######## kaktovik_scanner ########
### Nets reached from selected ports, kaktovik_scanner

(4 px per um)
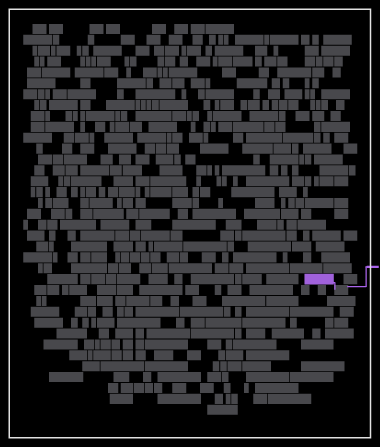

$ cat config.mk
export PLATFORM = sky130hd
export DESIGN_NAME = kaktovik_scanner
export DESIGN_NICKNAME = d
export VERILOG_FILES = /design/src/rtl/kaktovik_pkg.sv /design/src/rtl/kaktovik_div20.sv /design/src/rtl/kaktovik_scanner.sv
export SDC_FILE = /design/constraint.sdc
export NUM_CORES = 1
export LEC_CHECK = 0
export ABC_AREA = 0
export CAP_MARGIN = 20
export CORE_ASPECT_RATIO = 1.2
export CORE_MARGIN = 3
export CORE_UTILIZATION = 50
export DETAILED_ROUTE_END_ITERATION = 16
export PLACE_DENSITY_LB_ADDON = 0.08
export SYNTH_ARGS = -nofsm -noshare
export SYNTH_HDL_FRONTEND = slang
export SYNTH_SLANG_ARGS = --single-unit
$ cat constraint.sdc
create_clock -name CLK -period 1.59 [get_ports CLK]
set_clock_uncertainty 0.2 [all_clocks]
set_input_delay 0.159 -clock CLK [delete_from_list [all_inputs] [get_ports CLK]]
set_output_delay 0.159 -clock CLK [all_outputs]
set_load 0.005 [all_outputs]
$ cat src/rtl/kaktovik_pkg.sv
// rtl/kaktovik_pkg.sv - shared constants, state enum and helpers for the Kaktovik scanner
package kaktovik_pkg;

  localparam int BASE = 20;
  localparam int DIGIT_W = 5;
  localparam logic [DIGIT_W-1:0] BLANK_CODE = 5'd31;

  typedef enum logic [1:0] {
    IDLE,
    DIV,
    STORE
  } state_t;

  // BASE**n as a 64-bit constant, used for the overflow threshold
  function automatic logic [63:0] pow_base(input int n);
    logic [63:0] r;
    r = 64'd1;
    for (int i = 0; i < n; i++) r = r * 64'(BASE);
    return r;
  endfunction

endpackage

$ cat src/rtl/kaktovik_div20.sv
// rtl/kaktovik_div20.sv - restoring divide-by-20 step datapath (work, rem, quotient)
module kaktovik_div20
  import kaktovik_pkg::*;
#(
  parameter int WIDTH = 18
) (
  input  logic               clk,
  input  logic               rst,
  input  logic               load,
  input  logic [WIDTH-1:0]   din,
  input  logic               step,
  input  logic               clr_rem,
  output logic [DIGIT_W-1:0] rem
);

  // Quotient bits shift into the LSB of work as dividend bits leave the MSB,
  // so after WIDTH steps work already holds the quotient.
  logic [WIDTH-1:0]   work;
  logic [DIGIT_W-1:0] rem_q;
  logic [5:0]         trial;
  logic               ge;

  // Trial remainder and the restoring compare against the base
  always_comb begin
    trial = {rem_q, work[WIDTH-1]};
    ge    = (trial >= 6'(BASE));
  end

  // Work/remainder registers; a new load wins over a step in flight
  always_ff @(posedge clk) begin
    if (rst) begin
      work  <= '0;
      rem_q <= '0;
    end else if (load) begin
      work  <= din;
      rem_q <= '0;
    end else if (step) begin
      rem_q <= ge ? DIGIT_W'(trial - 6'(BASE)) : trial[DIGIT_W-1:0];
      work  <= {work[WIDTH-2:0], ge};
    end else if (clr_rem) begin
      rem_q <= '0;
    end
  end

  assign rem = rem_q;

endmodule

$ cat src/rtl/kaktovik_scanner.sv
// rtl/kaktovik_scanner.sv - binary to base-20 converter with multiplexed Kaktovik digit scan
module kaktovik_scanner
  import kaktovik_pkg::*;
#(
  parameter int DIGITS   = 4,
  parameter int WIDTH    = 18,
  parameter int PRESCALE = 1000
) (
  input  logic              CLK,
  input  logic              RST,
  input  logic              LOAD,
  input  logic [WIDTH-1:0]  DIN,
  input  logic              BLANKZ,
  output logic              BUSY,
  output logic              DONE,
  output logic              OVF,
  output logic              A,
  output logic              B,
  output logic              C,
  output logic              D,
  output logic              E,
  output logic              RBI,
  output logic [DIGITS-1:0] SEL
);

  localparam int KW = (DIGITS > 1) ? $clog2(DIGITS) : 1;
  localparam int CW = $clog2(WIDTH + 1);
  localparam int PW = (PRESCALE > 1) ? $clog2(PRESCALE) : 1;
  localparam logic [63:0] OVF_LIMIT = pow_base(DIGITS);

  state_t state, state_nxt;
  logic [CW-1:0]      cnt;
  logic [KW-1:0]      k;
  logic               ovf_pend;
  logic               done_q;
  logic               ovf_q;
  logic [DIGIT_W-1:0] rem;
  logic [DIGIT_W-1:0] dig  [DIGITS];
  logic [DIGIT_W-1:0] disp [DIGITS];
  logic               div_last, k_last, step, store, commit;

  logic [PW-1:0]      pcnt;
  logic [KW-1:0]      idx;
  logic [DIGITS-1:0]  sel_q;
  logic [DIGIT_W-1:0] dig_q;
  logic               rbi_q;
  logic               rbi_nxt;

  kaktovik_div20 #(.WIDTH(WIDTH)) u_div20 (
    .clk     (CLK),
    .rst     (RST),
    .load    (LOAD),
    .din     (DIN),
    .step    (step),
    .clr_rem (store),
    .rem     (rem)
  );

  // Next-state logic; LOAD restarts from any state, including the commit cycle
  always_comb begin
    state_nxt = state;
    div_last  = (cnt == CW'(WIDTH - 1));
    k_last    = (k == KW'(DIGITS - 1));
    step      = (state == DIV);
    store     = (state == STORE);
    commit    = store && k_last;
    case (state)
      IDLE:    state_nxt = IDLE;
      DIV:     if (div_last) state_nxt = STORE;
      STORE:   state_nxt = k_last ? IDLE : DIV;
      default: state_nxt = IDLE;
    endcase
    if (LOAD) state_nxt = DIV;
  end

  // FSM state, bit counter, digit index and overflow/done flags
  always_ff @(posedge CLK) begin
    if (RST) begin
      state    <= IDLE;
      cnt      <= '0;
      k        <= '0;
      ovf_pend <= 1'b0;
      done_q   <= 1'b0;
      ovf_q    <= 1'b0;
    end else begin
      state  <= state_nxt;
      done_q <= commit;
      if (commit) ovf_q <= ovf_pend;
      if (LOAD) begin
        cnt      <= '0;
        k        <= '0;
        ovf_pend <= (64'(DIN) >= OVF_LIMIT);
      end else if (step) begin
        cnt <= cnt + CW'(1);
      end else if (store) begin
        cnt <= '0;
        if (!k_last) k <= k + KW'(1);
      end
    end
  end

  // Per-position scratch digits, written as each remainder completes
  always_ff @(posedge CLK) begin
    if (RST) begin
      for (int i = 0; i < DIGITS; i++) dig[i] <= '0;
    end else if (store) begin
      dig[k] <= rem;
    end
  end

  // Display registers change only at commit; the last digit comes straight from rem
  always_ff @(posedge CLK) begin
    if (RST) begin
      for (int i = 0; i < DIGITS; i++) disp[i] <= '0;
    end else if (commit) begin
      for (int i = 0; i < DIGITS; i++)
        disp[i] <= ovf_pend ? BLANK_CODE : ((KW'(i) == k) ? rem : dig[i]);
    end
  end

  // Ripple-blank: show a zero unless suppression is on and nothing above is nonzero
  always_comb begin
    rbi_nxt = !BLANKZ || (idx == '0);
    for (int i = 0; i < DIGITS; i++)
      if ((KW'(i) > idx) && (disp[i] != '0)) rbi_nxt = 1'b1;
  end

  // Free-running prescaler, MSD-first scan index and registered scan outputs
  always_ff @(posedge CLK) begin
    if (RST) begin
      pcnt  <= '0;
      idx   <= KW'(DIGITS - 1);
      sel_q <= DIGITS'(1) << (DIGITS - 1);
      dig_q <= '0;
      rbi_q <= 1'b0;
    end else begin
      if (pcnt == PW'(PRESCALE - 1)) begin
        pcnt <= '0;
        idx  <= (idx == '0) ? KW'(DIGITS - 1) : idx - KW'(1);
      end else begin
        pcnt <= pcnt + PW'(1);
      end
      sel_q <= DIGITS'(1) << idx;
      dig_q <= disp[idx];
      rbi_q <= rbi_nxt;
    end
  end

  assign BUSY            = (state != IDLE);
  assign DONE            = done_q;
  assign OVF             = ovf_q;
  assign {E, D, C, B, A} = dig_q;
  assign RBI             = rbi_q;
  assign SEL             = sel_q;

endmodule

######## btn_reader_flat ########
[config.mk]
export PLATFORM = sky130hd
export DESIGN_NAME = btn_reader_flat
export DESIGN_NICKNAME = d
export VERILOG_FILES = /design/src/rtl/btn_reader_if.sv /design/src/rtl/btn_reader.sv /design/src/flat_wrapper.sv
export SDC_FILE = /design/constraint.sdc
export NUM_CORES = 1
export LEC_CHECK = 0
export CAP_MARGIN = 10
export CORE_MARGIN = 2
export CORE_UTILIZATION = 44
export CTS_CLUSTER_SIZE = 10
export DETAILED_ROUTE_END_ITERATION = 8
export HOLD_SLACK_MARGIN = 0.02
export PLACE_DENSITY = 0.76
export SYNTH_ARGS = -nofsm -noshare
export SYNTH_HDL_FRONTEND = slang
export SYNTH_SLANG_ARGS = --single-unit
[constraint.sdc]
create_clock -name clk -period 1.8 [get_ports clk]
set_input_delay 0.18 -clock clk [delete_from_list [all_inputs] [get_ports clk]]
set_output_delay 0.18 -clock clk [all_outputs]
set_load 0.01 [all_outputs]
[src/rtl/btn_reader_if.sv]
// btn_reader_if: CPU data-bus signals shared by the button reader and its bus master
//
// Signals:
//   data_addr  - CPU data word address
//   data_wr    - CPU write data
//   data_wr_en - CPU byte write enables (all four set = full-word write)
//   data_rd    - peripheral read data, zero when the address does not match
// Modports:
//   master - CPU side (drives address/write, receives read data)
//   slave  - peripheral side
interface btn_reader_if;
    logic [31:0] data_addr;
    logic [31:0] data_wr;
    logic [3:0]  data_wr_en;
    logic [31:0] data_rd;

    modport master (output data_addr, output data_wr, output data_wr_en, input data_rd);
    modport slave  (input data_addr, input data_wr, input data_wr_en, output data_rd);
endinterface

[src/rtl/btn_reader.sv]
// btn_reader: memory-mapped debounced button reader with sticky W1C edge flags
//
// Parameters:
//   BASE_ADDR       - word address of STATE; EVENT lives at BASE_ADDR+4
//   WIDTH           - number of buttons (1..16)
//   DEBOUNCE_CYCLES - cycles a new level must persist before it is accepted (>=1)
// Ports:
//   clk   - clock, all state updates on the rising edge
//   rst_n - asynchronous active-low reset
//   btn   - raw asynchronous button levels, 1 = pressed
//   bus   - slave side of the CPU data bus (combinational read, full-word W1C write)
//   irq   - registered OR of all EVENT flags
// Build option:
//   BTN_FALL_EDGE_EN - when defined, EVENT[16+WIDTH-1:16] hold sticky falling-edge flags
module btn_reader #(
    parameter logic [31:0] BASE_ADDR       = 32'h2000_0010,
    parameter int          WIDTH           = 4,
    parameter int          DEBOUNCE_CYCLES = 50000
) (
    input  logic             clk,
    input  logic             rst_n,
    input  logic [WIDTH-1:0] btn,
    btn_reader_if.slave      bus,
    output logic             irq
);
    localparam int CW = (DEBOUNCE_CYCLES > 1) ? $clog2(DEBOUNCE_CYCLES) : 1;
    localparam logic [CW-1:0] LAST = CW'(DEBOUNCE_CYCLES - 1);

    logic [WIDTH-1:0] sync1, sync2, stable, rise_ev;
    logic [CW-1:0]    cnt [WIDTH];
    logic [WIDTH-1:0] at_last, upd, rise_set, clr_rise;
    logic             wr_event;
    logic [31:0]      ev_word;
    logic             any_ev;
    logic             unused_wr;

    assign unused_wr = ^bus.data_wr;
    assign wr_event  = (bus.data_wr_en == 4'b1111) && (bus.data_addr == BASE_ADDR + 32'd4);
    assign clr_rise  = wr_event ? bus.data_wr[WIDTH-1:0] : '0;

    always_comb begin
        at_last = '0;
        for (int i = 0; i < WIDTH; i++) at_last[i] = (cnt[i] == LAST);
    end

    // A bit flips only when it disagrees with the synchronised input on the final count.
    assign upd      = (sync2 ^ stable) & at_last;
    assign rise_set = upd & sync2;

`ifdef BTN_FALL_EDGE_EN
    logic [WIDTH-1:0] fall_ev, fall_set, clr_fall;
    assign fall_set = upd & ~sync2;
    assign clr_fall = wr_event ? bus.data_wr[16 +: WIDTH] : '0;
    always_ff @(posedge clk or negedge rst_n) begin
        if (!rst_n) fall_ev <= '0;
        else fall_ev <= (fall_ev & ~clr_fall) | fall_set;
    end
    assign any_ev = |{rise_ev, fall_ev};
`else
    assign any_ev = |rise_ev;
`endif

    always_ff @(posedge clk or negedge rst_n) begin
        if (!rst_n) begin
            sync1   <= '0;
            sync2   <= '0;
            stable  <= '0;
            rise_ev <= '0;
            irq     <= 1'b0;
            for (int i = 0; i < WIDTH; i++) cnt[i] <= '0;
        end else begin
            sync1   <= btn;
            sync2   <= sync1;
            stable  <= stable ^ upd;
            // Clear first, then set, so a same-edge rise keeps the flag.
            rise_ev <= (rise_ev & ~clr_rise) | rise_set;
            irq     <= any_ev;
            for (int i = 0; i < WIDTH; i++)
                cnt[i] <= (sync2[i] == stable[i] || at_last[i]) ? '0 : cnt[i] + 1'b1;
        end
    end

    always_comb begin
        ev_word = '0;
        ev_word[WIDTH-1:0] = rise_ev;
`ifdef BTN_FALL_EDGE_EN
        ev_word[16 +: WIDTH] = fall_ev;
`endif
    end

    assign bus.data_rd = (bus.data_addr == BASE_ADDR)          ? 32'(stable) :
                         (bus.data_addr == BASE_ADDR + 32'd4) ? ev_word     : 32'h0;
endmodule

[src/flat_wrapper.sv]
// flat-port wrapper written by rule: the top's interface ports become plain ports
module btn_reader_flat 
#(
    parameter logic [31:0] BASE_ADDR       = 32'h2000_0010,
    parameter int          WIDTH           = 4,
    parameter int          DEBOUNCE_CYCLES = 50000
)
  (clk, rst_n, btn, irq, bus_data_addr, bus_data_wr, bus_data_wr_en, bus_data_rd);
  btn_reader_if bus_i ();
  input  logic clk;
  input  logic rst_n;
  input  logic [WIDTH-1:0] btn;
  output logic irq;
  input wire logic [$bits(bus_i.data_addr)-1:0] bus_data_addr;
  input wire logic [$bits(bus_i.data_wr)-1:0] bus_data_wr;
  input wire logic [$bits(bus_i.data_wr_en)-1:0] bus_data_wr_en;
  output wire logic [$bits(bus_i.data_rd)-1:0] bus_data_rd;
  assign bus_i.data_addr = bus_data_addr;
  assign bus_i.data_wr = bus_data_wr;
  assign bus_i.data_wr_en = bus_data_wr_en;
  assign bus_data_rd = bus_i.data_rd;
  btn_reader #(.BASE_ADDR(BASE_ADDR), .WIDTH(WIDTH), .DEBOUNCE_CYCLES(DEBOUNCE_CYCLES)) u_core (.clk(clk), .rst_n(rst_n), .btn(btn), .bus(bus_i), .irq(irq));
endmodule
######## rnd_harvest_ctrl ########
**config.mk**
```make
export PLATFORM = sky130hd
export DESIGN_NAME = rnd_harvest_ctrl
export DESIGN_NICKNAME = d
export VERILOG_FILES = /design/src/rtl/snpu_rnd_pkg.sv /design/src/rtl/rnd_sync2.sv /design/src/rtl/rnd_harvest_ctrl.sv
export SDC_FILE = /design/constraint.sdc
export NUM_CORES = 1
export LEC_CHECK = 0
export CORE_UTILIZATION = 25
export CTS_CLUSTER_DIAMETER = 100
export CTS_CLUSTER_SIZE = 8
export DETAILED_ROUTE_END_ITERATION = 16
export HOLD_SLACK_MARGIN = 0.03
export SETUP_SLACK_MARGIN = 0.05
export SLEW_MARGIN = 20
export SYNTH_ARGS = -nofsm -noshare
export SYNTH_HDL_FRONTEND = slang
export SYNTH_SLANG_ARGS = --single-unit
```
**constraint.sdc**
```tcl
create_clock -name clk -period 2.1 [get_ports clk]
set_clock_uncertainty 0.1 [all_clocks]
set_input_delay 0.525 -clock clk [delete_from_list [all_inputs] [get_ports clk]]
set_output_delay 0.525 -clock clk [all_outputs]
set_load 0.05 [all_outputs]
```
**src/rtl/snpu_rnd_pkg.sv**
```systemverilog
// Shared definitions for the random-cell harvesting controller:
// FSM encoding, debug view, default parameters and the byte-fold helper.
package snpu_rnd_pkg;

  localparam int N_CELLS_DEF     = 16;
  localparam int RELEASE_CYC_DEF = 4;
  localparam int SETTLE_CYC_DEF  = 3;
  localparam int REP_LIMIT_DEF   = 4;

  // Widest cell bank the fold helper handles; narrower words are zero-extended.
  localparam int FOLD_MAX_W = 256;

  typedef enum logic [2:0] {
    ST_IDLE    = 3'd0,
    ST_RELEASE = 3'd1,
    ST_SETTLE  = 3'd2,
    ST_CAPTURE = 3'd3,
    ST_CHECK   = 3'd4,
    ST_HOLD    = 3'd5,
    ST_FAIL    = 3'd6
  } state_t;

  // Debug view of the controller for checkers and benches.
  typedef struct packed {
    state_t     state;
    logic [7:0] rep_cnt;
    logic       prev_valid;
  } dbg_t;

  // XOR of all bytes of the word; zero padding bytes do not change the result.
  function automatic logic [7:0] fold_bytes(input logic [FOLD_MAX_W-1:0] w);
    logic [7:0] acc;
    acc = '0;
    for (int i = 0; i < FOLD_MAX_W / 8; i++) begin
      acc ^= w[i*8 +: 8];
    end
    return acc;
  endfunction

endpackage

```
**src/rtl/rnd_sync2.sv**
```systemverilog
// N-bit two-flop synchroniser for the asynchronous latch outputs.
module rnd_sync2 #(
  parameter int W = 16
) (
  input  logic         clk,
  input  logic         rst_n,
  input  logic [W-1:0] d,
  output logic [W-1:0] q
);

  logic [W-1:0] meta;

  // Two back-to-back flops, cleared by reset.
  always_ff @(posedge clk or negedge rst_n) begin
    if (!rst_n) begin
      meta <= '0;
      q    <= '0;
    end else begin
      meta <= d;
      q    <= meta;
    end
  end

endmodule

```
**src/rtl/rnd_harvest_ctrl.sv**
```systemverilog
// Harvest sequencer for the NAND-latch random cell bank: releases and
// freezes the cells, captures the synchronised bits, runs a repetition
// health test and serves the folded byte to one consumer.
//
// Handshake: a byte transfers on a clock edge where out_valid and out_ready
// are both 1. While out_valid=1 and no transfer has happened, out_data is
// held stable and out_valid stays high; out_ready may toggle freely.
module rnd_harvest_ctrl
  import snpu_rnd_pkg::*;
#(
  parameter int N_CELLS     = N_CELLS_DEF,
  parameter int RELEASE_CYC = RELEASE_CYC_DEF,
  parameter int SETTLE_CYC  = SETTLE_CYC_DEF,
  parameter int REP_LIMIT   = REP_LIMIT_DEF
) (
  input  logic               clk,
  input  logic               rst_n,
  input  logic               enable,
  input  logic [N_CELLS-1:0] rnd_bits,
  output logic               gen_freeze,
  output logic [7:0]         out_data,
  output logic               out_valid,
  input  logic               out_ready,
  output logic               health_fail,
  input  logic               fail_clr,
  output dbg_t               dbg
);

  localparam int CNT_MAX = (RELEASE_CYC > SETTLE_CYC) ? RELEASE_CYC : SETTLE_CYC;
  localparam int CNT_W   = $clog2(CNT_MAX);
  localparam int REP_W   = $clog2(REP_LIMIT);

  generate
    if ((N_CELLS % 8 != 0) || (N_CELLS > FOLD_MAX_W) || (N_CELLS < 8) ||
        (SETTLE_CYC < 3) || (RELEASE_CYC < 1) || (REP_LIMIT < 2)) begin : g_bad_params
      $error("rnd_harvest_ctrl: illegal parameter set");
    end
  endgenerate

  state_t             state;
  logic [CNT_W-1:0]   cnt;
  logic [N_CELLS-1:0] rnd_sync;
  logic [N_CELLS-1:0] word;
  logic [N_CELLS-1:0] prev_word;
  logic               prev_valid;
  logic [REP_W-1:0]   rep_cnt;
  logic [REP_W-1:0]   rep_next;
  logic               rep_fail;
  logic [7:0]         fold;

  rnd_sync2 #(.W(N_CELLS)) u_sync (
    .clk   (clk),
    .rst_n (rst_n),
    .d     (rnd_bits),
    .q     (rnd_sync)
  );

  // Repetition test on the freshly captured word against the previous capture.
  always_comb begin
    rep_next = '0;
    rep_fail = 1'b0;
    fold     = fold_bytes(FOLD_MAX_W'(word));
    if (prev_valid && (word == prev_word)) begin
      rep_next = rep_cnt + 1'b1;
    end
    if (rep_next == REP_W'(REP_LIMIT - 1)) begin
      rep_fail = 1'b1;
    end
  end

  // Harvest sequencer with registered outputs and health history.
  always_ff @(posedge clk or negedge rst_n) begin
    if (!rst_n) begin
      state       <= ST_IDLE;
      cnt         <= '0;
      word        <= '0;
      prev_word   <= '0;
      prev_valid  <= 1'b0;
      rep_cnt     <= '0;
      gen_freeze  <= 1'b1;
      out_valid   <= 1'b0;
      out_data    <= '0;
      health_fail <= 1'b0;
    end else begin
      case (state)
        ST_IDLE: begin
          if (enable) begin
            state      <= ST_RELEASE;
            gen_freeze <= 1'b0;
            cnt        <= '0;
          end
        end
        ST_RELEASE: begin
          if (cnt == CNT_W'(RELEASE_CYC - 1)) begin
            state      <= ST_SETTLE;
            gen_freeze <= 1'b1;
            cnt        <= '0;
          end else begin
            cnt <= cnt + 1'b1;
          end
        end
        ST_SETTLE: begin
          if (cnt == CNT_W'(SETTLE_CYC - 1)) begin
            state <= ST_CAPTURE;
            cnt   <= '0;
          end else begin
            cnt <= cnt + 1'b1;
          end
        end
        ST_CAPTURE: begin
          word  <= rnd_sync;
          state <= ST_CHECK;
        end
        ST_CHECK: begin
          prev_word  <= word;
          prev_valid <= 1'b1;
          rep_cnt    <= rep_next;
          if (rep_fail) begin
            state       <= ST_FAIL;
            health_fail <= 1'b1;
          end else begin
            state     <= ST_HOLD;
            out_valid <= 1'b1;
            out_data  <= fold;
          end
        end
        ST_HOLD: begin
          if (out_ready) begin
            out_valid <= 1'b0;
            if (enable) begin
              state      <= ST_RELEASE;
              gen_freeze <= 1'b0;
              cnt        <= '0;
            end else begin
              state <= ST_IDLE;
            end
          end
        end
        ST_FAIL: begin
          if (fail_clr) begin
            state       <= ST_IDLE;
            health_fail <= 1'b0;
            rep_cnt     <= '0;
            prev_valid  <= 1'b0;
          end
        end
        default: state <= ST_IDLE;
      endcase
    end
  end

  // Debug view of the sequencer state and health history.
  always_comb begin
    dbg            = '0;
    dbg.state      = state;
    dbg.rep_cnt    = 8'(rep_cnt);
    dbg.prev_valid = prev_valid;
  end

endmodule

```
######## instruction_fetch ########
## config.mk

```make
export PLATFORM = sky130hd
export DESIGN_NAME = instruction_fetch
export DESIGN_NICKNAME = d
export VERILOG_FILES = /design/src/rtl/cpu_pkg.sv /design/src/rtl/fetch_queue.sv /design/src/rtl/instruction_fetch.sv
export SDC_FILE = /design/constraint.sdc
export NUM_CORES = 1
export LEC_CHECK = 0
export ABC_AREA = 1
export CAP_MARGIN = 20
export CORE_ASPECT_RATIO = 0.8
export CORE_MARGIN = 2
export CORE_UTILIZATION = 30
export CTS_BUF_LIST = sky130_fd_sc_hd__clkbuf_2
export DETAILED_ROUTE_END_ITERATION = 10
export GPL_TIMING_DRIVEN = 0
export SYNTH_ARGS = -nofsm -noshare
export SYNTH_HDL_FRONTEND = slang
export SYNTH_SLANG_ARGS = --single-unit
```

## constraint.sdc

```tcl
create_clock -name clk -period 2.6 [get_ports clk]
set_input_delay 0.52 -clock clk [delete_from_list [all_inputs] [get_ports clk]]
set_output_delay 0.52 -clock clk [all_outputs]
set_load 0.02 [all_outputs]
```

## src/rtl/cpu_pkg.sv

```systemverilog
// Shared CPU definitions: opcode values, instruction field positions and fetch FSM states.
// The control unit imports the same opcode constants.
package cpu_pkg;

  localparam logic [1:0] OP_RTYPE  = 2'd0;
  localparam logic [1:0] OP_LOAD   = 2'd1;
  localparam logic [1:0] OP_STORE  = 2'd2;
  localparam logic [1:0] OP_BRANCH = 2'd3;

  localparam int OP_MSB  = 7;
  localparam int OP_LSB  = 6;
  localparam int RS_MSB  = 5;
  localparam int RS_LSB  = 4;
  localparam int RT_MSB  = 3;
  localparam int RT_LSB  = 2;
  localparam int IMM_MSB = 1;
  localparam int IMM_LSB = 0;

  typedef enum logic [1:0] {
    S_IDLE = 2'd0,
    S_REQ  = 2'd1,
    S_DROP = 2'd2
  } fetchState_e;

endpackage

```

## src/rtl/fetch_queue.sv

```systemverilog
// Two-entry {pc, instr} FIFO with registered head outputs and synchronous flush.
// The caller never pushes while full without popping, and never pops while empty.
module fetch_queue #(
  parameter int PC_W    = 8,
  parameter int INSTR_W = 8
) (
  input  logic               clk,
  input  logic               reset_n,
  input  logic               push,
  input  logic [PC_W-1:0]    pushPc,
  input  logic [INSTR_W-1:0] pushInstr,
  input  logic               pop,
  input  logic               flush,
  output logic [PC_W-1:0]    headPc,
  output logic [INSTR_W-1:0] headInstr,
  output logic [1:0]         count
);

  logic [PC_W-1:0]    tailPc;
  logic [INSTR_W-1:0] tailInstr;

  always_ff @(posedge clk or negedge reset_n) begin
    if (!reset_n) begin
      count     <= 2'd0;
      headPc    <= '0;
      headInstr <= '0;
      tailPc    <= '0;
      tailInstr <= '0;
    end else if (flush) begin
      count <= 2'd0;
    end else begin
      case ({push, pop})
        2'b10: begin
          if (count == 2'd0) begin
            headPc    <= pushPc;
            headInstr <= pushInstr;
          end else begin
            tailPc    <= pushPc;
            tailInstr <= pushInstr;
          end
          count <= count + 2'd1;
        end
        2'b01: begin
          headPc    <= tailPc;
          headInstr <= tailInstr;
          count     <= count - 2'd1;
        end
        2'b11: begin
          // Occupancy is unchanged; with two entries the old tail moves up.
          if (count == 2'd2) begin
            headPc    <= tailPc;
            headInstr <= tailInstr;
            tailPc    <= pushPc;
            tailInstr <= pushInstr;
          end else begin
            headPc    <= pushPc;
            headInstr <= pushInstr;
          end
        end
        default: ;
      endcase
    end
  end

endmodule

```

## src/rtl/instruction_fetch.sv

```systemverilog
// Fetch stage: PC, single-outstanding imem reads, 2-entry instruction queue to decode.
// Taken branches at handoff flush the queue, redirect the PC and discard in-flight wrong-path data.
module instruction_fetch
  import cpu_pkg::*;
#(
  parameter int              PC_W     = 8,
  parameter int              INSTR_W  = 8,
  parameter int              OFF_W    = 2,
  parameter logic [PC_W-1:0] RESET_PC = '0
) (
  input  logic               clk,
  input  logic               reset_n,
  output logic               imem_req,
  output logic [PC_W-1:0]    imem_addr,
  input  logic               imem_ready,
  input  logic [INSTR_W-1:0] imem_rdata,
  output logic               instr_valid,
  input  logic               instr_ready,
  output logic [INSTR_W-1:0] instr,
  output logic [PC_W-1:0]    instr_pc,
  output logic [1:0]         op,
  input  logic               branch_taken,
  input  logic [OFF_W-1:0]   branch_offset
);

  fetchState_e        state, stateNext;
  logic [PC_W-1:0]    pc, pcNext, reqAddr, target;
  logic [1:0]         count, countNext;
  logic               complete, handoff, redirect, push, pop;
  logic [PC_W-1:0]    headPc;
  logic [INSTR_W-1:0] headInstr;

  assign instr_valid = (count != 2'd0);
  assign instr       = headInstr;
  assign instr_pc    = headPc;
  assign op          = instr_valid ? headInstr[OP_MSB:OP_LSB] : 2'b00;

  assign imem_req  = (state != S_IDLE);
  assign imem_addr = reqAddr;

  assign complete = imem_req && imem_ready;
  assign handoff  = instr_valid && instr_ready;
  assign redirect = handoff && branch_taken;
  // A redirect wins over a same-cycle completion: that word is wrong-path.
  assign push     = (state == S_REQ) && complete && !redirect;
  assign pop      = handoff && !redirect;
  assign target   = headPc + PC_W'(1)
                  + {{(PC_W-OFF_W){branch_offset[OFF_W-1]}}, branch_offset};

  assign countNext = redirect ? 2'd0 : count + {1'b0, push} - {1'b0, pop};

  always_comb begin
    pcNext    = pc;
    stateNext = state;
    if (redirect)  pcNext = target;
    else if (push) pcNext = pc + PC_W'(1);
    case (state)
      S_IDLE: if (countNext <= 2'd1) stateNext = S_REQ;
      S_REQ: begin
        if (complete)      stateNext = (countNext <= 2'd1) ? S_REQ : S_IDLE;
        else if (redirect) stateNext = S_DROP;
      end
      S_DROP: if (complete) stateNext = S_REQ;
      default: stateNext = S_IDLE;
    endcase
  end

  always_ff @(posedge clk or negedge reset_n) begin
    if (!reset_n) begin
      state   <= S_IDLE;
      pc      <= RESET_PC;
      reqAddr <= RESET_PC;
    end else begin
      state <= stateNext;
      pc    <= pcNext;
      // The address of an accepted-but-incomplete request is frozen, even across a redirect.
      if (!(imem_req && !imem_ready)) reqAddr <= pcNext;
    end
  end

  fetch_queue #(
    .PC_W   (PC_W),
    .INSTR_W(INSTR_W)
  ) u_queue (
    .clk      (clk),
    .reset_n  (reset_n),
    .push     (push),
    .pushPc   (pc),
    .pushInstr(imem_rdata),
    .pop      (pop),
    .flush    (redirect),
    .headPc   (headPc),
    .headInstr(headInstr),
    .count    (count)
  );

endmodule

```

### Clock network drawn from the DEF, rnd_harvest_ctrl

(4 px per um)
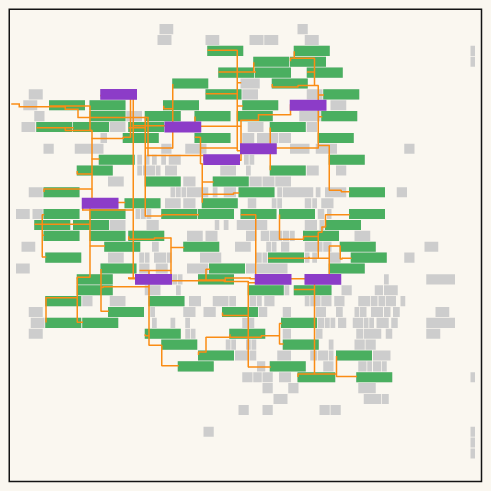
[orange] clock wires | length: 1000 um
[purple] clock-net drivers | count: 9
[green] flip-flops | count: 83
routed clock nets	10

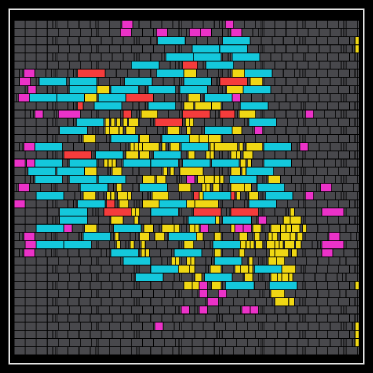
*Placed cells, one colour a class, rnd_harvest_ctrl*
(3 px per um) Fill, decap, tap and diode cells in grey.
colour	class	cells
magenta	remaining buffers and delay cells	46
red	clock drivers and dummy loads	16
yellow	remaining logic cells	173
cyan	sequential cells	83

==> flow_summary.yaml, rnd_harvest_ctrl <==
# generated from flow reports
status:
  outcome: "complete, no violations"
cells_and_area:
  n_antenna_cell: 0
  drive_above_1_share_pct: 24.21
power:
  p_clk_mw: 1.46
  p_leak_nw: 1.931
  p_sw_share_pct: 37.43
  pwr-share-seq_pct: 39.6
  comb_cell_power_mw: 2.39
clocking:
  numCtsBuffers: 9
synthesis:
  top_cell_area_share_pct: 61.35
  top_area_cell: "dfrtp_1"
  ys.warnings.count: 0
flow_run:
  maxCapViolCount: 0
final_timing:
  slew_viol_final: 0
  fmax_ghz: 0.5272
place:
  port_buffers: 37
worst_setup_path:
  worstPathCellList: "a22o_1 > a211oi_2 > and3_4 > a31oi_4 > mux2_4"
  crit_fanout: 5
grt:
  met3_usage_pct: 3.779
  busiest_layer: "met2"
  grtUsageTotal_pct: 9.988
detailed_routing:
  wire_per_inst_um: 13.25
## rnd_harvest_ctrl: area by class of cell
class / instances / area (um2) / area share, %
timing repair buffer: 46 / 432.9 / 10.24
multi-input combinational: 165 / 1190 / 28.14
clock buffer: 12 / 256.5 / 6.065
tap: 172 / 215.2 / 5.089
inverter: 8 / 30.03 / 0.7101
clock inverter: 4 / 25.02 / 0.5917
sequential: 83 / 2079 / 49.17
## rnd_harvest_ctrl: kinds of logic after synthesis
kind of cell | after synthesis | share of synthesized area [%]
AND-OR/OR-AND | 34 | 7.483
flip-flops | 83 | 62.14
buffers and inverters | 23 | 3.479
adder cells (fa/ha/maj) | 4 | 1.497
other | 1 | 0.1121
multiplexers | 25 | 9.278
AND/OR/NAND/NOR | 76 | 11.04
XOR/XNOR | 19 | 4.976
## rnd_harvest_ctrl: sequential cells by signal (all words and copies together), names as in the netlist
signal       flops
cnt              2
gen_freeze       1
health_fail      1
out_data         8
out_valid        1
prev_valid       1
prev_word       16
rep_cnt          2
state            3
u_sync.meta     16
u_sync.q        16
word            16
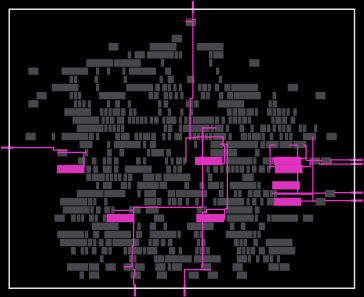
*Nets reached from selected ports, instruction_fetch*
(3 px per um)
colour	port	direction	edge	end cells	buffers	wire
magenta	instr_pc	output	4 right, 2 bottom, 1 left, 1 top	8	8	431 um

==> flow_summary.yaml, instruction_fetch <==
# generated from flow reports
die:
  fp.dieW_um: 114.6
  die_h_um: 92.48
final_timing:
  min_period_ns: 2.291
  hold-worst-slack_ns: 0.04635
synthesis:
  top_area_cell: "dfrtp_1"
  synth.most_common_cell: "nand2_1"
  muxShareOfSynthArea_pct: 0
  synthTopCellsByArea: "dfrtp_1, nand2_1, nand3_1"
  synth_cells: 377
worst_setup_path:
  crit_fanout: 6
  worstSetupEndpointType: "output pin"
power:
  p_per_area_nw_per_um2: 1237
  power_frac_comb_pct: 56.2
  p_clk_mw: 0.411
clocking:
  cts_buffer_depth: 2
cells_and_area:
  final_cells: 547
detailed_routing:
  antenna_left: 0
status:
  outcome: "complete, no violations"
grt:
  antenna_found_initial: 0
  grt_pass1_wl_mm: 12.61
instruction_fetch: metal layers:
| layer | share of wire (%) | vias to the layer above | GRT usage, % | wire, um |
|---|---|---|---|---|
| met1 | 49 | 1199 | 21.15 | 3524 |
| met3 | 5.8 | 11 | 2.487 | 420 |
| met2 | 44 | 59 | 23.47 | 3208 |
| met5 | 0 | - | 0 | 0 |
| met4 | 1.3 | 0 | 4.878 | 97 |
| li1 | - | 1309 | - | - |
instruction_fetch: kinds of logic after synthesis:
family,after synthesis
XOR/XNOR,5
AND-OR/OR-AND,51
flip-flops,52
buffers and inverters,66
AND/OR/NAND/NOR,193
adder cells (fa/ha/maj),10
instruction_fetch: area by class of cell:
type                    count  area share (%)
well taps                 119           4.154
clock inverters             2          0.9773
repair buffers             43           12.15
inverters                  53           5.620
multi-input cells         259           37.59
flip-flops and latches     52           36.30
plain buffers              13           2.373
clock buffers               6          0.8377
instruction_fetch: flip-flops by register name, indices dropped and copies added (netlist names):
| signal | flops |
|---|---|
| pc | 8 |
| u_queue.headInstr | 8 |
| state | 2 |
| u_queue.tailPc | 8 |
| u_queue.headPc | 8 |
| imem_addr | 8 |
| u_queue.count | 2 |
| u_queue.tailInstr | 8 |
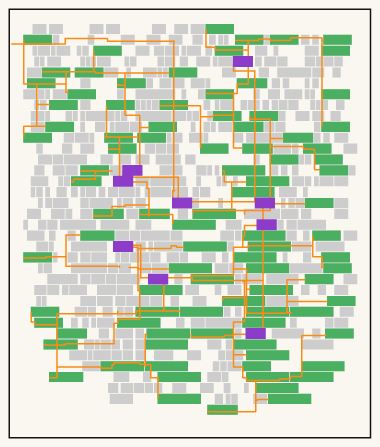
*Clock network drawn from the DEF, kaktovik_scanner*
(4 px per um)
[green] flip-flops | count: 92
[orange] clock wires | length: 1140 um
[purple] clock-net drivers | count: 9
routed clock nets	10

## Picture notes: 'Nets reached from selected ports' of kaktovik_scanner
colour	port	direction	edge	end cells	buffers	wire
purple	D	output	right	1	1	12.4 um

==> flow_summary.yaml, kaktovik_scanner <==
# generated from flow reports
synthesis:
  synth.most_common_cell: "dfxtp_1"
  postSynth.asyncResetShare_pct: 0
  top_cell_area_share_pct: 26.99
  synth-edff-count: 35
  synthTopCellsByArea: "dfxtp_1, edfxtp_1, mux2i_1"
worst_setup_path:
  crit_family: "AND-OR/OR-AND gates"
  r2r-start: "state[0]"
status:
  violations: "negative setup slack"
  outcome: "finished with violations"
power:
  p_int_mw: 3.542
  p_sw_share_pct: 23.74
grt:
  grt_max_degree: 34
die:
  fp-utilization_pct: 51.57
final_timing:
  worst_slack_ns: -0.04649
  finalSetupViolCount: 23
cells_and_area:
  buffers: 99
-- kaktovik_scanner: state kept, by name, indices dropped and copies added (netlist names), 4 cells and up --
register / count
u_div20.rem: 5
cnt: 5
pcnt: 10
dig_q: 5
disp: 20
u_div20.work: 18
SEL: 4
dig: 15
-- kaktovik_scanner: through the flow --
step | utilization (%) | setup WS (ns) | TNS [ns] | total power [mW]
after floorplan | - | -0.02896 | -0.2127 | 2.842
after global placement | 62.01 | -0.07380 | -0.8909 | 3.027
after detailed placement | 62.01 | -0.1054 | -1.617 | 3.036
after CTS | 66.12 | -0.01281 | -0.09332 | 4.638
after global routing | 69.19 | -0.08663 | -1.641 | 4.807
final | 69.19 | -0.04649 | -0.3748 | 4.645
-- kaktovik_scanner: logic make-up after synthesis --
logic type	Yosys count	synth area share (%)
simple gates	144	17.37
flops	92	51.85
compound gates	64	8.879
buf+inv	45	4.617
mux	38	10.48
fa+ha+maj	16	4.735
xor+xnor	10	2.072
-- kaktovik_scanner: worst paths after layout --
path                         end  slack [ns]  cells past startpoint
hold reg to reg              OVF        0.28                      2
hold / removal           pcnt[2]        0.07                      3
setup / recovery  u_div20.rem[4]       -0.05                      7
setup reg to reg  u_div20.rem[4]       -0.05                      7
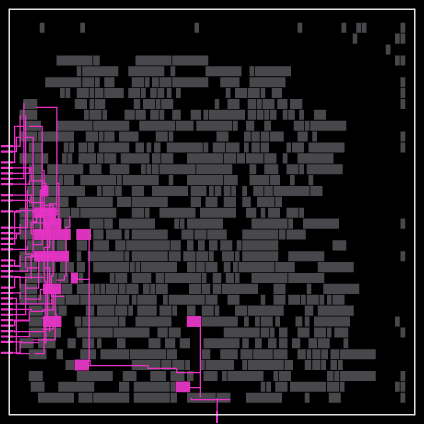
*Nets reached from selected ports, btn_reader_flat*
(4 px per um)
colour	port	direction	edge	end cells	buffers	wire
magenta	bus_data_addr	input	31 left, 1 bottom	13	33	760 um

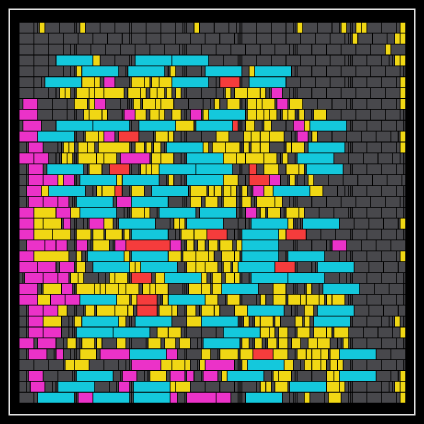
*Placed cells, one colour a class, btn_reader_flat*
(4 px per um) Fill, decap, tap and diode cells in grey.
colour	class	cells
cyan	sequential cells	81
magenta	remaining buffers and delay cells	78
red	clock drivers and dummy loads	15
yellow	remaining logic cells	322

==> flow_summary.yaml, btn_reader_flat <==
# generated from flow reports
grt:
  antenna_found_initial: 0
  met3_usage_pct: 3.883
  grt_pass1_wl_mm: 14.21
  grt_use_met1_pct: 22.12
synthesis:
  synthTopCellsByArea: "dfrtp_1, xnor2_1, nor2_1"
  ys_area_um2: 4140
  synth_cells: 413
  synth_flop_count: 81
  common_cells: "dfrtp_1, nor2_1, xnor2_1, buf_4, nand4_1"
final_timing:
  finalSetupViolCount: 0
  slew_viol_final: 0
clocking:
  cts_setup_buffers: 5
  cts_tree: "done"
  numCtsBuffers: 9
power:
  p_leak_nw: 2.246
cells_and_area:
  nClkBuffers: 12
detailed_routing:
  wire_per_inst_um: 13.50
  wl_met3_um: 383
  drt_iter0_markers: 147
status:
  outcome: "complete, no violations"
worst_setup_path:
  crit_start: "bus_data_addr[7]"
  cp.arrival_ns: 1.59
  endpoint: "bus_data_rd[2]"
hold_path:
  hold_start: "btn[0]"
place:
  pre_cts_ws_ns: -0.5140
die:
  num_tap_cells: 111
btn_reader_flat: per-stage QoR:
stage	power (mW)	util (%)
after floorplan	2.046	-
after global placement	2.175	52.65
after detailed placement	2.181	52.65
after CTS	3.508	55.37
after global routing	3.618	56.20
final	3.475	56.20
btn_reader_flat: state kept, by name, indices dropped and copies added, names as in the netlist, named ones only:
| register | cells |
|---|---|
| u_core.sync2 | 4 |
| u_core.irq | 1 |
| u_core.cnt | 64 |
| u_core.sync1 | 4 |
| u_core.rise_ev | 4 |
btn_reader_flat: where the power goes:
part	total, mW	internal, mW	switching, mW
Combinational	0.275	0.142	0.133
Sequential	1.88	1.85	0.0277
Clock	1.32	0.705	0.619
Total	3.48	2.70	0.779
btn_reader_flat: cells by family (layout without fill, tap and decap cells):
logic type	after synthesis	after routing	synth area share, %
xor gates and xnor gates	59	59	12.48
and+or+nand+nor	202	202	25.93
DFF	81	81	48.96
other	1	28	0.09057
AOI/OAI and AO/OA	9	9	1.662
adders and majority gates	4	4	1.209
muxes	9	9	2.297
buffers and inverters	48	104	7.374
btn_reader_flat: worst max-delay path, delay by kind of cell:
kind | cells | cell delay, ns
buffers and inverters | 2 | 0.56
and+or+nand+nor | 4 | 0.84

######## program_counter ########
### Metal 2, program_counter

(8 px per um) Cells faint in the background.
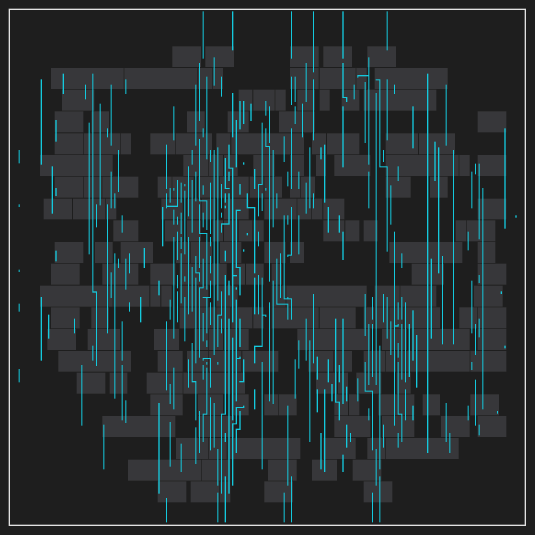

[src/rtl/program_counter.sv]
// program_counter: 16-bit PC for the single-cycle CPU datapath.
// Ports:
//   clk         - system clock, rising edge
//   rst_n       - asynchronous active-low reset, loads RESET_ADDR
//   pc_en       - update enable, 0 holds addr (stall)
//   jump_or_not - 1 = addr + ext, 0 = addr + INC
//   ext         - sign-extended two's-complement offset
//   addr        - registered PC / instruction-memory address
module program_counter #(
  parameter int unsigned       WIDTH      = 16,
  parameter logic [WIDTH-1:0]  RESET_ADDR = '0,
  parameter int unsigned       INC        = 1
) (
  input  logic             clk,
  input  logic             rst_n,
  input  logic             pc_en,
  input  logic             jump_or_not,
  input  logic [WIDTH-1:0] ext,
  output logic [WIDTH-1:0] addr
);

  logic [WIDTH-1:0] step;
  logic [WIDTH-1:0] addr_nxt;

  // Unsigned WIDTH-bit add gives two's-complement relative jumps;
  // carry out is dropped so both directions wrap silently.
  always_comb begin
    step     = jump_or_not ? ext : WIDTH'(INC);
    addr_nxt = addr + step;
  end

  always_ff @(posedge clk or negedge rst_n) begin
    if (!rst_n) begin
      addr <= RESET_ADDR;
    end else if (pc_en) begin
      addr <= addr_nxt;
    end
  end

endmodule

[config.mk]
export PLATFORM = sky130hd
export DESIGN_NAME = program_counter
export DESIGN_NICKNAME = d
export VERILOG_FILES = /design/src/rtl/program_counter.sv
export SDC_FILE = /design/constraint.sdc
export NUM_CORES = 1
export LEC_CHECK = 0
export CORE_MARGIN = 2
export CORE_UTILIZATION = 40
export DETAILED_ROUTE_END_ITERATION = 10
export GPL_TIMING_DRIVEN = 0
export HOLD_SLACK_MARGIN = 0.1
export PLACE_DENSITY = 0.67
export SLEW_MARGIN = 20
export SYNTH_ARGS = -nofsm -noshare
export SYNTH_HDL_FRONTEND = slang
export SYNTH_SLANG_ARGS = --single-unit
[constraint.sdc]
create_clock -name clk -period 3 [get_ports clk]
set_clock_uncertainty 0.1 [all_clocks]
set_input_delay 0.45 -clock clk [delete_from_list [all_inputs] [get_ports clk]]
set_output_delay 0.45 -clock clk [all_outputs]
set_load 0.005 [all_outputs]
######## contador_param ########
--- src/rtl/contador_param.sv ---
// WIDTH-bit up/down/step/load counter with registered Q, RCO and valid (1-cycle latency; cascade via cin).
// Define CONTADOR_SAT_EN to clamp at the limits instead of wrapping.
module contador_param #(
    parameter int WIDTH = 16,
    parameter int STEP  = 3
) (
    input  logic             clk,
    input  logic             reset,
    input  logic             enb,
    input  logic             cin,
    input  logic [1:0]       modo,
    input  logic [WIDTH-1:0] D,
    output logic [WIDTH-1:0] Q,
    output logic             RCO,
    output logic             valid
);

    localparam logic [WIDTH:0] ONE_X  = (WIDTH+1)'(1);
    localparam logic [WIDTH:0] STEP_X = (WIDTH+1)'(STEP);

    logic [WIDTH-1:0] r_q;
    logic             r_rco;
    logic             r_valid;

    logic             w_adv;
    logic [WIDTH:0]   w_ext;
    logic [WIDTH-1:0] w_q_nxt;
    logic             w_rco_nxt;

    assign w_adv = enb & cin;

    // One extra MSB carries the carry/borrow that becomes RCO.
    always_comb begin
        w_ext     = {1'b0, r_q};
        w_q_nxt   = r_q;
        w_rco_nxt = 1'b0;
        case (modo)
            2'b00:   w_ext = {1'b0, r_q} + ONE_X;
            2'b01:   w_ext = {1'b0, r_q} - ONE_X;
            2'b10:   w_ext = {1'b0, r_q} - STEP_X;
            default: w_ext = {1'b0, D};
        endcase
        w_q_nxt = w_ext[WIDTH-1:0];
        if (modo != 2'b11) begin
            w_rco_nxt = w_ext[WIDTH];
        end
`ifdef CONTADOR_SAT_EN
        if (w_rco_nxt) begin
            w_q_nxt = (modo == 2'b00) ? '1 : '0;
        end
`endif
    end

    always_ff @(posedge clk or posedge reset) begin
        if (reset) begin
            r_q     <= '0;
            r_rco   <= 1'b0;
            r_valid <= 1'b0;
        end else if (w_adv) begin
            r_q     <= w_q_nxt;
            r_rco   <= w_rco_nxt;
            r_valid <= 1'b1;
        end else begin
            r_rco   <= 1'b0;
            r_valid <= 1'b0;
        end
    end

    assign Q     = r_q;
    assign RCO   = r_rco;
    assign valid = r_valid;

endmodule
--- config.mk ---
export PLATFORM = sky130hd
export DESIGN_NAME = contador_param
export DESIGN_NICKNAME = d
export VERILOG_FILES = /design/src/rtl/contador_param.sv
export SDC_FILE = /design/constraint.sdc
export NUM_CORES = 1
export LEC_CHECK = 0
export CORE_ASPECT_RATIO = 0.5
export CORE_MARGIN = 5
export CORE_UTILIZATION = 49
export CTS_CLUSTER_DIAMETER = 60
export DETAILED_ROUTE_END_ITERATION = 10
export PLACE_DENSITY_LB_ADDON = 0.05
export RECOVER_POWER = 50
export SYNTH_ARGS = -nofsm -noshare
export SYNTH_HDL_FRONTEND = slang
export SYNTH_SLANG_ARGS = --single-unit
--- constraint.sdc ---
create_clock -name clk -period 2.8 [get_ports clk]
set_input_delay 0.56 -clock clk [delete_from_list [all_inputs] [get_ports clk]]
set_output_delay 0.56 -clock clk [all_outputs]
set_load 0.02 [all_outputs]
######## wb_arbiter ########
[src/rtl/riscv_pkg.sv]
// Shared RISC-V core definitions: data width default, register address width
// and the write-back request layout used by the write-back stage.
package riscv_pkg;

  localparam int XLEN_DEFAULT = 32;
  localparam int REG_ADDR_W   = 5;

  typedef struct packed {
    logic [REG_ADDR_W-1:0]   rd;
    logic [XLEN_DEFAULT-1:0] data;
  } wb_req_t;

  // Writes to x0 are architecturally dead, so they never count as a request.
  function automatic logic is_live(input logic en, input logic [REG_ADDR_W-1:0] rd);
    return en && (rd != {REG_ADDR_W{1'b0}});
  endfunction

endpackage

[src/rtl/wb_fifo.sv]
// Synchronous FIFO holding long-latency write-back results ({rd, data}) until
// the register-file write port is free.
module wb_fifo
  import riscv_pkg::*;
#(
  parameter int WIDTH = REG_ADDR_W + XLEN_DEFAULT,
  parameter int DEPTH = 4,
  localparam int AW   = $clog2(DEPTH),
  localparam int CW   = $clog2(DEPTH + 1)
) (
  input  logic             clk,
  input  logic             reset,
  input  logic             push,
  input  logic [WIDTH-1:0] push_data,
  input  logic             pop,
  output logic [WIDTH-1:0] head,
  output logic [CW-1:0]    count,
  output logic             empty
);

  logic [WIDTH-1:0] mem [DEPTH];
  logic [AW-1:0]    wr_ptr;
  logic [AW-1:0]    rd_ptr;

  assign head  = mem[rd_ptr];
  assign empty = (count == {CW{1'b0}});

  // Entry storage; contents are don't-care until counted as occupied.
  always_ff @(posedge clk) begin
    if (push) begin
      mem[wr_ptr] <= push_data;
    end
  end

  // Pointers wrap naturally since DEPTH is a power of two.
  always_ff @(posedge clk or posedge reset) begin
    if (reset) begin
      wr_ptr <= {AW{1'b0}};
      rd_ptr <= {AW{1'b0}};
      count  <= {CW{1'b0}};
    end else begin
      if (push) wr_ptr <= wr_ptr + AW'(1);
      if (pop)  rd_ptr <= rd_ptr + AW'(1);
      case ({push, pop})
        2'b10:   count <= count + CW'(1);
        2'b01:   count <= count - CW'(1);
        default: count <= count;
      endcase
    end
  end

endmodule

[src/rtl/wb_arbiter.sv]
// Write-back arbiter: merges the main pipe and a long-latency unit onto one
// register-file write port; the pipe always wins, ll results wait in wb_fifo.
module wb_arbiter
  import riscv_pkg::*;
#(
  parameter int XLEN      = XLEN_DEFAULT,
  parameter int DEPTH     = 4,
  parameter int WATCH_REG = 1,
  localparam int CW       = $clog2(DEPTH + 1)
) (
  input  logic                  clk,
  input  logic                  reset,
  input  logic                  pipe_regwrite,
  input  logic [REG_ADDR_W-1:0] pipe_rd,
  input  logic [XLEN-1:0]       pipe_data,
  input  logic                  ll_valid,
  output logic                  ll_ready,
  input  logic [REG_ADDR_W-1:0] ll_rd,
  input  logic [XLEN-1:0]       ll_data,
  output logic                  wb_regwrite,
  output logic [REG_ADDR_W-1:0] wb_rd,
  output logic [XLEN-1:0]       wb_write_data,
  output logic [XLEN-1:0]       watch_data,
  output logic [CW-1:0]         ll_count
);

  localparam int QW = REG_ADDR_W + XLEN;

  logic                  pipe_live;
  logic                  ll_live;
  logic                  q_push;
  logic                  q_pop;
  logic                  q_empty;
  logic [QW-1:0]         q_head;
  logic                  sel_valid;
  logic [REG_ADDR_W-1:0] sel_rd;
  logic [XLEN-1:0]       sel_data;

  // Ready depends only on occupancy so the ll unit sees no path from its own valid.
  assign ll_ready  = (ll_count < CW'(DEPTH));
  assign pipe_live = is_live(pipe_regwrite, pipe_rd);
  assign ll_live   = is_live(ll_valid && ll_ready, ll_rd);

  wb_fifo #(
    .WIDTH (QW),
    .DEPTH (DEPTH)
  ) u_fifo (
    .clk       (clk),
    .reset     (reset),
    .push      (q_push),
    .push_data ({ll_rd, ll_data}),
    .pop       (q_pop),
    .head      (q_head),
    .count     (ll_count),
    .empty     (q_empty)
  );

  // Priority select: live pipe, then queue head, then ll bypass of an empty queue.
  always_comb begin
    sel_valid = 1'b0;
    sel_rd    = wb_rd;
    sel_data  = wb_write_data;
    q_push    = 1'b0;
    q_pop     = 1'b0;
    if (pipe_live) begin
      sel_valid = 1'b1;
      sel_rd    = pipe_rd;
      sel_data  = pipe_data;
      q_push    = ll_live;
    end else if (!q_empty) begin
      sel_valid = 1'b1;
      sel_rd    = q_head[QW-1 -: REG_ADDR_W];
      sel_data  = q_head[XLEN-1:0];
      q_pop     = 1'b1;
      q_push    = ll_live;
    end else if (ll_live) begin
      sel_valid = 1'b1;
      sel_rd    = ll_rd;
      sel_data  = ll_data;
    end else begin
      sel_valid = 1'b0;
    end
  end

  // Registered write port plus watch-register mirror.
  always_ff @(posedge clk or posedge reset) begin
    if (reset) begin
      wb_regwrite   <= 1'b0;
      wb_rd         <= {REG_ADDR_W{1'b0}};
      wb_write_data <= {XLEN{1'b0}};
      watch_data    <= {XLEN{1'b0}};
    end else begin
      wb_regwrite <= sel_valid;
      if (sel_valid) begin
        wb_rd         <= sel_rd;
        wb_write_data <= sel_data;
      end
      if (sel_valid && (sel_rd == REG_ADDR_W'(WATCH_REG))) begin
        watch_data <= sel_data;
      end
    end
  end

endmodule

[config.mk]
export PLATFORM = sky130hd
export DESIGN_NAME = wb_arbiter
export DESIGN_NICKNAME = d
export VERILOG_FILES = /design/src/rtl/riscv_pkg.sv /design/src/rtl/wb_fifo.sv /design/src/rtl/wb_arbiter.sv
export SDC_FILE = /design/constraint.sdc
export NUM_CORES = 1
export LEC_CHECK = 0
export CAP_MARGIN = 30
export CORE_ASPECT_RATIO = 0.9
export CORE_MARGIN = 1
export CORE_UTILIZATION = 55
export CTS_BUF_LIST = sky130_fd_sc_hd__clkbuf_4 sky130_fd_sc_hd__clkbuf_8
export CTS_CLUSTER_SIZE = 40
export DETAILED_ROUTE_END_ITERATION = 10
export PLACE_DENSITY = 0.82
export RECOVER_POWER = 50
export SLEW_MARGIN = 10
export SYNTH_ARGS = -nofsm -noshare
export SYNTH_HDL_FRONTEND = slang
export SYNTH_SLANG_ARGS = --single-unit
[constraint.sdc]
create_clock -name clk -period 3 [get_ports clk]
set_clock_uncertainty 0.05 [all_clocks]
set_input_delay 0.6 -clock clk [delete_from_list [all_inputs] [get_ports clk]]
set_output_delay 0.6 -clock clk [all_outputs]
set_load 0.02 [all_outputs]
######## radar_point_cloud_sequencer ########
[src/rtl/radar_point_cloud_sequencer.sv]
`default_nettype none
// ============================================================================
//  Module   : radar_point_cloud_sequencer
//  Purpose  : Frame controller pairing clutter-free points with Doppler
//             velocities into fused 128-bit beats, with timeout drops and
//             per-frame counting. Optional macro: RPC_SEQ_FRAME_TAG_EN.
//  Revision : 1.0 - initial release
// ============================================================================
module radar_point_cloud_sequencer #(
    parameter int MAX_PTS     = 1024,
    parameter int CNT_W       = 11,
    parameter int TIMEOUT_CYC = 64
) (
    input  logic             clk,
    input  logic             rst_n,
    input  logic             frame_start,
    input  logic             frame_end,
    input  logic             pt_valid,
    output logic             pt_ready,
    input  logic [127:0]     pt_data,
    input  logic             vel_valid,
    output logic             vel_ready,
    input  logic [15:0]      vel_data,
    output logic             out_valid,
    input  logic             out_ready,
    output logic [127:0]     out_data,
    output logic             out_last,
    output logic             frame_done,
    output logic [CNT_W-1:0] pts_in_frame,
    output logic [15:0]      drop_cnt,
    output logic             busy
);
    localparam int TMO_W = $clog2(TIMEOUT_CYC + 1);

    typedef enum logic [1:0] {
        ST_IDLE    = 2'd0,
        ST_COLLECT = 2'd1,
        ST_DRAIN   = 2'd2
    } state_t;

    state_t           state_q, state_d;
    logic             pt_full_q, pt_full_d, vel_full_q, vel_full_d;
    logic [111:0]     pt_hold_q, pt_hold_d;
    logic [15:0]      vel_hold_q, vel_hold_d;
    logic             out_valid_q, out_valid_d, out_last_q, out_last_d;
    logic [127:0]     out_data_q, out_data_d;
    logic [CNT_W-1:0] pts_q, pts_d;
    logic [15:0]      drop_q, drop_d;
    logic [TMO_W-1:0] tmo_q, tmo_d;

    logic             w_load, w_last_pt, w_lone, w_drop, w_done, w_pt_hs, w_vel_hs;
    logic [127:0]     w_fused;
    logic             unused_bits;

`ifdef RPC_SEQ_FRAME_TAG_EN
    logic [7:0] frame_id_q, frame_id_d;
    assign w_fused     = {frame_id_q, pt_hold_q[103:0], vel_hold_q};
    assign unused_bits = ^{pt_data[15:0], pt_hold_q[111:104]};
    assign frame_id_d  = w_done ? frame_id_q + 8'd1 : frame_id_q;

    always_ff @(posedge clk) begin
        if (!rst_n) frame_id_q <= 8'd0;
        else        frame_id_q <= frame_id_d;
    end
`else
    assign w_fused     = {pt_hold_q, vel_hold_q};
    assign unused_bits = ^pt_data[15:0];
`endif

    always_comb begin
        w_load    = pt_full_q && vel_full_q && (!out_valid_q || out_ready) && (state_q != ST_IDLE);
        w_last_pt = w_load && (state_q == ST_COLLECT) && (pts_q == CNT_W'(MAX_PTS - 1));
        w_lone    = pt_full_q ^ vel_full_q;
        // A hold emptied by this cycle's load may refill at once, except on the frame-closing load.
        pt_ready  = (state_q == ST_COLLECT) && !frame_end && (!pt_full_q  || (w_load && !w_last_pt));
        vel_ready = (state_q == ST_COLLECT) && !frame_end && (!vel_full_q || (w_load && !w_last_pt));
        w_pt_hs   = pt_valid && pt_ready;
        w_vel_hs  = vel_valid && vel_ready;
        w_done    = (state_q == ST_DRAIN) && !out_valid_q && !pt_full_q && !vel_full_q;

        w_drop = 1'b0;
        tmo_d  = '0;
        if (state_q == ST_DRAIN) begin
            w_drop = w_lone;
        end else if ((state_q == ST_COLLECT) && w_lone) begin
            if (tmo_q == TMO_W'(TIMEOUT_CYC - 1))
                w_drop = pt_full_q ? !w_vel_hs : !w_pt_hs;
            else
                tmo_d = tmo_q + TMO_W'(1);
        end

        pt_full_d  = pt_full_q;
        pt_hold_d  = pt_hold_q;
        vel_full_d = vel_full_q;
        vel_hold_d = vel_hold_q;
        if (w_load || (w_drop && pt_full_q))  pt_full_d  = 1'b0;
        if (w_load || (w_drop && vel_full_q)) vel_full_d = 1'b0;
        if (w_pt_hs) begin
            pt_full_d = 1'b1;
            pt_hold_d = pt_data[127:16];
        end
        if (w_vel_hs) begin
            vel_full_d = 1'b1;
            vel_hold_d = vel_data;
        end

        out_valid_d = out_valid_q;
        out_data_d  = out_data_q;
        out_last_d  = out_last_q;
        if (w_load) begin
            out_valid_d = 1'b1;
            out_data_d  = w_fused;
            out_last_d  = w_last_pt || (state_q == ST_DRAIN) || frame_end;
        end else if (out_ready) begin
            out_valid_d = 1'b0;
            out_last_d  = 1'b0;
        end else if ((state_q == ST_COLLECT) && frame_end && out_valid_q &&
                     !(pt_full_q && vel_full_q)) begin
            // Stalled beat becomes the frame's last when no complete pair is left behind it.
            out_last_d = 1'b1;
        end

        pts_d = pts_q;
        if ((state_q == ST_IDLE) && frame_start) pts_d = '0;
        else if (w_load)                         pts_d = pts_q + CNT_W'(1);

        drop_d = (w_drop && (drop_q != 16'hFFFF)) ? drop_q + 16'd1 : drop_q;

        state_d = state_q;
        case (state_q)
            ST_IDLE:    if (frame_start) state_d = ST_COLLECT;
            ST_COLLECT: if (frame_end || w_last_pt) state_d = ST_DRAIN;
            ST_DRAIN:   if (w_done) state_d = ST_IDLE;
            default:    state_d = ST_IDLE;
        endcase
    end

    always_ff @(posedge clk) begin
        if (!rst_n) begin
            state_q     <= ST_IDLE;
            pt_full_q   <= 1'b0;
            vel_full_q  <= 1'b0;
            pt_hold_q   <= '0;
            vel_hold_q  <= '0;
            out_valid_q <= 1'b0;
            out_data_q  <= '0;
            out_last_q  <= 1'b0;
            pts_q       <= '0;
            drop_q      <= '0;
            tmo_q       <= '0;
        end else begin
            state_q     <= state_d;
            pt_full_q   <= pt_full_d;
            vel_full_q  <= vel_full_d;
            pt_hold_q   <= pt_hold_d;
            vel_hold_q  <= vel_hold_d;
            out_valid_q <= out_valid_d;
            out_data_q  <= out_data_d;
            out_last_q  <= out_last_d;
            pts_q       <= pts_d;
            drop_q      <= drop_d;
            tmo_q       <= tmo_d;
        end
    end

    assign out_valid    = out_valid_q;
    assign out_data     = out_data_q;
    assign out_last     = out_last_q;
    assign frame_done   = w_done;
    assign pts_in_frame = pts_q;
    assign drop_cnt     = drop_q;
    assign busy         = (state_q != ST_IDLE);
endmodule
`default_nettype wire
[config.mk]
export PLATFORM = sky130hd
export DESIGN_NAME = radar_point_cloud_sequencer
export DESIGN_NICKNAME = d
export VERILOG_FILES = /design/src/rtl/radar_point_cloud_sequencer.sv
export SDC_FILE = /design/constraint.sdc
export NUM_CORES = 1
export LEC_CHECK = 0
export ABC_CLOCK_PERIOD_IN_PS = 2600
export CORE_AREA = 2 2 154 156
export CTS_CLUSTER_DIAMETER = 60
export DETAILED_ROUTE_END_ITERATION = 8
export DIE_AREA = 0 0 156 158
export PLACE_DENSITY = 0.76
export REMOVE_ABC_BUFFERS = 1
export SLEW_MARGIN = 20
export SYNTH_ARGS = -nofsm -noshare
export SYNTH_HDL_FRONTEND = slang
export SYNTH_SLANG_ARGS = --single-unit
export TNS_END_PERCENT = 50
[constraint.sdc]
create_clock -name clk -period 2.6 [get_ports clk]
set_clock_uncertainty 0.05 [all_clocks]
set_input_delay 0.52 -clock clk [delete_from_list [all_inputs] [get_ports clk]]
set_output_delay 0.52 -clock clk [all_outputs]
set_load 0.1 [all_outputs]
######## pc_gen_flat ########
`config.mk`:
```
export PLATFORM = sky130hd
export DESIGN_NAME = pc_gen_flat
export DESIGN_NICKNAME = d
export VERILOG_FILES = /design/src/rtl/pc_pkg.sv /design/src/rtl/pc_gen_if.sv /design/src/rtl/pc_redirect_buf.sv /design/src/rtl/pc_gen.sv /design/src/flat_wrapper.sv
export SDC_FILE = /design/constraint.sdc
export NUM_CORES = 1
export LEC_CHECK = 0
export CAP_MARGIN = 20
export CORE_MARGIN = 2
export CORE_UTILIZATION = 50
export CTS_CLUSTER_DIAMETER = 80
export DETAILED_ROUTE_END_ITERATION = 12
export GPL_TIMING_DRIVEN = 1
export PLACE_DENSITY = 0.87
export REMOVE_ABC_BUFFERS = 1
export SYNTH_ARGS = -nofsm -noshare
export SYNTH_HDL_FRONTEND = slang
export SYNTH_SLANG_ARGS = --single-unit
```
`constraint.sdc`:
```
create_clock -name clk -period 3.6 [get_ports clk]
set_input_delay 0.36 -clock clk [delete_from_list [all_inputs] [get_ports clk]]
set_output_delay 0.36 -clock clk [all_outputs]
set_load 0.01 [all_outputs]
```
`src/rtl/pc_pkg.sv`:
```
// Shared constants and types for the fetch-stage program-counter generator.
package pc_pkg;
    localparam int          PC_W      = 32;
    localparam logic [31:0] RESET_VEC = 32'h0000_3000;
    localparam logic [31:0] EXC_VEC   = 32'h0000_4180;
    localparam int          STEP      = 4;

    typedef logic [PC_W-1:0] pc_t;

    typedef enum logic {
        PEND_EMPTY = 1'b0,
        PEND_FULL  = 1'b1
    } pend_state_e;
endpackage

```
`src/rtl/pc_gen_if.sv`:
```
// Request/response bundle between the hazard/exception units and pc_gen.
interface pc_gen_if
    import pc_pkg::*;
#(
    parameter int WIDTH = PC_W
);
    logic             stall_i;
    logic             br_en_i;
    logic [WIDTH-1:0] br_target_i;
    logic             exc_en_i;
    logic             eret_en_i;
    logic [WIDTH-1:0] epc_i;
    logic [WIDTH-1:0] pc_o;
    logic [WIDTH-1:0] pc_plus_o;
    logic             pend_o;
    logic             misalign_o;

    modport master (
        output stall_i, br_en_i, br_target_i, exc_en_i, eret_en_i, epc_i,
        input  pc_o, pc_plus_o, pend_o, misalign_o
    );

    modport slave (
        input  stall_i, br_en_i, br_target_i, exc_en_i, eret_en_i, epc_i,
        output pc_o, pc_plus_o, pend_o, misalign_o
    );
endinterface

```
`src/rtl/pc_redirect_buf.sv`:
```
// Single-entry buffer holding a redirect target that arrived while fetch was stalled.
module pc_redirect_buf
    import pc_pkg::*;
#(
    parameter int WIDTH = PC_W
) (
    input  logic             clk,
    input  logic             reset,
    input  logic             capture_i,
    input  logic             clear_i,
    input  logic [WIDTH-1:0] target_i,
    output logic             valid_o,
    output logic [WIDTH-1:0] target_o
);
    pend_state_e      state_q, state_d;
    logic [WIDTH-1:0] target_q, target_d;

    always_ff @(posedge clk) begin
        if (reset) begin
            state_q  <= PEND_EMPTY;
            target_q <= '0;
        end else begin
            state_q  <= state_d;
            target_q <= target_d;
        end
    end

    // A newer capture simply overwrites the stored target.
    always_comb begin
        state_d  = state_q;
        target_d = target_q;
        if (clear_i) begin
            state_d = PEND_EMPTY;
        end else if (capture_i) begin
            state_d  = PEND_FULL;
            target_d = target_i;
        end
    end

    assign valid_o  = (state_q == PEND_FULL);
    assign target_o = target_q;
endmodule

```
`src/rtl/pc_gen.sv`:
```
// Program-counter generator with stall-tolerant redirect buffering.
// Optional misalignment flag enabled by defining PC_ALIGN_CHECK_EN.
module pc_gen
    import pc_pkg::*;
#(
    parameter int               WIDTH     = PC_W,
    parameter logic [WIDTH-1:0] RESET_VEC = pc_pkg::RESET_VEC[WIDTH-1:0],
    parameter logic [WIDTH-1:0] EXC_VEC   = pc_pkg::EXC_VEC[WIDTH-1:0],
    parameter int               STEP      = pc_pkg::STEP
) (
    input  logic      clk,
    input  logic      reset,
    pc_gen_if.slave   bus
);
    logic [WIDTH-1:0] pc_q, pc_d;
    logic [WIDTH-1:0] pc_plus;
    logic [WIDTH-1:0] pend_tgt;
    logic             pend_vld;
    logic             buf_capture, buf_clear;

    assign pc_plus = pc_q + WIDTH'(STEP);

    // exc/eret flush the buffer even mid-stall; any unstalled cycle consumes or drops it.
    assign buf_capture = bus.stall_i & bus.br_en_i & ~bus.exc_en_i & ~bus.eret_en_i;
    assign buf_clear   = bus.exc_en_i | bus.eret_en_i | ~bus.stall_i;

    pc_redirect_buf #(.WIDTH(WIDTH)) u_buf (
        .clk       (clk),
        .reset     (reset),
        .capture_i (buf_capture),
        .clear_i   (buf_clear),
        .target_i  (bus.br_target_i),
        .valid_o   (pend_vld),
        .target_o  (pend_tgt)
    );

    always_comb begin
        pc_d = pc_plus;
        if (bus.exc_en_i)       pc_d = EXC_VEC;
        else if (bus.eret_en_i) pc_d = bus.epc_i;
        else if (bus.stall_i)   pc_d = pc_q;
        else if (bus.br_en_i)   pc_d = bus.br_target_i;
        else if (pend_vld)      pc_d = pend_tgt;
    end

    always_ff @(posedge clk) begin
        if (reset) pc_q <= RESET_VEC;
        else       pc_q <= pc_d;
    end

`ifdef PC_ALIGN_CHECK_EN
    logic misalign_q, misalign_d;

    assign misalign_d = (pc_d % WIDTH'(STEP)) != '0;

    always_ff @(posedge clk) begin
        if (reset) misalign_q <= 1'b0;
        else       misalign_q <= misalign_d;
    end

    assign bus.misalign_o = misalign_q;
`else
    assign bus.misalign_o = 1'b0;
`endif

    assign bus.pc_o      = pc_q;
    assign bus.pc_plus_o = pc_plus;
    assign bus.pend_o    = pend_vld;
endmodule

```
`src/flat_wrapper.sv`:
```
// flat-port wrapper written by rule: the top's interface ports become plain ports
module pc_gen_flat import pc_pkg::*;
#(
    parameter int               WIDTH     = PC_W,
    parameter logic [WIDTH-1:0] RESET_VEC = pc_pkg::RESET_VEC[WIDTH-1:0],
    parameter logic [WIDTH-1:0] EXC_VEC   = pc_pkg::EXC_VEC[WIDTH-1:0],
    parameter int               STEP      = pc_pkg::STEP
)
  (clk, reset, bus_stall_i, bus_br_en_i, bus_br_target_i, bus_exc_en_i, bus_eret_en_i, bus_epc_i, bus_pc_o, bus_pc_plus_o, bus_pend_o, bus_misalign_o);
  pc_gen_if #(.WIDTH(WIDTH)) bus_i ();
  input  logic clk;
  input  logic reset;
  input wire logic [$bits(bus_i.stall_i)-1:0] bus_stall_i;
  input wire logic [$bits(bus_i.br_en_i)-1:0] bus_br_en_i;
  input wire logic [$bits(bus_i.br_target_i)-1:0] bus_br_target_i;
  input wire logic [$bits(bus_i.exc_en_i)-1:0] bus_exc_en_i;
  input wire logic [$bits(bus_i.eret_en_i)-1:0] bus_eret_en_i;
  input wire logic [$bits(bus_i.epc_i)-1:0] bus_epc_i;
  output wire logic [$bits(bus_i.pc_o)-1:0] bus_pc_o;
  output wire logic [$bits(bus_i.pc_plus_o)-1:0] bus_pc_plus_o;
  output wire logic [$bits(bus_i.pend_o)-1:0] bus_pend_o;
  output wire logic [$bits(bus_i.misalign_o)-1:0] bus_misalign_o;
  assign bus_i.stall_i = bus_stall_i;
  assign bus_i.br_en_i = bus_br_en_i;
  assign bus_i.br_target_i = bus_br_target_i;
  assign bus_i.exc_en_i = bus_exc_en_i;
  assign bus_i.eret_en_i = bus_eret_en_i;
  assign bus_i.epc_i = bus_epc_i;
  assign bus_pc_o = bus_i.pc_o;
  assign bus_pc_plus_o = bus_i.pc_plus_o;
  assign bus_pend_o = bus_i.pend_o;
  assign bus_misalign_o = bus_i.misalign_o;
  pc_gen #(.WIDTH(WIDTH), .RESET_VEC(RESET_VEC), .EXC_VEC(EXC_VEC), .STEP(STEP)) u_core (.clk(clk), .reset(reset), .bus(bus_i));
endmodule
```
### Placed cells, one colour a class, contador_param

(6 px per um) Fill, decap, tap and diode cells in grey.
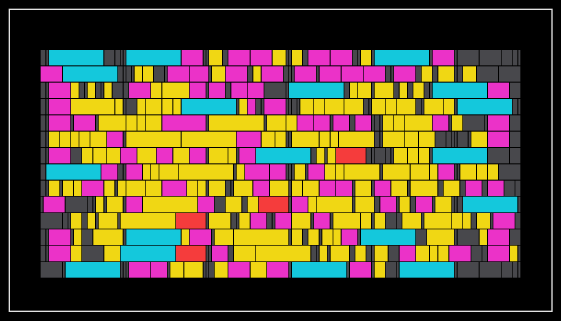
colour	class	cells
yellow	remaining logic cells	163
red	clock drivers and dummy loads	4
magenta	remaining buffers and delay cells	81
cyan	sequential cells	18

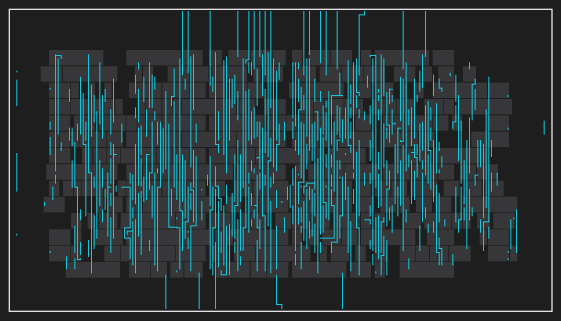
*Metal 2, contador_param*
(6 px per um) Cells faint in the background.
main direction	vertical
longest straight run	32.0 um
share of all routed wire	50%

==> flow_summary.yaml, contador_param <==
# generated from flow reports
status:
  outcome: "complete, no violations"
synthesis:
  ys_sh_xor_pct: 6.111
  synth.avg_cell_area_um2: 8.341
  synth_cells: 189
  top_logic_kind: "AND-OR/OR-AND gates"
hold_path:
  hold_start: "Q[14]"
  hold_depth: 2
final_timing:
  hold_viol: 0
  finalSetupViolCount: 0
  worst_slack_ns: 0.07453
  fin_worst_skew_ns: 0.007764
  max-slew-margin-rel_pct: 46.82
place:
  place_inst: 298
  hpwl_mm: 3.515
detailed_routing:
  drtPass1Iterations: 4
  drt_iter0_markers: 100
  wire_per_inst_um: 16.91
worst_setup_path:
  r2r_slack_ns: 0.51
cells_and_area:
  comb_cells: 154
  nets: 307
  final_common_cell: "buf_4"
clocking:
  path_clk_slew_ns: 0.08
grt:
  gr-total-overflow: 0
power:
  power_frac_comb_pct: 73.9
  pwr-share-clk_pct: 8.7
[contador_param: registers in the layout (all words and copies together), names as in the netlist]
| name | flops |
|---|---|
| RCO | 1 |
| Q | 16 |
| valid | 1 |
[contador_param: timing repair]
item,in CTS,in global routing
gates resized,13,5
endpoints found under the setup margin,9,5
setup buffers,3,1
hold buffers,0,0
pin swaps,5,5
[contador_param: through the flow]
| stage | utilization (%) | hold WS [ns] |
|---|---|---|
| 2_1_floorplan | - | 0.4986 |
| 3_3_place_gp | 75.49 | 0.5058 |
| 3_5_place_dp | 75.49 | 0.5216 |
| 4_1_cts | 80.75 | 0.5470 |
| 5_1_grt | 81.86 | 0.5678 |
| 6_report | 81.86 | 0.5371 |
[contador_param: synth_stat cells (all sizes together) (3+ instances only)]
master	instances	area (um2)
a211oi	3	22.52
a21o	6	45.04
a21oi	24	123.9
and3	5	31.28
clkbuf	7	26.28
dfrtp	18	450.4
ha	17	212.7
inv	9	33.78
nand2	13	48.80
nand2b	3	18.77
nand3	6	30.03
nand4	3	18.77
nor2	15	56.30
nor2b	3	26.27
nor3	4	20.02
o21a	5	37.54
o21ai	17	85.08
xnor2	7	61.31
xor2	4	35.03
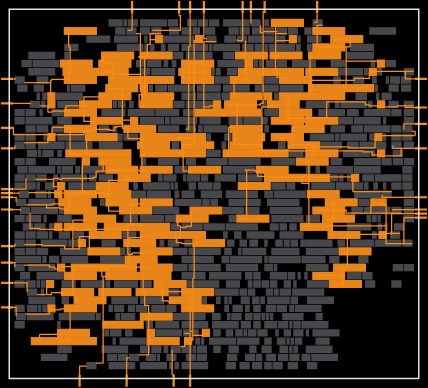
*Nets reached from selected ports, wb_arbiter*
(3 px per um)
colour	port	direction	edge	end cells	buffers	wire
orange	ll_data	input	12 left, 8 top, 8 right, 4 bottom	160	32	1970 um

==> flow_summary.yaml, wb_arbiter <==
# generated from flow reports
status:
  violations: "max-capacitance violations, max-slew violations"
  outcome: "finished with violations"
flow_run:
  maxCapViolCount: 1
worst_setup_path:
  cp.arrival_ns: 3.26
  worstPathCellList: "clkdlybuf4s50_1 > or4_4 > o211ai_4 > nor3_4 > a221o_1 > nor4_4 > buf_12 > buf_4 > mux2_1"
place:
  globalplace.congestion: 0.9026
power:
  finalPower_mw: 10.96
  p_int_mw: 7.374
detailed_routing:
  dr.max_layer_used: "met4"
grt:
  grt_use_met1_pct: 36.11
  grtUsageTotal_pct: 26.82
synthesis:
  postSynth.asyncResetShare_pct: 34.22
  synth-edff-count: 148
cells_and_area:
  fin_area_um2: 11780
  final_cells: 961
final_timing:
  slew_viol_final: 35
  hold-worst-slack_ns: 0.4390
die:
  die_h_um: 122.6
-- wb_arbiter: cells in the final DEF, fill, tap and decap left out, types with 3 or more instances in the layout --
cell type,instances
clkinv_2,4
buf_12,12
a221o_1,4
ha_1,5
nand2_1,37
o21ai_0,3
a21oi_1,3
edfxtp_1,148
clkdlybuf4s50_1,82
and2_2,4
buf_4,33
clkbuf_4,16
clkinv_1,5
inv_1,8
a22oi_1,32
dfrtp_1,75
mux2_1,30
nand3_1,64
clkbuf_1,6
mux4_2,37
clkbuf_8,36
dlygate4sd3_1,67
xnor2_1,4
nor2_1,5
-- wb_arbiter: final timing paths --
check	startpoint	to
max in group asynchronous	reset	wb_write_data[17]
max reg2reg	u_fifo.count[0]	watch_data[4]
min reg2reg	watch_data[26]	watch_data[26]
min in group asynchronous	reset	watch_data[5]
max	ll_rd[2]	watch_data[4]
min	watch_data[26]	watch_data[26]
-- wb_arbiter: final cells by class --
type / count / share of cell area (%)
Tap cell: 202 / 2.146
Clock inverter: 12 / 0.7223
Clock buffer: 52 / 5.226
Sequential cell: 225 / 54.11
Timing Repair Buffer: 204 / 17.25
Antenna cell: 1 / 0.02124
Multi-Input combinational cell: 256 / 20.23
Inverter: 9 / 0.2974
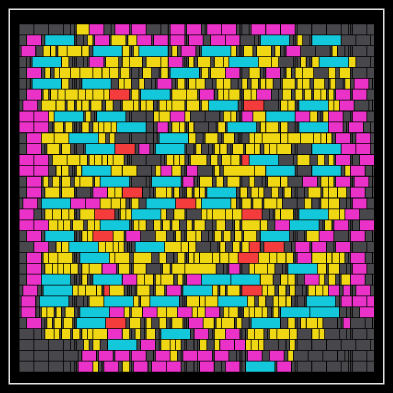
*Placed cells, one colour a class, pc_gen_flat*
(4 px per um) Fill, decap, tap and diode cells in grey.
colour	class	cells
cyan	sequential cells	65
red	clock drivers and dummy loads	15
magenta	remaining buffers and delay cells	144
yellow	remaining logic cells	443

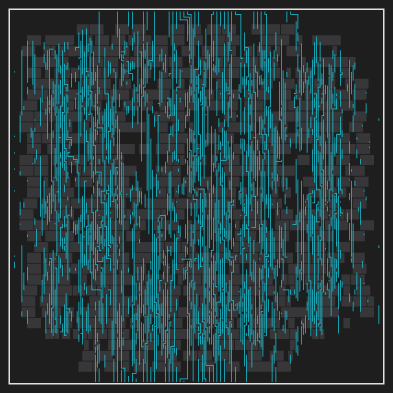
*Metal 2, pc_gen_flat*
(4 px per um) Cells faint in the background.
wire length on this layer	6340 um
share of all routed wire	47%

==> flow_summary.yaml, pc_gen_flat <==
# generated from flow reports
die:
  dieArea_um2: 8695
  num_tap_cells: 102
  fp-utilization_pct: 51.54
clocking:
  cts_setup_buffers: 0
  holdBufCountCts: 0
  path_clk_slew_ns: 0.07
detailed_routing:
  drt_wl_total_mm: 13.42
  vias: 4553
  drtPass1Iterations: 5
worst_setup_path:
  crit_type: "reg2out"
  start_kind: "flip-flop"
  worstSetupEndpointType: "output pin"
  crit_family: "simple AND/OR/NAND/NOR gates"
cells_and_area:
  comb_cells: 431
  nFillCells: 649
  utilization_pct: 71.28
  dominant_cells: "multi-input combinational cells"
  seqCellArea_um2: 1301
status:
  outcome: "complete, no violations"
grt:
  gr-total-overflow: 0
  antenna_found_initial: 0
synthesis:
  yosys.area_share.simple_pct: 29.41
  ys_cells: 553
  ys.warnings.count: 0
place:
  pre_cts_ws_ns: 0.7926
  place_inst: 754
final_timing:
  worst_pin_slew_ns: 1.010
  min_period_ns: 3.176
hold_path:
  hp-class: "reg2reg"
power:
  p_leak_nw: 1.975
## pc_gen_flat: sequential cells by signal, indices dropped and copies added, names as in the netlist, named ones only
signal                 cells
u_core.u_buf.valid_o       1
u_core.u_buf.target_o     32
u_core.bus.pc_o           30
## pc_gen_flat: power breakdown
group,switching [mW],internal (mW)
combinational,0.175,0.188
sequential,0.0316,0.744
clock,0.283,0.302
## pc_gen_flat: routing by layer
metal	GRT usage, %	vias up	wire length (um)
li1	-	2154	-
met1	40.10	2137	5738
met2	50.96	242	6338
met3	5.238	20	1172
met4	10.29	0	172
met5	0	-	0
## pc_gen_flat: worst paths after layout
path	start	to	slack (ns)	cells after the start
hold reg to reg	u_core.u_buf.target_o[31]	u_core.u_buf.target_o[31]	0.46	2
hold / removal	u_core.u_buf.target_o[31]	u_core.u_buf.target_o[31]	0.46	2
setup / recovery	u_core.bus.pc_o[3]	bus_pc_plus_o[16]	0.42	6
setup reg to reg	u_core.u_buf.valid_o	u_core.bus.pc_o[14]	1.24	5
## pc_gen_flat: tightest hold or removal path, stage by stage, from the launching register on
cell and delay [ns]:
dfxtp_1 0.31, nand2_1 0.05, a21oi_1 0.05
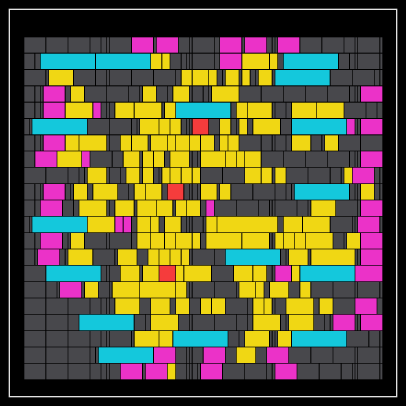
*Placed cells, one colour a class, program_counter*
(6 px per um) Fill, decap, tap and diode cells in grey.
colour	class	cells
cyan	sequential cells	16
yellow	remaining logic cells	138
red	clock-net drivers	3
magenta	remaining buffers and delay cells	41

Notes on 'Metal 2' of program_counter above:
wire length on this layer	1650 um
longest straight run	47.3 um

==> flow_summary.yaml, program_counter <==
# generated from flow reports
synthesis:
  ys_area_um2: 1455
  ys_seq_share_pct: 27.52
  top_cell_area_share_pct: 27.52
  ys_sh_xor_pct: 6.621
  top_area_cell: "dfrtp_1"
  syn_nets: 197
  synthTopCellsByArea: "dfrtp_1, ha_1, mux2_2"
worst_setup_path:
  r2r-start: "addr[2]"
  worstSetupEndpointType: "flip-flop"
  crit_start: "ext[0]"
  cp.arrival_ns: 2.76
  r2r_slack_ns: 0.60
  r2r_end: "addr[9]"
die:
  ios: 36
  fp.dieW_um: 64.32
  core_area_um2: 3416
  num_tap_cells: 46
clocking:
  clock_latency_ns: 0.30
  path_clk_slew_ns: 0.10
flow_run:
  warnings: 26
grt:
  grt_pass1_wl_mm: 5.892
status:
  outcome: "complete, no violations"
final_timing:
  worst_pin_slew_ns: 0.7802
cells_and_area:
  largest_reg_flops: 16
  n_antenna_cell: 0
  largestRegisters: "addr x16"
detailed_routing:
  drt_iter0_markers: 51
[program_counter: timing repair]
item / in CTS / in global routing
setup buffers: 0 / 0
pin swaps: 0 / 0
endpoints found under the setup margin: 2 / 5
gates resized: 1 / 9
[program_counter: stage by stage]
stage	hold WS (ns)	cell area, um2	setup TNS, ns	util, %	total power, mW
after global placement	0.3626	1853	-2.142	54.25	1.536
after CTS	0.3878	1877	0	54.95	1.696
after floorplan	0.05441	1455	0	-	1.164
after detailed placement	0.3729	1853	-2.205	54.25	1.561
final	0.3838	1903	0	55.71	1.721
after global routing	0.4270	1903	0	55.71	1.907
[program_counter: per-layer routing]
layer | up-vias | global-route usage, % | wire, um
li1 | 659 | - | -
met1 | 619 | 23.69 | 1587
met2 | 43 | 30.21 | 1647
met3 | 7 | 2.113 | 161
met4 | 0 | 7.181 | 61
met5 | - | 0 | 0
[program_counter: worst max-delay path, stage by stage]
cell and delay [ns]:
clkdlybuf4s50_1 0.40, nand2b_1 0.14, ha_1 0.22, fa_1 0.43, a21oi_2 0.20, o21ai_2 0.11, a21oi_4 0.22, o21ai_0 0.14
xor2_1 0.17, mux2_2 0.27
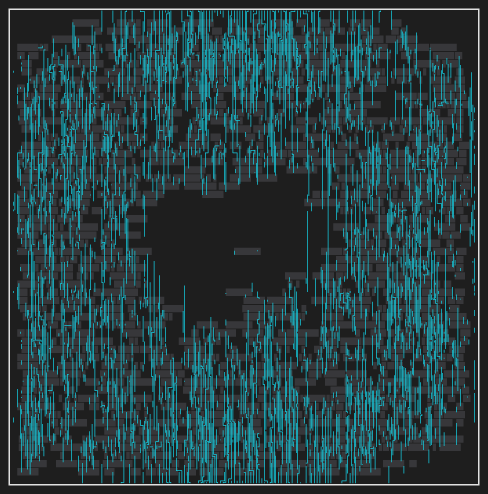
*Metal 2, radar_point_cloud_sequencer*
(3 px per um) Cells faint in the background.
nets with wire on the layer	1422
main direction	vertical
wire length on this layer	13700 um
longest straight run	48.6 um
share of all routed wire	47%

==> flow_summary.yaml, radar_point_cloud_sequencer <==
# generated from flow reports
synthesis:
  aoi_share_pct: 14.03
  ys_types: 45
  yosys.area_share.simple_pct: 22.86
  top_logic_kind: "simple AND/OR/NAND/NOR gates"
  synth.avg_cell_area_um2: 8.002
  synth_cells: 1333
  synth_flop_count: 296
final_timing:
  fmax_ghz: 0.3931
  max-slew-margin-rel_pct: 59.50
  worst_pin_slew_ns: 0.6019
cells_and_area:
  comb_cells: 936
  n_antenna_cell: 0
  seqCellArea_um2: 5934
  nClkBuffers: 47
status:
  outcome: "complete, no violations"
die:
  core_area_um2: 23050
  fp-utilization_pct: 46.27
clocking:
  clock_latency_ns: 0.54
worst_setup_path:
  crit_type: "reg2out"
  worstPathCellList: "or3b_4 > nor3_4 > buf_4 > a21o_1 > a21oi_2 > buf_12"
  required_ns: 2.03
power:
  p_per_area_nw_per_um2: 635.9
  irDropWorstVdd_mv: 0.5260
place:
  hpwl_mm: 19.06
grt:
  grt_pass1_wl_mm: 45.42
  grtUsageTotal_pct: 22.40
detailed_routing:
  drc_errors: 0
  drtPass1Iterations: 7
[radar_point_cloud_sequencer: worst reg2reg max path, cell delays in order (launching register included)]
cell	delay, ns
dfxtp_2	0.34
ha_1	0.17
nand4_1	0.15
or4_4	0.53
a221oi_4	0.36
o21ai_4	0.14
buf_6	0.17
or3_1	0.36
a21oi_1	0.14
[radar_point_cloud_sequencer: through the flow]
| stage | hold slack [ns] | power [mW] |
|---|---|---|
| 2_1_floorplan | 0.3676 | 4.897 |
| 3_3_place_gp | 0.3819 | 5.218 |
| 3_5_place_dp | 0.3870 | 5.224 |
| 4_1_cts | 0.3996 | 9.576 |
| 5_1_grt | 0.3924 | 9.826 |
| 6_report | 0.3621 | 9.489 |
[radar_point_cloud_sequencer: power breakdown]
part,total (mW),internal (mW),switching [mW],leakage (nW)
clock,4.36,2.63,1.73,0.507
sequential,4.61,4.58,0.0259,2.39
combinational,0.522,0.281,0.241,2.55
[radar_point_cloud_sequencer: metal layers]
metal  track usage, %  wire length, um
met5                0                0
met4            6.684              751
met3            8.267             2857
met2            38.16            13650
met1            26.48            11670

######## uvma_mpb_txn_capture_flat ########
### Nets reached from selected ports, uvma_mpb_txn_capture_flat

(1.5 px per um)
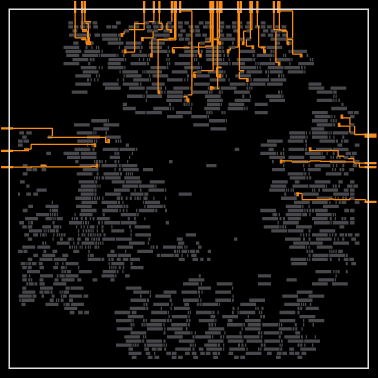

===== config.mk =====
export PLATFORM = sky130hd
export DESIGN_NAME = uvma_mpb_txn_capture_flat
export DESIGN_NICKNAME = d
export VERILOG_FILES = /design/src/rtl/uvma_mpb_txn_capture_pkg.sv /design/src/rtl/uvma_mpb_txn_capture_if.sv /design/src/rtl/uvma_mpb_txn_fifo.sv /design/src/rtl/uvma_mpb_txn_capture.sv /design/src/flat_wrapper.sv
export SDC_FILE = /design/constraint.sdc
export NUM_CORES = 1
export LEC_CHECK = 0
export ABC_AREA = 1
export CAP_MARGIN = 25
export CORE_MARGIN = 5
export CORE_UTILIZATION = 26
export CTS_BUF_LIST = sky130_fd_sc_hd__clkbuf_8 sky130_fd_sc_hd__clkbuf_16
export DETAILED_ROUTE_END_ITERATION = 16
export PLACE_DENSITY = 0.55
export SLEW_MARGIN = 10
export SYNTH_ARGS = -nofsm -noshare
export SYNTH_HDL_FRONTEND = slang
export SYNTH_SLANG_ARGS = --single-unit

===== constraint.sdc =====
create_clock -name clk -period 4.8 [get_ports clk]
set_input_delay 0.96 -clock clk [delete_from_list [all_inputs] [get_ports clk]]
set_output_delay 0.96 -clock clk [all_outputs]
set_load 0.05 [all_outputs]

===== src/rtl/uvma_mpb_txn_capture_pkg.sv =====
// Shared types for the MPB transaction capture stage: FSM states, counter widths, record layout.
package uvma_mpb_txn_capture_pkg;

  localparam int LAT_W  = 8;
  localparam int CNT_W  = 16;
  localparam int MAX_AW = 32;
  localparam int MAX_DW = 32;

  typedef enum logic [1:0] {
    ST_IDLE,
    ST_WAIT,
    ST_STALL
  } state_t;

  // Sized for the widest supported bus; narrower instances zero-extend into it.
  typedef struct packed {
    logic              r_w;
    logic [MAX_AW-1:0] addr;
    logic [MAX_DW-1:0] data;
    logic [LAT_W-1:0]  lat;
  } rec_t;

  function automatic logic [LAT_W-1:0] sat_inc(input logic [LAT_W-1:0] v);
    return (v == '1) ? v : v + 1'b1;
  endfunction

endpackage


===== src/rtl/uvma_mpb_txn_capture_if.sv =====
// MPB tap signals plus the downstream record port of the capture stage.
interface uvma_mpb_txn_capture_if
  import uvma_mpb_txn_capture_pkg::*;
#(
  parameter int ADDR_WIDTH = 32,
  parameter int DATA_WIDTH = 32
);
  logic                  mpb_vld;
  logic                  mpb_rdy;
  logic                  mpb_r_w;
  logic [ADDR_WIDTH-1:0] mpb_addr;
  logic [DATA_WIDTH-1:0] mpb_wdata;
  logic [DATA_WIDTH-1:0] mpb_rdata;

  logic                  out_vld;
  logic                  out_rdy;
  logic                  out_r_w;
  logic [ADDR_WIDTH-1:0] out_addr;
  logic [DATA_WIDTH-1:0] out_data;
  logic [LAT_W-1:0]      out_lat;

  modport slave (
    input  mpb_vld, mpb_rdy, mpb_r_w, mpb_addr, mpb_wdata, mpb_rdata, out_rdy,
    output out_vld, out_r_w, out_addr, out_data, out_lat
  );

  modport master (
    output mpb_vld, mpb_rdy, mpb_r_w, mpb_addr, mpb_wdata, mpb_rdata, out_rdy,
    input  out_vld, out_r_w, out_addr, out_data, out_lat
  );
endinterface


===== src/rtl/uvma_mpb_txn_fifo.sv =====
// Show-ahead FIFO: head entry visible on rd_dat whenever not empty.
// A push while full is accepted only if a pop happens in the same cycle.
module uvma_mpb_txn_fifo #(
  parameter int W     = 8,
  parameter int DEPTH = 4
) (
  input  logic         clk,
  input  logic         reset_n,
  input  logic         push,
  input  logic [W-1:0] push_dat,
  input  logic         pop,
  output logic [W-1:0] rd_dat,
  output logic         full,
  output logic         empty
);
  localparam int PW = $clog2(DEPTH);

  logic [W-1:0]  mem [DEPTH];
  logic [PW-1:0] wr_ptr;
  logic [PW-1:0] rd_ptr;
  logic [PW:0]   cnt;
  logic          pop_eff;
  logic          push_eff;

  assign full     = (cnt == (PW+1)'(DEPTH));
  assign empty    = (cnt == '0);
  assign pop_eff  = pop & ~empty;
  assign push_eff = push & (~full | pop_eff);
  assign rd_dat   = mem[rd_ptr];

  always_ff @(posedge clk) begin
    if (push_eff) mem[wr_ptr] <= push_dat;
  end

  always_ff @(posedge clk or negedge reset_n) begin
    if (!reset_n) begin
      wr_ptr <= '0;
      rd_ptr <= '0;
      cnt    <= '0;
    end else begin
      if (push_eff) wr_ptr <= wr_ptr + 1'b1;
      if (pop_eff)  rd_ptr <= rd_ptr + 1'b1;
      case ({push_eff, pop_eff})
        2'b10:   cnt <= cnt + 1'b1;
        2'b01:   cnt <= cnt - 1'b1;
        default: cnt <= cnt;
      endcase
    end
  end
endmodule


===== src/rtl/uvma_mpb_txn_capture.sv =====
// Turns each MPB vld&rdy handshake into a buffered record with its wait latency;
// records appear one cycle after the handshake, sticky flags report timeout/abort/drop.
module uvma_mpb_txn_capture
  import uvma_mpb_txn_capture_pkg::*;
#(
  parameter int DATA_WIDTH = 32,
  parameter int ADDR_WIDTH = 32,
  parameter int DEPTH      = 4,
  parameter int TIMEOUT    = 16
) (
  input  logic             clk,
  input  logic             reset_n,
  uvma_mpb_txn_capture_if.slave bus,
  input  logic             clr_flags,
  output logic [CNT_W-1:0] txn_count,
  output logic             overflow,
  output logic             timeout_err,
  output logic             abort_err
);
  localparam int TO_SAT = (TIMEOUT > 255) ? 255 : TIMEOUT;
  localparam logic [LAT_W-1:0] TO_CNT = LAT_W'(TO_SAT);

  state_t           state, state_nxt;
  logic [LAT_W-1:0] wait_cnt, wait_nxt;
  logic             cap;
  logic [LAT_W-1:0] cap_lat;
  logic             set_to;
  logic             set_ab;
  logic             set_ovf;

  rec_t             rec_in;
  rec_t             rec_q;
  logic             fifo_full;
  logic             fifo_empty;
  logic             pop;

  always_comb begin
    state_nxt = state;
    wait_nxt  = wait_cnt;
    cap       = 1'b0;
    cap_lat   = '0;
    set_to    = 1'b0;
    set_ab    = 1'b0;
    case (state)
      ST_IDLE: begin
        if (bus.mpb_vld) begin
          if (bus.mpb_rdy) begin
            cap = 1'b1;
          end else begin
            wait_nxt = LAT_W'(1);
            // A one-cycle timeout already expires on the first unanswered cycle.
            if (TO_CNT <= LAT_W'(1)) begin
              set_to    = 1'b1;
              state_nxt = ST_STALL;
            end else begin
              state_nxt = ST_WAIT;
            end
          end
        end
      end
      ST_WAIT, ST_STALL: begin
        if (!bus.mpb_vld) begin
          set_ab    = 1'b1;
          wait_nxt  = '0;
          state_nxt = ST_IDLE;
        end else if (bus.mpb_rdy) begin
          cap       = 1'b1;
          cap_lat   = wait_cnt;
          wait_nxt  = '0;
          state_nxt = ST_IDLE;
        end else begin
          wait_nxt = sat_inc(wait_cnt);
          if (state == ST_WAIT && wait_nxt >= TO_CNT) begin
            set_to    = 1'b1;
            state_nxt = ST_STALL;
          end
        end
      end
      default: begin
        wait_nxt  = '0;
        state_nxt = ST_IDLE;
      end
    endcase
  end

  always_ff @(posedge clk or negedge reset_n) begin
    if (!reset_n) begin
      state    <= ST_IDLE;
      wait_cnt <= '0;
    end else begin
      state    <= state_nxt;
      wait_cnt <= wait_nxt;
    end
  end

  always_comb begin
    rec_in      = '0;
    rec_in.r_w  = bus.mpb_r_w;
    rec_in.addr = MAX_AW'(bus.mpb_addr);
    rec_in.data = bus.mpb_r_w ? MAX_DW'(bus.mpb_wdata) : MAX_DW'(bus.mpb_rdata);
    rec_in.lat  = cap_lat;
  end

  assign pop     = ~fifo_empty & bus.out_rdy;
  assign set_ovf = cap & fifo_full & ~pop;

  uvma_mpb_txn_fifo #(
    .W     ($bits(rec_t)),
    .DEPTH (DEPTH)
  ) u_fifo (
    .clk      (clk),
    .reset_n  (reset_n),
    .push     (cap),
    .push_dat (rec_in),
    .pop      (pop),
    .rd_dat   (rec_q),
    .full     (fifo_full),
    .empty    (fifo_empty)
  );

  // Gate the head entry so stale or uninitialised storage never leaks out.
  assign bus.out_vld  = ~fifo_empty;
  assign bus.out_r_w  = ~fifo_empty & rec_q.r_w;
  assign bus.out_addr = fifo_empty ? '0 : ADDR_WIDTH'(rec_q.addr);
  assign bus.out_data = fifo_empty ? '0 : DATA_WIDTH'(rec_q.data);
  assign bus.out_lat  = fifo_empty ? '0 : rec_q.lat;

  always_ff @(posedge clk or negedge reset_n) begin
    if (!reset_n) begin
      txn_count   <= '0;
      overflow    <= 1'b0;
      timeout_err <= 1'b0;
      abort_err   <= 1'b0;
    end else begin
      if (cap) txn_count <= txn_count + 1'b1;
      overflow    <= (overflow    & ~clr_flags) | set_ovf;
      timeout_err <= (timeout_err & ~clr_flags) | set_to;
      abort_err   <= (abort_err   & ~clr_flags) | set_ab;
    end
  end
endmodule


===== src/flat_wrapper.sv =====
// flat-port wrapper written by rule: the top's interface ports become plain ports
module uvma_mpb_txn_capture_flat import uvma_mpb_txn_capture_pkg::*;
#(
  parameter int DATA_WIDTH = 32,
  parameter int ADDR_WIDTH = 32,
  parameter int DEPTH      = 4,
  parameter int TIMEOUT    = 16
)
  (clk, reset_n, clr_flags, txn_count, overflow, timeout_err, abort_err, bus_mpb_vld, bus_mpb_rdy, bus_mpb_r_w, bus_mpb_addr, bus_mpb_wdata, bus_mpb_rdata, bus_out_rdy, bus_out_vld, bus_out_r_w, bus_out_addr, bus_out_data, bus_out_lat);
  uvma_mpb_txn_capture_if #(.ADDR_WIDTH(ADDR_WIDTH), .DATA_WIDTH(DATA_WIDTH)) bus_i ();
  input  logic clk;
  input  logic reset_n;
  input  logic clr_flags;
  output logic [CNT_W-1:0] txn_count;
  output logic overflow;
  output logic timeout_err;
  output logic abort_err;
  input wire logic [$bits(bus_i.mpb_vld)-1:0] bus_mpb_vld;
  input wire logic [$bits(bus_i.mpb_rdy)-1:0] bus_mpb_rdy;
  input wire logic [$bits(bus_i.mpb_r_w)-1:0] bus_mpb_r_w;
  input wire logic [$bits(bus_i.mpb_addr)-1:0] bus_mpb_addr;
  input wire logic [$bits(bus_i.mpb_wdata)-1:0] bus_mpb_wdata;
  input wire logic [$bits(bus_i.mpb_rdata)-1:0] bus_mpb_rdata;
  input wire logic [$bits(bus_i.out_rdy)-1:0] bus_out_rdy;
  output wire logic [$bits(bus_i.out_vld)-1:0] bus_out_vld;
  output wire logic [$bits(bus_i.out_r_w)-1:0] bus_out_r_w;
  output wire logic [$bits(bus_i.out_addr)-1:0] bus_out_addr;
  output wire logic [$bits(bus_i.out_data)-1:0] bus_out_data;
  output wire logic [$bits(bus_i.out_lat)-1:0] bus_out_lat;
  assign bus_i.mpb_vld = bus_mpb_vld;
  assign bus_i.mpb_rdy = bus_mpb_rdy;
  assign bus_i.mpb_r_w = bus_mpb_r_w;
  assign bus_i.mpb_addr = bus_mpb_addr;
  assign bus_i.mpb_wdata = bus_mpb_wdata;
  assign bus_i.mpb_rdata = bus_mpb_rdata;
  assign bus_i.out_rdy = bus_out_rdy;
  assign bus_out_vld = bus_i.out_vld;
  assign bus_out_r_w = bus_i.out_r_w;
  assign bus_out_addr = bus_i.out_addr;
  assign bus_out_data = bus_i.out_data;
  assign bus_out_lat = bus_i.out_lat;
  uvma_mpb_txn_capture #(.DATA_WIDTH(DATA_WIDTH), .ADDR_WIDTH(ADDR_WIDTH), .DEPTH(DEPTH), .TIMEOUT(TIMEOUT)) u_core (.clk(clk), .reset_n(reset_n), .bus(bus_i), .clr_flags(clr_flags), .txn_count(txn_count), .overflow(overflow), .timeout_err(timeout_err), .abort_err(abort_err));
endmodule

######## logic_unit_pipe ########
**src/rtl/logic_unit_pipe.sv**
```systemverilog
// Two-stage pipelined logic/shift unit with valid/ready handshakes on both sides.
// S1 holds the accepted operands; S2 holds the computed result and its flags.
module logic_unit_pipe #(
    parameter int WIDTH = 16
) (
    input  logic             clk,
    input  logic             rst,
    input  logic [WIDTH-1:0] inp1,
    input  logic [WIDTH-1:0] inp2,
    input  logic [3:0]       op,
    input  logic             in_valid,
    output logic             in_ready,
    output logic [WIDTH-1:0] out,
    output logic [3:0]       flags,
    output logic             out_valid,
    input  logic             out_ready
);

    localparam int SHW = $clog2(WIDTH);

    logic             s1_valid;
    logic [WIDTH-1:0] s1_a;
    logic [WIDTH-1:0] s1_b;
    logic [3:0]       s1_op;

    logic             s2_load;
    logic [SHW-1:0]   amt;
    logic [2*WIDTH-1:0] dbl_l;
    logic [2*WIDTH-1:0] dbl_r;
    logic [WIDTH-1:0] res;
    logic             res_err;

    // S2 only moves when it has something to take or something to give up.
    assign s2_load  = (s1_valid | out_valid) & (!out_valid | out_ready);
    assign in_ready = !s1_valid | s2_load;

    always_comb begin
        amt     = SHW'(32'(s1_b[SHW-1:0]) % WIDTH);
        // Rotates come from the matching half of the operand doubled end to end.
        dbl_l   = {s1_a, s1_a} << amt;
        dbl_r   = {s1_a, s1_a} >> amt;
        res     = '0;
        res_err = 1'b0;
        case (s1_op)
            4'd0:    res = s1_a & s1_b;
            4'd1:    res = s1_a | s1_b;
            4'd2:    res = s1_a ^ s1_b;
            4'd3:    res = ~s1_a;
            4'd4:    res = ~(s1_a & s1_b);
            4'd5:    res = ~(s1_a | s1_b);
            4'd6:    res = ~(s1_a ^ s1_b);
            4'd7:    res = s1_a << amt;
            4'd8:    res = s1_a >> amt;
            4'd9:    res = dbl_l[2*WIDTH-1:WIDTH];
            4'd10:   res = dbl_r[WIDTH-1:0];
            4'd11:   res = s1_a;
            default: begin
                res     = '0;
                res_err = 1'b1;
            end
        endcase
    end

    always_ff @(posedge clk or negedge rst) begin
        if (!rst) begin
            s1_valid <= 1'b0;
            s1_a     <= '0;
            s1_b     <= '0;
            s1_op    <= '0;
        end else if (in_ready) begin
            s1_valid <= in_valid;
            if (in_valid) begin
                s1_a  <= inp1;
                s1_b  <= inp2;
                s1_op <= op;
            end
        end
    end

    always_ff @(posedge clk or negedge rst) begin
        if (!rst) begin
            out_valid <= 1'b0;
            out       <= '0;
            flags     <= '0;
        end else if (s2_load) begin
            out_valid <= s1_valid;
            if (s1_valid) begin
                out   <= res;
                flags <= {res_err, ^res, res[WIDTH-1], res == '0};
            end
        end
    end

endmodule
```
**config.mk**
```make
export PLATFORM = sky130hd
export DESIGN_NAME = logic_unit_pipe
export DESIGN_NICKNAME = d
export VERILOG_FILES = /design/src/rtl/logic_unit_pipe.sv
export SDC_FILE = /design/constraint.sdc
export NUM_CORES = 1
export LEC_CHECK = 0
export CAP_MARGIN = 20
export CORE_MARGIN = 10
export CORE_UTILIZATION = 40
export DETAILED_ROUTE_END_ITERATION = 8
export PLACE_DENSITY = 0.7
export REMOVE_ABC_BUFFERS = 1
export SLEW_MARGIN = 10
export SYNTH_ARGS = -nofsm -noshare
export SYNTH_HDL_FRONTEND = slang
export SYNTH_SLANG_ARGS = --single-unit
```
**constraint.sdc**
```tcl
create_clock -name clk -period 7.2 [get_ports clk]
set_input_delay 1.44 -clock clk [delete_from_list [all_inputs] [get_ports clk]]
set_output_delay 1.44 -clock clk [all_outputs]
set_load 0.005 [all_outputs]
```
######## top_multi_iobus ########
--- src/rtl/top_multi_iobus.sv ---
// Board-level top of the multi-cycle I/O-bus demo.
// Ports: clk_50mhz, rst_n (async low), BTN[4:0], SW[7:0] in;
//   LED[7:0], SEGMENT[7:0], AN_SEL[3:0], LCDRS/LCDRW/LCDE, LCDDAT[3:0] out.
module top_multi_iobus #(
    parameter int DEB_CYCLES = 50000,
    parameter int SCAN_BIT   = 17
) (
    input  logic       clk_50mhz,
    input  logic       rst_n,
    input  logic [4:0] BTN,
    input  logic [7:0] SW,
    output logic [7:0] LED,
    output logic [7:0] SEGMENT,
    output logic [3:0] AN_SEL,
    output logic       LCDRS,
    output logic       LCDRW,
    output logic       LCDE,
    output logic [3:0] LCDDAT
);

    localparam int DW = (DEB_CYCLES < 2) ? 1 : $clog2(DEB_CYCLES + 1);
    localparam logic [DW-1:0] DEB_LAST = DW'(DEB_CYCLES - 1);

    typedef enum logic [2:0] {
        S_IDLE, S_RD_SW, S_RD_BTN, S_EXEC, S_WR_LED, S_WR_SEG
    } state_t;

    state_t      state;
    logic [4:0]  btn_s1, btn_s2;
    logic [7:0]  sw_s1, sw_s2;
    logic [DW-1:0] deb_cnt [5];
    logic [4:0]  deb;
    logic [4:0]  rise;
    logic [4:0]  pend;
    logic [4:0]  snap;
    logic [4:0]  clr;
    logic [7:0]  sw_r;
    logic [15:0] cnt;
    logic [15:0] seg_reg;
    logic [31:0] clkdiv;

    logic [1:0]  addr;
    logic        we;
    logic [15:0] wdata;
    logic [15:0] rdata;

    always_ff @(posedge clk_50mhz or negedge rst_n) begin
        if (!rst_n) begin
            btn_s1 <= '0;
            btn_s2 <= '0;
            sw_s1  <= '0;
            sw_s2  <= '0;
        end else begin
            btn_s1 <= BTN;
            btn_s2 <= btn_s1;
            sw_s1  <= SW;
            sw_s2  <= sw_s1;
        end
    end

    // A level is accepted only after DEB_CYCLES consecutive differing clocks.
    always_ff @(posedge clk_50mhz or negedge rst_n) begin
        if (!rst_n) begin
            deb <= '0;
            for (int i = 0; i < 5; i++) deb_cnt[i] <= '0;
        end else begin
            for (int i = 0; i < 5; i++) begin
                if (btn_s2[i] != deb[i]) begin
                    if (deb_cnt[i] == DEB_LAST) begin
                        deb[i]     <= btn_s2[i];
                        deb_cnt[i] <= '0;
                    end else begin
                        deb_cnt[i] <= deb_cnt[i] + 1'b1;
                    end
                end else begin
                    deb_cnt[i] <= '0;
                end
            end
        end
    end

    always_comb begin
        rise = '0;
        for (int i = 0; i < 5; i++)
            rise[i] = btn_s2[i] & ~deb[i] & (deb_cnt[i] == DEB_LAST);
    end

    // Only the highest-priority snapshot bit is consumed; bit 3 is dropped.
    always_comb begin
        clr = '0;
        if (state == S_EXEC) begin
            clr[3] = snap[3];
            if (snap[4])      clr[4] = 1'b1;
            else if (snap[2]) clr[2] = 1'b1;
            else if (snap[1]) clr[1] = 1'b1;
            else if (snap[0]) clr[0] = 1'b1;
        end
    end

    always_comb begin
        addr  = 2'd0;
        we    = 1'b0;
        wdata = '0;
        case (state)
            S_RD_SW:  addr = 2'd0;
            S_RD_BTN: addr = 2'd1;
            S_WR_LED: begin
                addr  = 2'd2;
                we    = 1'b1;
                wdata = {8'h00, sw_r[7] ? cnt[7:0] : sw_r};
            end
            S_WR_SEG: begin
                addr  = 2'd3;
                we    = 1'b1;
                wdata = cnt;
            end
            default: ;
        endcase
    end

    always_comb begin
        rdata = '0;
        case (addr)
            2'd0: rdata = {8'h00, sw_s2};
            2'd1: rdata = {11'h000, deb};
            2'd2: rdata = {8'h00, LED};
            2'd3: rdata = seg_reg;
            default: ;
        endcase
    end

    always_ff @(posedge clk_50mhz or negedge rst_n) begin
        if (!rst_n) begin
            state   <= S_IDLE;
            cnt     <= '0;
            LED     <= '0;
            seg_reg <= '0;
            sw_r    <= '0;
            snap    <= '0;
            pend    <= '0;
        end else begin
            // A new edge in the clearing cycle survives.
            pend <= (pend & ~clr) | rise;
            if (we && addr == 2'd2) LED     <= wdata[7:0];
            if (we && addr == 2'd3) seg_reg <= wdata;
            case (state)
                S_IDLE:   state <= S_RD_SW;
                S_RD_SW: begin
                    sw_r  <= rdata[7:0];
                    state <= S_RD_BTN;
                end
                S_RD_BTN: begin
                    snap  <= pend;
                    state <= S_EXEC;
                end
                S_EXEC: begin
                    if (snap[4])      cnt <= '0;
                    else if (snap[2]) cnt <= {8'h00, sw_r};
                    else if (snap[1]) cnt <= cnt - 1'b1;
                    else if (snap[0]) cnt <= cnt + 1'b1;
                    state <= S_WR_LED;
                end
                S_WR_LED: state <= S_WR_SEG;
                S_WR_SEG: state <= S_IDLE;
                default:  state <= S_IDLE;
            endcase
        end
    end

    logic [1:0] d;
    logic [3:0] nib;
    logic [6:0] hex;

    assign d   = clkdiv[SCAN_BIT -: 2];
    assign nib = seg_reg[{d, 2'b00} +: 4];

    always_comb begin
        hex = 7'h7F;
        case (nib)
            4'h0: hex = 7'h40;
            4'h1: hex = 7'h79;
            4'h2: hex = 7'h24;
            4'h3: hex = 7'h30;
            4'h4: hex = 7'h19;
            4'h5: hex = 7'h12;
            4'h6: hex = 7'h02;
            4'h7: hex = 7'h78;
            4'h8: hex = 7'h00;
            4'h9: hex = 7'h10;
            4'hA: hex = 7'h08;
            4'hB: hex = 7'h03;
            4'hC: hex = 7'h46;
            4'hD: hex = 7'h21;
            4'hE: hex = 7'h06;
            4'hF: hex = 7'h0E;
            default: hex = 7'h7F;
        endcase
    end

    always_ff @(posedge clk_50mhz or negedge rst_n) begin
        if (!rst_n) begin
            clkdiv  <= '0;
            SEGMENT <= 8'hFF;
            AN_SEL  <= 4'hF;
        end else begin
            clkdiv  <= clkdiv + 1'b1;
            SEGMENT <= {1'b1, hex};
            AN_SEL  <= ~(4'b0001 << d);
        end
    end

    assign LCDRS  = 1'b0;
    assign LCDRW  = 1'b0;
    assign LCDE   = 1'b0;
    assign LCDDAT = 4'h0;

    // High read bits and upper scan-divider bits are intentionally unused.
    logic unused_bits;
    assign unused_bits = ^{rdata[15:8], wdata[15:8], clkdiv};

endmodule

--- config.mk ---
export PLATFORM = sky130hd
export DESIGN_NAME = top_multi_iobus
export DESIGN_NICKNAME = d
export VERILOG_FILES = /design/src/rtl/top_multi_iobus.sv
export SDC_FILE = /design/constraint.sdc
export NUM_CORES = 1
export LEC_CHECK = 0
export ABC_AREA = 1
export CAP_MARGIN = 25
export CORE_UTILIZATION = 30
export CTS_CLUSTER_SIZE = 14
export DETAILED_ROUTE_END_ITERATION = 10
export GPL_ROUTABILITY_DRIVEN = 1
export PLACE_DENSITY = 0.53
export SLEW_MARGIN = 5
export SYNTH_ARGS = -nofsm -noshare
export SYNTH_HDL_FRONTEND = slang
export SYNTH_SLANG_ARGS = --single-unit
--- constraint.sdc ---
create_clock -name clk_50mhz -period 3.9 [get_ports clk_50mhz]
set_clock_uncertainty 0.1 [all_clocks]
set_input_delay 0.975 -clock clk_50mhz [delete_from_list [all_inputs] [get_ports clk_50mhz]]
set_output_delay 0.975 -clock clk_50mhz [all_outputs]
set_load 0.1 [all_outputs]
######## float16_add_stream_ctrl ########
==> config.mk <==
export PLATFORM = sky130hd
export DESIGN_NAME = float16_add_stream_ctrl
export DESIGN_NICKNAME = d
export VERILOG_FILES = /design/src/rtl/float16_pkg.sv /design/src/rtl/float16_result_fifo.sv /design/src/rtl/float16_add_stream_ctrl.sv
export SDC_FILE = /design/constraint.sdc
export NUM_CORES = 1
export LEC_CHECK = 0
export CORE_MARGIN = 2
export CORE_UTILIZATION = 28
export DETAILED_ROUTE_END_ITERATION = 8
export GPL_ROUTABILITY_DRIVEN = 0
export SLEW_MARGIN = 20
export SYNTH_ARGS = -nofsm -noshare
export SYNTH_HDL_FRONTEND = slang
export SYNTH_SLANG_ARGS = --single-unit
export TNS_END_PERCENT = 100
==> constraint.sdc <==
create_clock -name clk -period 7.9 [get_ports clk]
set_input_delay 1.58 -clock clk [delete_from_list [all_inputs] [get_ports clk]]
set_output_delay 1.58 -clock clk [all_outputs]
set_load 0.05 [all_outputs]
==> src/rtl/float16_pkg.sv <==
// float16 field layout, constants and NaN/Inf classifiers.
// Shared by the add stream controller and its result FIFO.
package float16_pkg;

  localparam int FLOAT_LEN = 16;
  localparam int EXP_LEN   = 5;
  localparam int MANT_LEN  = 10;
  localparam logic [FLOAT_LEN-1:0] QNAN = 16'h7E00;

  typedef struct packed {
    logic                sign;
    logic [EXP_LEN-1:0]  exp;
    logic [MANT_LEN-1:0] mant;
  } fp16_t;

  function automatic logic is_nan(input fp16_t f);
    return (&f.exp) && (|f.mant);
  endfunction

  function automatic logic is_inf(input fp16_t f);
    return (&f.exp) && !(|f.mant);
  endfunction

endpackage

==> src/rtl/float16_result_fifo.sv <==
// Synchronous FIFO for tagged adder results.
// Ports: clk/rst, wr_en/wr_data, rd_en/rd_data, empty/full/count.
module float16_result_fifo
  import float16_pkg::*;
#(
  parameter int DEPTH = 4,
  parameter int WIDTH = 22
) (
  input  logic                     clk,
  input  logic                     rst,
  input  logic                     wr_en,
  input  logic [WIDTH-1:0]         wr_data,
  input  logic                     rd_en,
  output logic [WIDTH-1:0]         rd_data,
  output logic                     empty,
  output logic                     full,
  output logic [$clog2(DEPTH):0]   count
);

  localparam int AW = $clog2(DEPTH);

  logic [WIDTH-1:0] mem [DEPTH];
  logic [AW:0]      wr_ptr;
  logic [AW:0]      rd_ptr;

  // Extra pointer MSB distinguishes full from empty.
  assign empty = (wr_ptr == rd_ptr);
  assign full  = (wr_ptr[AW] != rd_ptr[AW]) &&
                 (wr_ptr[AW-1:0] == rd_ptr[AW-1:0]);
  assign count = wr_ptr - rd_ptr;

  assign rd_data = mem[rd_ptr[AW-1:0]];

  always_ff @(posedge clk) begin
    if (rst) begin
      wr_ptr <= '0;
      rd_ptr <= '0;
      for (int i = 0; i < DEPTH; i++) begin
        mem[i] <= '0;
      end
    end else begin
      if (wr_en && !full) begin
        mem[wr_ptr[AW-1:0]] <= wr_data;
        wr_ptr <= wr_ptr + 1'b1;
      end
      if (rd_en && !empty) begin
        rd_ptr <= rd_ptr + 1'b1;
      end
    end
  end

endmodule

==> src/rtl/float16_add_stream_ctrl.sv <==
// Valid/ready wrapper around a fixed-latency float16 adder.
// Ports: in_* stream, add_* adder side, out_* stream, busy.
module float16_add_stream_ctrl
  import float16_pkg::*;
#(
  parameter int FLOAT_LEN = 16,
  parameter int ADD_LAT   = 2,
  parameter int DEPTH     = 4,
  parameter int TAG_W     = 4
) (
  input  logic                 clk,
  input  logic                 rst,
  input  logic                 in_valid,
  output logic                 in_ready,
  input  logic [FLOAT_LEN-1:0] in_a,
  input  logic [FLOAT_LEN-1:0] in_b,
  input  logic [TAG_W-1:0]     in_tag,
  output logic [FLOAT_LEN-1:0] add_a,
  output logic [FLOAT_LEN-1:0] add_b,
  input  logic [FLOAT_LEN-1:0] add_result,
  output logic                 out_valid,
  input  logic                 out_ready,
  output logic [FLOAT_LEN-1:0] out_data,
  output logic [TAG_W-1:0]     out_tag,
  output logic                 out_nan,
  output logic                 out_inf,
  output logic                 busy
);

  localparam int AW = $clog2(DEPTH);
  localparam int CW = AW + 2;
  localparam int EW = FLOAT_LEN + TAG_W + 2;

  typedef struct packed {
    logic                 nan;
    logic                 inf;
    logic [TAG_W-1:0]     tag;
    logic [FLOAT_LEN-1:0] data;
  } entry_t;

  logic [ADD_LAT-1:0] vld_q;
  logic [TAG_W-1:0]   tag_q [ADD_LAT];
  logic [CW-1:0]      inflight_q;
  logic [AW:0]        count;
  logic               issue;
  logic               capture;
  logic               pop;
  logic               empty;
  logic               full;
  fp16_t              res_f;
  entry_t             wr_e;
  entry_t             rd_e;

  assign add_a = in_a;
  assign add_b = in_b;

  // Every accepted pair already owns a FIFO slot,
  // so captures can never overflow.
  assign in_ready = (inflight_q + CW'(count)) < CW'(DEPTH);
  assign issue    = in_valid & in_ready;
  assign capture  = vld_q[ADD_LAT-1];
  assign pop      = out_valid & out_ready;

  always_ff @(posedge clk) begin
    if (rst) begin
      vld_q      <= '0;
      inflight_q <= '0;
    end else begin
      vld_q[0] <= issue;
      for (int i = 1; i < ADD_LAT; i++) begin
        vld_q[i] <= vld_q[i-1];
      end
      inflight_q <= inflight_q + CW'(issue) - CW'(capture);
    end
  end

  always_ff @(posedge clk) begin
    tag_q[0] <= in_tag;
    for (int i = 1; i < ADD_LAT; i++) begin
      tag_q[i] <= tag_q[i-1];
    end
  end

  assign res_f     = add_result;
  assign wr_e.nan  = is_nan(res_f);
  assign wr_e.inf  = is_inf(res_f);
  assign wr_e.tag  = tag_q[ADD_LAT-1];
  assign wr_e.data = add_result;

  float16_result_fifo #(
    .DEPTH (DEPTH),
    .WIDTH (EW)
  ) u_fifo (
    .clk     (clk),
    .rst     (rst),
    .wr_en   (capture),
    .wr_data (wr_e),
    .rd_en   (pop),
    .rd_data (rd_e),
    .empty   (empty),
    .full    (full),
    .count   (count)
  );

  assign out_valid = ~empty;
  assign out_data  = rd_e.data;
  assign out_tag   = rd_e.tag;
  assign out_nan   = rd_e.nan;
  assign out_inf   = rd_e.inf;

  assign busy = (inflight_q != '0) | (count != '0);

  a_count_le_depth: assert property (
    @(posedge clk) disable iff (rst)
    CW'(count) <= CW'(DEPTH)
  );

  a_no_full_capture: assert property (
    @(posedge clk) disable iff (rst)
    !(capture && full && !pop)
  );

endmodule


==> notes/layouts.md <==
Pictures saved along the way, in no particular order.

Clock network drawn from the DEF.
panel A
(2 px per um)
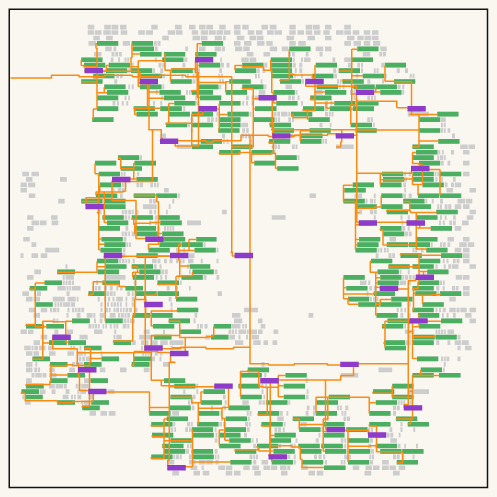
panel B
(3 px per um)
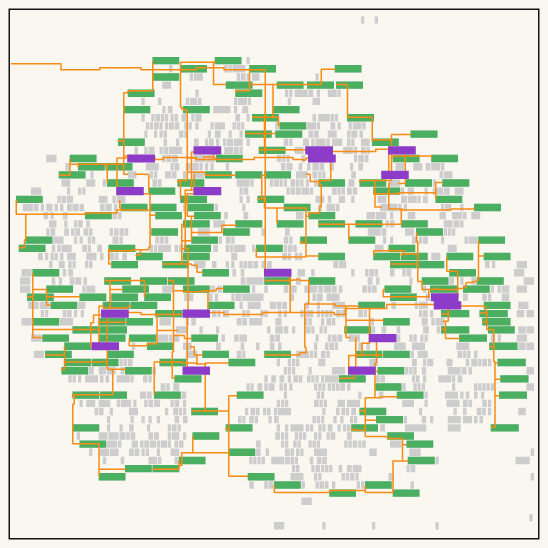
panel C
(3 px per um)
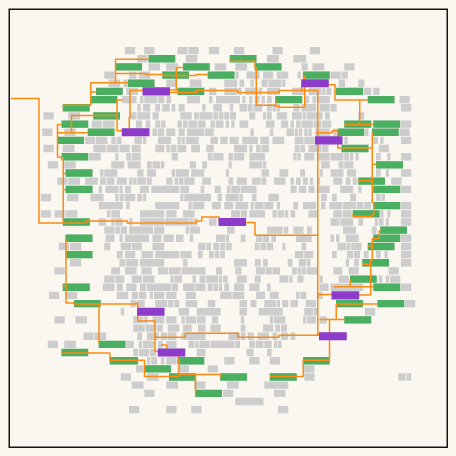
panel D
(3 px per um)
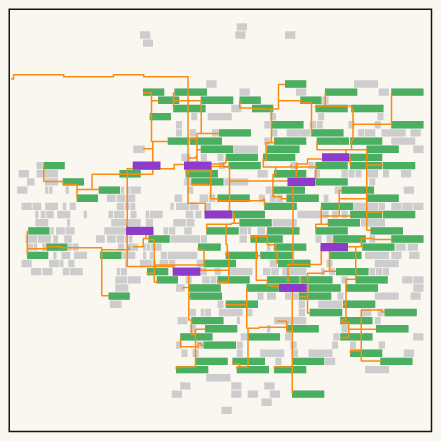
Panel A is uvma_mpb_txn_capture_flat.
Panel C is logic_unit_pipe.
Panel B is top_multi_iobus.
Panel D is float16_add_stream_ctrl.
The one with the most sequential cells is panel A.
The one with the fewest sequential cells is panel C.

Key to panel D:
[purple] clock-net drivers | count: 9
[orange] clock wires | length: 1340 um
[green] flip-flops | count: 110
routed clock nets	10

### Clock wiring as the flow saved it, uvma_mpb_txn_capture_flat

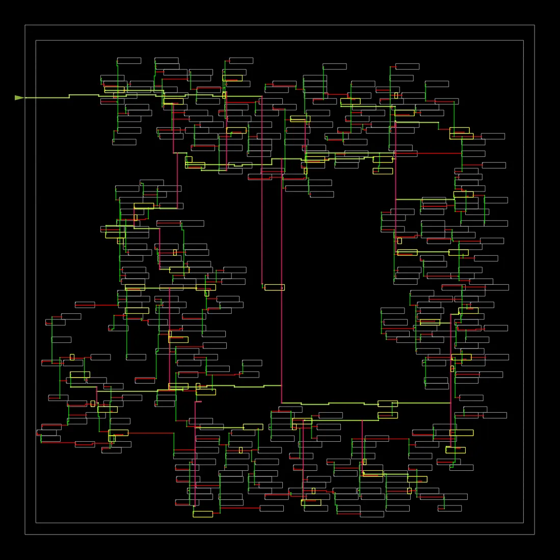
clock buffer count: 39
FF+latch count: 328
clock skew: 0.01103 ns
latest clock arrival within the worst-skew pair: 0.53 ns
clock sinks: 328

About 'Nets reached from selected ports' of uvma_mpb_txn_capture_flat:
colour	port	direction	edge	end cells	buffers	wire
orange	bus_out_data	output	24 top, 5 right, 3 left	32	32	1330 um

==> flow_summary.yaml, uvma_mpb_txn_capture_flat <==
# generated from flow reports
die:
  dieArea_um2: 56830
clocking:
  cts_tree: "done"
final_timing:
  fin_crit_sh_pct: 86.93
  worst_pin_slew_ns: 0.8348
power:
  p_per_area_nw_per_um2: 682.3
hold_path:
  holdPathEnd: "u_core.txn_count[15]"
worst_setup_path:
  r2r-start: "u_core.state[0]"
  required_ns: 3.84
  slowest_stage: "clkdlybuf4s50_1"
  r2r_end: "u_core.u_fifo.mem[3][29]"
  crit_type: "reg2out"
synthesis:
  ys_seq_share_pct: 71.30
  synthFlopType: "edfxtp_1"
cells_and_area:
  fin_area_um2: 17570
  largestRegisters: "u_core.u_fifo.mem x292, u_core.txn_count x16, u_core.wait_cnt x8"
status:
  outcome: "complete, no violations"
==> uvma_mpb_txn_capture_flat: routing by layer <==
layer | vias to the layer above | wire length [um] | GRT usage (%) | share of wire, %
met3 | 46 | 1552 | 2.681 | 4.5
met1 | 4266 | 15300 | 15.23 | 45
met5 | - | 0 | 0 | 0
met4 | 0 | 716 | 3.217 | 2.1
li1 | 4303 | - | - | -
met2 | 177 | 16750 | 19.66 | 49
==> uvma_mpb_txn_capture_flat: power by group through the flow <==
stage	clock network, mW	logic [mW]	registers [mW]
2_1_floorplan	0	3.68	3.75
3_3_place_gp	0	5.64	3.76
3_5_place_dp	0	5.65	3.77
4_1_cts	2.82	5.67	3.71
5_1_grt	2.93	5.97	3.74
6_report	2.72	5.56	3.70
==> uvma_mpb_txn_capture_flat: logic make-up after synthesis <==
| kind of cell | after synthesis | share of synthesized area (%) |
|---|---|---|
| muxes | 32 | 2.657 |
| AOI/OAI and AO/OA | 237 | 8.857 |
| and+or+nand+nor | 395 | 11.81 |
| xor gates and xnor gates | 22 | 1.421 |
| buffers and inverters | 98 | 2.888 |
| DFF | 328 | 71.30 |
| adders and majority gates | 11 | 1.070 |
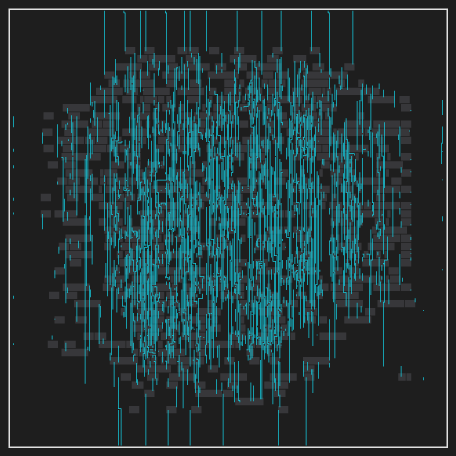
*Metal 2, logic_unit_pipe*
(3 px per um) Cells faint in the background.
wire length on this layer	9160 um
longest straight run	59.8 um
share of all routed wire	45%
nets with wire on the layer	636
main direction	vertical

==> flow_summary.yaml, logic_unit_pipe <==
# generated from flow reports
cells_and_area:
  nNonClkInverters: 35
  final_common_cell: "mux2_2"
  nClkBuffers: 12
  nonClkBufAreaFrac_pct: 9.516
grt:
  met3_usage_pct: 5.061
  grt_use_met1_pct: 25.09
final_timing:
  worst_slack_ns: 3.146
  finalSetupViolCount: 0
  fin_crit_sh_pct: 56.30
  grt_setup_unrepaired: "no"
worst_setup_path:
  r2r-start: "s1_b[0]"
  critPathMostFrequentCell: "clkdlybuf4s50_1"
  worstPathCellList: "clkdlybuf4s50_1 > nand3b_1 > clkdlybuf4s50_1"
  crit_fanout: 3
synthesis:
  top_area_cell: "dfrtp_1"
  ys_area_um2: 6296
clocking:
  clock_latency_ns: 0.35
  path_clk_slew_ns: 0.05
status:
  outcome: "complete, no violations"
power:
  pwr-share-clk_pct: 22.5
die:
  fp-row-count: 45
place:
  place_area_um2: 6915
## logic_unit_pipe: state kept, by name (all words and copies together) (netlist names)
signal,flops
s1_a,16
s1_b,16
out,15
flags,4
s1_op,4
out_valid,1
s1_valid,1
## logic_unit_pipe: power by group through the flow
stage          Clock (mW)  Combinational, mW  Sequential (mW)
6_report            0.450               1.05            0.498
5_1_grt             0.476               1.14            0.510
4_1_cts             0.464               1.04            0.496
3_5_place_dp            0               1.03            0.501
3_3_place_gp            0               1.03            0.500
2_1_floorplan           0              0.668            0.513
## logic_unit_pipe: worst reg2reg max path: cells and delay by family, from the launching register on
family / cells / cell delay [ns]
compound gates: 5 / 1.08
buf+inv: 2 / 0.83
flops: 1 / 0.81
fa+ha+maj: 2 / 0.56
xor+xnor: 3 / 0.48
## logic_unit_pipe: how the worst max path moves through the flow
stage                         start  endpoint
after global placement    out_ready  in_ready
after detailed placement  out_ready  in_ready
final                     out_ready  in_ready
after floorplan             s1_b[1]  flags[2]
after CTS                 out_ready  in_ready
after global routing        s1_b[0]  flags[2]
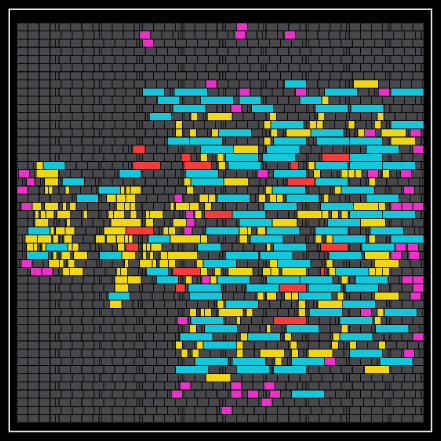
*Placed cells, one colour a class, float16_add_stream_ctrl*
(3 px per um) Fill, decap, tap and diode cells in grey.
colour	class	cells
magenta	remaining buffers and delay cells	54
cyan	sequential cells	110
yellow	remaining logic cells	207
red	clock drivers and dummy loads	16

==> flow_summary.yaml, float16_add_stream_ctrl <==
# generated from flow reports
grt:
  grt_pass1_wl_mm: 16.37
  met3_usage_pct: 2.632
  busiest_layer: "met2"
synthesis:
  synthFlopType: "edfxtp_1"
cells_and_area:
  seqCellArea_um2: 3084
power:
  pwr-share-seq_pct: 41.9
  p_sw_share_pct: 32.49
detailed_routing:
  antenna_left: 0
  wl_met1_mm: 4.404
  dr.max_layer_used: "met4"
clocking:
  clock_sinks: 110
  holdBufCountCts: 0
flow_run:
  warnings: 27
final_timing:
  fmax_ghz: 0.2023
  grt_setup_unrepaired: "no"
status:
  outcome: "complete, no violations"
## float16_add_stream_ctrl: sequential cells by signal (all words and copies together) (netlist names), named ones only
signal	flops
vld_q	2
tag_q	8
u_fifo.wr_ptr	3
inflight_q	4
u_fifo.rd_ptr	3
u_fifo.mem	88
## float16_add_stream_ctrl: stage by stage
stage | hold WS [ns] | area (um2) | util, %
floorplan | 0.3096 | 5199 | -
global placement | 0.3156 | 5715 | 31.60
finish | 0.3272 | 6023 | 33.30
global route | 0.3448 | 6023 | 33.30
detailed placement | 0.3138 | 5717 | 31.61
CTS | 0.3304 | 6023 | 33.30
## float16_add_stream_ctrl: logic make-up after synthesis
kind of cell             count (synthesis)
AND-OR/OR-AND                           21
XOR/XNOR                                 4
adder cells (fa/ha/maj)                 13
buffers and inverters                   60
flip-flops                             110
multiplexers                            27
AND/OR/NAND/NOR                        129
## float16_add_stream_ctrl: power by group through the flow
stage	clock, mW	sequential (mW)	combinational [mW]
after floorplan	0	0.697	0.399
after global placement	0	0.704	0.491
after detailed placement	0	0.708	0.499
after CTS	0.481	0.694	0.501
after global routing	0.506	0.698	0.528
final	0.468	0.693	0.493
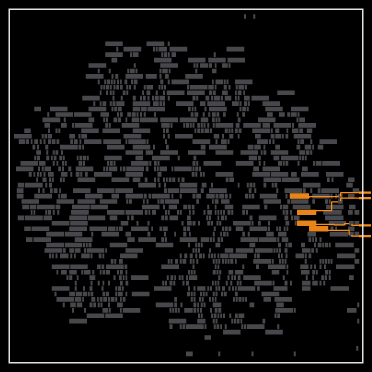
*Nets reached from selected ports, top_multi_iobus*
(2 px per um)
colour	port	direction	edge	end cells	buffers	wire
orange	AN_SEL	output	right	4	4	95.4 um

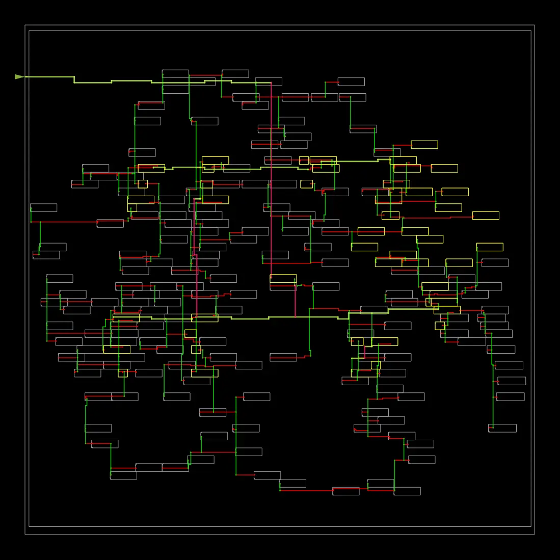
*Clock wiring as the flow saved it, top_multi_iobus*
Num CTS Buffers: 17
clock buffer count: 17

==> flow_summary.yaml, top_multi_iobus <==
# generated from flow reports
place:
  place_area_um2: 9792
  port_buffers: 32
grt:
  grt_pass1_vias: 6610
  grt_max_degree: 82
  antenna_found_initial: 0
  gr-total-overflow: 0
power:
  maxPowerGroup: "registers"
  finalPower_mw: 3.785
die:
  dieArea_um2: 30970
cells_and_area:
  final_cells: 1516
synthesis:
  ys_cells: 1075
  aoi_share_pct: 5.993
worst_setup_path:
  r2r_end: "cnt[14]"
  crit_buf_inv: 1
  worstPathCellList: "clkdlybuf4s50_1"
final_timing:
  slew_viol_final: 0
  max-slew-margin-rel_pct: 35.34
  worst_slack_ns: 0.8948
  finalSetupViolCount: 0
  fmax_ghz: 0.3328
status:
  outcome: "complete, no violations"
top_multi_iobus: worst reg2reg max path, stage by stage (launching register included):
cell,delay [ns]
dfrtp_1,0.81
inv_1,0.30
fa_1,0.47
inv_1,0.12
nand4_1,0.12
nand2_1,0.15
nand2_1,0.09
nand2_1,0.06
nand2_1,0.05
nand3_1,0.06
nand2_1,0.05
top_multi_iobus: layer usage:
layer	vias up	track usage, %	part of all wire, %
met1	3163	18.43	52
li1	3505	-	-
met3	8	2.864	3.0
met5	-	0	0
met4	0	3.188	0.67
met2	97	20.32	44
top_multi_iobus: final cells by class:
class	instances	area (um2)	area share, %
clock buffers	17	425.4	4.103
well taps	390	488.0	4.707
repair buffers	35	331.6	3.198
inverters	143	536.8	5.177
clock inverters	15	150.1	1.448
multi-input cells	736	3918	37.79
flip-flops and latches	180	4518	43.58
top_multi_iobus: cell families (layout without fill, tap and decap cells):
group / after synthesis / in the layout
AND-OR/OR-AND: 98 / 98
XOR/XNOR: 42 / 42
adder cells (fa/ha/maj): 30 / 30
buffers and inverters: 165 / 210
flip-flops: 180 / 180
multiplexers: 11 / 11
other: 2 / 8
AND/OR/NAND/NOR: 547 / 547

######## clk_div_bank_flat ########
### Clock network drawn from the DEF, clk_div_bank_flat

(4 px per um)
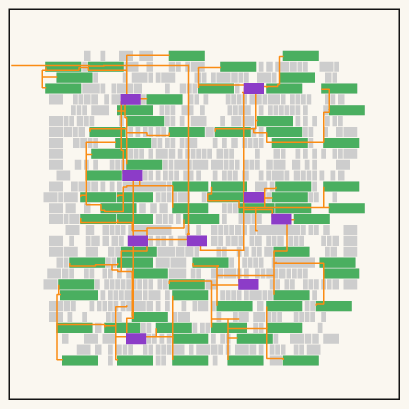

[src/rtl/clk_div_bank_if.sv]
// Control and status bundle for the clock-divider bank: per-channel run/ratio
// requests in, divided clocks, rising-edge ticks and busy flags out.
interface clk_div_bank_if #(
  parameter int NUM_CH = 2,
  parameter int CNT_W  = 16
);
  logic [NUM_CH-1:0]            en;
  logic [NUM_CH-1:0][CNT_W-1:0] half_p;
  logic                         sync;
  logic [NUM_CH-1:0]            clk_out;
  logic [NUM_CH-1:0]            tick;
  logic [NUM_CH-1:0]            busy;

  modport master (output en, half_p, sync, input clk_out, tick, busy);
  modport slave  (input en, half_p, sync, output clk_out, tick, busy);
endinterface

[src/rtl/clk_div_bank.sv]
// Bank of independent runtime-programmable 50%-duty clock dividers with
// glitch-free start/stop, phase-boundary ratio updates and a shared phase sync.
module clk_div_ch #(
  parameter int CNT_W        = 16,
  parameter int DEFAULT_HALF = 1
) (
  input  logic             clk,
  input  logic             rst,
  input  logic             en_i,
  input  logic [CNT_W-1:0] half_p_i,
  input  logic             sync_i,
  output logic             clk_out_o,
  output logic             tick_o,
  output logic             busy_o
);
  typedef enum logic [1:0] {IDLE, RUN, STOPPING} state_e;

  state_e           state_q, state_d;
  logic [CNT_W-1:0] cnt_q, cnt_d;
  logic [CNT_W-1:0] shadow_q, shadow_d;
  logic             clk_q, clk_d;
  logic             tick_q, tick_d;
  logic             term;

  assign term = (cnt_q == shadow_q);

  always_ff @(posedge clk or posedge rst) begin
    if (rst) begin
      state_q  <= IDLE;
      cnt_q    <= '0;
      shadow_q <= CNT_W'(DEFAULT_HALF);
      clk_q    <= 1'b0;
      tick_q   <= 1'b0;
    end else begin
      state_q  <= state_d;
      cnt_q    <= cnt_d;
      shadow_q <= shadow_d;
      clk_q    <= clk_d;
      tick_q   <= tick_d;
    end
  end

  always_comb begin
    state_d  = state_q;
    cnt_d    = cnt_q;
    shadow_d = shadow_q;
    clk_d    = clk_q;
    tick_d   = 1'b0;
    case (state_q)
      IDLE: begin
        cnt_d = '0;
        clk_d = 1'b0;
        if (en_i) begin
          state_d  = RUN;
          shadow_d = half_p_i;
        end
      end
      default: begin
        if (sync_i) begin
          cnt_d    = '0;
          clk_d    = 1'b0;
          shadow_d = half_p_i;
          state_d  = en_i ? RUN : IDLE;
        end else begin
          if (term) begin
            cnt_d    = '0;
            clk_d    = ~clk_q;
            tick_d   = ~clk_q;
            shadow_d = half_p_i;
          end else begin
            cnt_d = cnt_q + CNT_W'(1);
          end
          // Stop only from the low phase: a high phase always runs to its full length.
          if (state_q == RUN && !en_i) begin
            if (!clk_q || term) begin
              state_d = IDLE;
              cnt_d   = '0;
              clk_d   = 1'b0;
              tick_d  = 1'b0;
            end else begin
              state_d = STOPPING;
            end
          end else if (state_q == STOPPING) begin
            if (en_i) begin
              state_d = RUN;
            end else if (term) begin
              state_d = IDLE;
              cnt_d   = '0;
            end
          end
        end
      end
    endcase
  end

  assign clk_out_o = clk_q;
  assign tick_o    = tick_q;
  assign busy_o    = (state_q != IDLE);
endmodule

module clk_div_bank #(
  parameter int NUM_CH       = 2,
  parameter int CNT_W        = 16,
  parameter int DEFAULT_HALF = 1
) (
  input  logic          clk,
  input  logic          rst,
  clk_div_bank_if.slave bus
);
  for (genvar i = 0; i < NUM_CH; i++) begin : g_ch
    clk_div_ch #(
      .CNT_W       (CNT_W),
      .DEFAULT_HALF(DEFAULT_HALF)
    ) u_ch (
      .clk      (clk),
      .rst      (rst),
      .en_i     (bus.en[i]),
      .half_p_i (bus.half_p[i]),
      .sync_i   (bus.sync),
      .clk_out_o(bus.clk_out[i]),
      .tick_o   (bus.tick[i]),
      .busy_o   (bus.busy[i])
    );
  end
endmodule

[src/flat_wrapper.sv]
// flat-port wrapper written by rule: the top's interface ports become plain ports
module clk_div_bank_flat 
#(
  parameter int NUM_CH       = 2,
  parameter int CNT_W        = 16,
  parameter int DEFAULT_HALF = 1
)
  (clk, rst, bus_en, bus_half_p, bus_sync, bus_clk_out, bus_tick, bus_busy);
  clk_div_bank_if #(.NUM_CH(NUM_CH), .CNT_W(CNT_W)) bus_i ();
  input  logic clk;
  input  logic rst;
  input wire logic [$bits(bus_i.en)-1:0] bus_en;
  input wire logic [$bits(bus_i.half_p)-1:0] bus_half_p;
  input wire logic [$bits(bus_i.sync)-1:0] bus_sync;
  output wire logic [$bits(bus_i.clk_out)-1:0] bus_clk_out;
  output wire logic [$bits(bus_i.tick)-1:0] bus_tick;
  output wire logic [$bits(bus_i.busy)-1:0] bus_busy;
  assign bus_i.en = bus_en;
  assign bus_i.half_p = bus_half_p;
  assign bus_i.sync = bus_sync;
  assign bus_clk_out = bus_i.clk_out;
  assign bus_tick = bus_i.tick;
  assign bus_busy = bus_i.busy;
  clk_div_bank #(.NUM_CH(NUM_CH), .CNT_W(CNT_W), .DEFAULT_HALF(DEFAULT_HALF)) u_core (.clk(clk), .rst(rst), .bus(bus_i));
endmodule
[config.mk]
export PLATFORM = sky130hd
export DESIGN_NAME = clk_div_bank_flat
export DESIGN_NICKNAME = d
export VERILOG_FILES = /design/src/rtl/clk_div_bank_if.sv /design/src/rtl/clk_div_bank.sv /design/src/flat_wrapper.sv
export SDC_FILE = /design/constraint.sdc
export NUM_CORES = 1
export LEC_CHECK = 0
export ABC_AREA = 1
export CAP_MARGIN = 20
export CORE_MARGIN = 8
export CORE_UTILIZATION = 60
export CTS_CLUSTER_DIAMETER = 30
export CTS_CLUSTER_SIZE = 12
export DETAILED_ROUTE_END_ITERATION = 8
export PLACE_DENSITY = 0.82
export SLEW_MARGIN = 20
export SYNTH_ARGS = -nofsm -noshare
export SYNTH_HDL_FRONTEND = slang
export SYNTH_HIERARCHICAL = 1
export SYNTH_SLANG_ARGS = --single-unit
[constraint.sdc]
create_clock -name clk -period 4.4 [get_ports clk]
set_clock_uncertainty 0.2 [all_clocks]
set_input_delay 0.44 -clock clk [delete_from_list [all_inputs] [get_ports clk]]
set_output_delay 0.44 -clock clk [all_outputs]
set_load 0.03 [all_outputs]
######## game_ctrl_flat ########
==> config.mk <==
export PLATFORM = sky130hd
export DESIGN_NAME = game_ctrl_flat
export DESIGN_NICKNAME = d
export VERILOG_FILES = /design/src/rtl/game_ctrl_if.sv /design/src/rtl/game_ctrl.sv /design/src/flat_wrapper.sv
export SDC_FILE = /design/constraint.sdc
export NUM_CORES = 1
export LEC_CHECK = 0
export CAP_MARGIN = 20
export CORE_ASPECT_RATIO = 2
export CORE_MARGIN = 5
export CORE_UTILIZATION = 45
export CTS_CLUSTER_SIZE = 30
export DETAILED_ROUTE_END_ITERATION = 7
export GPL_TIMING_DRIVEN = 1
export SLEW_MARGIN = 20
export SYNTH_ARGS = -nofsm -noshare
export SYNTH_HDL_FRONTEND = slang
export SYNTH_SLANG_ARGS = --single-unit
==> constraint.sdc <==
create_clock -name clk -period 9.26 [get_ports clk]
set_clock_uncertainty 0.05 [all_clocks]
set_input_delay 1.852 -clock clk [delete_from_list [all_inputs] [get_ports clk]]
set_output_delay 1.852 -clock clk [all_outputs]
set_load 0.02 [all_outputs]
==> src/rtl/game_ctrl_if.sv <==
// game_ctrl_if: valid/ready link from the game sequencer to the shared sound player.
//   snd_valid  master->slave  request valid, held until accepted
//   snd_type   master->slave  0 UI_PRESS, 1 NEXTLEVEL, 2 CRASH, 3 CELEBRATION
//   snd_ready  slave->master  player accepts; transfer when snd_valid & snd_ready
interface game_ctrl_if;
  logic       snd_valid;
  logic [1:0] snd_type;
  logic       snd_ready;

  modport master (output snd_valid, output snd_type, input snd_ready);
  modport slave  (input snd_valid, input snd_type, output snd_ready);
endinterface

==> src/rtl/game_ctrl.sv <==
// game_ctrl: top-level frogger game sequencer.
// Owns the MENU/PLAYING/DEAD/WIN FSM. Tracks row progress, score, hi-score and level.
// Issues sound-effect requests over a valid/ready link that has a one-deep priority pending slot.
//   clk, rst       system clock, synchronous active-high reset
//   btn_*_tick     1-cycle button pulses (up, down, any)
//   collision      frog hit a hazard (level, only honoured while PLAYING)
//   state          0 MENU, 1 PLAYING, 2 DEAD, 3 WIN
//   level, score,  registered ui_gen display values
//   hiscore
//   snd            sound request link (master side)
//
// state   | meaning
// MENU    | idle, waiting for any button to start a game
// PLAYING | frog moving, collision and goal checks active
// DEAD    | crashed; buttons blocked until hold timer expires
// WIN     | cleared final level; buttons blocked until hold timer expires
module game_ctrl #(
  parameter int GOAL_ROWS   = 12,
  parameter int MAX_LEVEL   = 9,
  parameter int HOLD_CYCLES = 50_000_000,
  parameter int SCORE_MAX   = 999
) (
  input  logic               clk,
  input  logic               rst,
  input  logic               btn_up_tick,
  input  logic               btn_down_tick,
  input  logic               btn_any_tick,
  input  logic               collision,
  output logic [1:0]         state,
  output logic [3:0]         level,
  output logic [9:0]         score,
  output logic [9:0]         hiscore,
  game_ctrl_if.master        snd
);

  localparam int HOLD_W = (HOLD_CYCLES > 1) ? $clog2(HOLD_CYCLES) : 1;

  typedef enum logic [1:0] {
    S_MENU    = 2'd0,
    S_PLAYING = 2'd1,
    S_DEAD    = 2'd2,
    S_WIN     = 2'd3
  } state_t;

  // Type encoding doubles as priority: higher code wins the pending slot.
  localparam logic [1:0] SND_UI_PRESS    = 2'd0;
  localparam logic [1:0] SND_NEXTLEVEL   = 2'd1;
  localparam logic [1:0] SND_CRASH       = 2'd2;
  localparam logic [1:0] SND_CELEBRATION = 2'd3;

  state_t              state_q, state_d;
  logic [3:0]          level_q, level_d;
  logic [9:0]          score_q, score_d;
  logic [9:0]          hiscore_q, hiscore_d;
  logic [3:0]          row_q, row_d;
  logic [3:0]          max_row_q, max_row_d;
  logic [HOLD_W-1:0]   hold_q, hold_d;
  logic                snd_valid_q, snd_valid_d;
  logic [1:0]          snd_type_q, snd_type_d;
  logic                pend_valid_q, pend_valid_d;
  logic [1:0]          pend_type_q, pend_type_d;

  logic                req_valid;
  logic [1:0]          req_type;
  logic [4:0]          row_inc;
  logic [9:0]          score_inc;
  logic [9:0]          score_new;
  logic                xfer;
  logic                out_free;

  assign row_inc   = {1'b0, row_q} + 5'd1;
  assign score_inc = (score_q >= 10'(SCORE_MAX)) ? 10'(SCORE_MAX) : score_q + 10'd1;

  // Game FSM and playfield bookkeeping.
  always_comb begin
    state_d   = state_q;
    level_d   = level_q;
    score_d   = score_q;
    hiscore_d = hiscore_q;
    row_d     = row_q;
    max_row_d = max_row_q;
    hold_d    = hold_q;
    req_valid = 1'b0;
    req_type  = SND_UI_PRESS;
    score_new = score_q;

    unique case (state_q)
      S_MENU: begin
        if (btn_any_tick) begin
          state_d   = S_PLAYING;
          score_d   = '0;
          level_d   = 4'd1;
          row_d     = '0;
          max_row_d = '0;
          req_valid = 1'b1;
          req_type  = SND_UI_PRESS;
        end
      end

      S_PLAYING: begin
        if (collision) begin
          state_d   = S_DEAD;
          req_valid = 1'b1;
          req_type  = SND_CRASH;
          hiscore_d = (score_q > hiscore_q) ? score_q : hiscore_q;
          hold_d    = HOLD_W'(HOLD_CYCLES - 1);
        end else if (btn_up_tick && btn_down_tick) begin
          // Contradictory input: hold position.
        end else if (btn_up_tick) begin
          row_d = row_inc[3:0];
          if (row_inc > {1'b0, max_row_q}) begin
            max_row_d = row_inc[3:0];
            score_new = score_inc;
          end
          score_d = score_new;
          if (row_inc == 5'(GOAL_ROWS)) begin
            if (level_q < 4'(MAX_LEVEL)) begin
              level_d   = level_q + 4'd1;
              row_d     = '0;
              max_row_d = '0;
              req_valid = 1'b1;
              req_type  = SND_NEXTLEVEL;
            end else begin
              state_d   = S_WIN;
              req_valid = 1'b1;
              req_type  = SND_CELEBRATION;
              hiscore_d = (score_new > hiscore_q) ? score_new : hiscore_q;
              hold_d    = HOLD_W'(HOLD_CYCLES - 1);
            end
          end
        end else if (btn_down_tick) begin
          if (row_q != 4'd0) begin
            row_d = row_q - 4'd1;
          end
        end
      end

      S_DEAD, S_WIN: begin
        if (hold_q != '0) begin
          hold_d = hold_q - HOLD_W'(1);
        end else if (btn_any_tick) begin
          state_d = S_MENU;
        end
      end

      default: state_d = S_MENU;
    endcase
  end

  // Sound link: output register plus a one-deep pending slot.
  assign xfer     = snd_valid_q & snd.snd_ready;
  assign out_free = ~snd_valid_q | xfer;

  always_comb begin
    snd_valid_d  = snd_valid_q;
    snd_type_d   = snd_type_q;
    pend_valid_d = pend_valid_q;
    pend_type_d  = pend_type_q;

    // Drain first: a queued entry takes the freed output register.
    if (out_free) begin
      if (pend_valid_q) begin
        snd_valid_d  = 1'b1;
        snd_type_d   = pend_type_q;
        pend_valid_d = 1'b0;
      end else begin
        snd_valid_d = 1'b0;
      end
    end

    // Then place the new request; it sees the slot as it stands after the drain.
    if (req_valid) begin
      if (out_free && !pend_valid_q) begin
        snd_valid_d = 1'b1;
        snd_type_d  = req_type;
      end else if (!pend_valid_d || (req_type >= pend_type_d)) begin
        pend_valid_d = 1'b1;
        pend_type_d  = req_type;
      end
    end
  end

  always_ff @(posedge clk) begin
    if (rst) begin
      state_q      <= S_MENU;
      level_q      <= 4'd1;
      score_q      <= '0;
      hiscore_q    <= '0;
      row_q        <= '0;
      max_row_q    <= '0;
      hold_q       <= '0;
      snd_valid_q  <= 1'b0;
      snd_type_q   <= SND_UI_PRESS;
      pend_valid_q <= 1'b0;
      pend_type_q  <= SND_UI_PRESS;
    end else begin
      state_q      <= state_d;
      level_q      <= level_d;
      score_q      <= score_d;
      hiscore_q    <= hiscore_d;
      row_q        <= row_d;
      max_row_q    <= max_row_d;
      hold_q       <= hold_d;
      snd_valid_q  <= snd_valid_d;
      snd_type_q   <= snd_type_d;
      pend_valid_q <= pend_valid_d;
      pend_type_q  <= pend_type_d;
    end
  end

  assign state         = state_q;
  assign level         = level_q;
  assign score         = score_q;
  assign hiscore       = hiscore_q;
  assign snd.snd_valid = snd_valid_q;
  assign snd.snd_type  = snd_type_q;

endmodule

==> src/flat_wrapper.sv <==
// flat-port wrapper written by rule: the top's interface ports become plain ports
module game_ctrl_flat 
#(
  parameter int GOAL_ROWS   = 12,
  parameter int MAX_LEVEL   = 9,
  parameter int HOLD_CYCLES = 50_000_000,
  parameter int SCORE_MAX   = 999
)
  (clk, rst, btn_up_tick, btn_down_tick, btn_any_tick, collision, state, level, score, hiscore, snd_snd_valid, snd_snd_type, snd_snd_ready);
  game_ctrl_if snd_i ();
  input  logic clk;
  input  logic rst;
  input  logic btn_up_tick;
  input  logic btn_down_tick;
  input  logic btn_any_tick;
  input  logic collision;
  output logic [1:0] state;
  output logic [3:0] level;
  output logic [9:0] score;
  output logic [9:0] hiscore;
  output wire logic [$bits(snd_i.snd_valid)-1:0] snd_snd_valid;
  output wire logic [$bits(snd_i.snd_type)-1:0] snd_snd_type;
  input wire logic [$bits(snd_i.snd_ready)-1:0] snd_snd_ready;
  assign snd_snd_valid = snd_i.snd_valid;
  assign snd_snd_type = snd_i.snd_type;
  assign snd_i.snd_ready = snd_snd_ready;
  game_ctrl #(.GOAL_ROWS(GOAL_ROWS), .MAX_LEVEL(MAX_LEVEL), .HOLD_CYCLES(HOLD_CYCLES), .SCORE_MAX(SCORE_MAX)) u_core (.clk(clk), .rst(rst), .btn_up_tick(btn_up_tick), .btn_down_tick(btn_down_tick), .btn_any_tick(btn_any_tick), .collision(collision), .state(state), .level(level), .score(score), .hiscore(hiscore), .snd(snd_i));
endmodule
### Clock wiring as the flow saved it, game_ctrl_flat

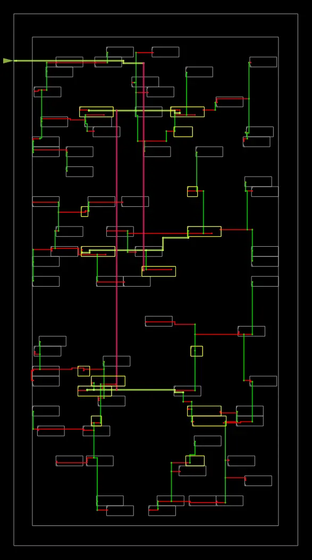
Num CTS Buffers: 9
clock sinks: 66
P_clk: 0.328 mW

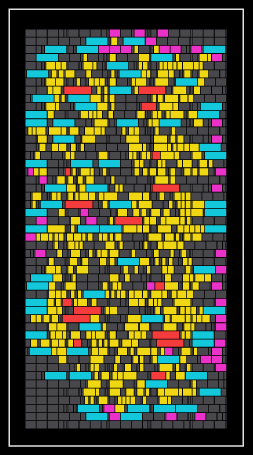
*Placed cells, one colour a class, game_ctrl_flat*
(3 px per um) Fill, decap, tap and diode cells in grey.
colour	class	cells
magenta	remaining buffers and delay cells	39
cyan	sequential cells	66
red	clock drivers and dummy loads	16
yellow	remaining logic cells	432

==> flow_summary.yaml, game_ctrl_flat <==
# generated from flow reports
die:
  core_area_um2: 8951
  die_h_um: 145.1
grt:
  gr-total-overflow: 0
  grt_pass1_vias: 3807
  grtUsageTotal_pct: 20.95
  use_met2_pct: 38.68
worst_setup_path:
  cpPeakStageDelay_ns: 0.52
  worstPathCellList: "nand3_1 > xnor2_1 > ha_1 > and3_1 > and2_1 > o21ai_0 > buf_4 > nand4_1 > xnor2_1 > o21ai_0 > ha_1 > nand4_1 > nor3_1 > o21ai_0 > o2111ai_1 > nand4_2 > a311o_1 > a21oi_1"
  crit_type: "reg2reg"
clocking:
  holdBufCountCts: 0
  clock_latency_ns: 0.33
cells_and_area:
  seqCellArea_um2: 1321
  drive_above_1_share_pct: 7.957
  nClkBuffers: 11
  fin_area_um2: 4806
place:
  globalplace.congestion: 0.8643
  pre_cts_ws_ns: 4.216
hold_path:
  hold_start: "u_core.hold_q[7]"
synthesis:
  synth_flop_count: 66
  syn_nets: 558
  synthFlopType: "dfxtp_1"
  ys_types: 65
detailed_routing:
  wire_per_inst_um: 17.35
  viasPerCell: 5.855
  drc_errors: 0
  drtPass1Iterations: 4
power:
  p_int_mw: 0.5981
final_timing:
  grt_setup_unrepaired: "no"
status:
  outcome: "complete, no violations"
[game_ctrl_flat: state kept, by name, indices dropped and copies added (netlist names)]
name,cells
u_core.hold_q,26
u_core.hiscore,10
u_core.score,10
u_core.level,4
u_core.max_row_q,4
u_core.row_q,4
u_core.pend_type_q,2
u_core.snd.snd_type,2
u_core.state,2
u_core.pend_valid_q,1
u_core.snd.snd_valid,1
[game_ctrl_flat: layout by cell type, fill, tap and decap left out, types with 3 or more instances in the layout]
master,instances
a31o_2,4
nor2b_1,8
and2_1,6
nand3_1,11
a211o_1,3
mux2i_1,4
a31oi_1,3
xor2_1,9
xnor2_1,13
nand2b_1,9
ha_1,33
a41oi_1,3
clkbuf_16,9
nor4_1,8
nor2_1,64
a311o_1,3
o31ai_1,3
a22o_1,5
and3_1,7
clkdlybuf4s50_1,34
or3_1,5
a211oi_1,10
or3_2,3
or2_2,4
buf_4,4
nand4_1,7
nand2_1,38
a221oi_1,3
nor3_1,17
a21oi_1,61
dfxtp_1,66
o21ai_0,26
inv_1,27
[game_ctrl_flat: metal layers]
layer | share of wire (%) | wire, um
met1 | 37 | 4160
met2 | 56 | 6308
met3 | 3.5 | 395
met4 | 4.4 | 497
met5 | 0 | 0
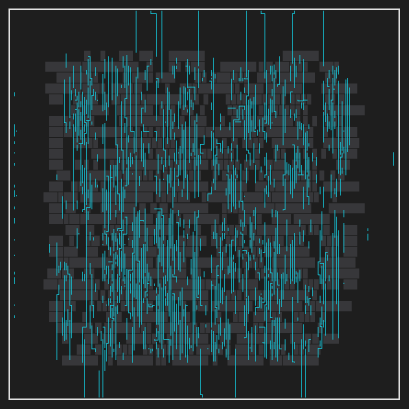
*Metal 2, clk_div_bank_flat*
(4 px per um) Cells faint in the background.
nets with wire on the layer	472
share of all routed wire	46%
longest straight run	29.9 um
wire length on this layer	3900 um

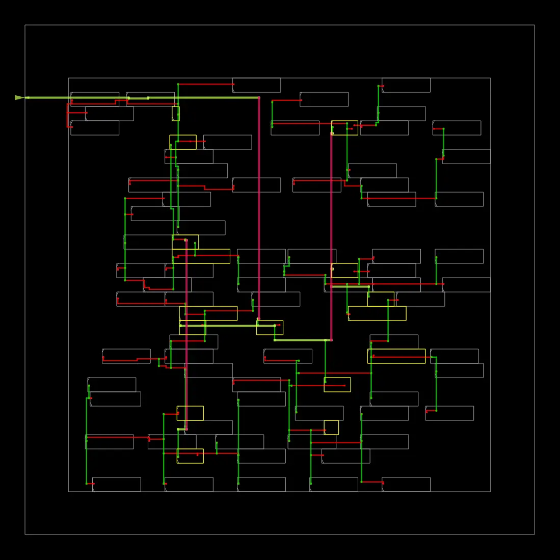
*Clock wiring as the flow saved it, clk_div_bank_flat*
P_clk: 0.696 mW
Num CTS Buffers: 9
FF+latch count: 72
clock buffer count: 11

About 'Clock network drawn from the DEF' of clk_div_bank_flat:
[green] flip-flops | count: 72
[orange] clock wires | length: 893 um
[purple] clock-net drivers | count: 9
flops lie	widely spread
routed clock nets	10

==> flow_summary.yaml, clk_div_bank_flat <==
# generated from flow reports
status:
  outcome: "complete, no violations"
synthesis:
  postSynth.asyncResetShare_pct: 100.0
  syn_nets: 589
  synth_cells: 546
clocking:
  path_clk_slew_ns: 0.08
  clockRootBuffer: "clkbuf_8"
  clock_latency_ns: 0.34
  cts_setup_buffers: 0
power:
  p_leak_nw: 2.367
cells_and_area:
  nFillCells: 493
  fin_area_um2: 4692
  layout_top_cells: "nand2_1, nor2_1, inv_1, dfrtp_1, nand3_1"
  n_antenna_cell: 0
  nonClkBufAreaFrac_pct: 9.280
  largestRegisters: "u_core/g_ch.u_ch/cnt_q x32, u_core/g_ch.u_ch/shadow_q x32, u_core/g_ch.u_ch/state_q x4"
final_timing:
  max-slew-margin-rel_pct: 58.13
  slew_viol_final: 0
  finalSetupViolCount: 0
  fmax_ghz: 0.4280
worst_setup_path:
  crit_buf_inv: 2
  r2r_end: "u_core/g_ch[1].u_ch/cnt_q[13]"
flow_run:
  maxCapViolCount: 0
detailed_routing:
  wl_met2_mm: 3.903
  drt_iter0_markers: 160
hold_path:
  hold_start: "u_core/g_ch[1].u_ch/shadow_q[0]"
  hp-class: "reg2reg"
die:
  fp-row-count: 29
==> clk_div_bank_flat: through the flow <==
stage          std cells  setup WS [ns]  power, mW
2_1_floorplan        546          2.262     0.9114
6_report             675          2.064      1.675
3_3_place_gp         659          2.112     0.9789
3_5_place_dp         659          2.040     0.9900
4_1_cts              675          2.055      1.688
5_1_grt              675          1.915      1.753
==> clk_div_bank_flat: cell families after synthesis <==
family	count (synthesis)	synth area share [%]
xor+xnor	22	4.877
buf+inv	89	9.215
compound gates	8	1.013
simple gates	349	37.33
fa+ha+maj	6	1.900
flops	72	45.66
==> clk_div_bank_flat: cell usage after synthesis (4+ instances only) <==
cell,n
a21oi_1,6
buf_4,4
dfrtp_1,70
ha_1,6
inv_1,70
inv_2,11
nand2_1,196
nand2_4,5
nand3_1,44
nand4_1,4
nor2_1,75
nor3_1,12
or2_2,4
xor2_1,20
==> clk_div_bank_flat: power by group <==
part	internal, mW	switching, mW	total [mW]	leakage, nW
registers	0.708	0.0391	0.747	0.935
clock network	0.450	0.246	0.696	0.130
logic	0.0951	0.136	0.231	1.30

######## muldiv_unit ########
### Clock network drawn from the DEF, muldiv_unit

(2 px per um)
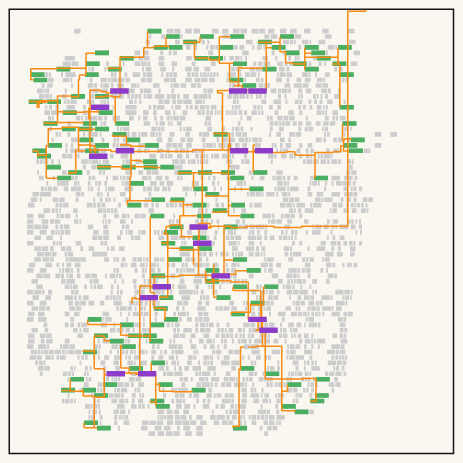

**config.mk**
```make
export PLATFORM = sky130hd
export DESIGN_NAME = muldiv_unit
export DESIGN_NICKNAME = d
export VERILOG_FILES = /design/src/rtl/muldiv_unit.sv
export SDC_FILE = /design/constraint.sdc
export NUM_CORES = 1
export LEC_CHECK = 0
export CAP_MARGIN = 20
export CORE_MARGIN = 8
export CORE_UTILIZATION = 35
export DETAILED_ROUTE_END_ITERATION = 7
export SYNTH_ARGS = -nofsm -noshare
export SYNTH_HDL_FRONTEND = slang
export SYNTH_SLANG_ARGS = --single-unit
```
**constraint.sdc**
```tcl
create_clock -name clk -period 5.1 [get_ports clk]
set_clock_uncertainty 0.2 [all_clocks]
set_input_delay 0.51 -clock clk [delete_from_list [all_inputs] [get_ports clk]]
set_output_delay 0.51 -clock clk [all_outputs]
set_load 0.005 [all_outputs]
```
**src/rtl/muldiv_unit.sv**
```systemverilog
`default_nettype none
// ============================================================================
// Module   : muldiv_unit
// Brief    : Iterative RV32M multiply/divide unit (shift-add multiply,
//            restoring divide) with a start / will_be_done / done handshake.
// Revision : 1.0 - initial release
// ============================================================================
module muldiv_unit #(
    parameter int XLEN               = 32,
    parameter int MUL_BITS_PER_CYCLE = 1
) (
    input  logic            clk,
    input  logic            rst,
    input  logic            start,
    input  logic [2:0]      op,
    input  logic [XLEN-1:0] dataA,
    input  logic [XLEN-1:0] dataB,
    output logic            busy,
    output logic            will_be_done,
    output logic            done,
    output logic [XLEN-1:0] result
);

    localparam int                c_M        = MUL_BITS_PER_CYCLE;
    localparam int                c_N_MUL    = XLEN / MUL_BITS_PER_CYCLE;
    localparam int                c_CNT_W    = $clog2(XLEN) + 1;
    localparam logic [c_CNT_W-1:0] c_MUL_LAST = c_CNT_W'(c_N_MUL - 1);
    localparam logic [c_CNT_W-1:0] c_DIV_LAST = c_CNT_W'(XLEN - 1);
    localparam logic [XLEN-1:0]    c_INT_MIN  = {1'b1, {(XLEN-1){1'b0}}};

    localparam logic [1:0] c_ST_IDLE = 2'd0;
    localparam logic [1:0] c_ST_CALC = 2'd1;
    localparam logic [1:0] c_ST_FIX  = 2'd2;
    localparam logic [1:0] c_ST_DONE = 2'd3;

    logic [1:0]        r_state;
    logic [1:0]        w_state_nxt;
    logic [2:0]        r_op;
    logic              r_neg_a;
    logic              r_neg_b;
    logic [XLEN-1:0]   r_mag;
    logic [2*XLEN-1:0] r_acc;
    logic [c_CNT_W-1:0] r_cnt;
    logic [XLEN-1:0]   r_result;

    logic              w_sign_a;
    logic              w_sign_b;
    logic              w_neg_a;
    logic              w_neg_b;
    logic [XLEN-1:0]   w_mag_a;
    logic [XLEN-1:0]   w_mag_b;
    logic              w_div_zero;
    logic              w_div_ovf;
    logic              w_special;
    logic              w_cnt_last;

    logic [XLEN+c_M-1:0] w_pp;
    logic [XLEN+c_M-1:0] w_mul_sum;
    logic [2*XLEN-1:0]   w_mul_nxt;
    logic [XLEN:0]       w_rem_sh;
    logic [XLEN:0]       w_diff;
    logic                w_qbit;
    logic [2*XLEN-1:0]   w_div_nxt;

    logic [2*XLEN-1:0] w_prod;
    logic [XLEN-1:0]   w_quot;
    logic [XLEN-1:0]   w_rem;
    logic [XLEN-1:0]   w_fix_result;

    assign busy         = (r_state != c_ST_IDLE);
    assign will_be_done = (r_state == c_ST_FIX);
    assign done         = (r_state == c_ST_DONE);
    assign result       = r_result;

    // Operand decode for the request presented in IDLE.
    always_comb begin
        w_sign_a = 1'b0;
        w_sign_b = 1'b0;
        case (op)
            3'b000, 3'b001, 3'b100, 3'b110: begin
                w_sign_a = 1'b1;
                w_sign_b = 1'b1;
            end
            3'b010:  w_sign_a = 1'b1;
            default: ;
        endcase
        w_neg_a    = w_sign_a & dataA[XLEN-1];
        w_neg_b    = w_sign_b & dataB[XLEN-1];
        w_mag_a    = w_neg_a ? -dataA : dataA;
        w_mag_b    = w_neg_b ? -dataB : dataB;
        w_div_zero = op[2] & (dataB == '0);
        w_div_ovf  = op[2] & ~op[0] & (dataA == c_INT_MIN) & (dataB == '1);
        w_special  = w_div_zero | w_div_ovf;
    end

    // Multiply step: r_acc = {partial high, remaining multiplier bits}.
    always_comb begin
        w_pp = '0;
        for (int i = 0; i < c_M; i++) begin
            if (r_acc[i]) begin
                w_pp = w_pp + ({{c_M{1'b0}}, r_mag} << i);
            end
        end
        w_mul_sum = {{c_M{1'b0}}, r_acc[2*XLEN-1:XLEN]} + w_pp;
        w_mul_nxt = {w_mul_sum, r_acc[XLEN-1:c_M]};
    end

    // Divide step: r_acc = {partial remainder, dividend/quotient shift}.
    always_comb begin
        w_rem_sh  = {r_acc[2*XLEN-1:XLEN], r_acc[XLEN-1]};
        w_diff    = w_rem_sh - {1'b0, r_mag};
        w_qbit    = ~w_diff[XLEN];
        w_div_nxt = {(w_qbit ? w_diff[XLEN-1:0] : w_rem_sh[XLEN-1:0]),
                     r_acc[XLEN-2:0], w_qbit};
    end

    always_comb begin
        w_prod       = (r_neg_a ^ r_neg_b) ? -r_acc : r_acc;
        w_quot       = (r_neg_a ^ r_neg_b) ? -r_acc[XLEN-1:0] : r_acc[XLEN-1:0];
        w_rem        = r_neg_a ? -r_acc[2*XLEN-1:XLEN] : r_acc[2*XLEN-1:XLEN];
        w_fix_result = '0;
        case (r_op)
            3'b000:         w_fix_result = w_prod[XLEN-1:0];
            3'b001, 3'b010,
            3'b011:         w_fix_result = w_prod[2*XLEN-1:XLEN];
            3'b100, 3'b101: w_fix_result = w_quot;
            default:        w_fix_result = w_rem;
        endcase
    end

    assign w_cnt_last = (r_cnt == (r_op[2] ? c_DIV_LAST : c_MUL_LAST));

    always_comb begin
        w_state_nxt = r_state;
        case (r_state)
            c_ST_IDLE: if (start) w_state_nxt = w_special ? c_ST_FIX : c_ST_CALC;
            c_ST_CALC: if (w_cnt_last) w_state_nxt = c_ST_FIX;
            c_ST_FIX:  w_state_nxt = c_ST_DONE;
            c_ST_DONE: w_state_nxt = c_ST_IDLE;
            default:   w_state_nxt = c_ST_IDLE;
        endcase
    end

    always_ff @(posedge clk) begin
        if (rst) begin
            r_state <= c_ST_IDLE;
        end else begin
            r_state <= w_state_nxt;
        end
    end

    always_ff @(posedge clk) begin
        if (rst) begin
            r_op     <= '0;
            r_neg_a  <= 1'b0;
            r_neg_b  <= 1'b0;
            r_mag    <= '0;
            r_acc    <= '0;
            r_cnt    <= '0;
            r_result <= '0;
        end else begin
            case (r_state)
                c_ST_IDLE: begin
                    if (start) begin
                        r_op  <= op;
                        r_cnt <= '0;
                        if (w_special) begin
                            // Final quotient/remainder loaded directly, no sign fix-up.
                            r_neg_a <= 1'b0;
                            r_neg_b <= 1'b0;
                            r_mag   <= w_mag_b;
                            r_acc   <= w_div_zero ? {dataA, {XLEN{1'b1}}}
                                                  : {{XLEN{1'b0}}, dataA};
                        end else begin
                            r_neg_a <= w_neg_a;
                            r_neg_b <= w_neg_b;
                            r_mag   <= op[2] ? w_mag_b : w_mag_a;
                            r_acc   <= op[2] ? {{XLEN{1'b0}}, w_mag_a}
                                             : {{XLEN{1'b0}}, w_mag_b};
                        end
                    end
                end
                c_ST_CALC: begin
                    r_acc <= r_op[2] ? w_div_nxt : w_mul_nxt;
                    r_cnt <= r_cnt + c_CNT_W'(1);
                end
                c_ST_FIX: begin
                    r_result <= w_fix_result;
                end
                default: ;
            endcase
        end
    end

endmodule
`default_nettype wire

```
######## cdb_arbiter ########
$ cat config.mk
export PLATFORM = sky130hd
export DESIGN_NAME = cdb_arbiter
export DESIGN_NICKNAME = d
export VERILOG_FILES = /design/src/rtl/cdb_arbiter.sv
export SDC_FILE = /design/constraint.sdc
export NUM_CORES = 1
export LEC_CHECK = 0
export CAP_MARGIN = 20
export CORE_ASPECT_RATIO = 0.5
export CORE_MARGIN = 2
export CORE_UTILIZATION = 42
export DETAILED_ROUTE_END_ITERATION = 8
export PLACE_DENSITY = 0.87
export REMOVE_ABC_BUFFERS = 1
export SLEW_MARGIN = 15
export SYNTH_ARGS = -nofsm -noshare
export SYNTH_HDL_FRONTEND = slang
export SYNTH_SLANG_ARGS = --single-unit
$ cat constraint.sdc
create_clock -name clk -period 3.78 [get_ports clk]
set_input_delay 0.756 -clock clk [delete_from_list [all_inputs] [get_ports clk]]
set_output_delay 0.756 -clock clk [all_outputs]
set_load 0.03 [all_outputs]
$ cat src/rtl/cdb_arbiter.sv
// Common data bus arbiter: round-robin selection among functional-unit
// producers, one registered broadcast per cycle, flush drains all pending
// results, and a saturating broadcast counter.

package cdb_arbiter_pkg;

  typedef struct packed {
    logic [3:0]  dest_ROB_entry;
    logic [31:0] result;
    logic        branch_result;
    logic        from_memory;
  } CDB_packet_t;

endpackage

module cdb_arbiter
  import cdb_arbiter_pkg::*;
#(
  parameter int NUM_UNITS = 4
) (
  input  logic                 clk,
  input  logic                 reset,
  input  logic [NUM_UNITS-1:0] fu_valid,
  input  CDB_packet_t          fu_pkt [NUM_UNITS],
  input  logic                 flush,
  output logic [NUM_UNITS-1:0] fu_yumi,
  output logic                 cdb_valid,
  output CDB_packet_t          cdb_pkt,
  output logic [15:0]          bcast_count
);

  localparam int PTR_W = (NUM_UNITS > 1) ? $clog2(NUM_UNITS) : 1;
  localparam logic [PTR_W-1:0] LAST_IDX = PTR_W'(NUM_UNITS - 1);

  logic [PTR_W-1:0] ptr_r;
  logic             cdb_valid_r;
  CDB_packet_t      cdb_pkt_r;
  logic [15:0]      bcast_count_r;

  logic             grant_valid_s;
  logic [PTR_W-1:0] grant_idx_s;

  // Round-robin search: first valid unit at or after start, wrapping past
  // the last unit. Returns {found, index}.
  function automatic logic [PTR_W:0] rr_pick(input logic [NUM_UNITS-1:0] valid,
                                             input logic [PTR_W-1:0]     start);
    logic             found;
    logic [PTR_W-1:0] idx;
    logic [PTR_W-1:0] cand_idx;
    int unsigned      cand;
    found = 1'b0;
    idx   = '0;
    for (int off = 0; off < NUM_UNITS; off++) begin
      cand = int'(start) + off;
      if (cand >= NUM_UNITS) begin
        cand = cand - NUM_UNITS;
      end else begin
        cand = cand;
      end
      cand_idx = cand[PTR_W-1:0];
      if (!found && valid[cand_idx]) begin
        found = 1'b1;
        idx   = cand_idx;
      end else begin
        found = found;
      end
    end
    return {found, idx};
  endfunction

  // Pick the unit that wins the bus this cycle.
  always_comb begin
    {grant_valid_s, grant_idx_s} = rr_pick(fu_valid, ptr_r);
  end

  // Consume strobes: nothing in reset, drain everything on flush, else one-hot grant.
  always_comb begin
    fu_yumi = '0;
    if (reset) begin
      fu_yumi = '0;
    end else if (flush) begin
      fu_yumi = fu_valid;
    end else if (grant_valid_s) begin
      fu_yumi[grant_idx_s] = 1'b1;
    end else begin
      fu_yumi = '0;
    end
  end

  // Broadcast register, round-robin pointer and saturating broadcast counter.
  always_ff @(posedge clk) begin
    if (reset) begin
      cdb_valid_r   <= 1'b0;
      cdb_pkt_r     <= '0;
      ptr_r         <= '0;
      bcast_count_r <= 16'd0;
    end else if (flush) begin
      // Packet register holds; only the valid is dropped.
      cdb_valid_r   <= 1'b0;
      ptr_r         <= '0;
    end else if (grant_valid_s) begin
      cdb_valid_r <= 1'b1;
      cdb_pkt_r   <= fu_pkt[grant_idx_s];
      if (grant_idx_s == LAST_IDX) begin
        ptr_r <= '0;
      end else begin
        ptr_r <= grant_idx_s + PTR_W'(1);
      end
      if (bcast_count_r != 16'hFFFF) begin
        bcast_count_r <= bcast_count_r + 16'd1;
      end else begin
        bcast_count_r <= bcast_count_r;
      end
    end else begin
      cdb_valid_r <= 1'b0;
    end
  end

  assign cdb_valid   = cdb_valid_r;
  assign cdb_pkt     = cdb_pkt_r;
  assign bcast_count = bcast_count_r;

endmodule

### Clock wiring as the flow saved it, muldiv_unit

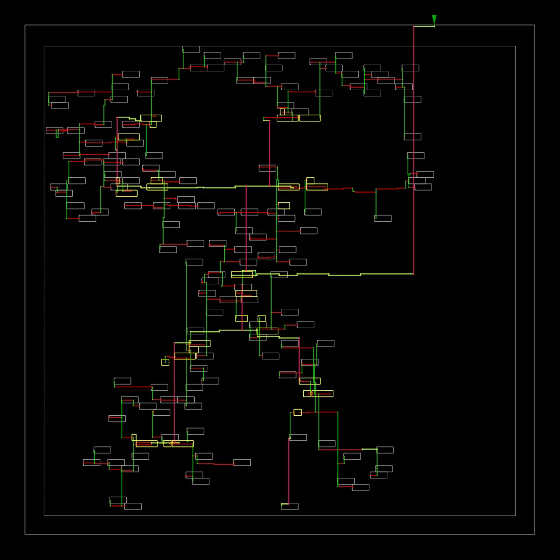
latest clock arrival within the worst-skew pair: 0.45 ns
clock buffer count: 21
clock sinks: 141
FF+latch count: 141

About 'Clock network drawn from the DEF' of muldiv_unit:
[purple] clock-net drivers | count: 17
[orange] clock wires | length: 2390 um
[green] flip-flops | count: 141
routed clock nets	18

==> flow_summary.yaml, muldiv_unit <==
# generated from flow reports
die:
  fp-utilization_pct: 35.34
  fp.dieW_um: 221.3
hold_path:
  hp-class: "reg2reg"
  holdPathEnd: "r_mag[29]"
cells_and_area:
  final_common_cell: "nor2_1"
  nets: 2261
power:
  p_clk_mw: 1.22
  maxPowerGroup: "combinational cells"
  power_frac_comb_pct: 68.5
worst_setup_path:
  r2r_cells: 12
  cpPeakStageDelay_ns: 0.72
  start_kind: "flip-flop"
clocking:
  cts_buffer_depth: 2
grt:
  grt_max_degree: 51
  gr-total-overflow: 0
  antenna_found_initial: 0
detailed_routing:
  dr.max_layer_used: "met4"
final_timing:
  worst_pin_slew_ns: 1.076
  grt_setup_unrepaired: "no"
synthesis:
  ys_types: 79
status:
  outcome: "complete, no violations"
==> muldiv_unit: tightest hold or removal path: cells and delay by family, from the launching register on <==
| family | cells | cell delay (ns) |
|---|---|---|
| flip-flops | 1 | 0.31 |
| AND-OR/OR-AND | 1 | 0.05 |
| AND/OR/NAND/NOR | 1 | 0.05 |
==> muldiv_unit: stage by stage <==
step	hold slack (ns)	utilization (%)	cell area (um2)	cells	power, mW
after global placement	0.2420	38.73	16170	2635	8.691
after CTS	0.2571	40.05	16720	2666	9.965
after floorplan	0.2319	-	14760	2095	6.619
final	0.2554	40.05	16720	2666	10.12
after detailed placement	0.2475	38.73	16170	2635	8.708
after global routing	0.2818	40.05	16720	2666	10.79
==> muldiv_unit: cell type report <==
class                      instances  area, um2
timing repair buffer             159       1446
sequential                       141       2824
clock inverter                    10      81.33
tap                              539      674.4
fill                            4326      25030
clock buffer                      21      470.5
inverter                          70      262.8
multi-input combinational       1726      10970
==> muldiv_unit: sequential cells by signal (all words and copies together), names as in the netlist <==
| register | cells |
|---|---|
| r_acc | 64 |
| r_cnt | 6 |
| r_mag | 32 |
| r_neg_a | 1 |
| r_neg_b | 1 |
| r_op | 3 |
| r_state | 2 |
| result | 32 |
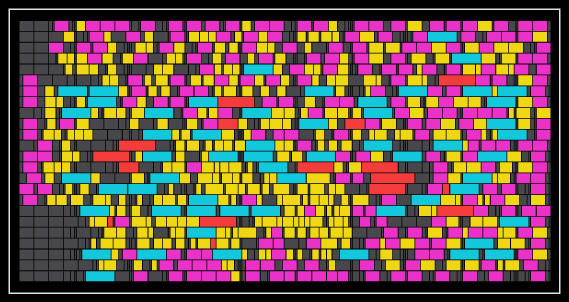
*Placed cells, one colour a class, cdb_arbiter*
(4 px per um) Fill, decap, tap and diode cells in grey.
colour	class	cells
yellow	remaining logic cells	350
red	clock drivers and dummy loads	16
cyan	sequential cells	57
magenta	remaining buffers and delay cells	228

==> flow_summary.yaml, cdb_arbiter <==
# generated from flow reports
status:
  outcome: "complete, no violations"
grt:
  grt_pass1_vias: 3902
  grtUsageTotal_pct: 25.00
  met3_usage_pct: 5.663
  use_met2_pct: 45.11
  antenna_found_initial: 0
power:
  irDropWorstVdd_mv: 0.2440
  p_sw_mw: 0.6060
  p_seq_mw: 0.678
die:
  dieArea_um2: 9693
  num_tap_cells: 117
  ios: 218
worst_setup_path:
  cp.arrival_ns: 2.90
  required_ns: 3.02
synthesis:
  syn_area_um2: 3729
  ys_seq_share_pct: 30.60
  synth-edff-count: 0
  ys_area_um2: 3729
clocking:
  cts_resized: 0
  cts_buffer_depth: 2
  clock_latency_ns: 0.33
final_timing:
  min_period_ns: 3.658
  worst_pin_slew_ns: 0.7174
cells_and_area:
  nClkBuffers: 14
  dominant_cells: "multi-input combinational cells"
hold_path:
  hold_depth: 2
-- cdb_arbiter: worst max-delay path: cells and delay by family --
family                 cells  cell delay, ns
buffers and inverters      3            1.37
AND/OR/NAND/NOR            2            0.48
AND-OR/OR-AND              3            0.29
-- cdb_arbiter: stage by stage --
step / std cells / TNS, ns / area, um2 / total power [mW] / util [%]
3_5_place_dp: 751 / 0 / 5924 / 1.339 / 68.27
4_1_cts: 767 / 0 / 6233 / 2.175 / 71.83
2_1_floorplan: 407 / -1.322 / 3538 / 1.005 / -
3_3_place_gp: 751 / 0 / 5924 / 1.327 / 68.27
6_report: 768 / 0 / 6241 / 2.161 / 71.91
5_1_grt: 768 / 0 / 6241 / 2.252 / 71.91
-- cdb_arbiter: routing by layer --
| layer | wire [um] | vias up | share of wire [%] |
|---|---|---|---|
| li1 | - | 2056 | - |
| met1 | 5189 | 1972 | 40 |
| met2 | 6499 | 150 | 50 |
| met3 | 825 | 35 | 6.4 |
| met4 | 403 | 0 | 3.1 |
| met5 | 0 | - | 0 |
-- cdb_arbiter: sequential cells by signal, indices dropped and copies added (netlist names) --
name	cells
cdb_pkt	38
bcast_count	16
ptr_r	2
cdb_valid	1

######## exe_stage ########
### Nets reached from selected ports, exe_stage

(2 px per um)
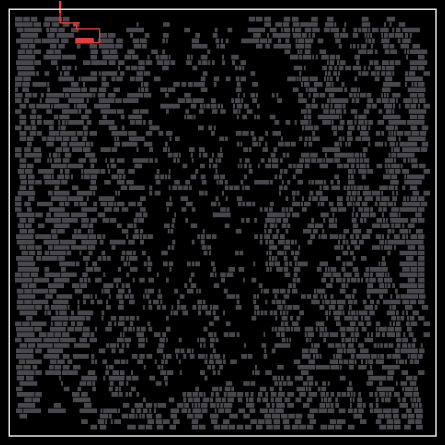

### config.mk
export PLATFORM = sky130hd
export DESIGN_NAME = exe_stage
export DESIGN_NICKNAME = d
export VERILOG_FILES = /design/src/rtl/exe_stage.sv
export SDC_FILE = /design/constraint.sdc
export NUM_CORES = 1
export LEC_CHECK = 0
export CAP_MARGIN = 10
export CELL_PAD_IN_SITES_DETAIL_PLACEMENT = 0
export CELL_PAD_IN_SITES_GLOBAL_PLACEMENT = 1
export CORE_MARGIN = 2
export CORE_UTILIZATION = 40
export DETAILED_ROUTE_END_ITERATION = 7
export PLACE_DENSITY = 0.86
export REMOVE_ABC_BUFFERS = 1
export SLEW_MARGIN = 20
export SYNTH_ARGS = -nofsm -noshare
export SYNTH_HDL_FRONTEND = slang
export SYNTH_SLANG_ARGS = --single-unit
### constraint.sdc
create_clock -name clk -period 8.8 [get_ports clk]
set_input_delay 0.88 -clock clk [delete_from_list [all_inputs] [get_ports clk]]
set_output_delay 0.88 -clock clk [all_outputs]
set_load 0.1 [all_outputs]
### src/rtl/exe_stage.sv
// Execute stage: forms Val2, runs the ALU, computes the branch target, and
// owns the NZCV status register plus the EX/MEM pipeline register.
module exe_stage (
  input  logic        clk,
  input  logic        rst,
  input  logic        freeze,
  input  logic [31:0] pc,
  input  logic [3:0]  alu_cmd,
  input  logic        wb_en,
  input  logic        mem_r_en,
  input  logic        mem_w_en,
  input  logic        s,
  input  logic        b,
  input  logic        imm,
  input  logic [11:0] shifter_operand,
  input  logic [23:0] signed_imm_24,
  input  logic [3:0]  dest,
  input  logic [31:0] val_rn,
  input  logic [31:0] val_rm,
  output logic [3:0]  sr,
  output logic        branch_taken,
  output logic [31:0] branch_addr,
  output logic        wb_en_out,
  output logic        mem_r_en_out,
  output logic        mem_w_en_out,
  output logic [31:0] alu_res,
  output logic [31:0] val_rm_out,
  output logic [3:0]  dest_out
);

  typedef enum logic [3:0] {
    ALU_MOV = 4'b0001,
    ALU_ADD = 4'b0010,
    ALU_ADC = 4'b0011,
    ALU_SUB = 4'b0100,
    ALU_SBC = 4'b0101,
    ALU_AND = 4'b0110,
    ALU_ORR = 4'b0111,
    ALU_EOR = 4'b1000,
    ALU_MVN = 4'b1001
  } alu_cmd_e;

  logic [31:0] val2;
  logic [31:0] imm32;
  logic [4:0]  imm_rot;
  logic [4:0]  sh_amt;
  logic [31:0] res;
  logic [31:0] op_b;
  logic        carry_in;
  logic        arith;
  logic [32:0] sum;
  logic        flag_n, flag_z, flag_c, flag_v;

  assign imm32   = {24'b0, shifter_operand[7:0]};
  assign imm_rot = {shifter_operand[11:8], 1'b0};
  assign sh_amt  = shifter_operand[11:7];

  // Rotates use (x >> n) | (x << (32-n)); a zero amount shifts by 32 and yields 0.
  always_comb begin
    val2 = '0;
    if (mem_r_en || mem_w_en) begin
      val2 = {20'b0, shifter_operand};
    end else if (imm) begin
      val2 = (imm32 >> imm_rot) | (imm32 << (6'd32 - {1'b0, imm_rot}));
    end else begin
      case (shifter_operand[6:5])
        2'b00:   val2 = val_rm << sh_amt;
        2'b01:   val2 = val_rm >> sh_amt;
        2'b10:   val2 = $signed(val_rm) >>> sh_amt;
        default: val2 = (val_rm >> sh_amt) | (val_rm << (6'd32 - {1'b0, sh_amt}));
      endcase
    end
  end

  // Subtractions reuse the adder as Rn + ~Val2 + carry, so C is "no borrow".
  always_comb begin
    res      = '0;
    op_b     = val2;
    carry_in = 1'b0;
    arith    = 1'b0;
    case (alu_cmd_e'(alu_cmd))
      ALU_MOV: res = val2;
      ALU_MVN: res = ~val2;
      ALU_ADD: arith = 1'b1;
      ALU_ADC: begin arith = 1'b1; carry_in = sr[1]; end
      ALU_SUB: begin arith = 1'b1; op_b = ~val2; carry_in = 1'b1; end
      ALU_SBC: begin arith = 1'b1; op_b = ~val2; carry_in = sr[1]; end
      ALU_AND: res = val_rn & val2;
      ALU_ORR: res = val_rn | val2;
      ALU_EOR: res = val_rn ^ val2;
      default: res = '0;
    endcase
    sum = {1'b0, val_rn} + {1'b0, op_b} + {32'b0, carry_in};
    if (arith) res = sum[31:0];
    flag_n = res[31];
    flag_z = (res == '0);
    flag_c = arith ? sum[32] : sr[1];
    flag_v = arith ? ((val_rn[31] == op_b[31]) && (res[31] != val_rn[31])) : sr[0];
  end

  assign branch_taken = b;
  assign branch_addr  = pc + {{6{signed_imm_24[23]}}, signed_imm_24, 2'b00};

  always_ff @(posedge clk or posedge rst) begin
    if (rst) begin
      sr           <= '0;
      wb_en_out    <= 1'b0;
      mem_r_en_out <= 1'b0;
      mem_w_en_out <= 1'b0;
      alu_res      <= '0;
      val_rm_out   <= '0;
      dest_out     <= '0;
    end else if (!freeze) begin
      if (s) sr <= {flag_n, flag_z, flag_c, flag_v};
      wb_en_out    <= wb_en;
      mem_r_en_out <= mem_r_en;
      mem_w_en_out <= mem_w_en;
      alu_res      <= res;
      val_rm_out   <= val_rm;
      dest_out     <= dest;
    end
  end

endmodule

######## inst_fetch_queue ########
$ cat config.mk
export PLATFORM = sky130hd
export DESIGN_NAME = inst_fetch_queue
export DESIGN_NICKNAME = d
export VERILOG_FILES = /design/src/rtl/inst_fetch_queue.sv
export SDC_FILE = /design/constraint.sdc
export NUM_CORES = 1
export LEC_CHECK = 0
export ABC_CLOCK_PERIOD_IN_PS = 5200
export CELL_PAD_IN_SITES_DETAIL_PLACEMENT = 0
export CELL_PAD_IN_SITES_GLOBAL_PLACEMENT = 1
export CORE_AREA = 2 2 155 157
export CTS_BUF_LIST = sky130_fd_sc_hd__clkbuf_8 sky130_fd_sc_hd__clkbuf_16
export DETAILED_ROUTE_END_ITERATION = 6
export DIE_AREA = 0 0 157 159
export PLACE_DENSITY_LB_ADDON = 0.08
export REMOVE_ABC_BUFFERS = 1
export SETUP_SLACK_MARGIN = 0.15
export SYNTH_ARGS = -nofsm -noshare
export SYNTH_HDL_FRONTEND = slang
export SYNTH_SLANG_ARGS = --single-unit
$ cat constraint.sdc
create_clock -name clk -period 5.2 [get_ports clk]
set_input_delay 1.04 -clock clk [delete_from_list [all_inputs] [get_ports clk]]
set_output_delay 1.04 -clock clk [all_outputs]
set_load 0.05 [all_outputs]
$ cat src/rtl/inst_fetch_queue.sv
// Fetch-to-decode instruction buffer: circular FIFO of {pred_taken, pc, inst}
// with valid/ready handshakes on both sides and a single-cycle flush.
module inst_fetch_queue #(
    parameter int DEPTH = 4
) (
    input  logic                       clk,
    input  logic                       rst,
    input  logic                       flush,
    input  logic                       in_valid,
    input  logic [31:0]                in_pc,
    input  logic [31:0]                in_inst,
    input  logic                       in_pred_taken,
    output logic                       in_ready,
    output logic                       out_valid,
    output logic [31:0]                out_pc,
    output logic [31:0]                out_inst,
    output logic                       out_pred_taken,
    input  logic                       out_ready,
    output logic [$clog2(DEPTH):0]     level
);

    localparam int AW = $clog2(DEPTH);
    localparam int CW = AW + 1;
    localparam logic [31:0] NOP_INST = 32'h0000_0013;

    logic [64:0]    r_mem [DEPTH];
    logic [AW-1:0]  r_wr_ptr;
    logic [AW-1:0]  r_rd_ptr;
    logic [CW-1:0]  r_count;

    logic           w_push;
    logic           w_pop;
    logic [64:0]    w_head;

    // in_ready looks only at the stored count, keeping decode stalls off the PC-write path
    assign in_ready  = (r_count != CW'(DEPTH));
    assign out_valid = (r_count != '0);
    assign w_push    = in_valid & in_ready;
    assign w_pop     = out_valid & out_ready;
    assign level     = r_count;

    always_ff @(posedge clk or negedge rst) begin
        if (!rst) begin
            r_wr_ptr <= '0;
            r_rd_ptr <= '0;
            r_count  <= '0;
        end else if (flush) begin
            r_wr_ptr <= '0;
            r_rd_ptr <= '0;
            r_count  <= '0;
        end else begin
            if (w_push) r_wr_ptr <= r_wr_ptr + AW'(1);
            if (w_pop)  r_rd_ptr <= r_rd_ptr + AW'(1);
            case ({w_push, w_pop})
                2'b10:   r_count <= r_count + CW'(1);
                2'b01:   r_count <= r_count - CW'(1);
                default: r_count <= r_count;
            endcase
        end
    end

    // Storage is never cleared; only pointers and count define what is live
    always_ff @(posedge clk) begin
        if (w_push && !flush) begin
            r_mem[r_wr_ptr] <= {in_pred_taken, in_pc, in_inst};
        end
    end

    assign w_head = r_mem[r_rd_ptr];

    always_comb begin
        out_pred_taken = 1'b0;
        out_pc         = 32'h0;
        out_inst       = NOP_INST;
        if (out_valid) begin
            out_pred_taken = w_head[64];
            out_pc         = w_head[63:32];
            out_inst       = w_head[31:0];
        end
    end

endmodule

######## fp_seq_unit ########
## src/rtl/fp_pkg.sv

```systemverilog
// Shared definitions for the sequential single-precision FADD/FSUB/FMUL unit:
// op codes, IEEE constants, FSM encoding and flag bit positions.
package fp_pkg;

  localparam int ALIGN_CAP_DEF = 26;
  localparam int MUL_STEPS_DEF = 24;
  localparam int BIAS          = 127;

  localparam logic [1:0]  OP_ADD = 2'b00;
  localparam logic [1:0]  OP_SUB = 2'b01;
  localparam logic [1:0]  OP_MUL = 2'b10;
  localparam logic [31:0] QNAN   = 32'h7FC0_0000;

  // flags = {invalid, overflow, underflow}
  localparam int FLG_INV = 2;
  localparam int FLG_OVF = 1;
  localparam int FLG_UNF = 0;

  typedef enum logic [2:0] {
    S_IDLE, S_UNPACK, S_ALIGN, S_ADD, S_MUL, S_NORM, S_PACK, S_DONE
  } state_e;

endpackage

```

## src/rtl/fp_classify.sv

```systemverilog
// Combinational unpack of one IEEE-754 single operand. Denormals are flushed
// to signed zero; the hidden bit is restored for normal numbers.
module fp_classify (
  input  logic [31:0] x,
  output logic        sign,
  output logic [7:0]  exp,
  output logic [23:0] mant,
  output logic        is_zero,
  output logic        is_inf,
  output logic        is_nan
);

  logic [7:0]  efield;
  logic [22:0] frac;

  assign efield  = x[30:23];
  assign frac    = x[22:0];
  assign sign    = x[31];
  assign exp     = efield;
  assign is_zero = (efield == 8'h00);
  assign is_inf  = (efield == 8'hFF) && (frac == 23'd0);
  assign is_nan  = (efield == 8'hFF) && (frac != 23'd0);
  assign mant    = is_zero ? 24'd0 : {1'b1, frac};

endmodule

```

## src/rtl/fp_seq_unit.sv

```systemverilog
// Multi-cycle FADD/FSUB/FMUL: one 26-bit adder and 1-bit/cycle shifting are
// time-shared across align, add, shift-add multiply and normalize states.
module fp_seq_unit
  import fp_pkg::*;
#(
  parameter int ALIGN_CAP = ALIGN_CAP_DEF,
  parameter int MUL_STEPS = MUL_STEPS_DEF
) (
  input  logic        clk,
  input  logic        reset,
  input  logic        start,
  input  logic [1:0]  op,
  input  logic [31:0] a,
  input  logic [31:0] b,
  output logic        busy,
  output logic        done,
  output logic [31:0] result,
  output logic [2:0]  flags
);

  state_e             state_q, state_d;
  logic [1:0]         op_q, op_d;
  logic [31:0]        a_q, a_d, b_q, b_d;
  logic               sx_q, sx_d, sy_q, sy_d, sign_q, sign_d;
  logic [25:0]        mx_q, mx_d, my_q, my_d, mant_q, mant_d;
  logic signed [9:0]  exp_q, exp_d;
  logic [47:0]        prod_q, prod_d;
  logic [4:0]         cnt_q, cnt_d;
  logic               spec_q, spec_d, zero_q, zero_d;
  logic [31:0]        spec_res_q, spec_res_d, res_q, res_d;
  logic [2:0]         spec_flg_q, spec_flg_d, flg_q, flg_d;

  logic        ca_sign, cb_sign, ca_zero, cb_zero, ca_inf, cb_inf, ca_nan, cb_nan;
  logic [7:0]  ca_exp, cb_exp;
  logic [23:0] ca_mant, cb_mant;

  fp_classify u_cls_a (.x(a_q), .sign(ca_sign), .exp(ca_exp), .mant(ca_mant),
                       .is_zero(ca_zero), .is_inf(ca_inf), .is_nan(ca_nan));
  fp_classify u_cls_b (.x(b_q), .sign(cb_sign), .exp(cb_exp), .mant(cb_mant),
                       .is_zero(cb_zero), .is_inf(cb_inf), .is_nan(cb_nan));

  logic              sbe, sm, a_big;
  logic signed [9:0] ediff;
  logic [9:0]        absd;
  logic [4:0]        dcl;

  assign sbe   = cb_sign ^ (op_q == OP_SUB);
  assign sm    = ca_sign ^ cb_sign;
  assign ediff = $signed({2'b00, ca_exp}) - $signed({2'b00, cb_exp});
  assign a_big = (ediff >= 10'sd0);
  assign absd  = a_big ? ediff : -ediff;
  assign dcl   = (absd > 10'(ALIGN_CAP)) ? 5'(ALIGN_CAP) : absd[4:0];

  // Special-case detection; only consumed in UNPACK.
  logic        sp_hit;
  logic [31:0] sp_res;
  logic [2:0]  sp_flg;

  always_comb begin
    sp_hit          = 1'b1;
    sp_res          = QNAN;
    sp_flg          = '0;
    sp_flg[FLG_INV] = 1'b1;
    if (op_q == 2'b11 || ca_nan || cb_nan) begin
      sp_hit = 1'b1;
    end else if (op_q == OP_MUL) begin
      if ((ca_inf && cb_zero) || (ca_zero && cb_inf)) begin
        sp_hit = 1'b1;
      end else if (ca_inf || cb_inf) begin
        sp_res = {sm, 8'hFF, 23'd0};
        sp_flg = '0;
      end else if (ca_zero || cb_zero) begin
        sp_res = {sm, 31'd0};
        sp_flg = '0;
      end else begin
        sp_hit = 1'b0;
      end
    end else begin
      if (ca_inf && cb_inf && (ca_sign != sbe)) begin
        sp_hit = 1'b1;
      end else if (ca_inf) begin
        sp_res = {ca_sign, 8'hFF, 23'd0};
        sp_flg = '0;
      end else if (cb_inf) begin
        sp_res = {sbe, 8'hFF, 23'd0};
        sp_flg = '0;
      end else begin
        sp_hit = 1'b0;
      end
    end
  end

  // Shared mantissa adder.
  logic [25:0] add_x, add_y, sum;
  logic        add_sub;
  assign sum = add_sub ? (add_x - add_y) : (add_x + add_y);

  always_comb begin
    state_d    = state_q;
    op_d       = op_q;
    a_d        = a_q;
    b_d        = b_q;
    sx_d       = sx_q;
    sy_d       = sy_q;
    sign_d     = sign_q;
    mx_d       = mx_q;
    my_d       = my_q;
    mant_d     = mant_q;
    exp_d      = exp_q;
    prod_d     = prod_q;
    cnt_d      = cnt_q;
    spec_d     = spec_q;
    zero_d     = zero_q;
    spec_res_d = spec_res_q;
    spec_flg_d = spec_flg_q;
    res_d      = res_q;
    flg_d      = flg_q;
    add_x      = '0;
    add_y      = '0;
    add_sub    = 1'b0;
    case (state_q)
      S_IDLE: if (start) begin
        a_d     = a;
        b_d     = b;
        op_d    = op;
        spec_d  = 1'b0;
        zero_d  = 1'b0;
        state_d = S_UNPACK;
      end
      S_UNPACK: begin
        if (op_q == OP_MUL) begin
          sign_d  = sm;
          exp_d   = 10'(ca_exp) + 10'(cb_exp) - 10'(BIAS);
          prod_d  = {24'd0, ca_mant};
          my_d    = {2'b00, cb_mant};
          cnt_d   = 5'(MUL_STEPS);
          state_d = S_MUL;
        end else begin
          // x keeps the larger exponent; y is the one that gets aligned
          sx_d    = a_big ? ca_sign : sbe;
          sy_d    = a_big ? sbe : ca_sign;
          mx_d    = {2'b00, a_big ? ca_mant : cb_mant};
          my_d    = {2'b00, a_big ? cb_mant : ca_mant};
          exp_d   = $signed({2'b00, a_big ? ca_exp : cb_exp});
          cnt_d   = dcl;
          state_d = (dcl == 5'd0) ? S_ADD : S_ALIGN;
        end
        if (sp_hit) begin
          spec_d     = 1'b1;
          spec_res_d = sp_res;
          spec_flg_d = sp_flg;
          state_d    = S_PACK;
        end
      end
      S_ALIGN: begin
        my_d  = my_q >> 1;
        cnt_d = cnt_q - 5'd1;
        if (cnt_q == 5'd1) state_d = S_ADD;
      end
      S_ADD: begin
        add_sub = sx_q ^ sy_q;
        add_x   = (mx_q >= my_q) ? mx_q : my_q;
        add_y   = (mx_q >= my_q) ? my_q : mx_q;
        sign_d  = (add_sub && (my_q > mx_q)) ? sy_q : sx_q;
        mant_d  = sum;
        if (sum == 26'd0) begin
          zero_d  = 1'b1;
          sign_d  = 1'b0;
          state_d = S_PACK;
        end else if (sum[24]) begin
          mant_d  = sum >> 1;
          exp_d   = exp_q + 10'sd1;
          state_d = S_PACK;
        end else begin
          state_d = sum[23] ? S_PACK : S_NORM;
        end
      end
      S_MUL: begin
        add_x   = {2'b00, prod_q[47:24]};
        add_y   = prod_q[0] ? my_q : 26'd0;
        prod_d  = {sum[24:0], prod_q[23:1]};
        cnt_d   = cnt_q - 5'd1;
        if (cnt_q == 5'd1) state_d = S_NORM;
      end
      S_NORM: begin
        if (op_q == OP_MUL) begin
          // product of two normal mantissas lies in [1,4)
          if (prod_q[47]) begin
            mant_d = {2'b00, prod_q[47:24]};
            exp_d  = exp_q + 10'sd1;
          end else begin
            mant_d = {2'b00, prod_q[46:23]};
          end
          state_d = S_PACK;
        end else begin
          mant_d = mant_q << 1;
          exp_d  = exp_q - 10'sd1;
          if (mant_d[23] || exp_d <= 10'sd0) state_d = S_PACK;
        end
      end
      S_PACK: begin
        flg_d = '0;
        if (spec_q) begin
          res_d = spec_res_q;
          flg_d = spec_flg_q;
        end else if (zero_q) begin
          res_d = {sign_q, 31'd0};
        end else if (exp_q >= 10'sd255) begin
          res_d          = {sign_q, 8'hFF, 23'd0};
          flg_d[FLG_OVF] = 1'b1;
        end else if (exp_q <= 10'sd0) begin
          res_d          = {sign_q, 31'd0};
          flg_d[FLG_UNF] = 1'b1;
        end else begin
          res_d = {sign_q, exp_q[7:0], mant_q[22:0]};
        end
        state_d = S_DONE;
      end
      S_DONE:  state_d = S_IDLE;
      default: state_d = S_IDLE;
    endcase
  end

  always_ff @(posedge clk) begin
    if (reset) begin
      state_q    <= S_IDLE;
      op_q       <= '0;
      a_q        <= '0;
      b_q        <= '0;
      sx_q       <= 1'b0;
      sy_q       <= 1'b0;
      sign_q     <= 1'b0;
      mx_q       <= '0;
      my_q       <= '0;
      mant_q     <= '0;
      exp_q      <= '0;
      prod_q     <= '0;
      cnt_q      <= '0;
      spec_q     <= 1'b0;
      zero_q     <= 1'b0;
      spec_res_q <= '0;
      spec_flg_q <= '0;
      res_q      <= '0;
      flg_q      <= '0;
    end else begin
      state_q    <= state_d;
      op_q       <= op_d;
      a_q        <= a_d;
      b_q        <= b_d;
      sx_q       <= sx_d;
      sy_q       <= sy_d;
      sign_q     <= sign_d;
      mx_q       <= mx_d;
      my_q       <= my_d;
      mant_q     <= mant_d;
      exp_q      <= exp_d;
      prod_q     <= prod_d;
      cnt_q      <= cnt_d;
      spec_q     <= spec_d;
      zero_q     <= zero_d;
      spec_res_q <= spec_res_d;
      spec_flg_q <= spec_flg_d;
      res_q      <= res_d;
      flg_q      <= flg_d;
    end
  end

  assign busy   = (state_q != S_IDLE) && (state_q != S_DONE);
  assign done   = (state_q == S_DONE);
  assign result = res_q;
  assign flags  = flg_q;

endmodule

```

## config.mk

```make
export PLATFORM = sky130hd
export DESIGN_NAME = fp_seq_unit
export DESIGN_NICKNAME = d
export VERILOG_FILES = /design/src/rtl/fp_pkg.sv /design/src/rtl/fp_classify.sv /design/src/rtl/fp_seq_unit.sv
export SDC_FILE = /design/constraint.sdc
export NUM_CORES = 1
export LEC_CHECK = 0
export CAP_MARGIN = 25
export CORE_UTILIZATION = 60
export DETAILED_ROUTE_END_ITERATION = 16
export GPL_TIMING_DRIVEN = 0
export PLACE_DENSITY = 0.81
export SYNTH_ARGS = -nofsm -noshare
export SYNTH_HDL_FRONTEND = slang
export SYNTH_SLANG_ARGS = --single-unit
```

## constraint.sdc

```tcl
create_clock -name clk -period 8.5 [get_ports clk]
set_input_delay 2.55 -clock clk [delete_from_list [all_inputs] [get_ports clk]]
set_output_delay 2.55 -clock clk [all_outputs]
set_load 0.01 [all_outputs]
```

######## wb_stage ########
===== config.mk =====
export PLATFORM = sky130hd
export DESIGN_NAME = wb_stage
export DESIGN_NICKNAME = d
export VERILOG_FILES = /design/src/rtl/wb_pkg.sv /design/src/rtl/load_formatter.sv /design/src/rtl/wb_stage.sv
export SDC_FILE = /design/constraint.sdc
export NUM_CORES = 1
export LEC_CHECK = 0
export CAP_MARGIN = 10
export CORE_MARGIN = 1.5
export CORE_UTILIZATION = 40
export CTS_CLUSTER_SIZE = 8
export DETAILED_ROUTE_END_ITERATION = 16
export PLACE_DENSITY = 0.82
export RECOVER_POWER = 50
export SYNTH_ARGS = -nofsm -noshare
export SYNTH_HDL_FRONTEND = slang
export SYNTH_SLANG_ARGS = --single-unit

===== constraint.sdc =====
create_clock -name clk_i -period 2.8 [get_ports clk_i]
set_input_delay 0.56 -clock clk_i [delete_from_list [all_inputs] [get_ports clk_i]]
set_output_delay 0.56 -clock clk_i [all_outputs]
set_load 0.02 [all_outputs]

===== src/rtl/wb_pkg.sv =====
// Shared encodings and types for the RV32I writeback stage.
package wb_pkg;

  // wb_sel encoding; the value 3 falls through to the ALU result.
  localparam logic [1:0] WB_MEM = 2'd0;
  localparam logic [1:0] WB_ALU = 2'd1;
  localparam logic [1:0] WB_PC4 = 2'd2;

  // Load funct3 encodings; 011/110/111 pass the word through unchanged.
  localparam logic [2:0] LD_B  = 3'b000;
  localparam logic [2:0] LD_H  = 3'b001;
  localparam logic [2:0] LD_W  = 3'b010;
  localparam logic [2:0] LD_BU = 3'b100;
  localparam logic [2:0] LD_HU = 3'b101;

  typedef enum logic [0:0] {
    IDLE      = 1'b0,
    WAIT_LOAD = 1'b1
  } wb_state_e;

  // Fields of an accepted instruction that are still needed once its load
  // response arrives.
  typedef struct packed {
    logic [4:0] rd;
    logic       regwen;
    logic [2:0] ld_st_sel;
    logic [1:0] addr_lo;
  } wb_hold_t;

endpackage


===== src/rtl/load_formatter.sv =====
// Selects and extends the byte/halfword addressed by a load from the
// returned memory word.
module load_formatter
  import wb_pkg::*;
(
  input  logic [31:0] rdata_i,
  input  logic [2:0]  ld_st_sel_i,
  input  logic [1:0]  addr_lo_i,
  output logic [31:0] data_o
);

  logic [7:0]  byte_sel;
  logic [15:0] half_sel;

  // Pick the addressed byte and halfword; addr_lo[0] is ignored for halves.
  always_comb begin
    case (addr_lo_i)
      2'd0:    byte_sel = rdata_i[7:0];
      2'd1:    byte_sel = rdata_i[15:8];
      2'd2:    byte_sel = rdata_i[23:16];
      default: byte_sel = rdata_i[31:24];
    endcase
    half_sel = addr_lo_i[1] ? rdata_i[31:16] : rdata_i[15:0];
  end

  // Extend according to the load type.
  always_comb begin
    case (ld_st_sel_i)
      LD_B:    data_o = {{24{byte_sel[7]}}, byte_sel};
      LD_H:    data_o = {{16{half_sel[15]}}, half_sel};
      LD_BU:   data_o = {24'd0, byte_sel};
      LD_HU:   data_o = {16'd0, half_sel};
      LD_W:    data_o = rdata_i;
      default: data_o = rdata_i;
    endcase
  end

endmodule


===== src/rtl/wb_stage.sv =====
// Writeback stage: accepts retiring instructions from MEM, waits for load
// data, and drives the single register-file write port.
//
//   state     | meaning
//   ----------+-------------------------------------------------------
//   IDLE      | ready for the next instruction; non-loads retire here
//   WAIT_LOAD | load accepted, holding until dmem_rvalid_i arrives
module wb_stage
  import wb_pkg::*;
#(
  parameter int CNT_W = 32
) (
  input  logic             clk_i,
  input  logic             reset_n,
  input  logic             valid_i,
  output logic             ready_o,
  input  logic [4:0]       rd_i,
  input  logic             regWEn_i,
  input  logic             is_load_i,
  input  logic [1:0]       wb_sel_i,
  input  logic [2:0]       ld_st_sel_i,
  input  logic [1:0]       addr_lo_i,
  input  logic [31:0]      alu_result_i,
  input  logic [31:0]      pc_plus4_i,
  input  logic             dmem_rvalid_i,
  input  logic [31:0]      dmem_rdata_i,
  output logic [4:0]       rsW_o,
  output logic [31:0]      dataW_o,
  output logic             regWEn_o,
  output logic             retire_o,
  output logic [CNT_W-1:0] instret_o,
  output logic             err_o
);

  wb_state_e        state_q, state_d;
  wb_hold_t         hold_q, hold_d;
  logic [4:0]       rsw_q, rsw_d;
  logic [31:0]      data_q, data_d;
  logic             wen_q, wen_d;
  logic             retire_q, retire_d;
  logic [CNT_W-1:0] instret_q, instret_d;
  logic             err_q, err_d;
  logic [31:0]      fmt_data;
  logic [31:0]      nonload_data;

  load_formatter u_fmt (
    .rdata_i     (dmem_rdata_i),
    .ld_st_sel_i (hold_q.ld_st_sel),
    .addr_lo_i   (hold_q.addr_lo),
    .data_o      (fmt_data)
  );

  assign ready_o = (state_q == IDLE);

  // Non-load result select; a non-load has no memory data, so WB_MEM and
  // the unused code both fall back to the ALU result.
  always_comb begin
    if (wb_sel_i == WB_PC4) nonload_data = pc_plus4_i;
    else                    nonload_data = alu_result_i;
  end

  // Next-state logic for the handshake FSM and the write-port registers.
  always_comb begin
    state_d  = state_q;
    hold_d   = hold_q;
    rsw_d    = rsw_q;
    data_d   = data_q;
    wen_d    = 1'b0;
    retire_d = 1'b0;
    err_d    = err_q;
    case (state_q)
      IDLE: begin
        if (dmem_rvalid_i) err_d = 1'b1;
        if (valid_i) begin
          hold_d = '{rd: rd_i, regwen: regWEn_i,
                     ld_st_sel: ld_st_sel_i, addr_lo: addr_lo_i};
          if (is_load_i) begin
            state_d = WAIT_LOAD;
          end else begin
            rsw_d    = rd_i;
            data_d   = nonload_data;
            wen_d    = regWEn_i && (rd_i != 5'd0);
            retire_d = 1'b1;
          end
        end
      end
      WAIT_LOAD: begin
        if (dmem_rvalid_i) begin
          rsw_d    = hold_q.rd;
          data_d   = fmt_data;
          wen_d    = hold_q.regwen && (hold_q.rd != 5'd0);
          retire_d = 1'b1;
          state_d  = IDLE;
        end
      end
      default: state_d = IDLE;
    endcase
    instret_d = instret_q + {{(CNT_W-1){1'b0}}, retire_d};
  end

  // State registers with synchronous active-low reset; reset also drops
  // any pending load together with a response arriving in the same cycle.
  always_ff @(posedge clk_i) begin
    if (!reset_n) begin
      state_q   <= IDLE;
      hold_q    <= '0;
      rsw_q     <= '0;
      data_q    <= '0;
      wen_q     <= 1'b0;
      retire_q  <= 1'b0;
      instret_q <= '0;
      err_q     <= 1'b0;
    end else begin
      state_q   <= state_d;
      hold_q    <= hold_d;
      rsw_q     <= rsw_d;
      data_q    <= data_d;
      wen_q     <= wen_d;
      retire_q  <= retire_d;
      instret_q <= instret_d;
      err_q     <= err_d;
    end
  end

  assign rsW_o     = rsw_q;
  assign dataW_o   = data_q;
  assign regWEn_o  = wen_q;
  assign retire_o  = retire_q;
  assign instret_o = instret_q;
  assign err_o     = err_q;

endmodule


### Nets reached from selected ports, inst_fetch_queue

(2 px per um)
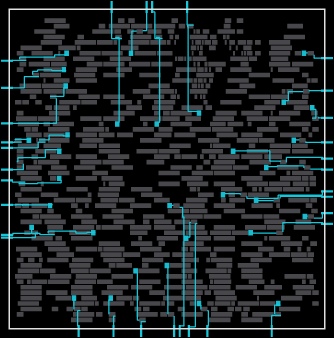
colour	port	direction	edge	end cells	buffers	wire
cyan	out_pc	output	10 left, 10 right, 8 bottom, 4 top	32	32	1050 um

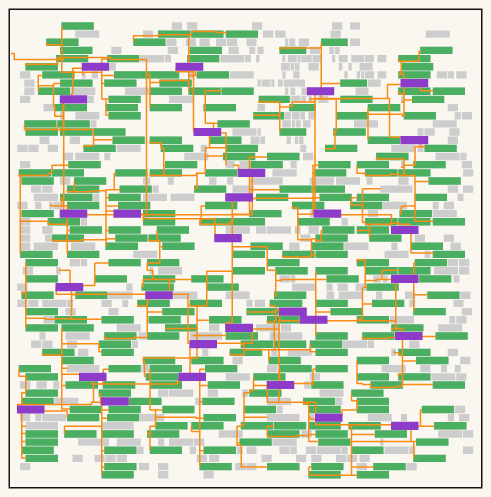
*Clock network drawn from the DEF, inst_fetch_queue*
(3 px per um)
[green] flip-flops | count: 267
[orange] clock wires | length: 3000 um
[purple] clock-net drivers | count: 29
routed clock nets	30

==> flow_summary.yaml, inst_fetch_queue <==
# generated from flow reports
cells_and_area:
  comb_cells: 181
  comb_area_share_pct: 16.85
  nNonClkInverters: 3
  final_cells: 970
status:
  outcome: "complete, no violations"
detailed_routing:
  vias: 4974
synthesis:
  ys.warnings.count: 0
  ys_area_um2: 10380
  synth-edff-count: 260
worst_setup_path:
  start_kind: "flip-flop"
  r2r-start: "level[0]"
  slowest_stage: "clkdlybuf4s50_1"
  endpoint: "out_inst[9]"
clocking:
  cts_buffer_depth: 3
die:
  dieArea_um2: 24960
grt:
  busiest_layer: "met2"
final_timing:
  slew_viol_final: 0
  fin_crit_sh_pct: 80.10
-- inst_fetch_queue: power groups by stage --
stage / Sequential [mW] / Combinational (mW) / Clock (mW)
after floorplan: 2.57 / 0.740 / 0
after global placement: 2.54 / 1.20 / 0
after detailed placement: 2.55 / 1.20 / 0
after CTS: 2.50 / 1.21 / 2.24
after global routing: 2.51 / 1.25 / 2.31
final: 2.50 / 1.18 / 2.19
-- inst_fetch_queue: registers in the layout, summed over array words and instances (netlist names) --
register  cells
r_mem       260
r_rd_ptr      2
r_wr_ptr      2
level         3
-- inst_fetch_queue: cells by family after synthesis --
kind of cell	count (synthesis)	share of synthesized area [%]
adder cells (fa/ha/maj)	5	0.6752
buffers and inverters	29	1.881
flip-flops	267	76.92
AND-OR/OR-AND	11	0.6753
AND/OR/NAND/NOR	96	5.402
multiplexers	65	14.11
XOR/XNOR	4	0.3377
-- inst_fetch_queue: per-layer routing --
| metal | up-vias | part of all wire (%) | wire length [um] |
|---|---|---|---|
| li1 | 2233 | - | - |
| met1 | 2571 | 42 | 8717 |
| met2 | 148 | 50 | 10370 |
| met3 | 22 | 5.6 | 1156 |
| met4 | 0 | 1.5 | 303 |
| met5 | - | 0 | 0 |
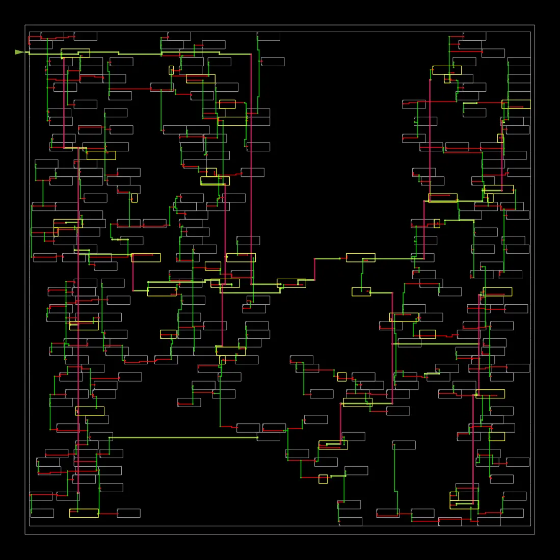
*Clock wiring as the flow saved it, fp_seq_unit*
clock sinks: 246
Num CTS Buffers: 26

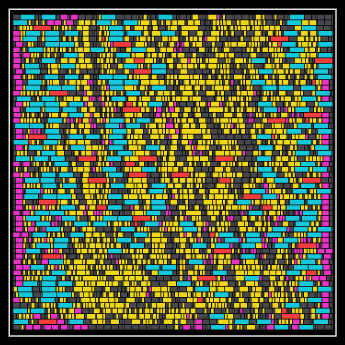
*Placed cells, one colour a class, fp_seq_unit*
(2 px per um) Fill, decap, tap and diode cells in grey.
colour	class	cells
red	clock drivers and dummy loads	44
yellow	remaining logic cells	1669
magenta	remaining buffers and delay cells	258
cyan	sequential cells	246

==> flow_summary.yaml, fp_seq_unit <==
# generated from flow reports
synthesis:
  ys.warnings.count: 0
  ys_cells: 2065
  ys_seq_share_pct: 31.79
status:
  outcome: "complete, no violations"
worst_setup_path:
  crit_cells: 28
  r2r_slack_ns: 0.44
  required_ns: 8.90
power:
  p_per_area_nw_per_um2: 460.8
die:
  fp.dieW_um: 162.7
  core_area_um2: 25250
place:
  globalplace.congestion: 1.012
detailed_routing:
  drc_errors: 0
  dr.max_layer_used: "met4"
  wl_met2_mm: 23.03
final_timing:
  fin_tns_setup_ns: 0
  worst_pin_slew_ns: 1.023
grt:
  grt_max_degree: 14
  use_met2_pct: 62.01
clocking:
  cts_setup_buffers: 0
==> fp_seq_unit: where the power goes <==
group	leakage (nW)	internal, mW	switching (mW)
Sequential	2.00	1.35	0.263
Clock	0.394	0.604	0.486
Combinational	4.17	1.90	3.60
==> fp_seq_unit: per-stage QoR <==
| step | area, um2 | cells | power (mW) | util [%] |
|---|---|---|---|---|
| after global placement | 16960 | 2500 | 6.809 | 67.14 |
| after detailed placement | 16960 | 2500 | 6.910 | 67.14 |
| final | 17810 | 2547 | 8.209 | 70.54 |
| after global routing | 17810 | 2547 | 8.713 | 70.54 |
| after floorplan | 15490 | 2065 | 5.498 | - |
| after CTS | 17760 | 2544 | 8.010 | 70.32 |
==> fp_seq_unit: placed cells by master, fill, tap and decap left out, types with 31 or more instances in the layout <==
master           netlist  routed
o21ai_0              101     101
a21oi_1              227     227
xor2_1                31      31
clkbuf_1             131     133
nor3_1                56      56
dfxtp_1              246     246
a211oi_1              42      41
inv_1                 68      68
ha_1                  82      82
a221oi_1              54      54
clkdlybuf4s50_1        0     105
xnor2_1               37      37
nand2_1              292     292
nor2_1               250     250
mux2i_1               54      54
nand3_1               55      55
a22oi_1               43      43
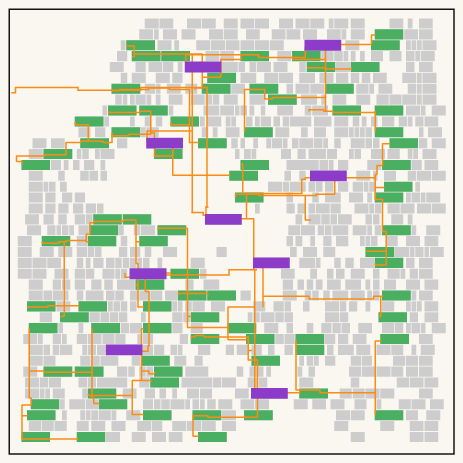
*Clock network drawn from the DEF, wb_stage*
(4 px per um)
[green] flip-flops | count: 84
[purple] clock-net drivers | count: 9
[orange] clock wires | length: 1190 um
flops lie	widely spread
routed clock nets	10

==> flow_summary.yaml, wb_stage <==
# generated from flow reports
power:
  pwr-share-seq_pct: 41.8
  p_seq_mw: 1.29
  power_frac_comb_pct: 21.4
  pwr-share-clk_pct: 36.8
  maxPowerGroup: "registers"
  p_leak_nw: 2.692
grt:
  antenna_found_initial: 0
status:
  outcome: "complete, no violations"
final_timing:
  fin_worst_skew_ns: 0.008040
  slew_viol_final: 0
cells_and_area:
  comb_cells: 430
  comb_area_share_pct: 39.22
synthesis:
  ys_seq_share_pct: 36.17
worst_setup_path:
  required_ns: 3.08
  r2r_slack_ns: 0.50
die:
  num_tap_cells: 143
clocking:
  clockRootBuffer: "clkbuf_16"
[wb_stage: cells in the mapped netlist, drive strengths merged, types with 3 or more instances]
library cell,count
a211o,5
a211oi,7
a21oi,53
a22o,17
a311o,5
a31oi,19
and2,14
and3,3
and3b,7
and4,5
buf,19
clkbuf,23
dfxtp,84
inv,10
mux2,8
mux2i,16
nand2,89
nand2b,14
nand3,27
nand3b,5
nand4,13
nor2,22
nor2b,5
o211ai,6
o21ai,25
o221a,8
o311ai,3
o31ai,7
o41ai,3
or3,7
or4,10
xnor2,3
xor2,9
[wb_stage: metal layers]
metal	vias up	GRT usage (%)	part of all wire, %
met3	17	6.998	7.6
met1	2491	31.62	40
met2	255	45.88	50
li1	2466	-	-
met5	-	0	0
met4	0	8.205	1.6
[wb_stage: cell families (layout without fill, tap and decap cells)]
kind of cell / count (synthesis) / in the layout / share of synthesized area [%]
DFF: 84 / 84 / 36.17
adders and majority gates: 2 / 2 / 0.5381
xor gates and xnor gates: 12 / 12 / 2.261
buffers and inverters: 54 / 242 / 5.167
AOI/OAI and AO/OA: 166 / 166 / 24.22
muxes: 25 / 25 / 5.947
and+or+nand+nor: 225 / 225 / 25.70
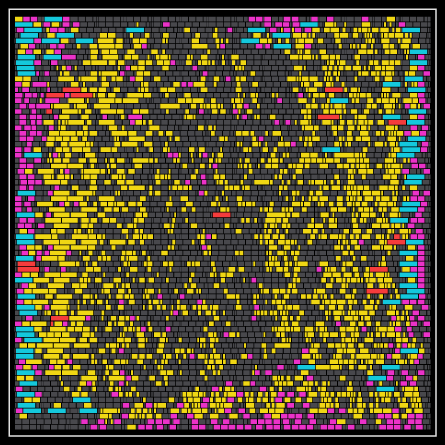
*Placed cells, one colour a class, exe_stage*
(2 px per um) Fill, decap, tap and diode cells in grey.
colour	class	cells
magenta	remaining buffers and delay cells	363
yellow	remaining logic cells	1850
red	clock drivers and dummy loads	16
cyan	sequential cells	75

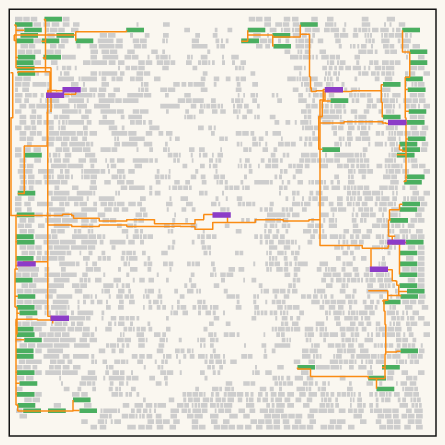
*Clock network drawn from the DEF, exe_stage*
(2 px per um)
[orange] clock wires | length: 1570 um
[green] flip-flops | count: 75
[purple] clock-net drivers | count: 9
flops lie	widely spread

About 'Nets reached from selected ports' of exe_stage:
colour	port	direction	edge	end cells	buffers	wire
red	wb_en_out	output	top	1	1	41.2 um

==> flow_summary.yaml, exe_stage <==
# generated from flow reports
grt:
  use_met2_pct: 63.00
  grt_max_degree: 99
synthesis:
  top_logic_kind: "AND-OR/OR-AND gates"
  ys_types: 102
cells_and_area:
  seq_cells: 75
  buffers: 363
  seq_share_pct: 8.930
  fin_area_um2: 21020
  layout_top_cells: "clkdlybuf4s50_1, nand2_1, nor2_1, a21oi_1, ha_1"
  final_cells: 2889
worst_setup_path:
  r2r_slack_ns: 3.88
  required_ns: 9.09
hold_path:
  hold_start: "val_rm_out[31]"
status:
  outcome: "complete, no violations"
clocking:
  numCtsBuffers: 9
place:
  port_buffers: 250
final_timing:
  fin_crit_sh_pct: 89.37
  fin_tns_setup_ns: 0
## exe_stage: where the power goes
part / leakage (nW) / switching [mW] / total (mW) / internal (mW)
sequential: 0.905 / 0.0282 / 0.421 / 0.392
combinational: 7.46 / 1.43 / 2.08 / 0.652
clock: 0.177 / 0.175 / 0.481 / 0.306
total: 8.54 / 1.63 / 2.98 / 1.35
## exe_stage: cells in the mapped netlist (all sizes together), types with 11 or more instances
master   instances  area share, %
nand2          153            3.3
nor2           131            2.8
a21oi          129            3.7
mux2           129            8.5
ha             127            9.1
clkbuf         118            2.5
mux2i          117            6.7
o21ai          117            3.4
inv            100            2.2
mux4            82             11
buf             80            2.7
dfrtp           75             11
xnor2           58            3.0
nand3           46            1.3
nor3            43            1.3
a31oi           39            1.4
nand2b          37            1.3
o211ai          37            1.6
a211oi          36            1.6
a22oi           28            1.2
xor2            28            1.5
a221oi          25            1.4
nor2b           25           0.90
o22ai           22           0.86
nand4           19           0.68
a21o            18           0.78
a2111oi         16           0.95
and2            16           0.57
a211o           15           0.75
or3             14           0.50
and3            13           0.47
o221ai          13           0.65
o31ai           13           0.62
o2111ai         12           0.60
or2             11           0.40


==> gallery <==
Placed cells, one colour a class.
Plate I
(2 px per um) Fill, decap, tap and diode cells in grey.
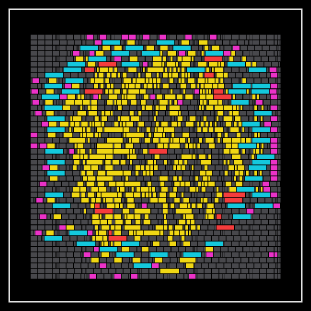
Plate II
(2 px per um) Fill, decap, tap and diode cells in grey.
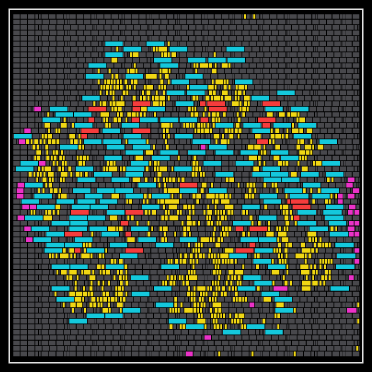
Plate III
(3 px per um) Fill, decap, tap and diode cells in grey.
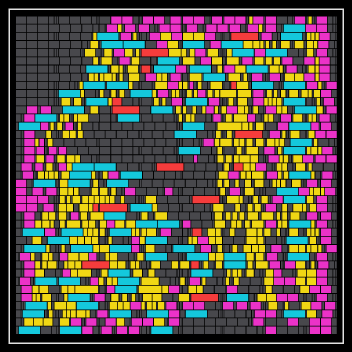
Plate IV
(1.5 px per um) Fill, decap, tap and diode cells in grey.
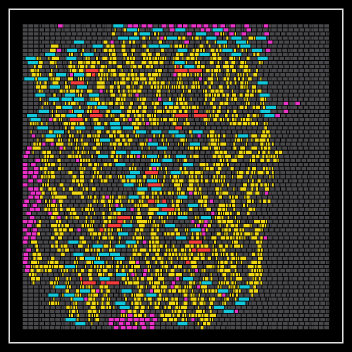
Plate V
(2 px per um) Fill, decap, tap and diode cells in grey.
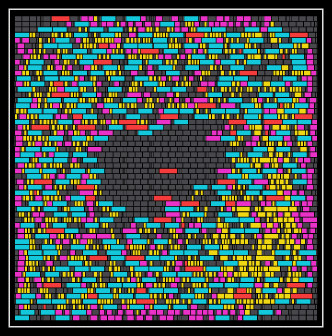
Plate VI
(4 px per um) Fill, decap, tap and diode cells in grey.
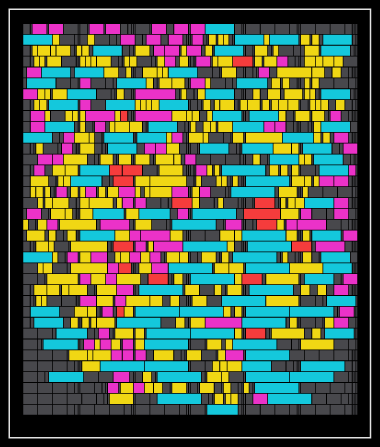
Plate IV -> muldiv_unit
Plate II -> top_multi_iobus
Plate V -> radar_point_cloud_sequencer
Plate III -> wb_stage
Plate I -> logic_unit_pipe
Plate VI -> kaktovik_scanner
Of these, fewest cells: Plate VI
Of these, fewest sequential cells: Plate I


==> layout pictures side by side <==
Placed cells, one colour a class.
(a)
(3 px per um) Fill, decap, tap and diode cells in grey.
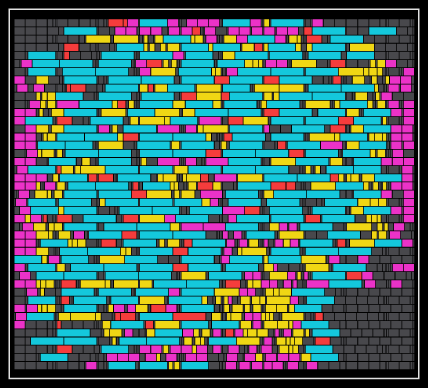
(b)
(3 px per um) Fill, decap, tap and diode cells in grey.
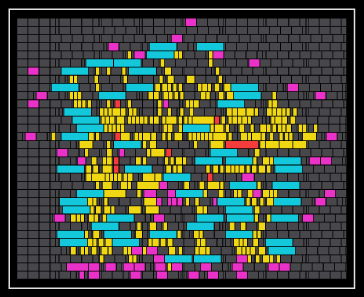
(c)
(2 px per um) Fill, decap, tap and diode cells in grey.
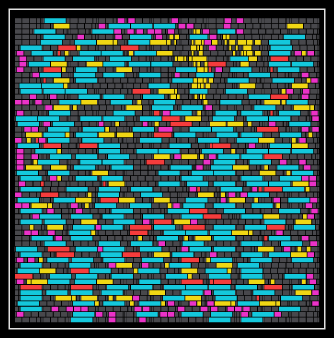
(d)
(4 px per um) Fill, decap, tap and diode cells in grey.
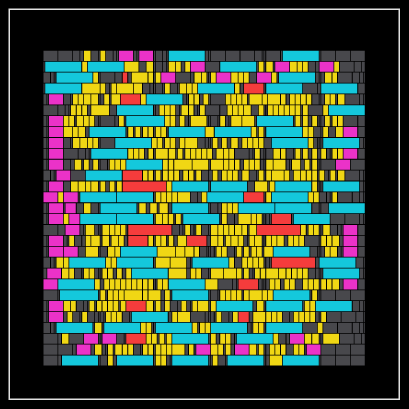
(e)
(1.5 px per um) Fill, decap, tap and diode cells in grey.
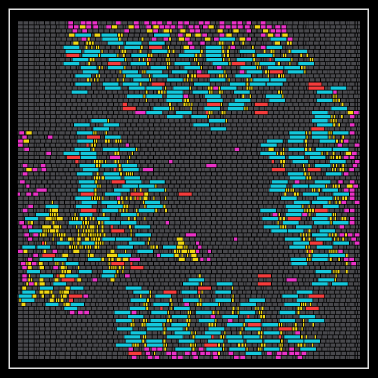
(b) comes from instruction_fetch.
(a) comes from wb_arbiter.
(d) comes from clk_div_bank_flat.
(c) comes from inst_fetch_queue.
(e) comes from uvma_mpb_txn_capture_flat.
- most cells: (e)
- fewest sequential cells: (b)

Key to (c):
colour	class	cells
cyan	sequential cells	267
magenta	remaining buffers and delay cells	147
red	clock drivers and dummy loads	52
yellow	remaining logic cells	184

No activity file was given, so power comes from the tool's default toggle rates.
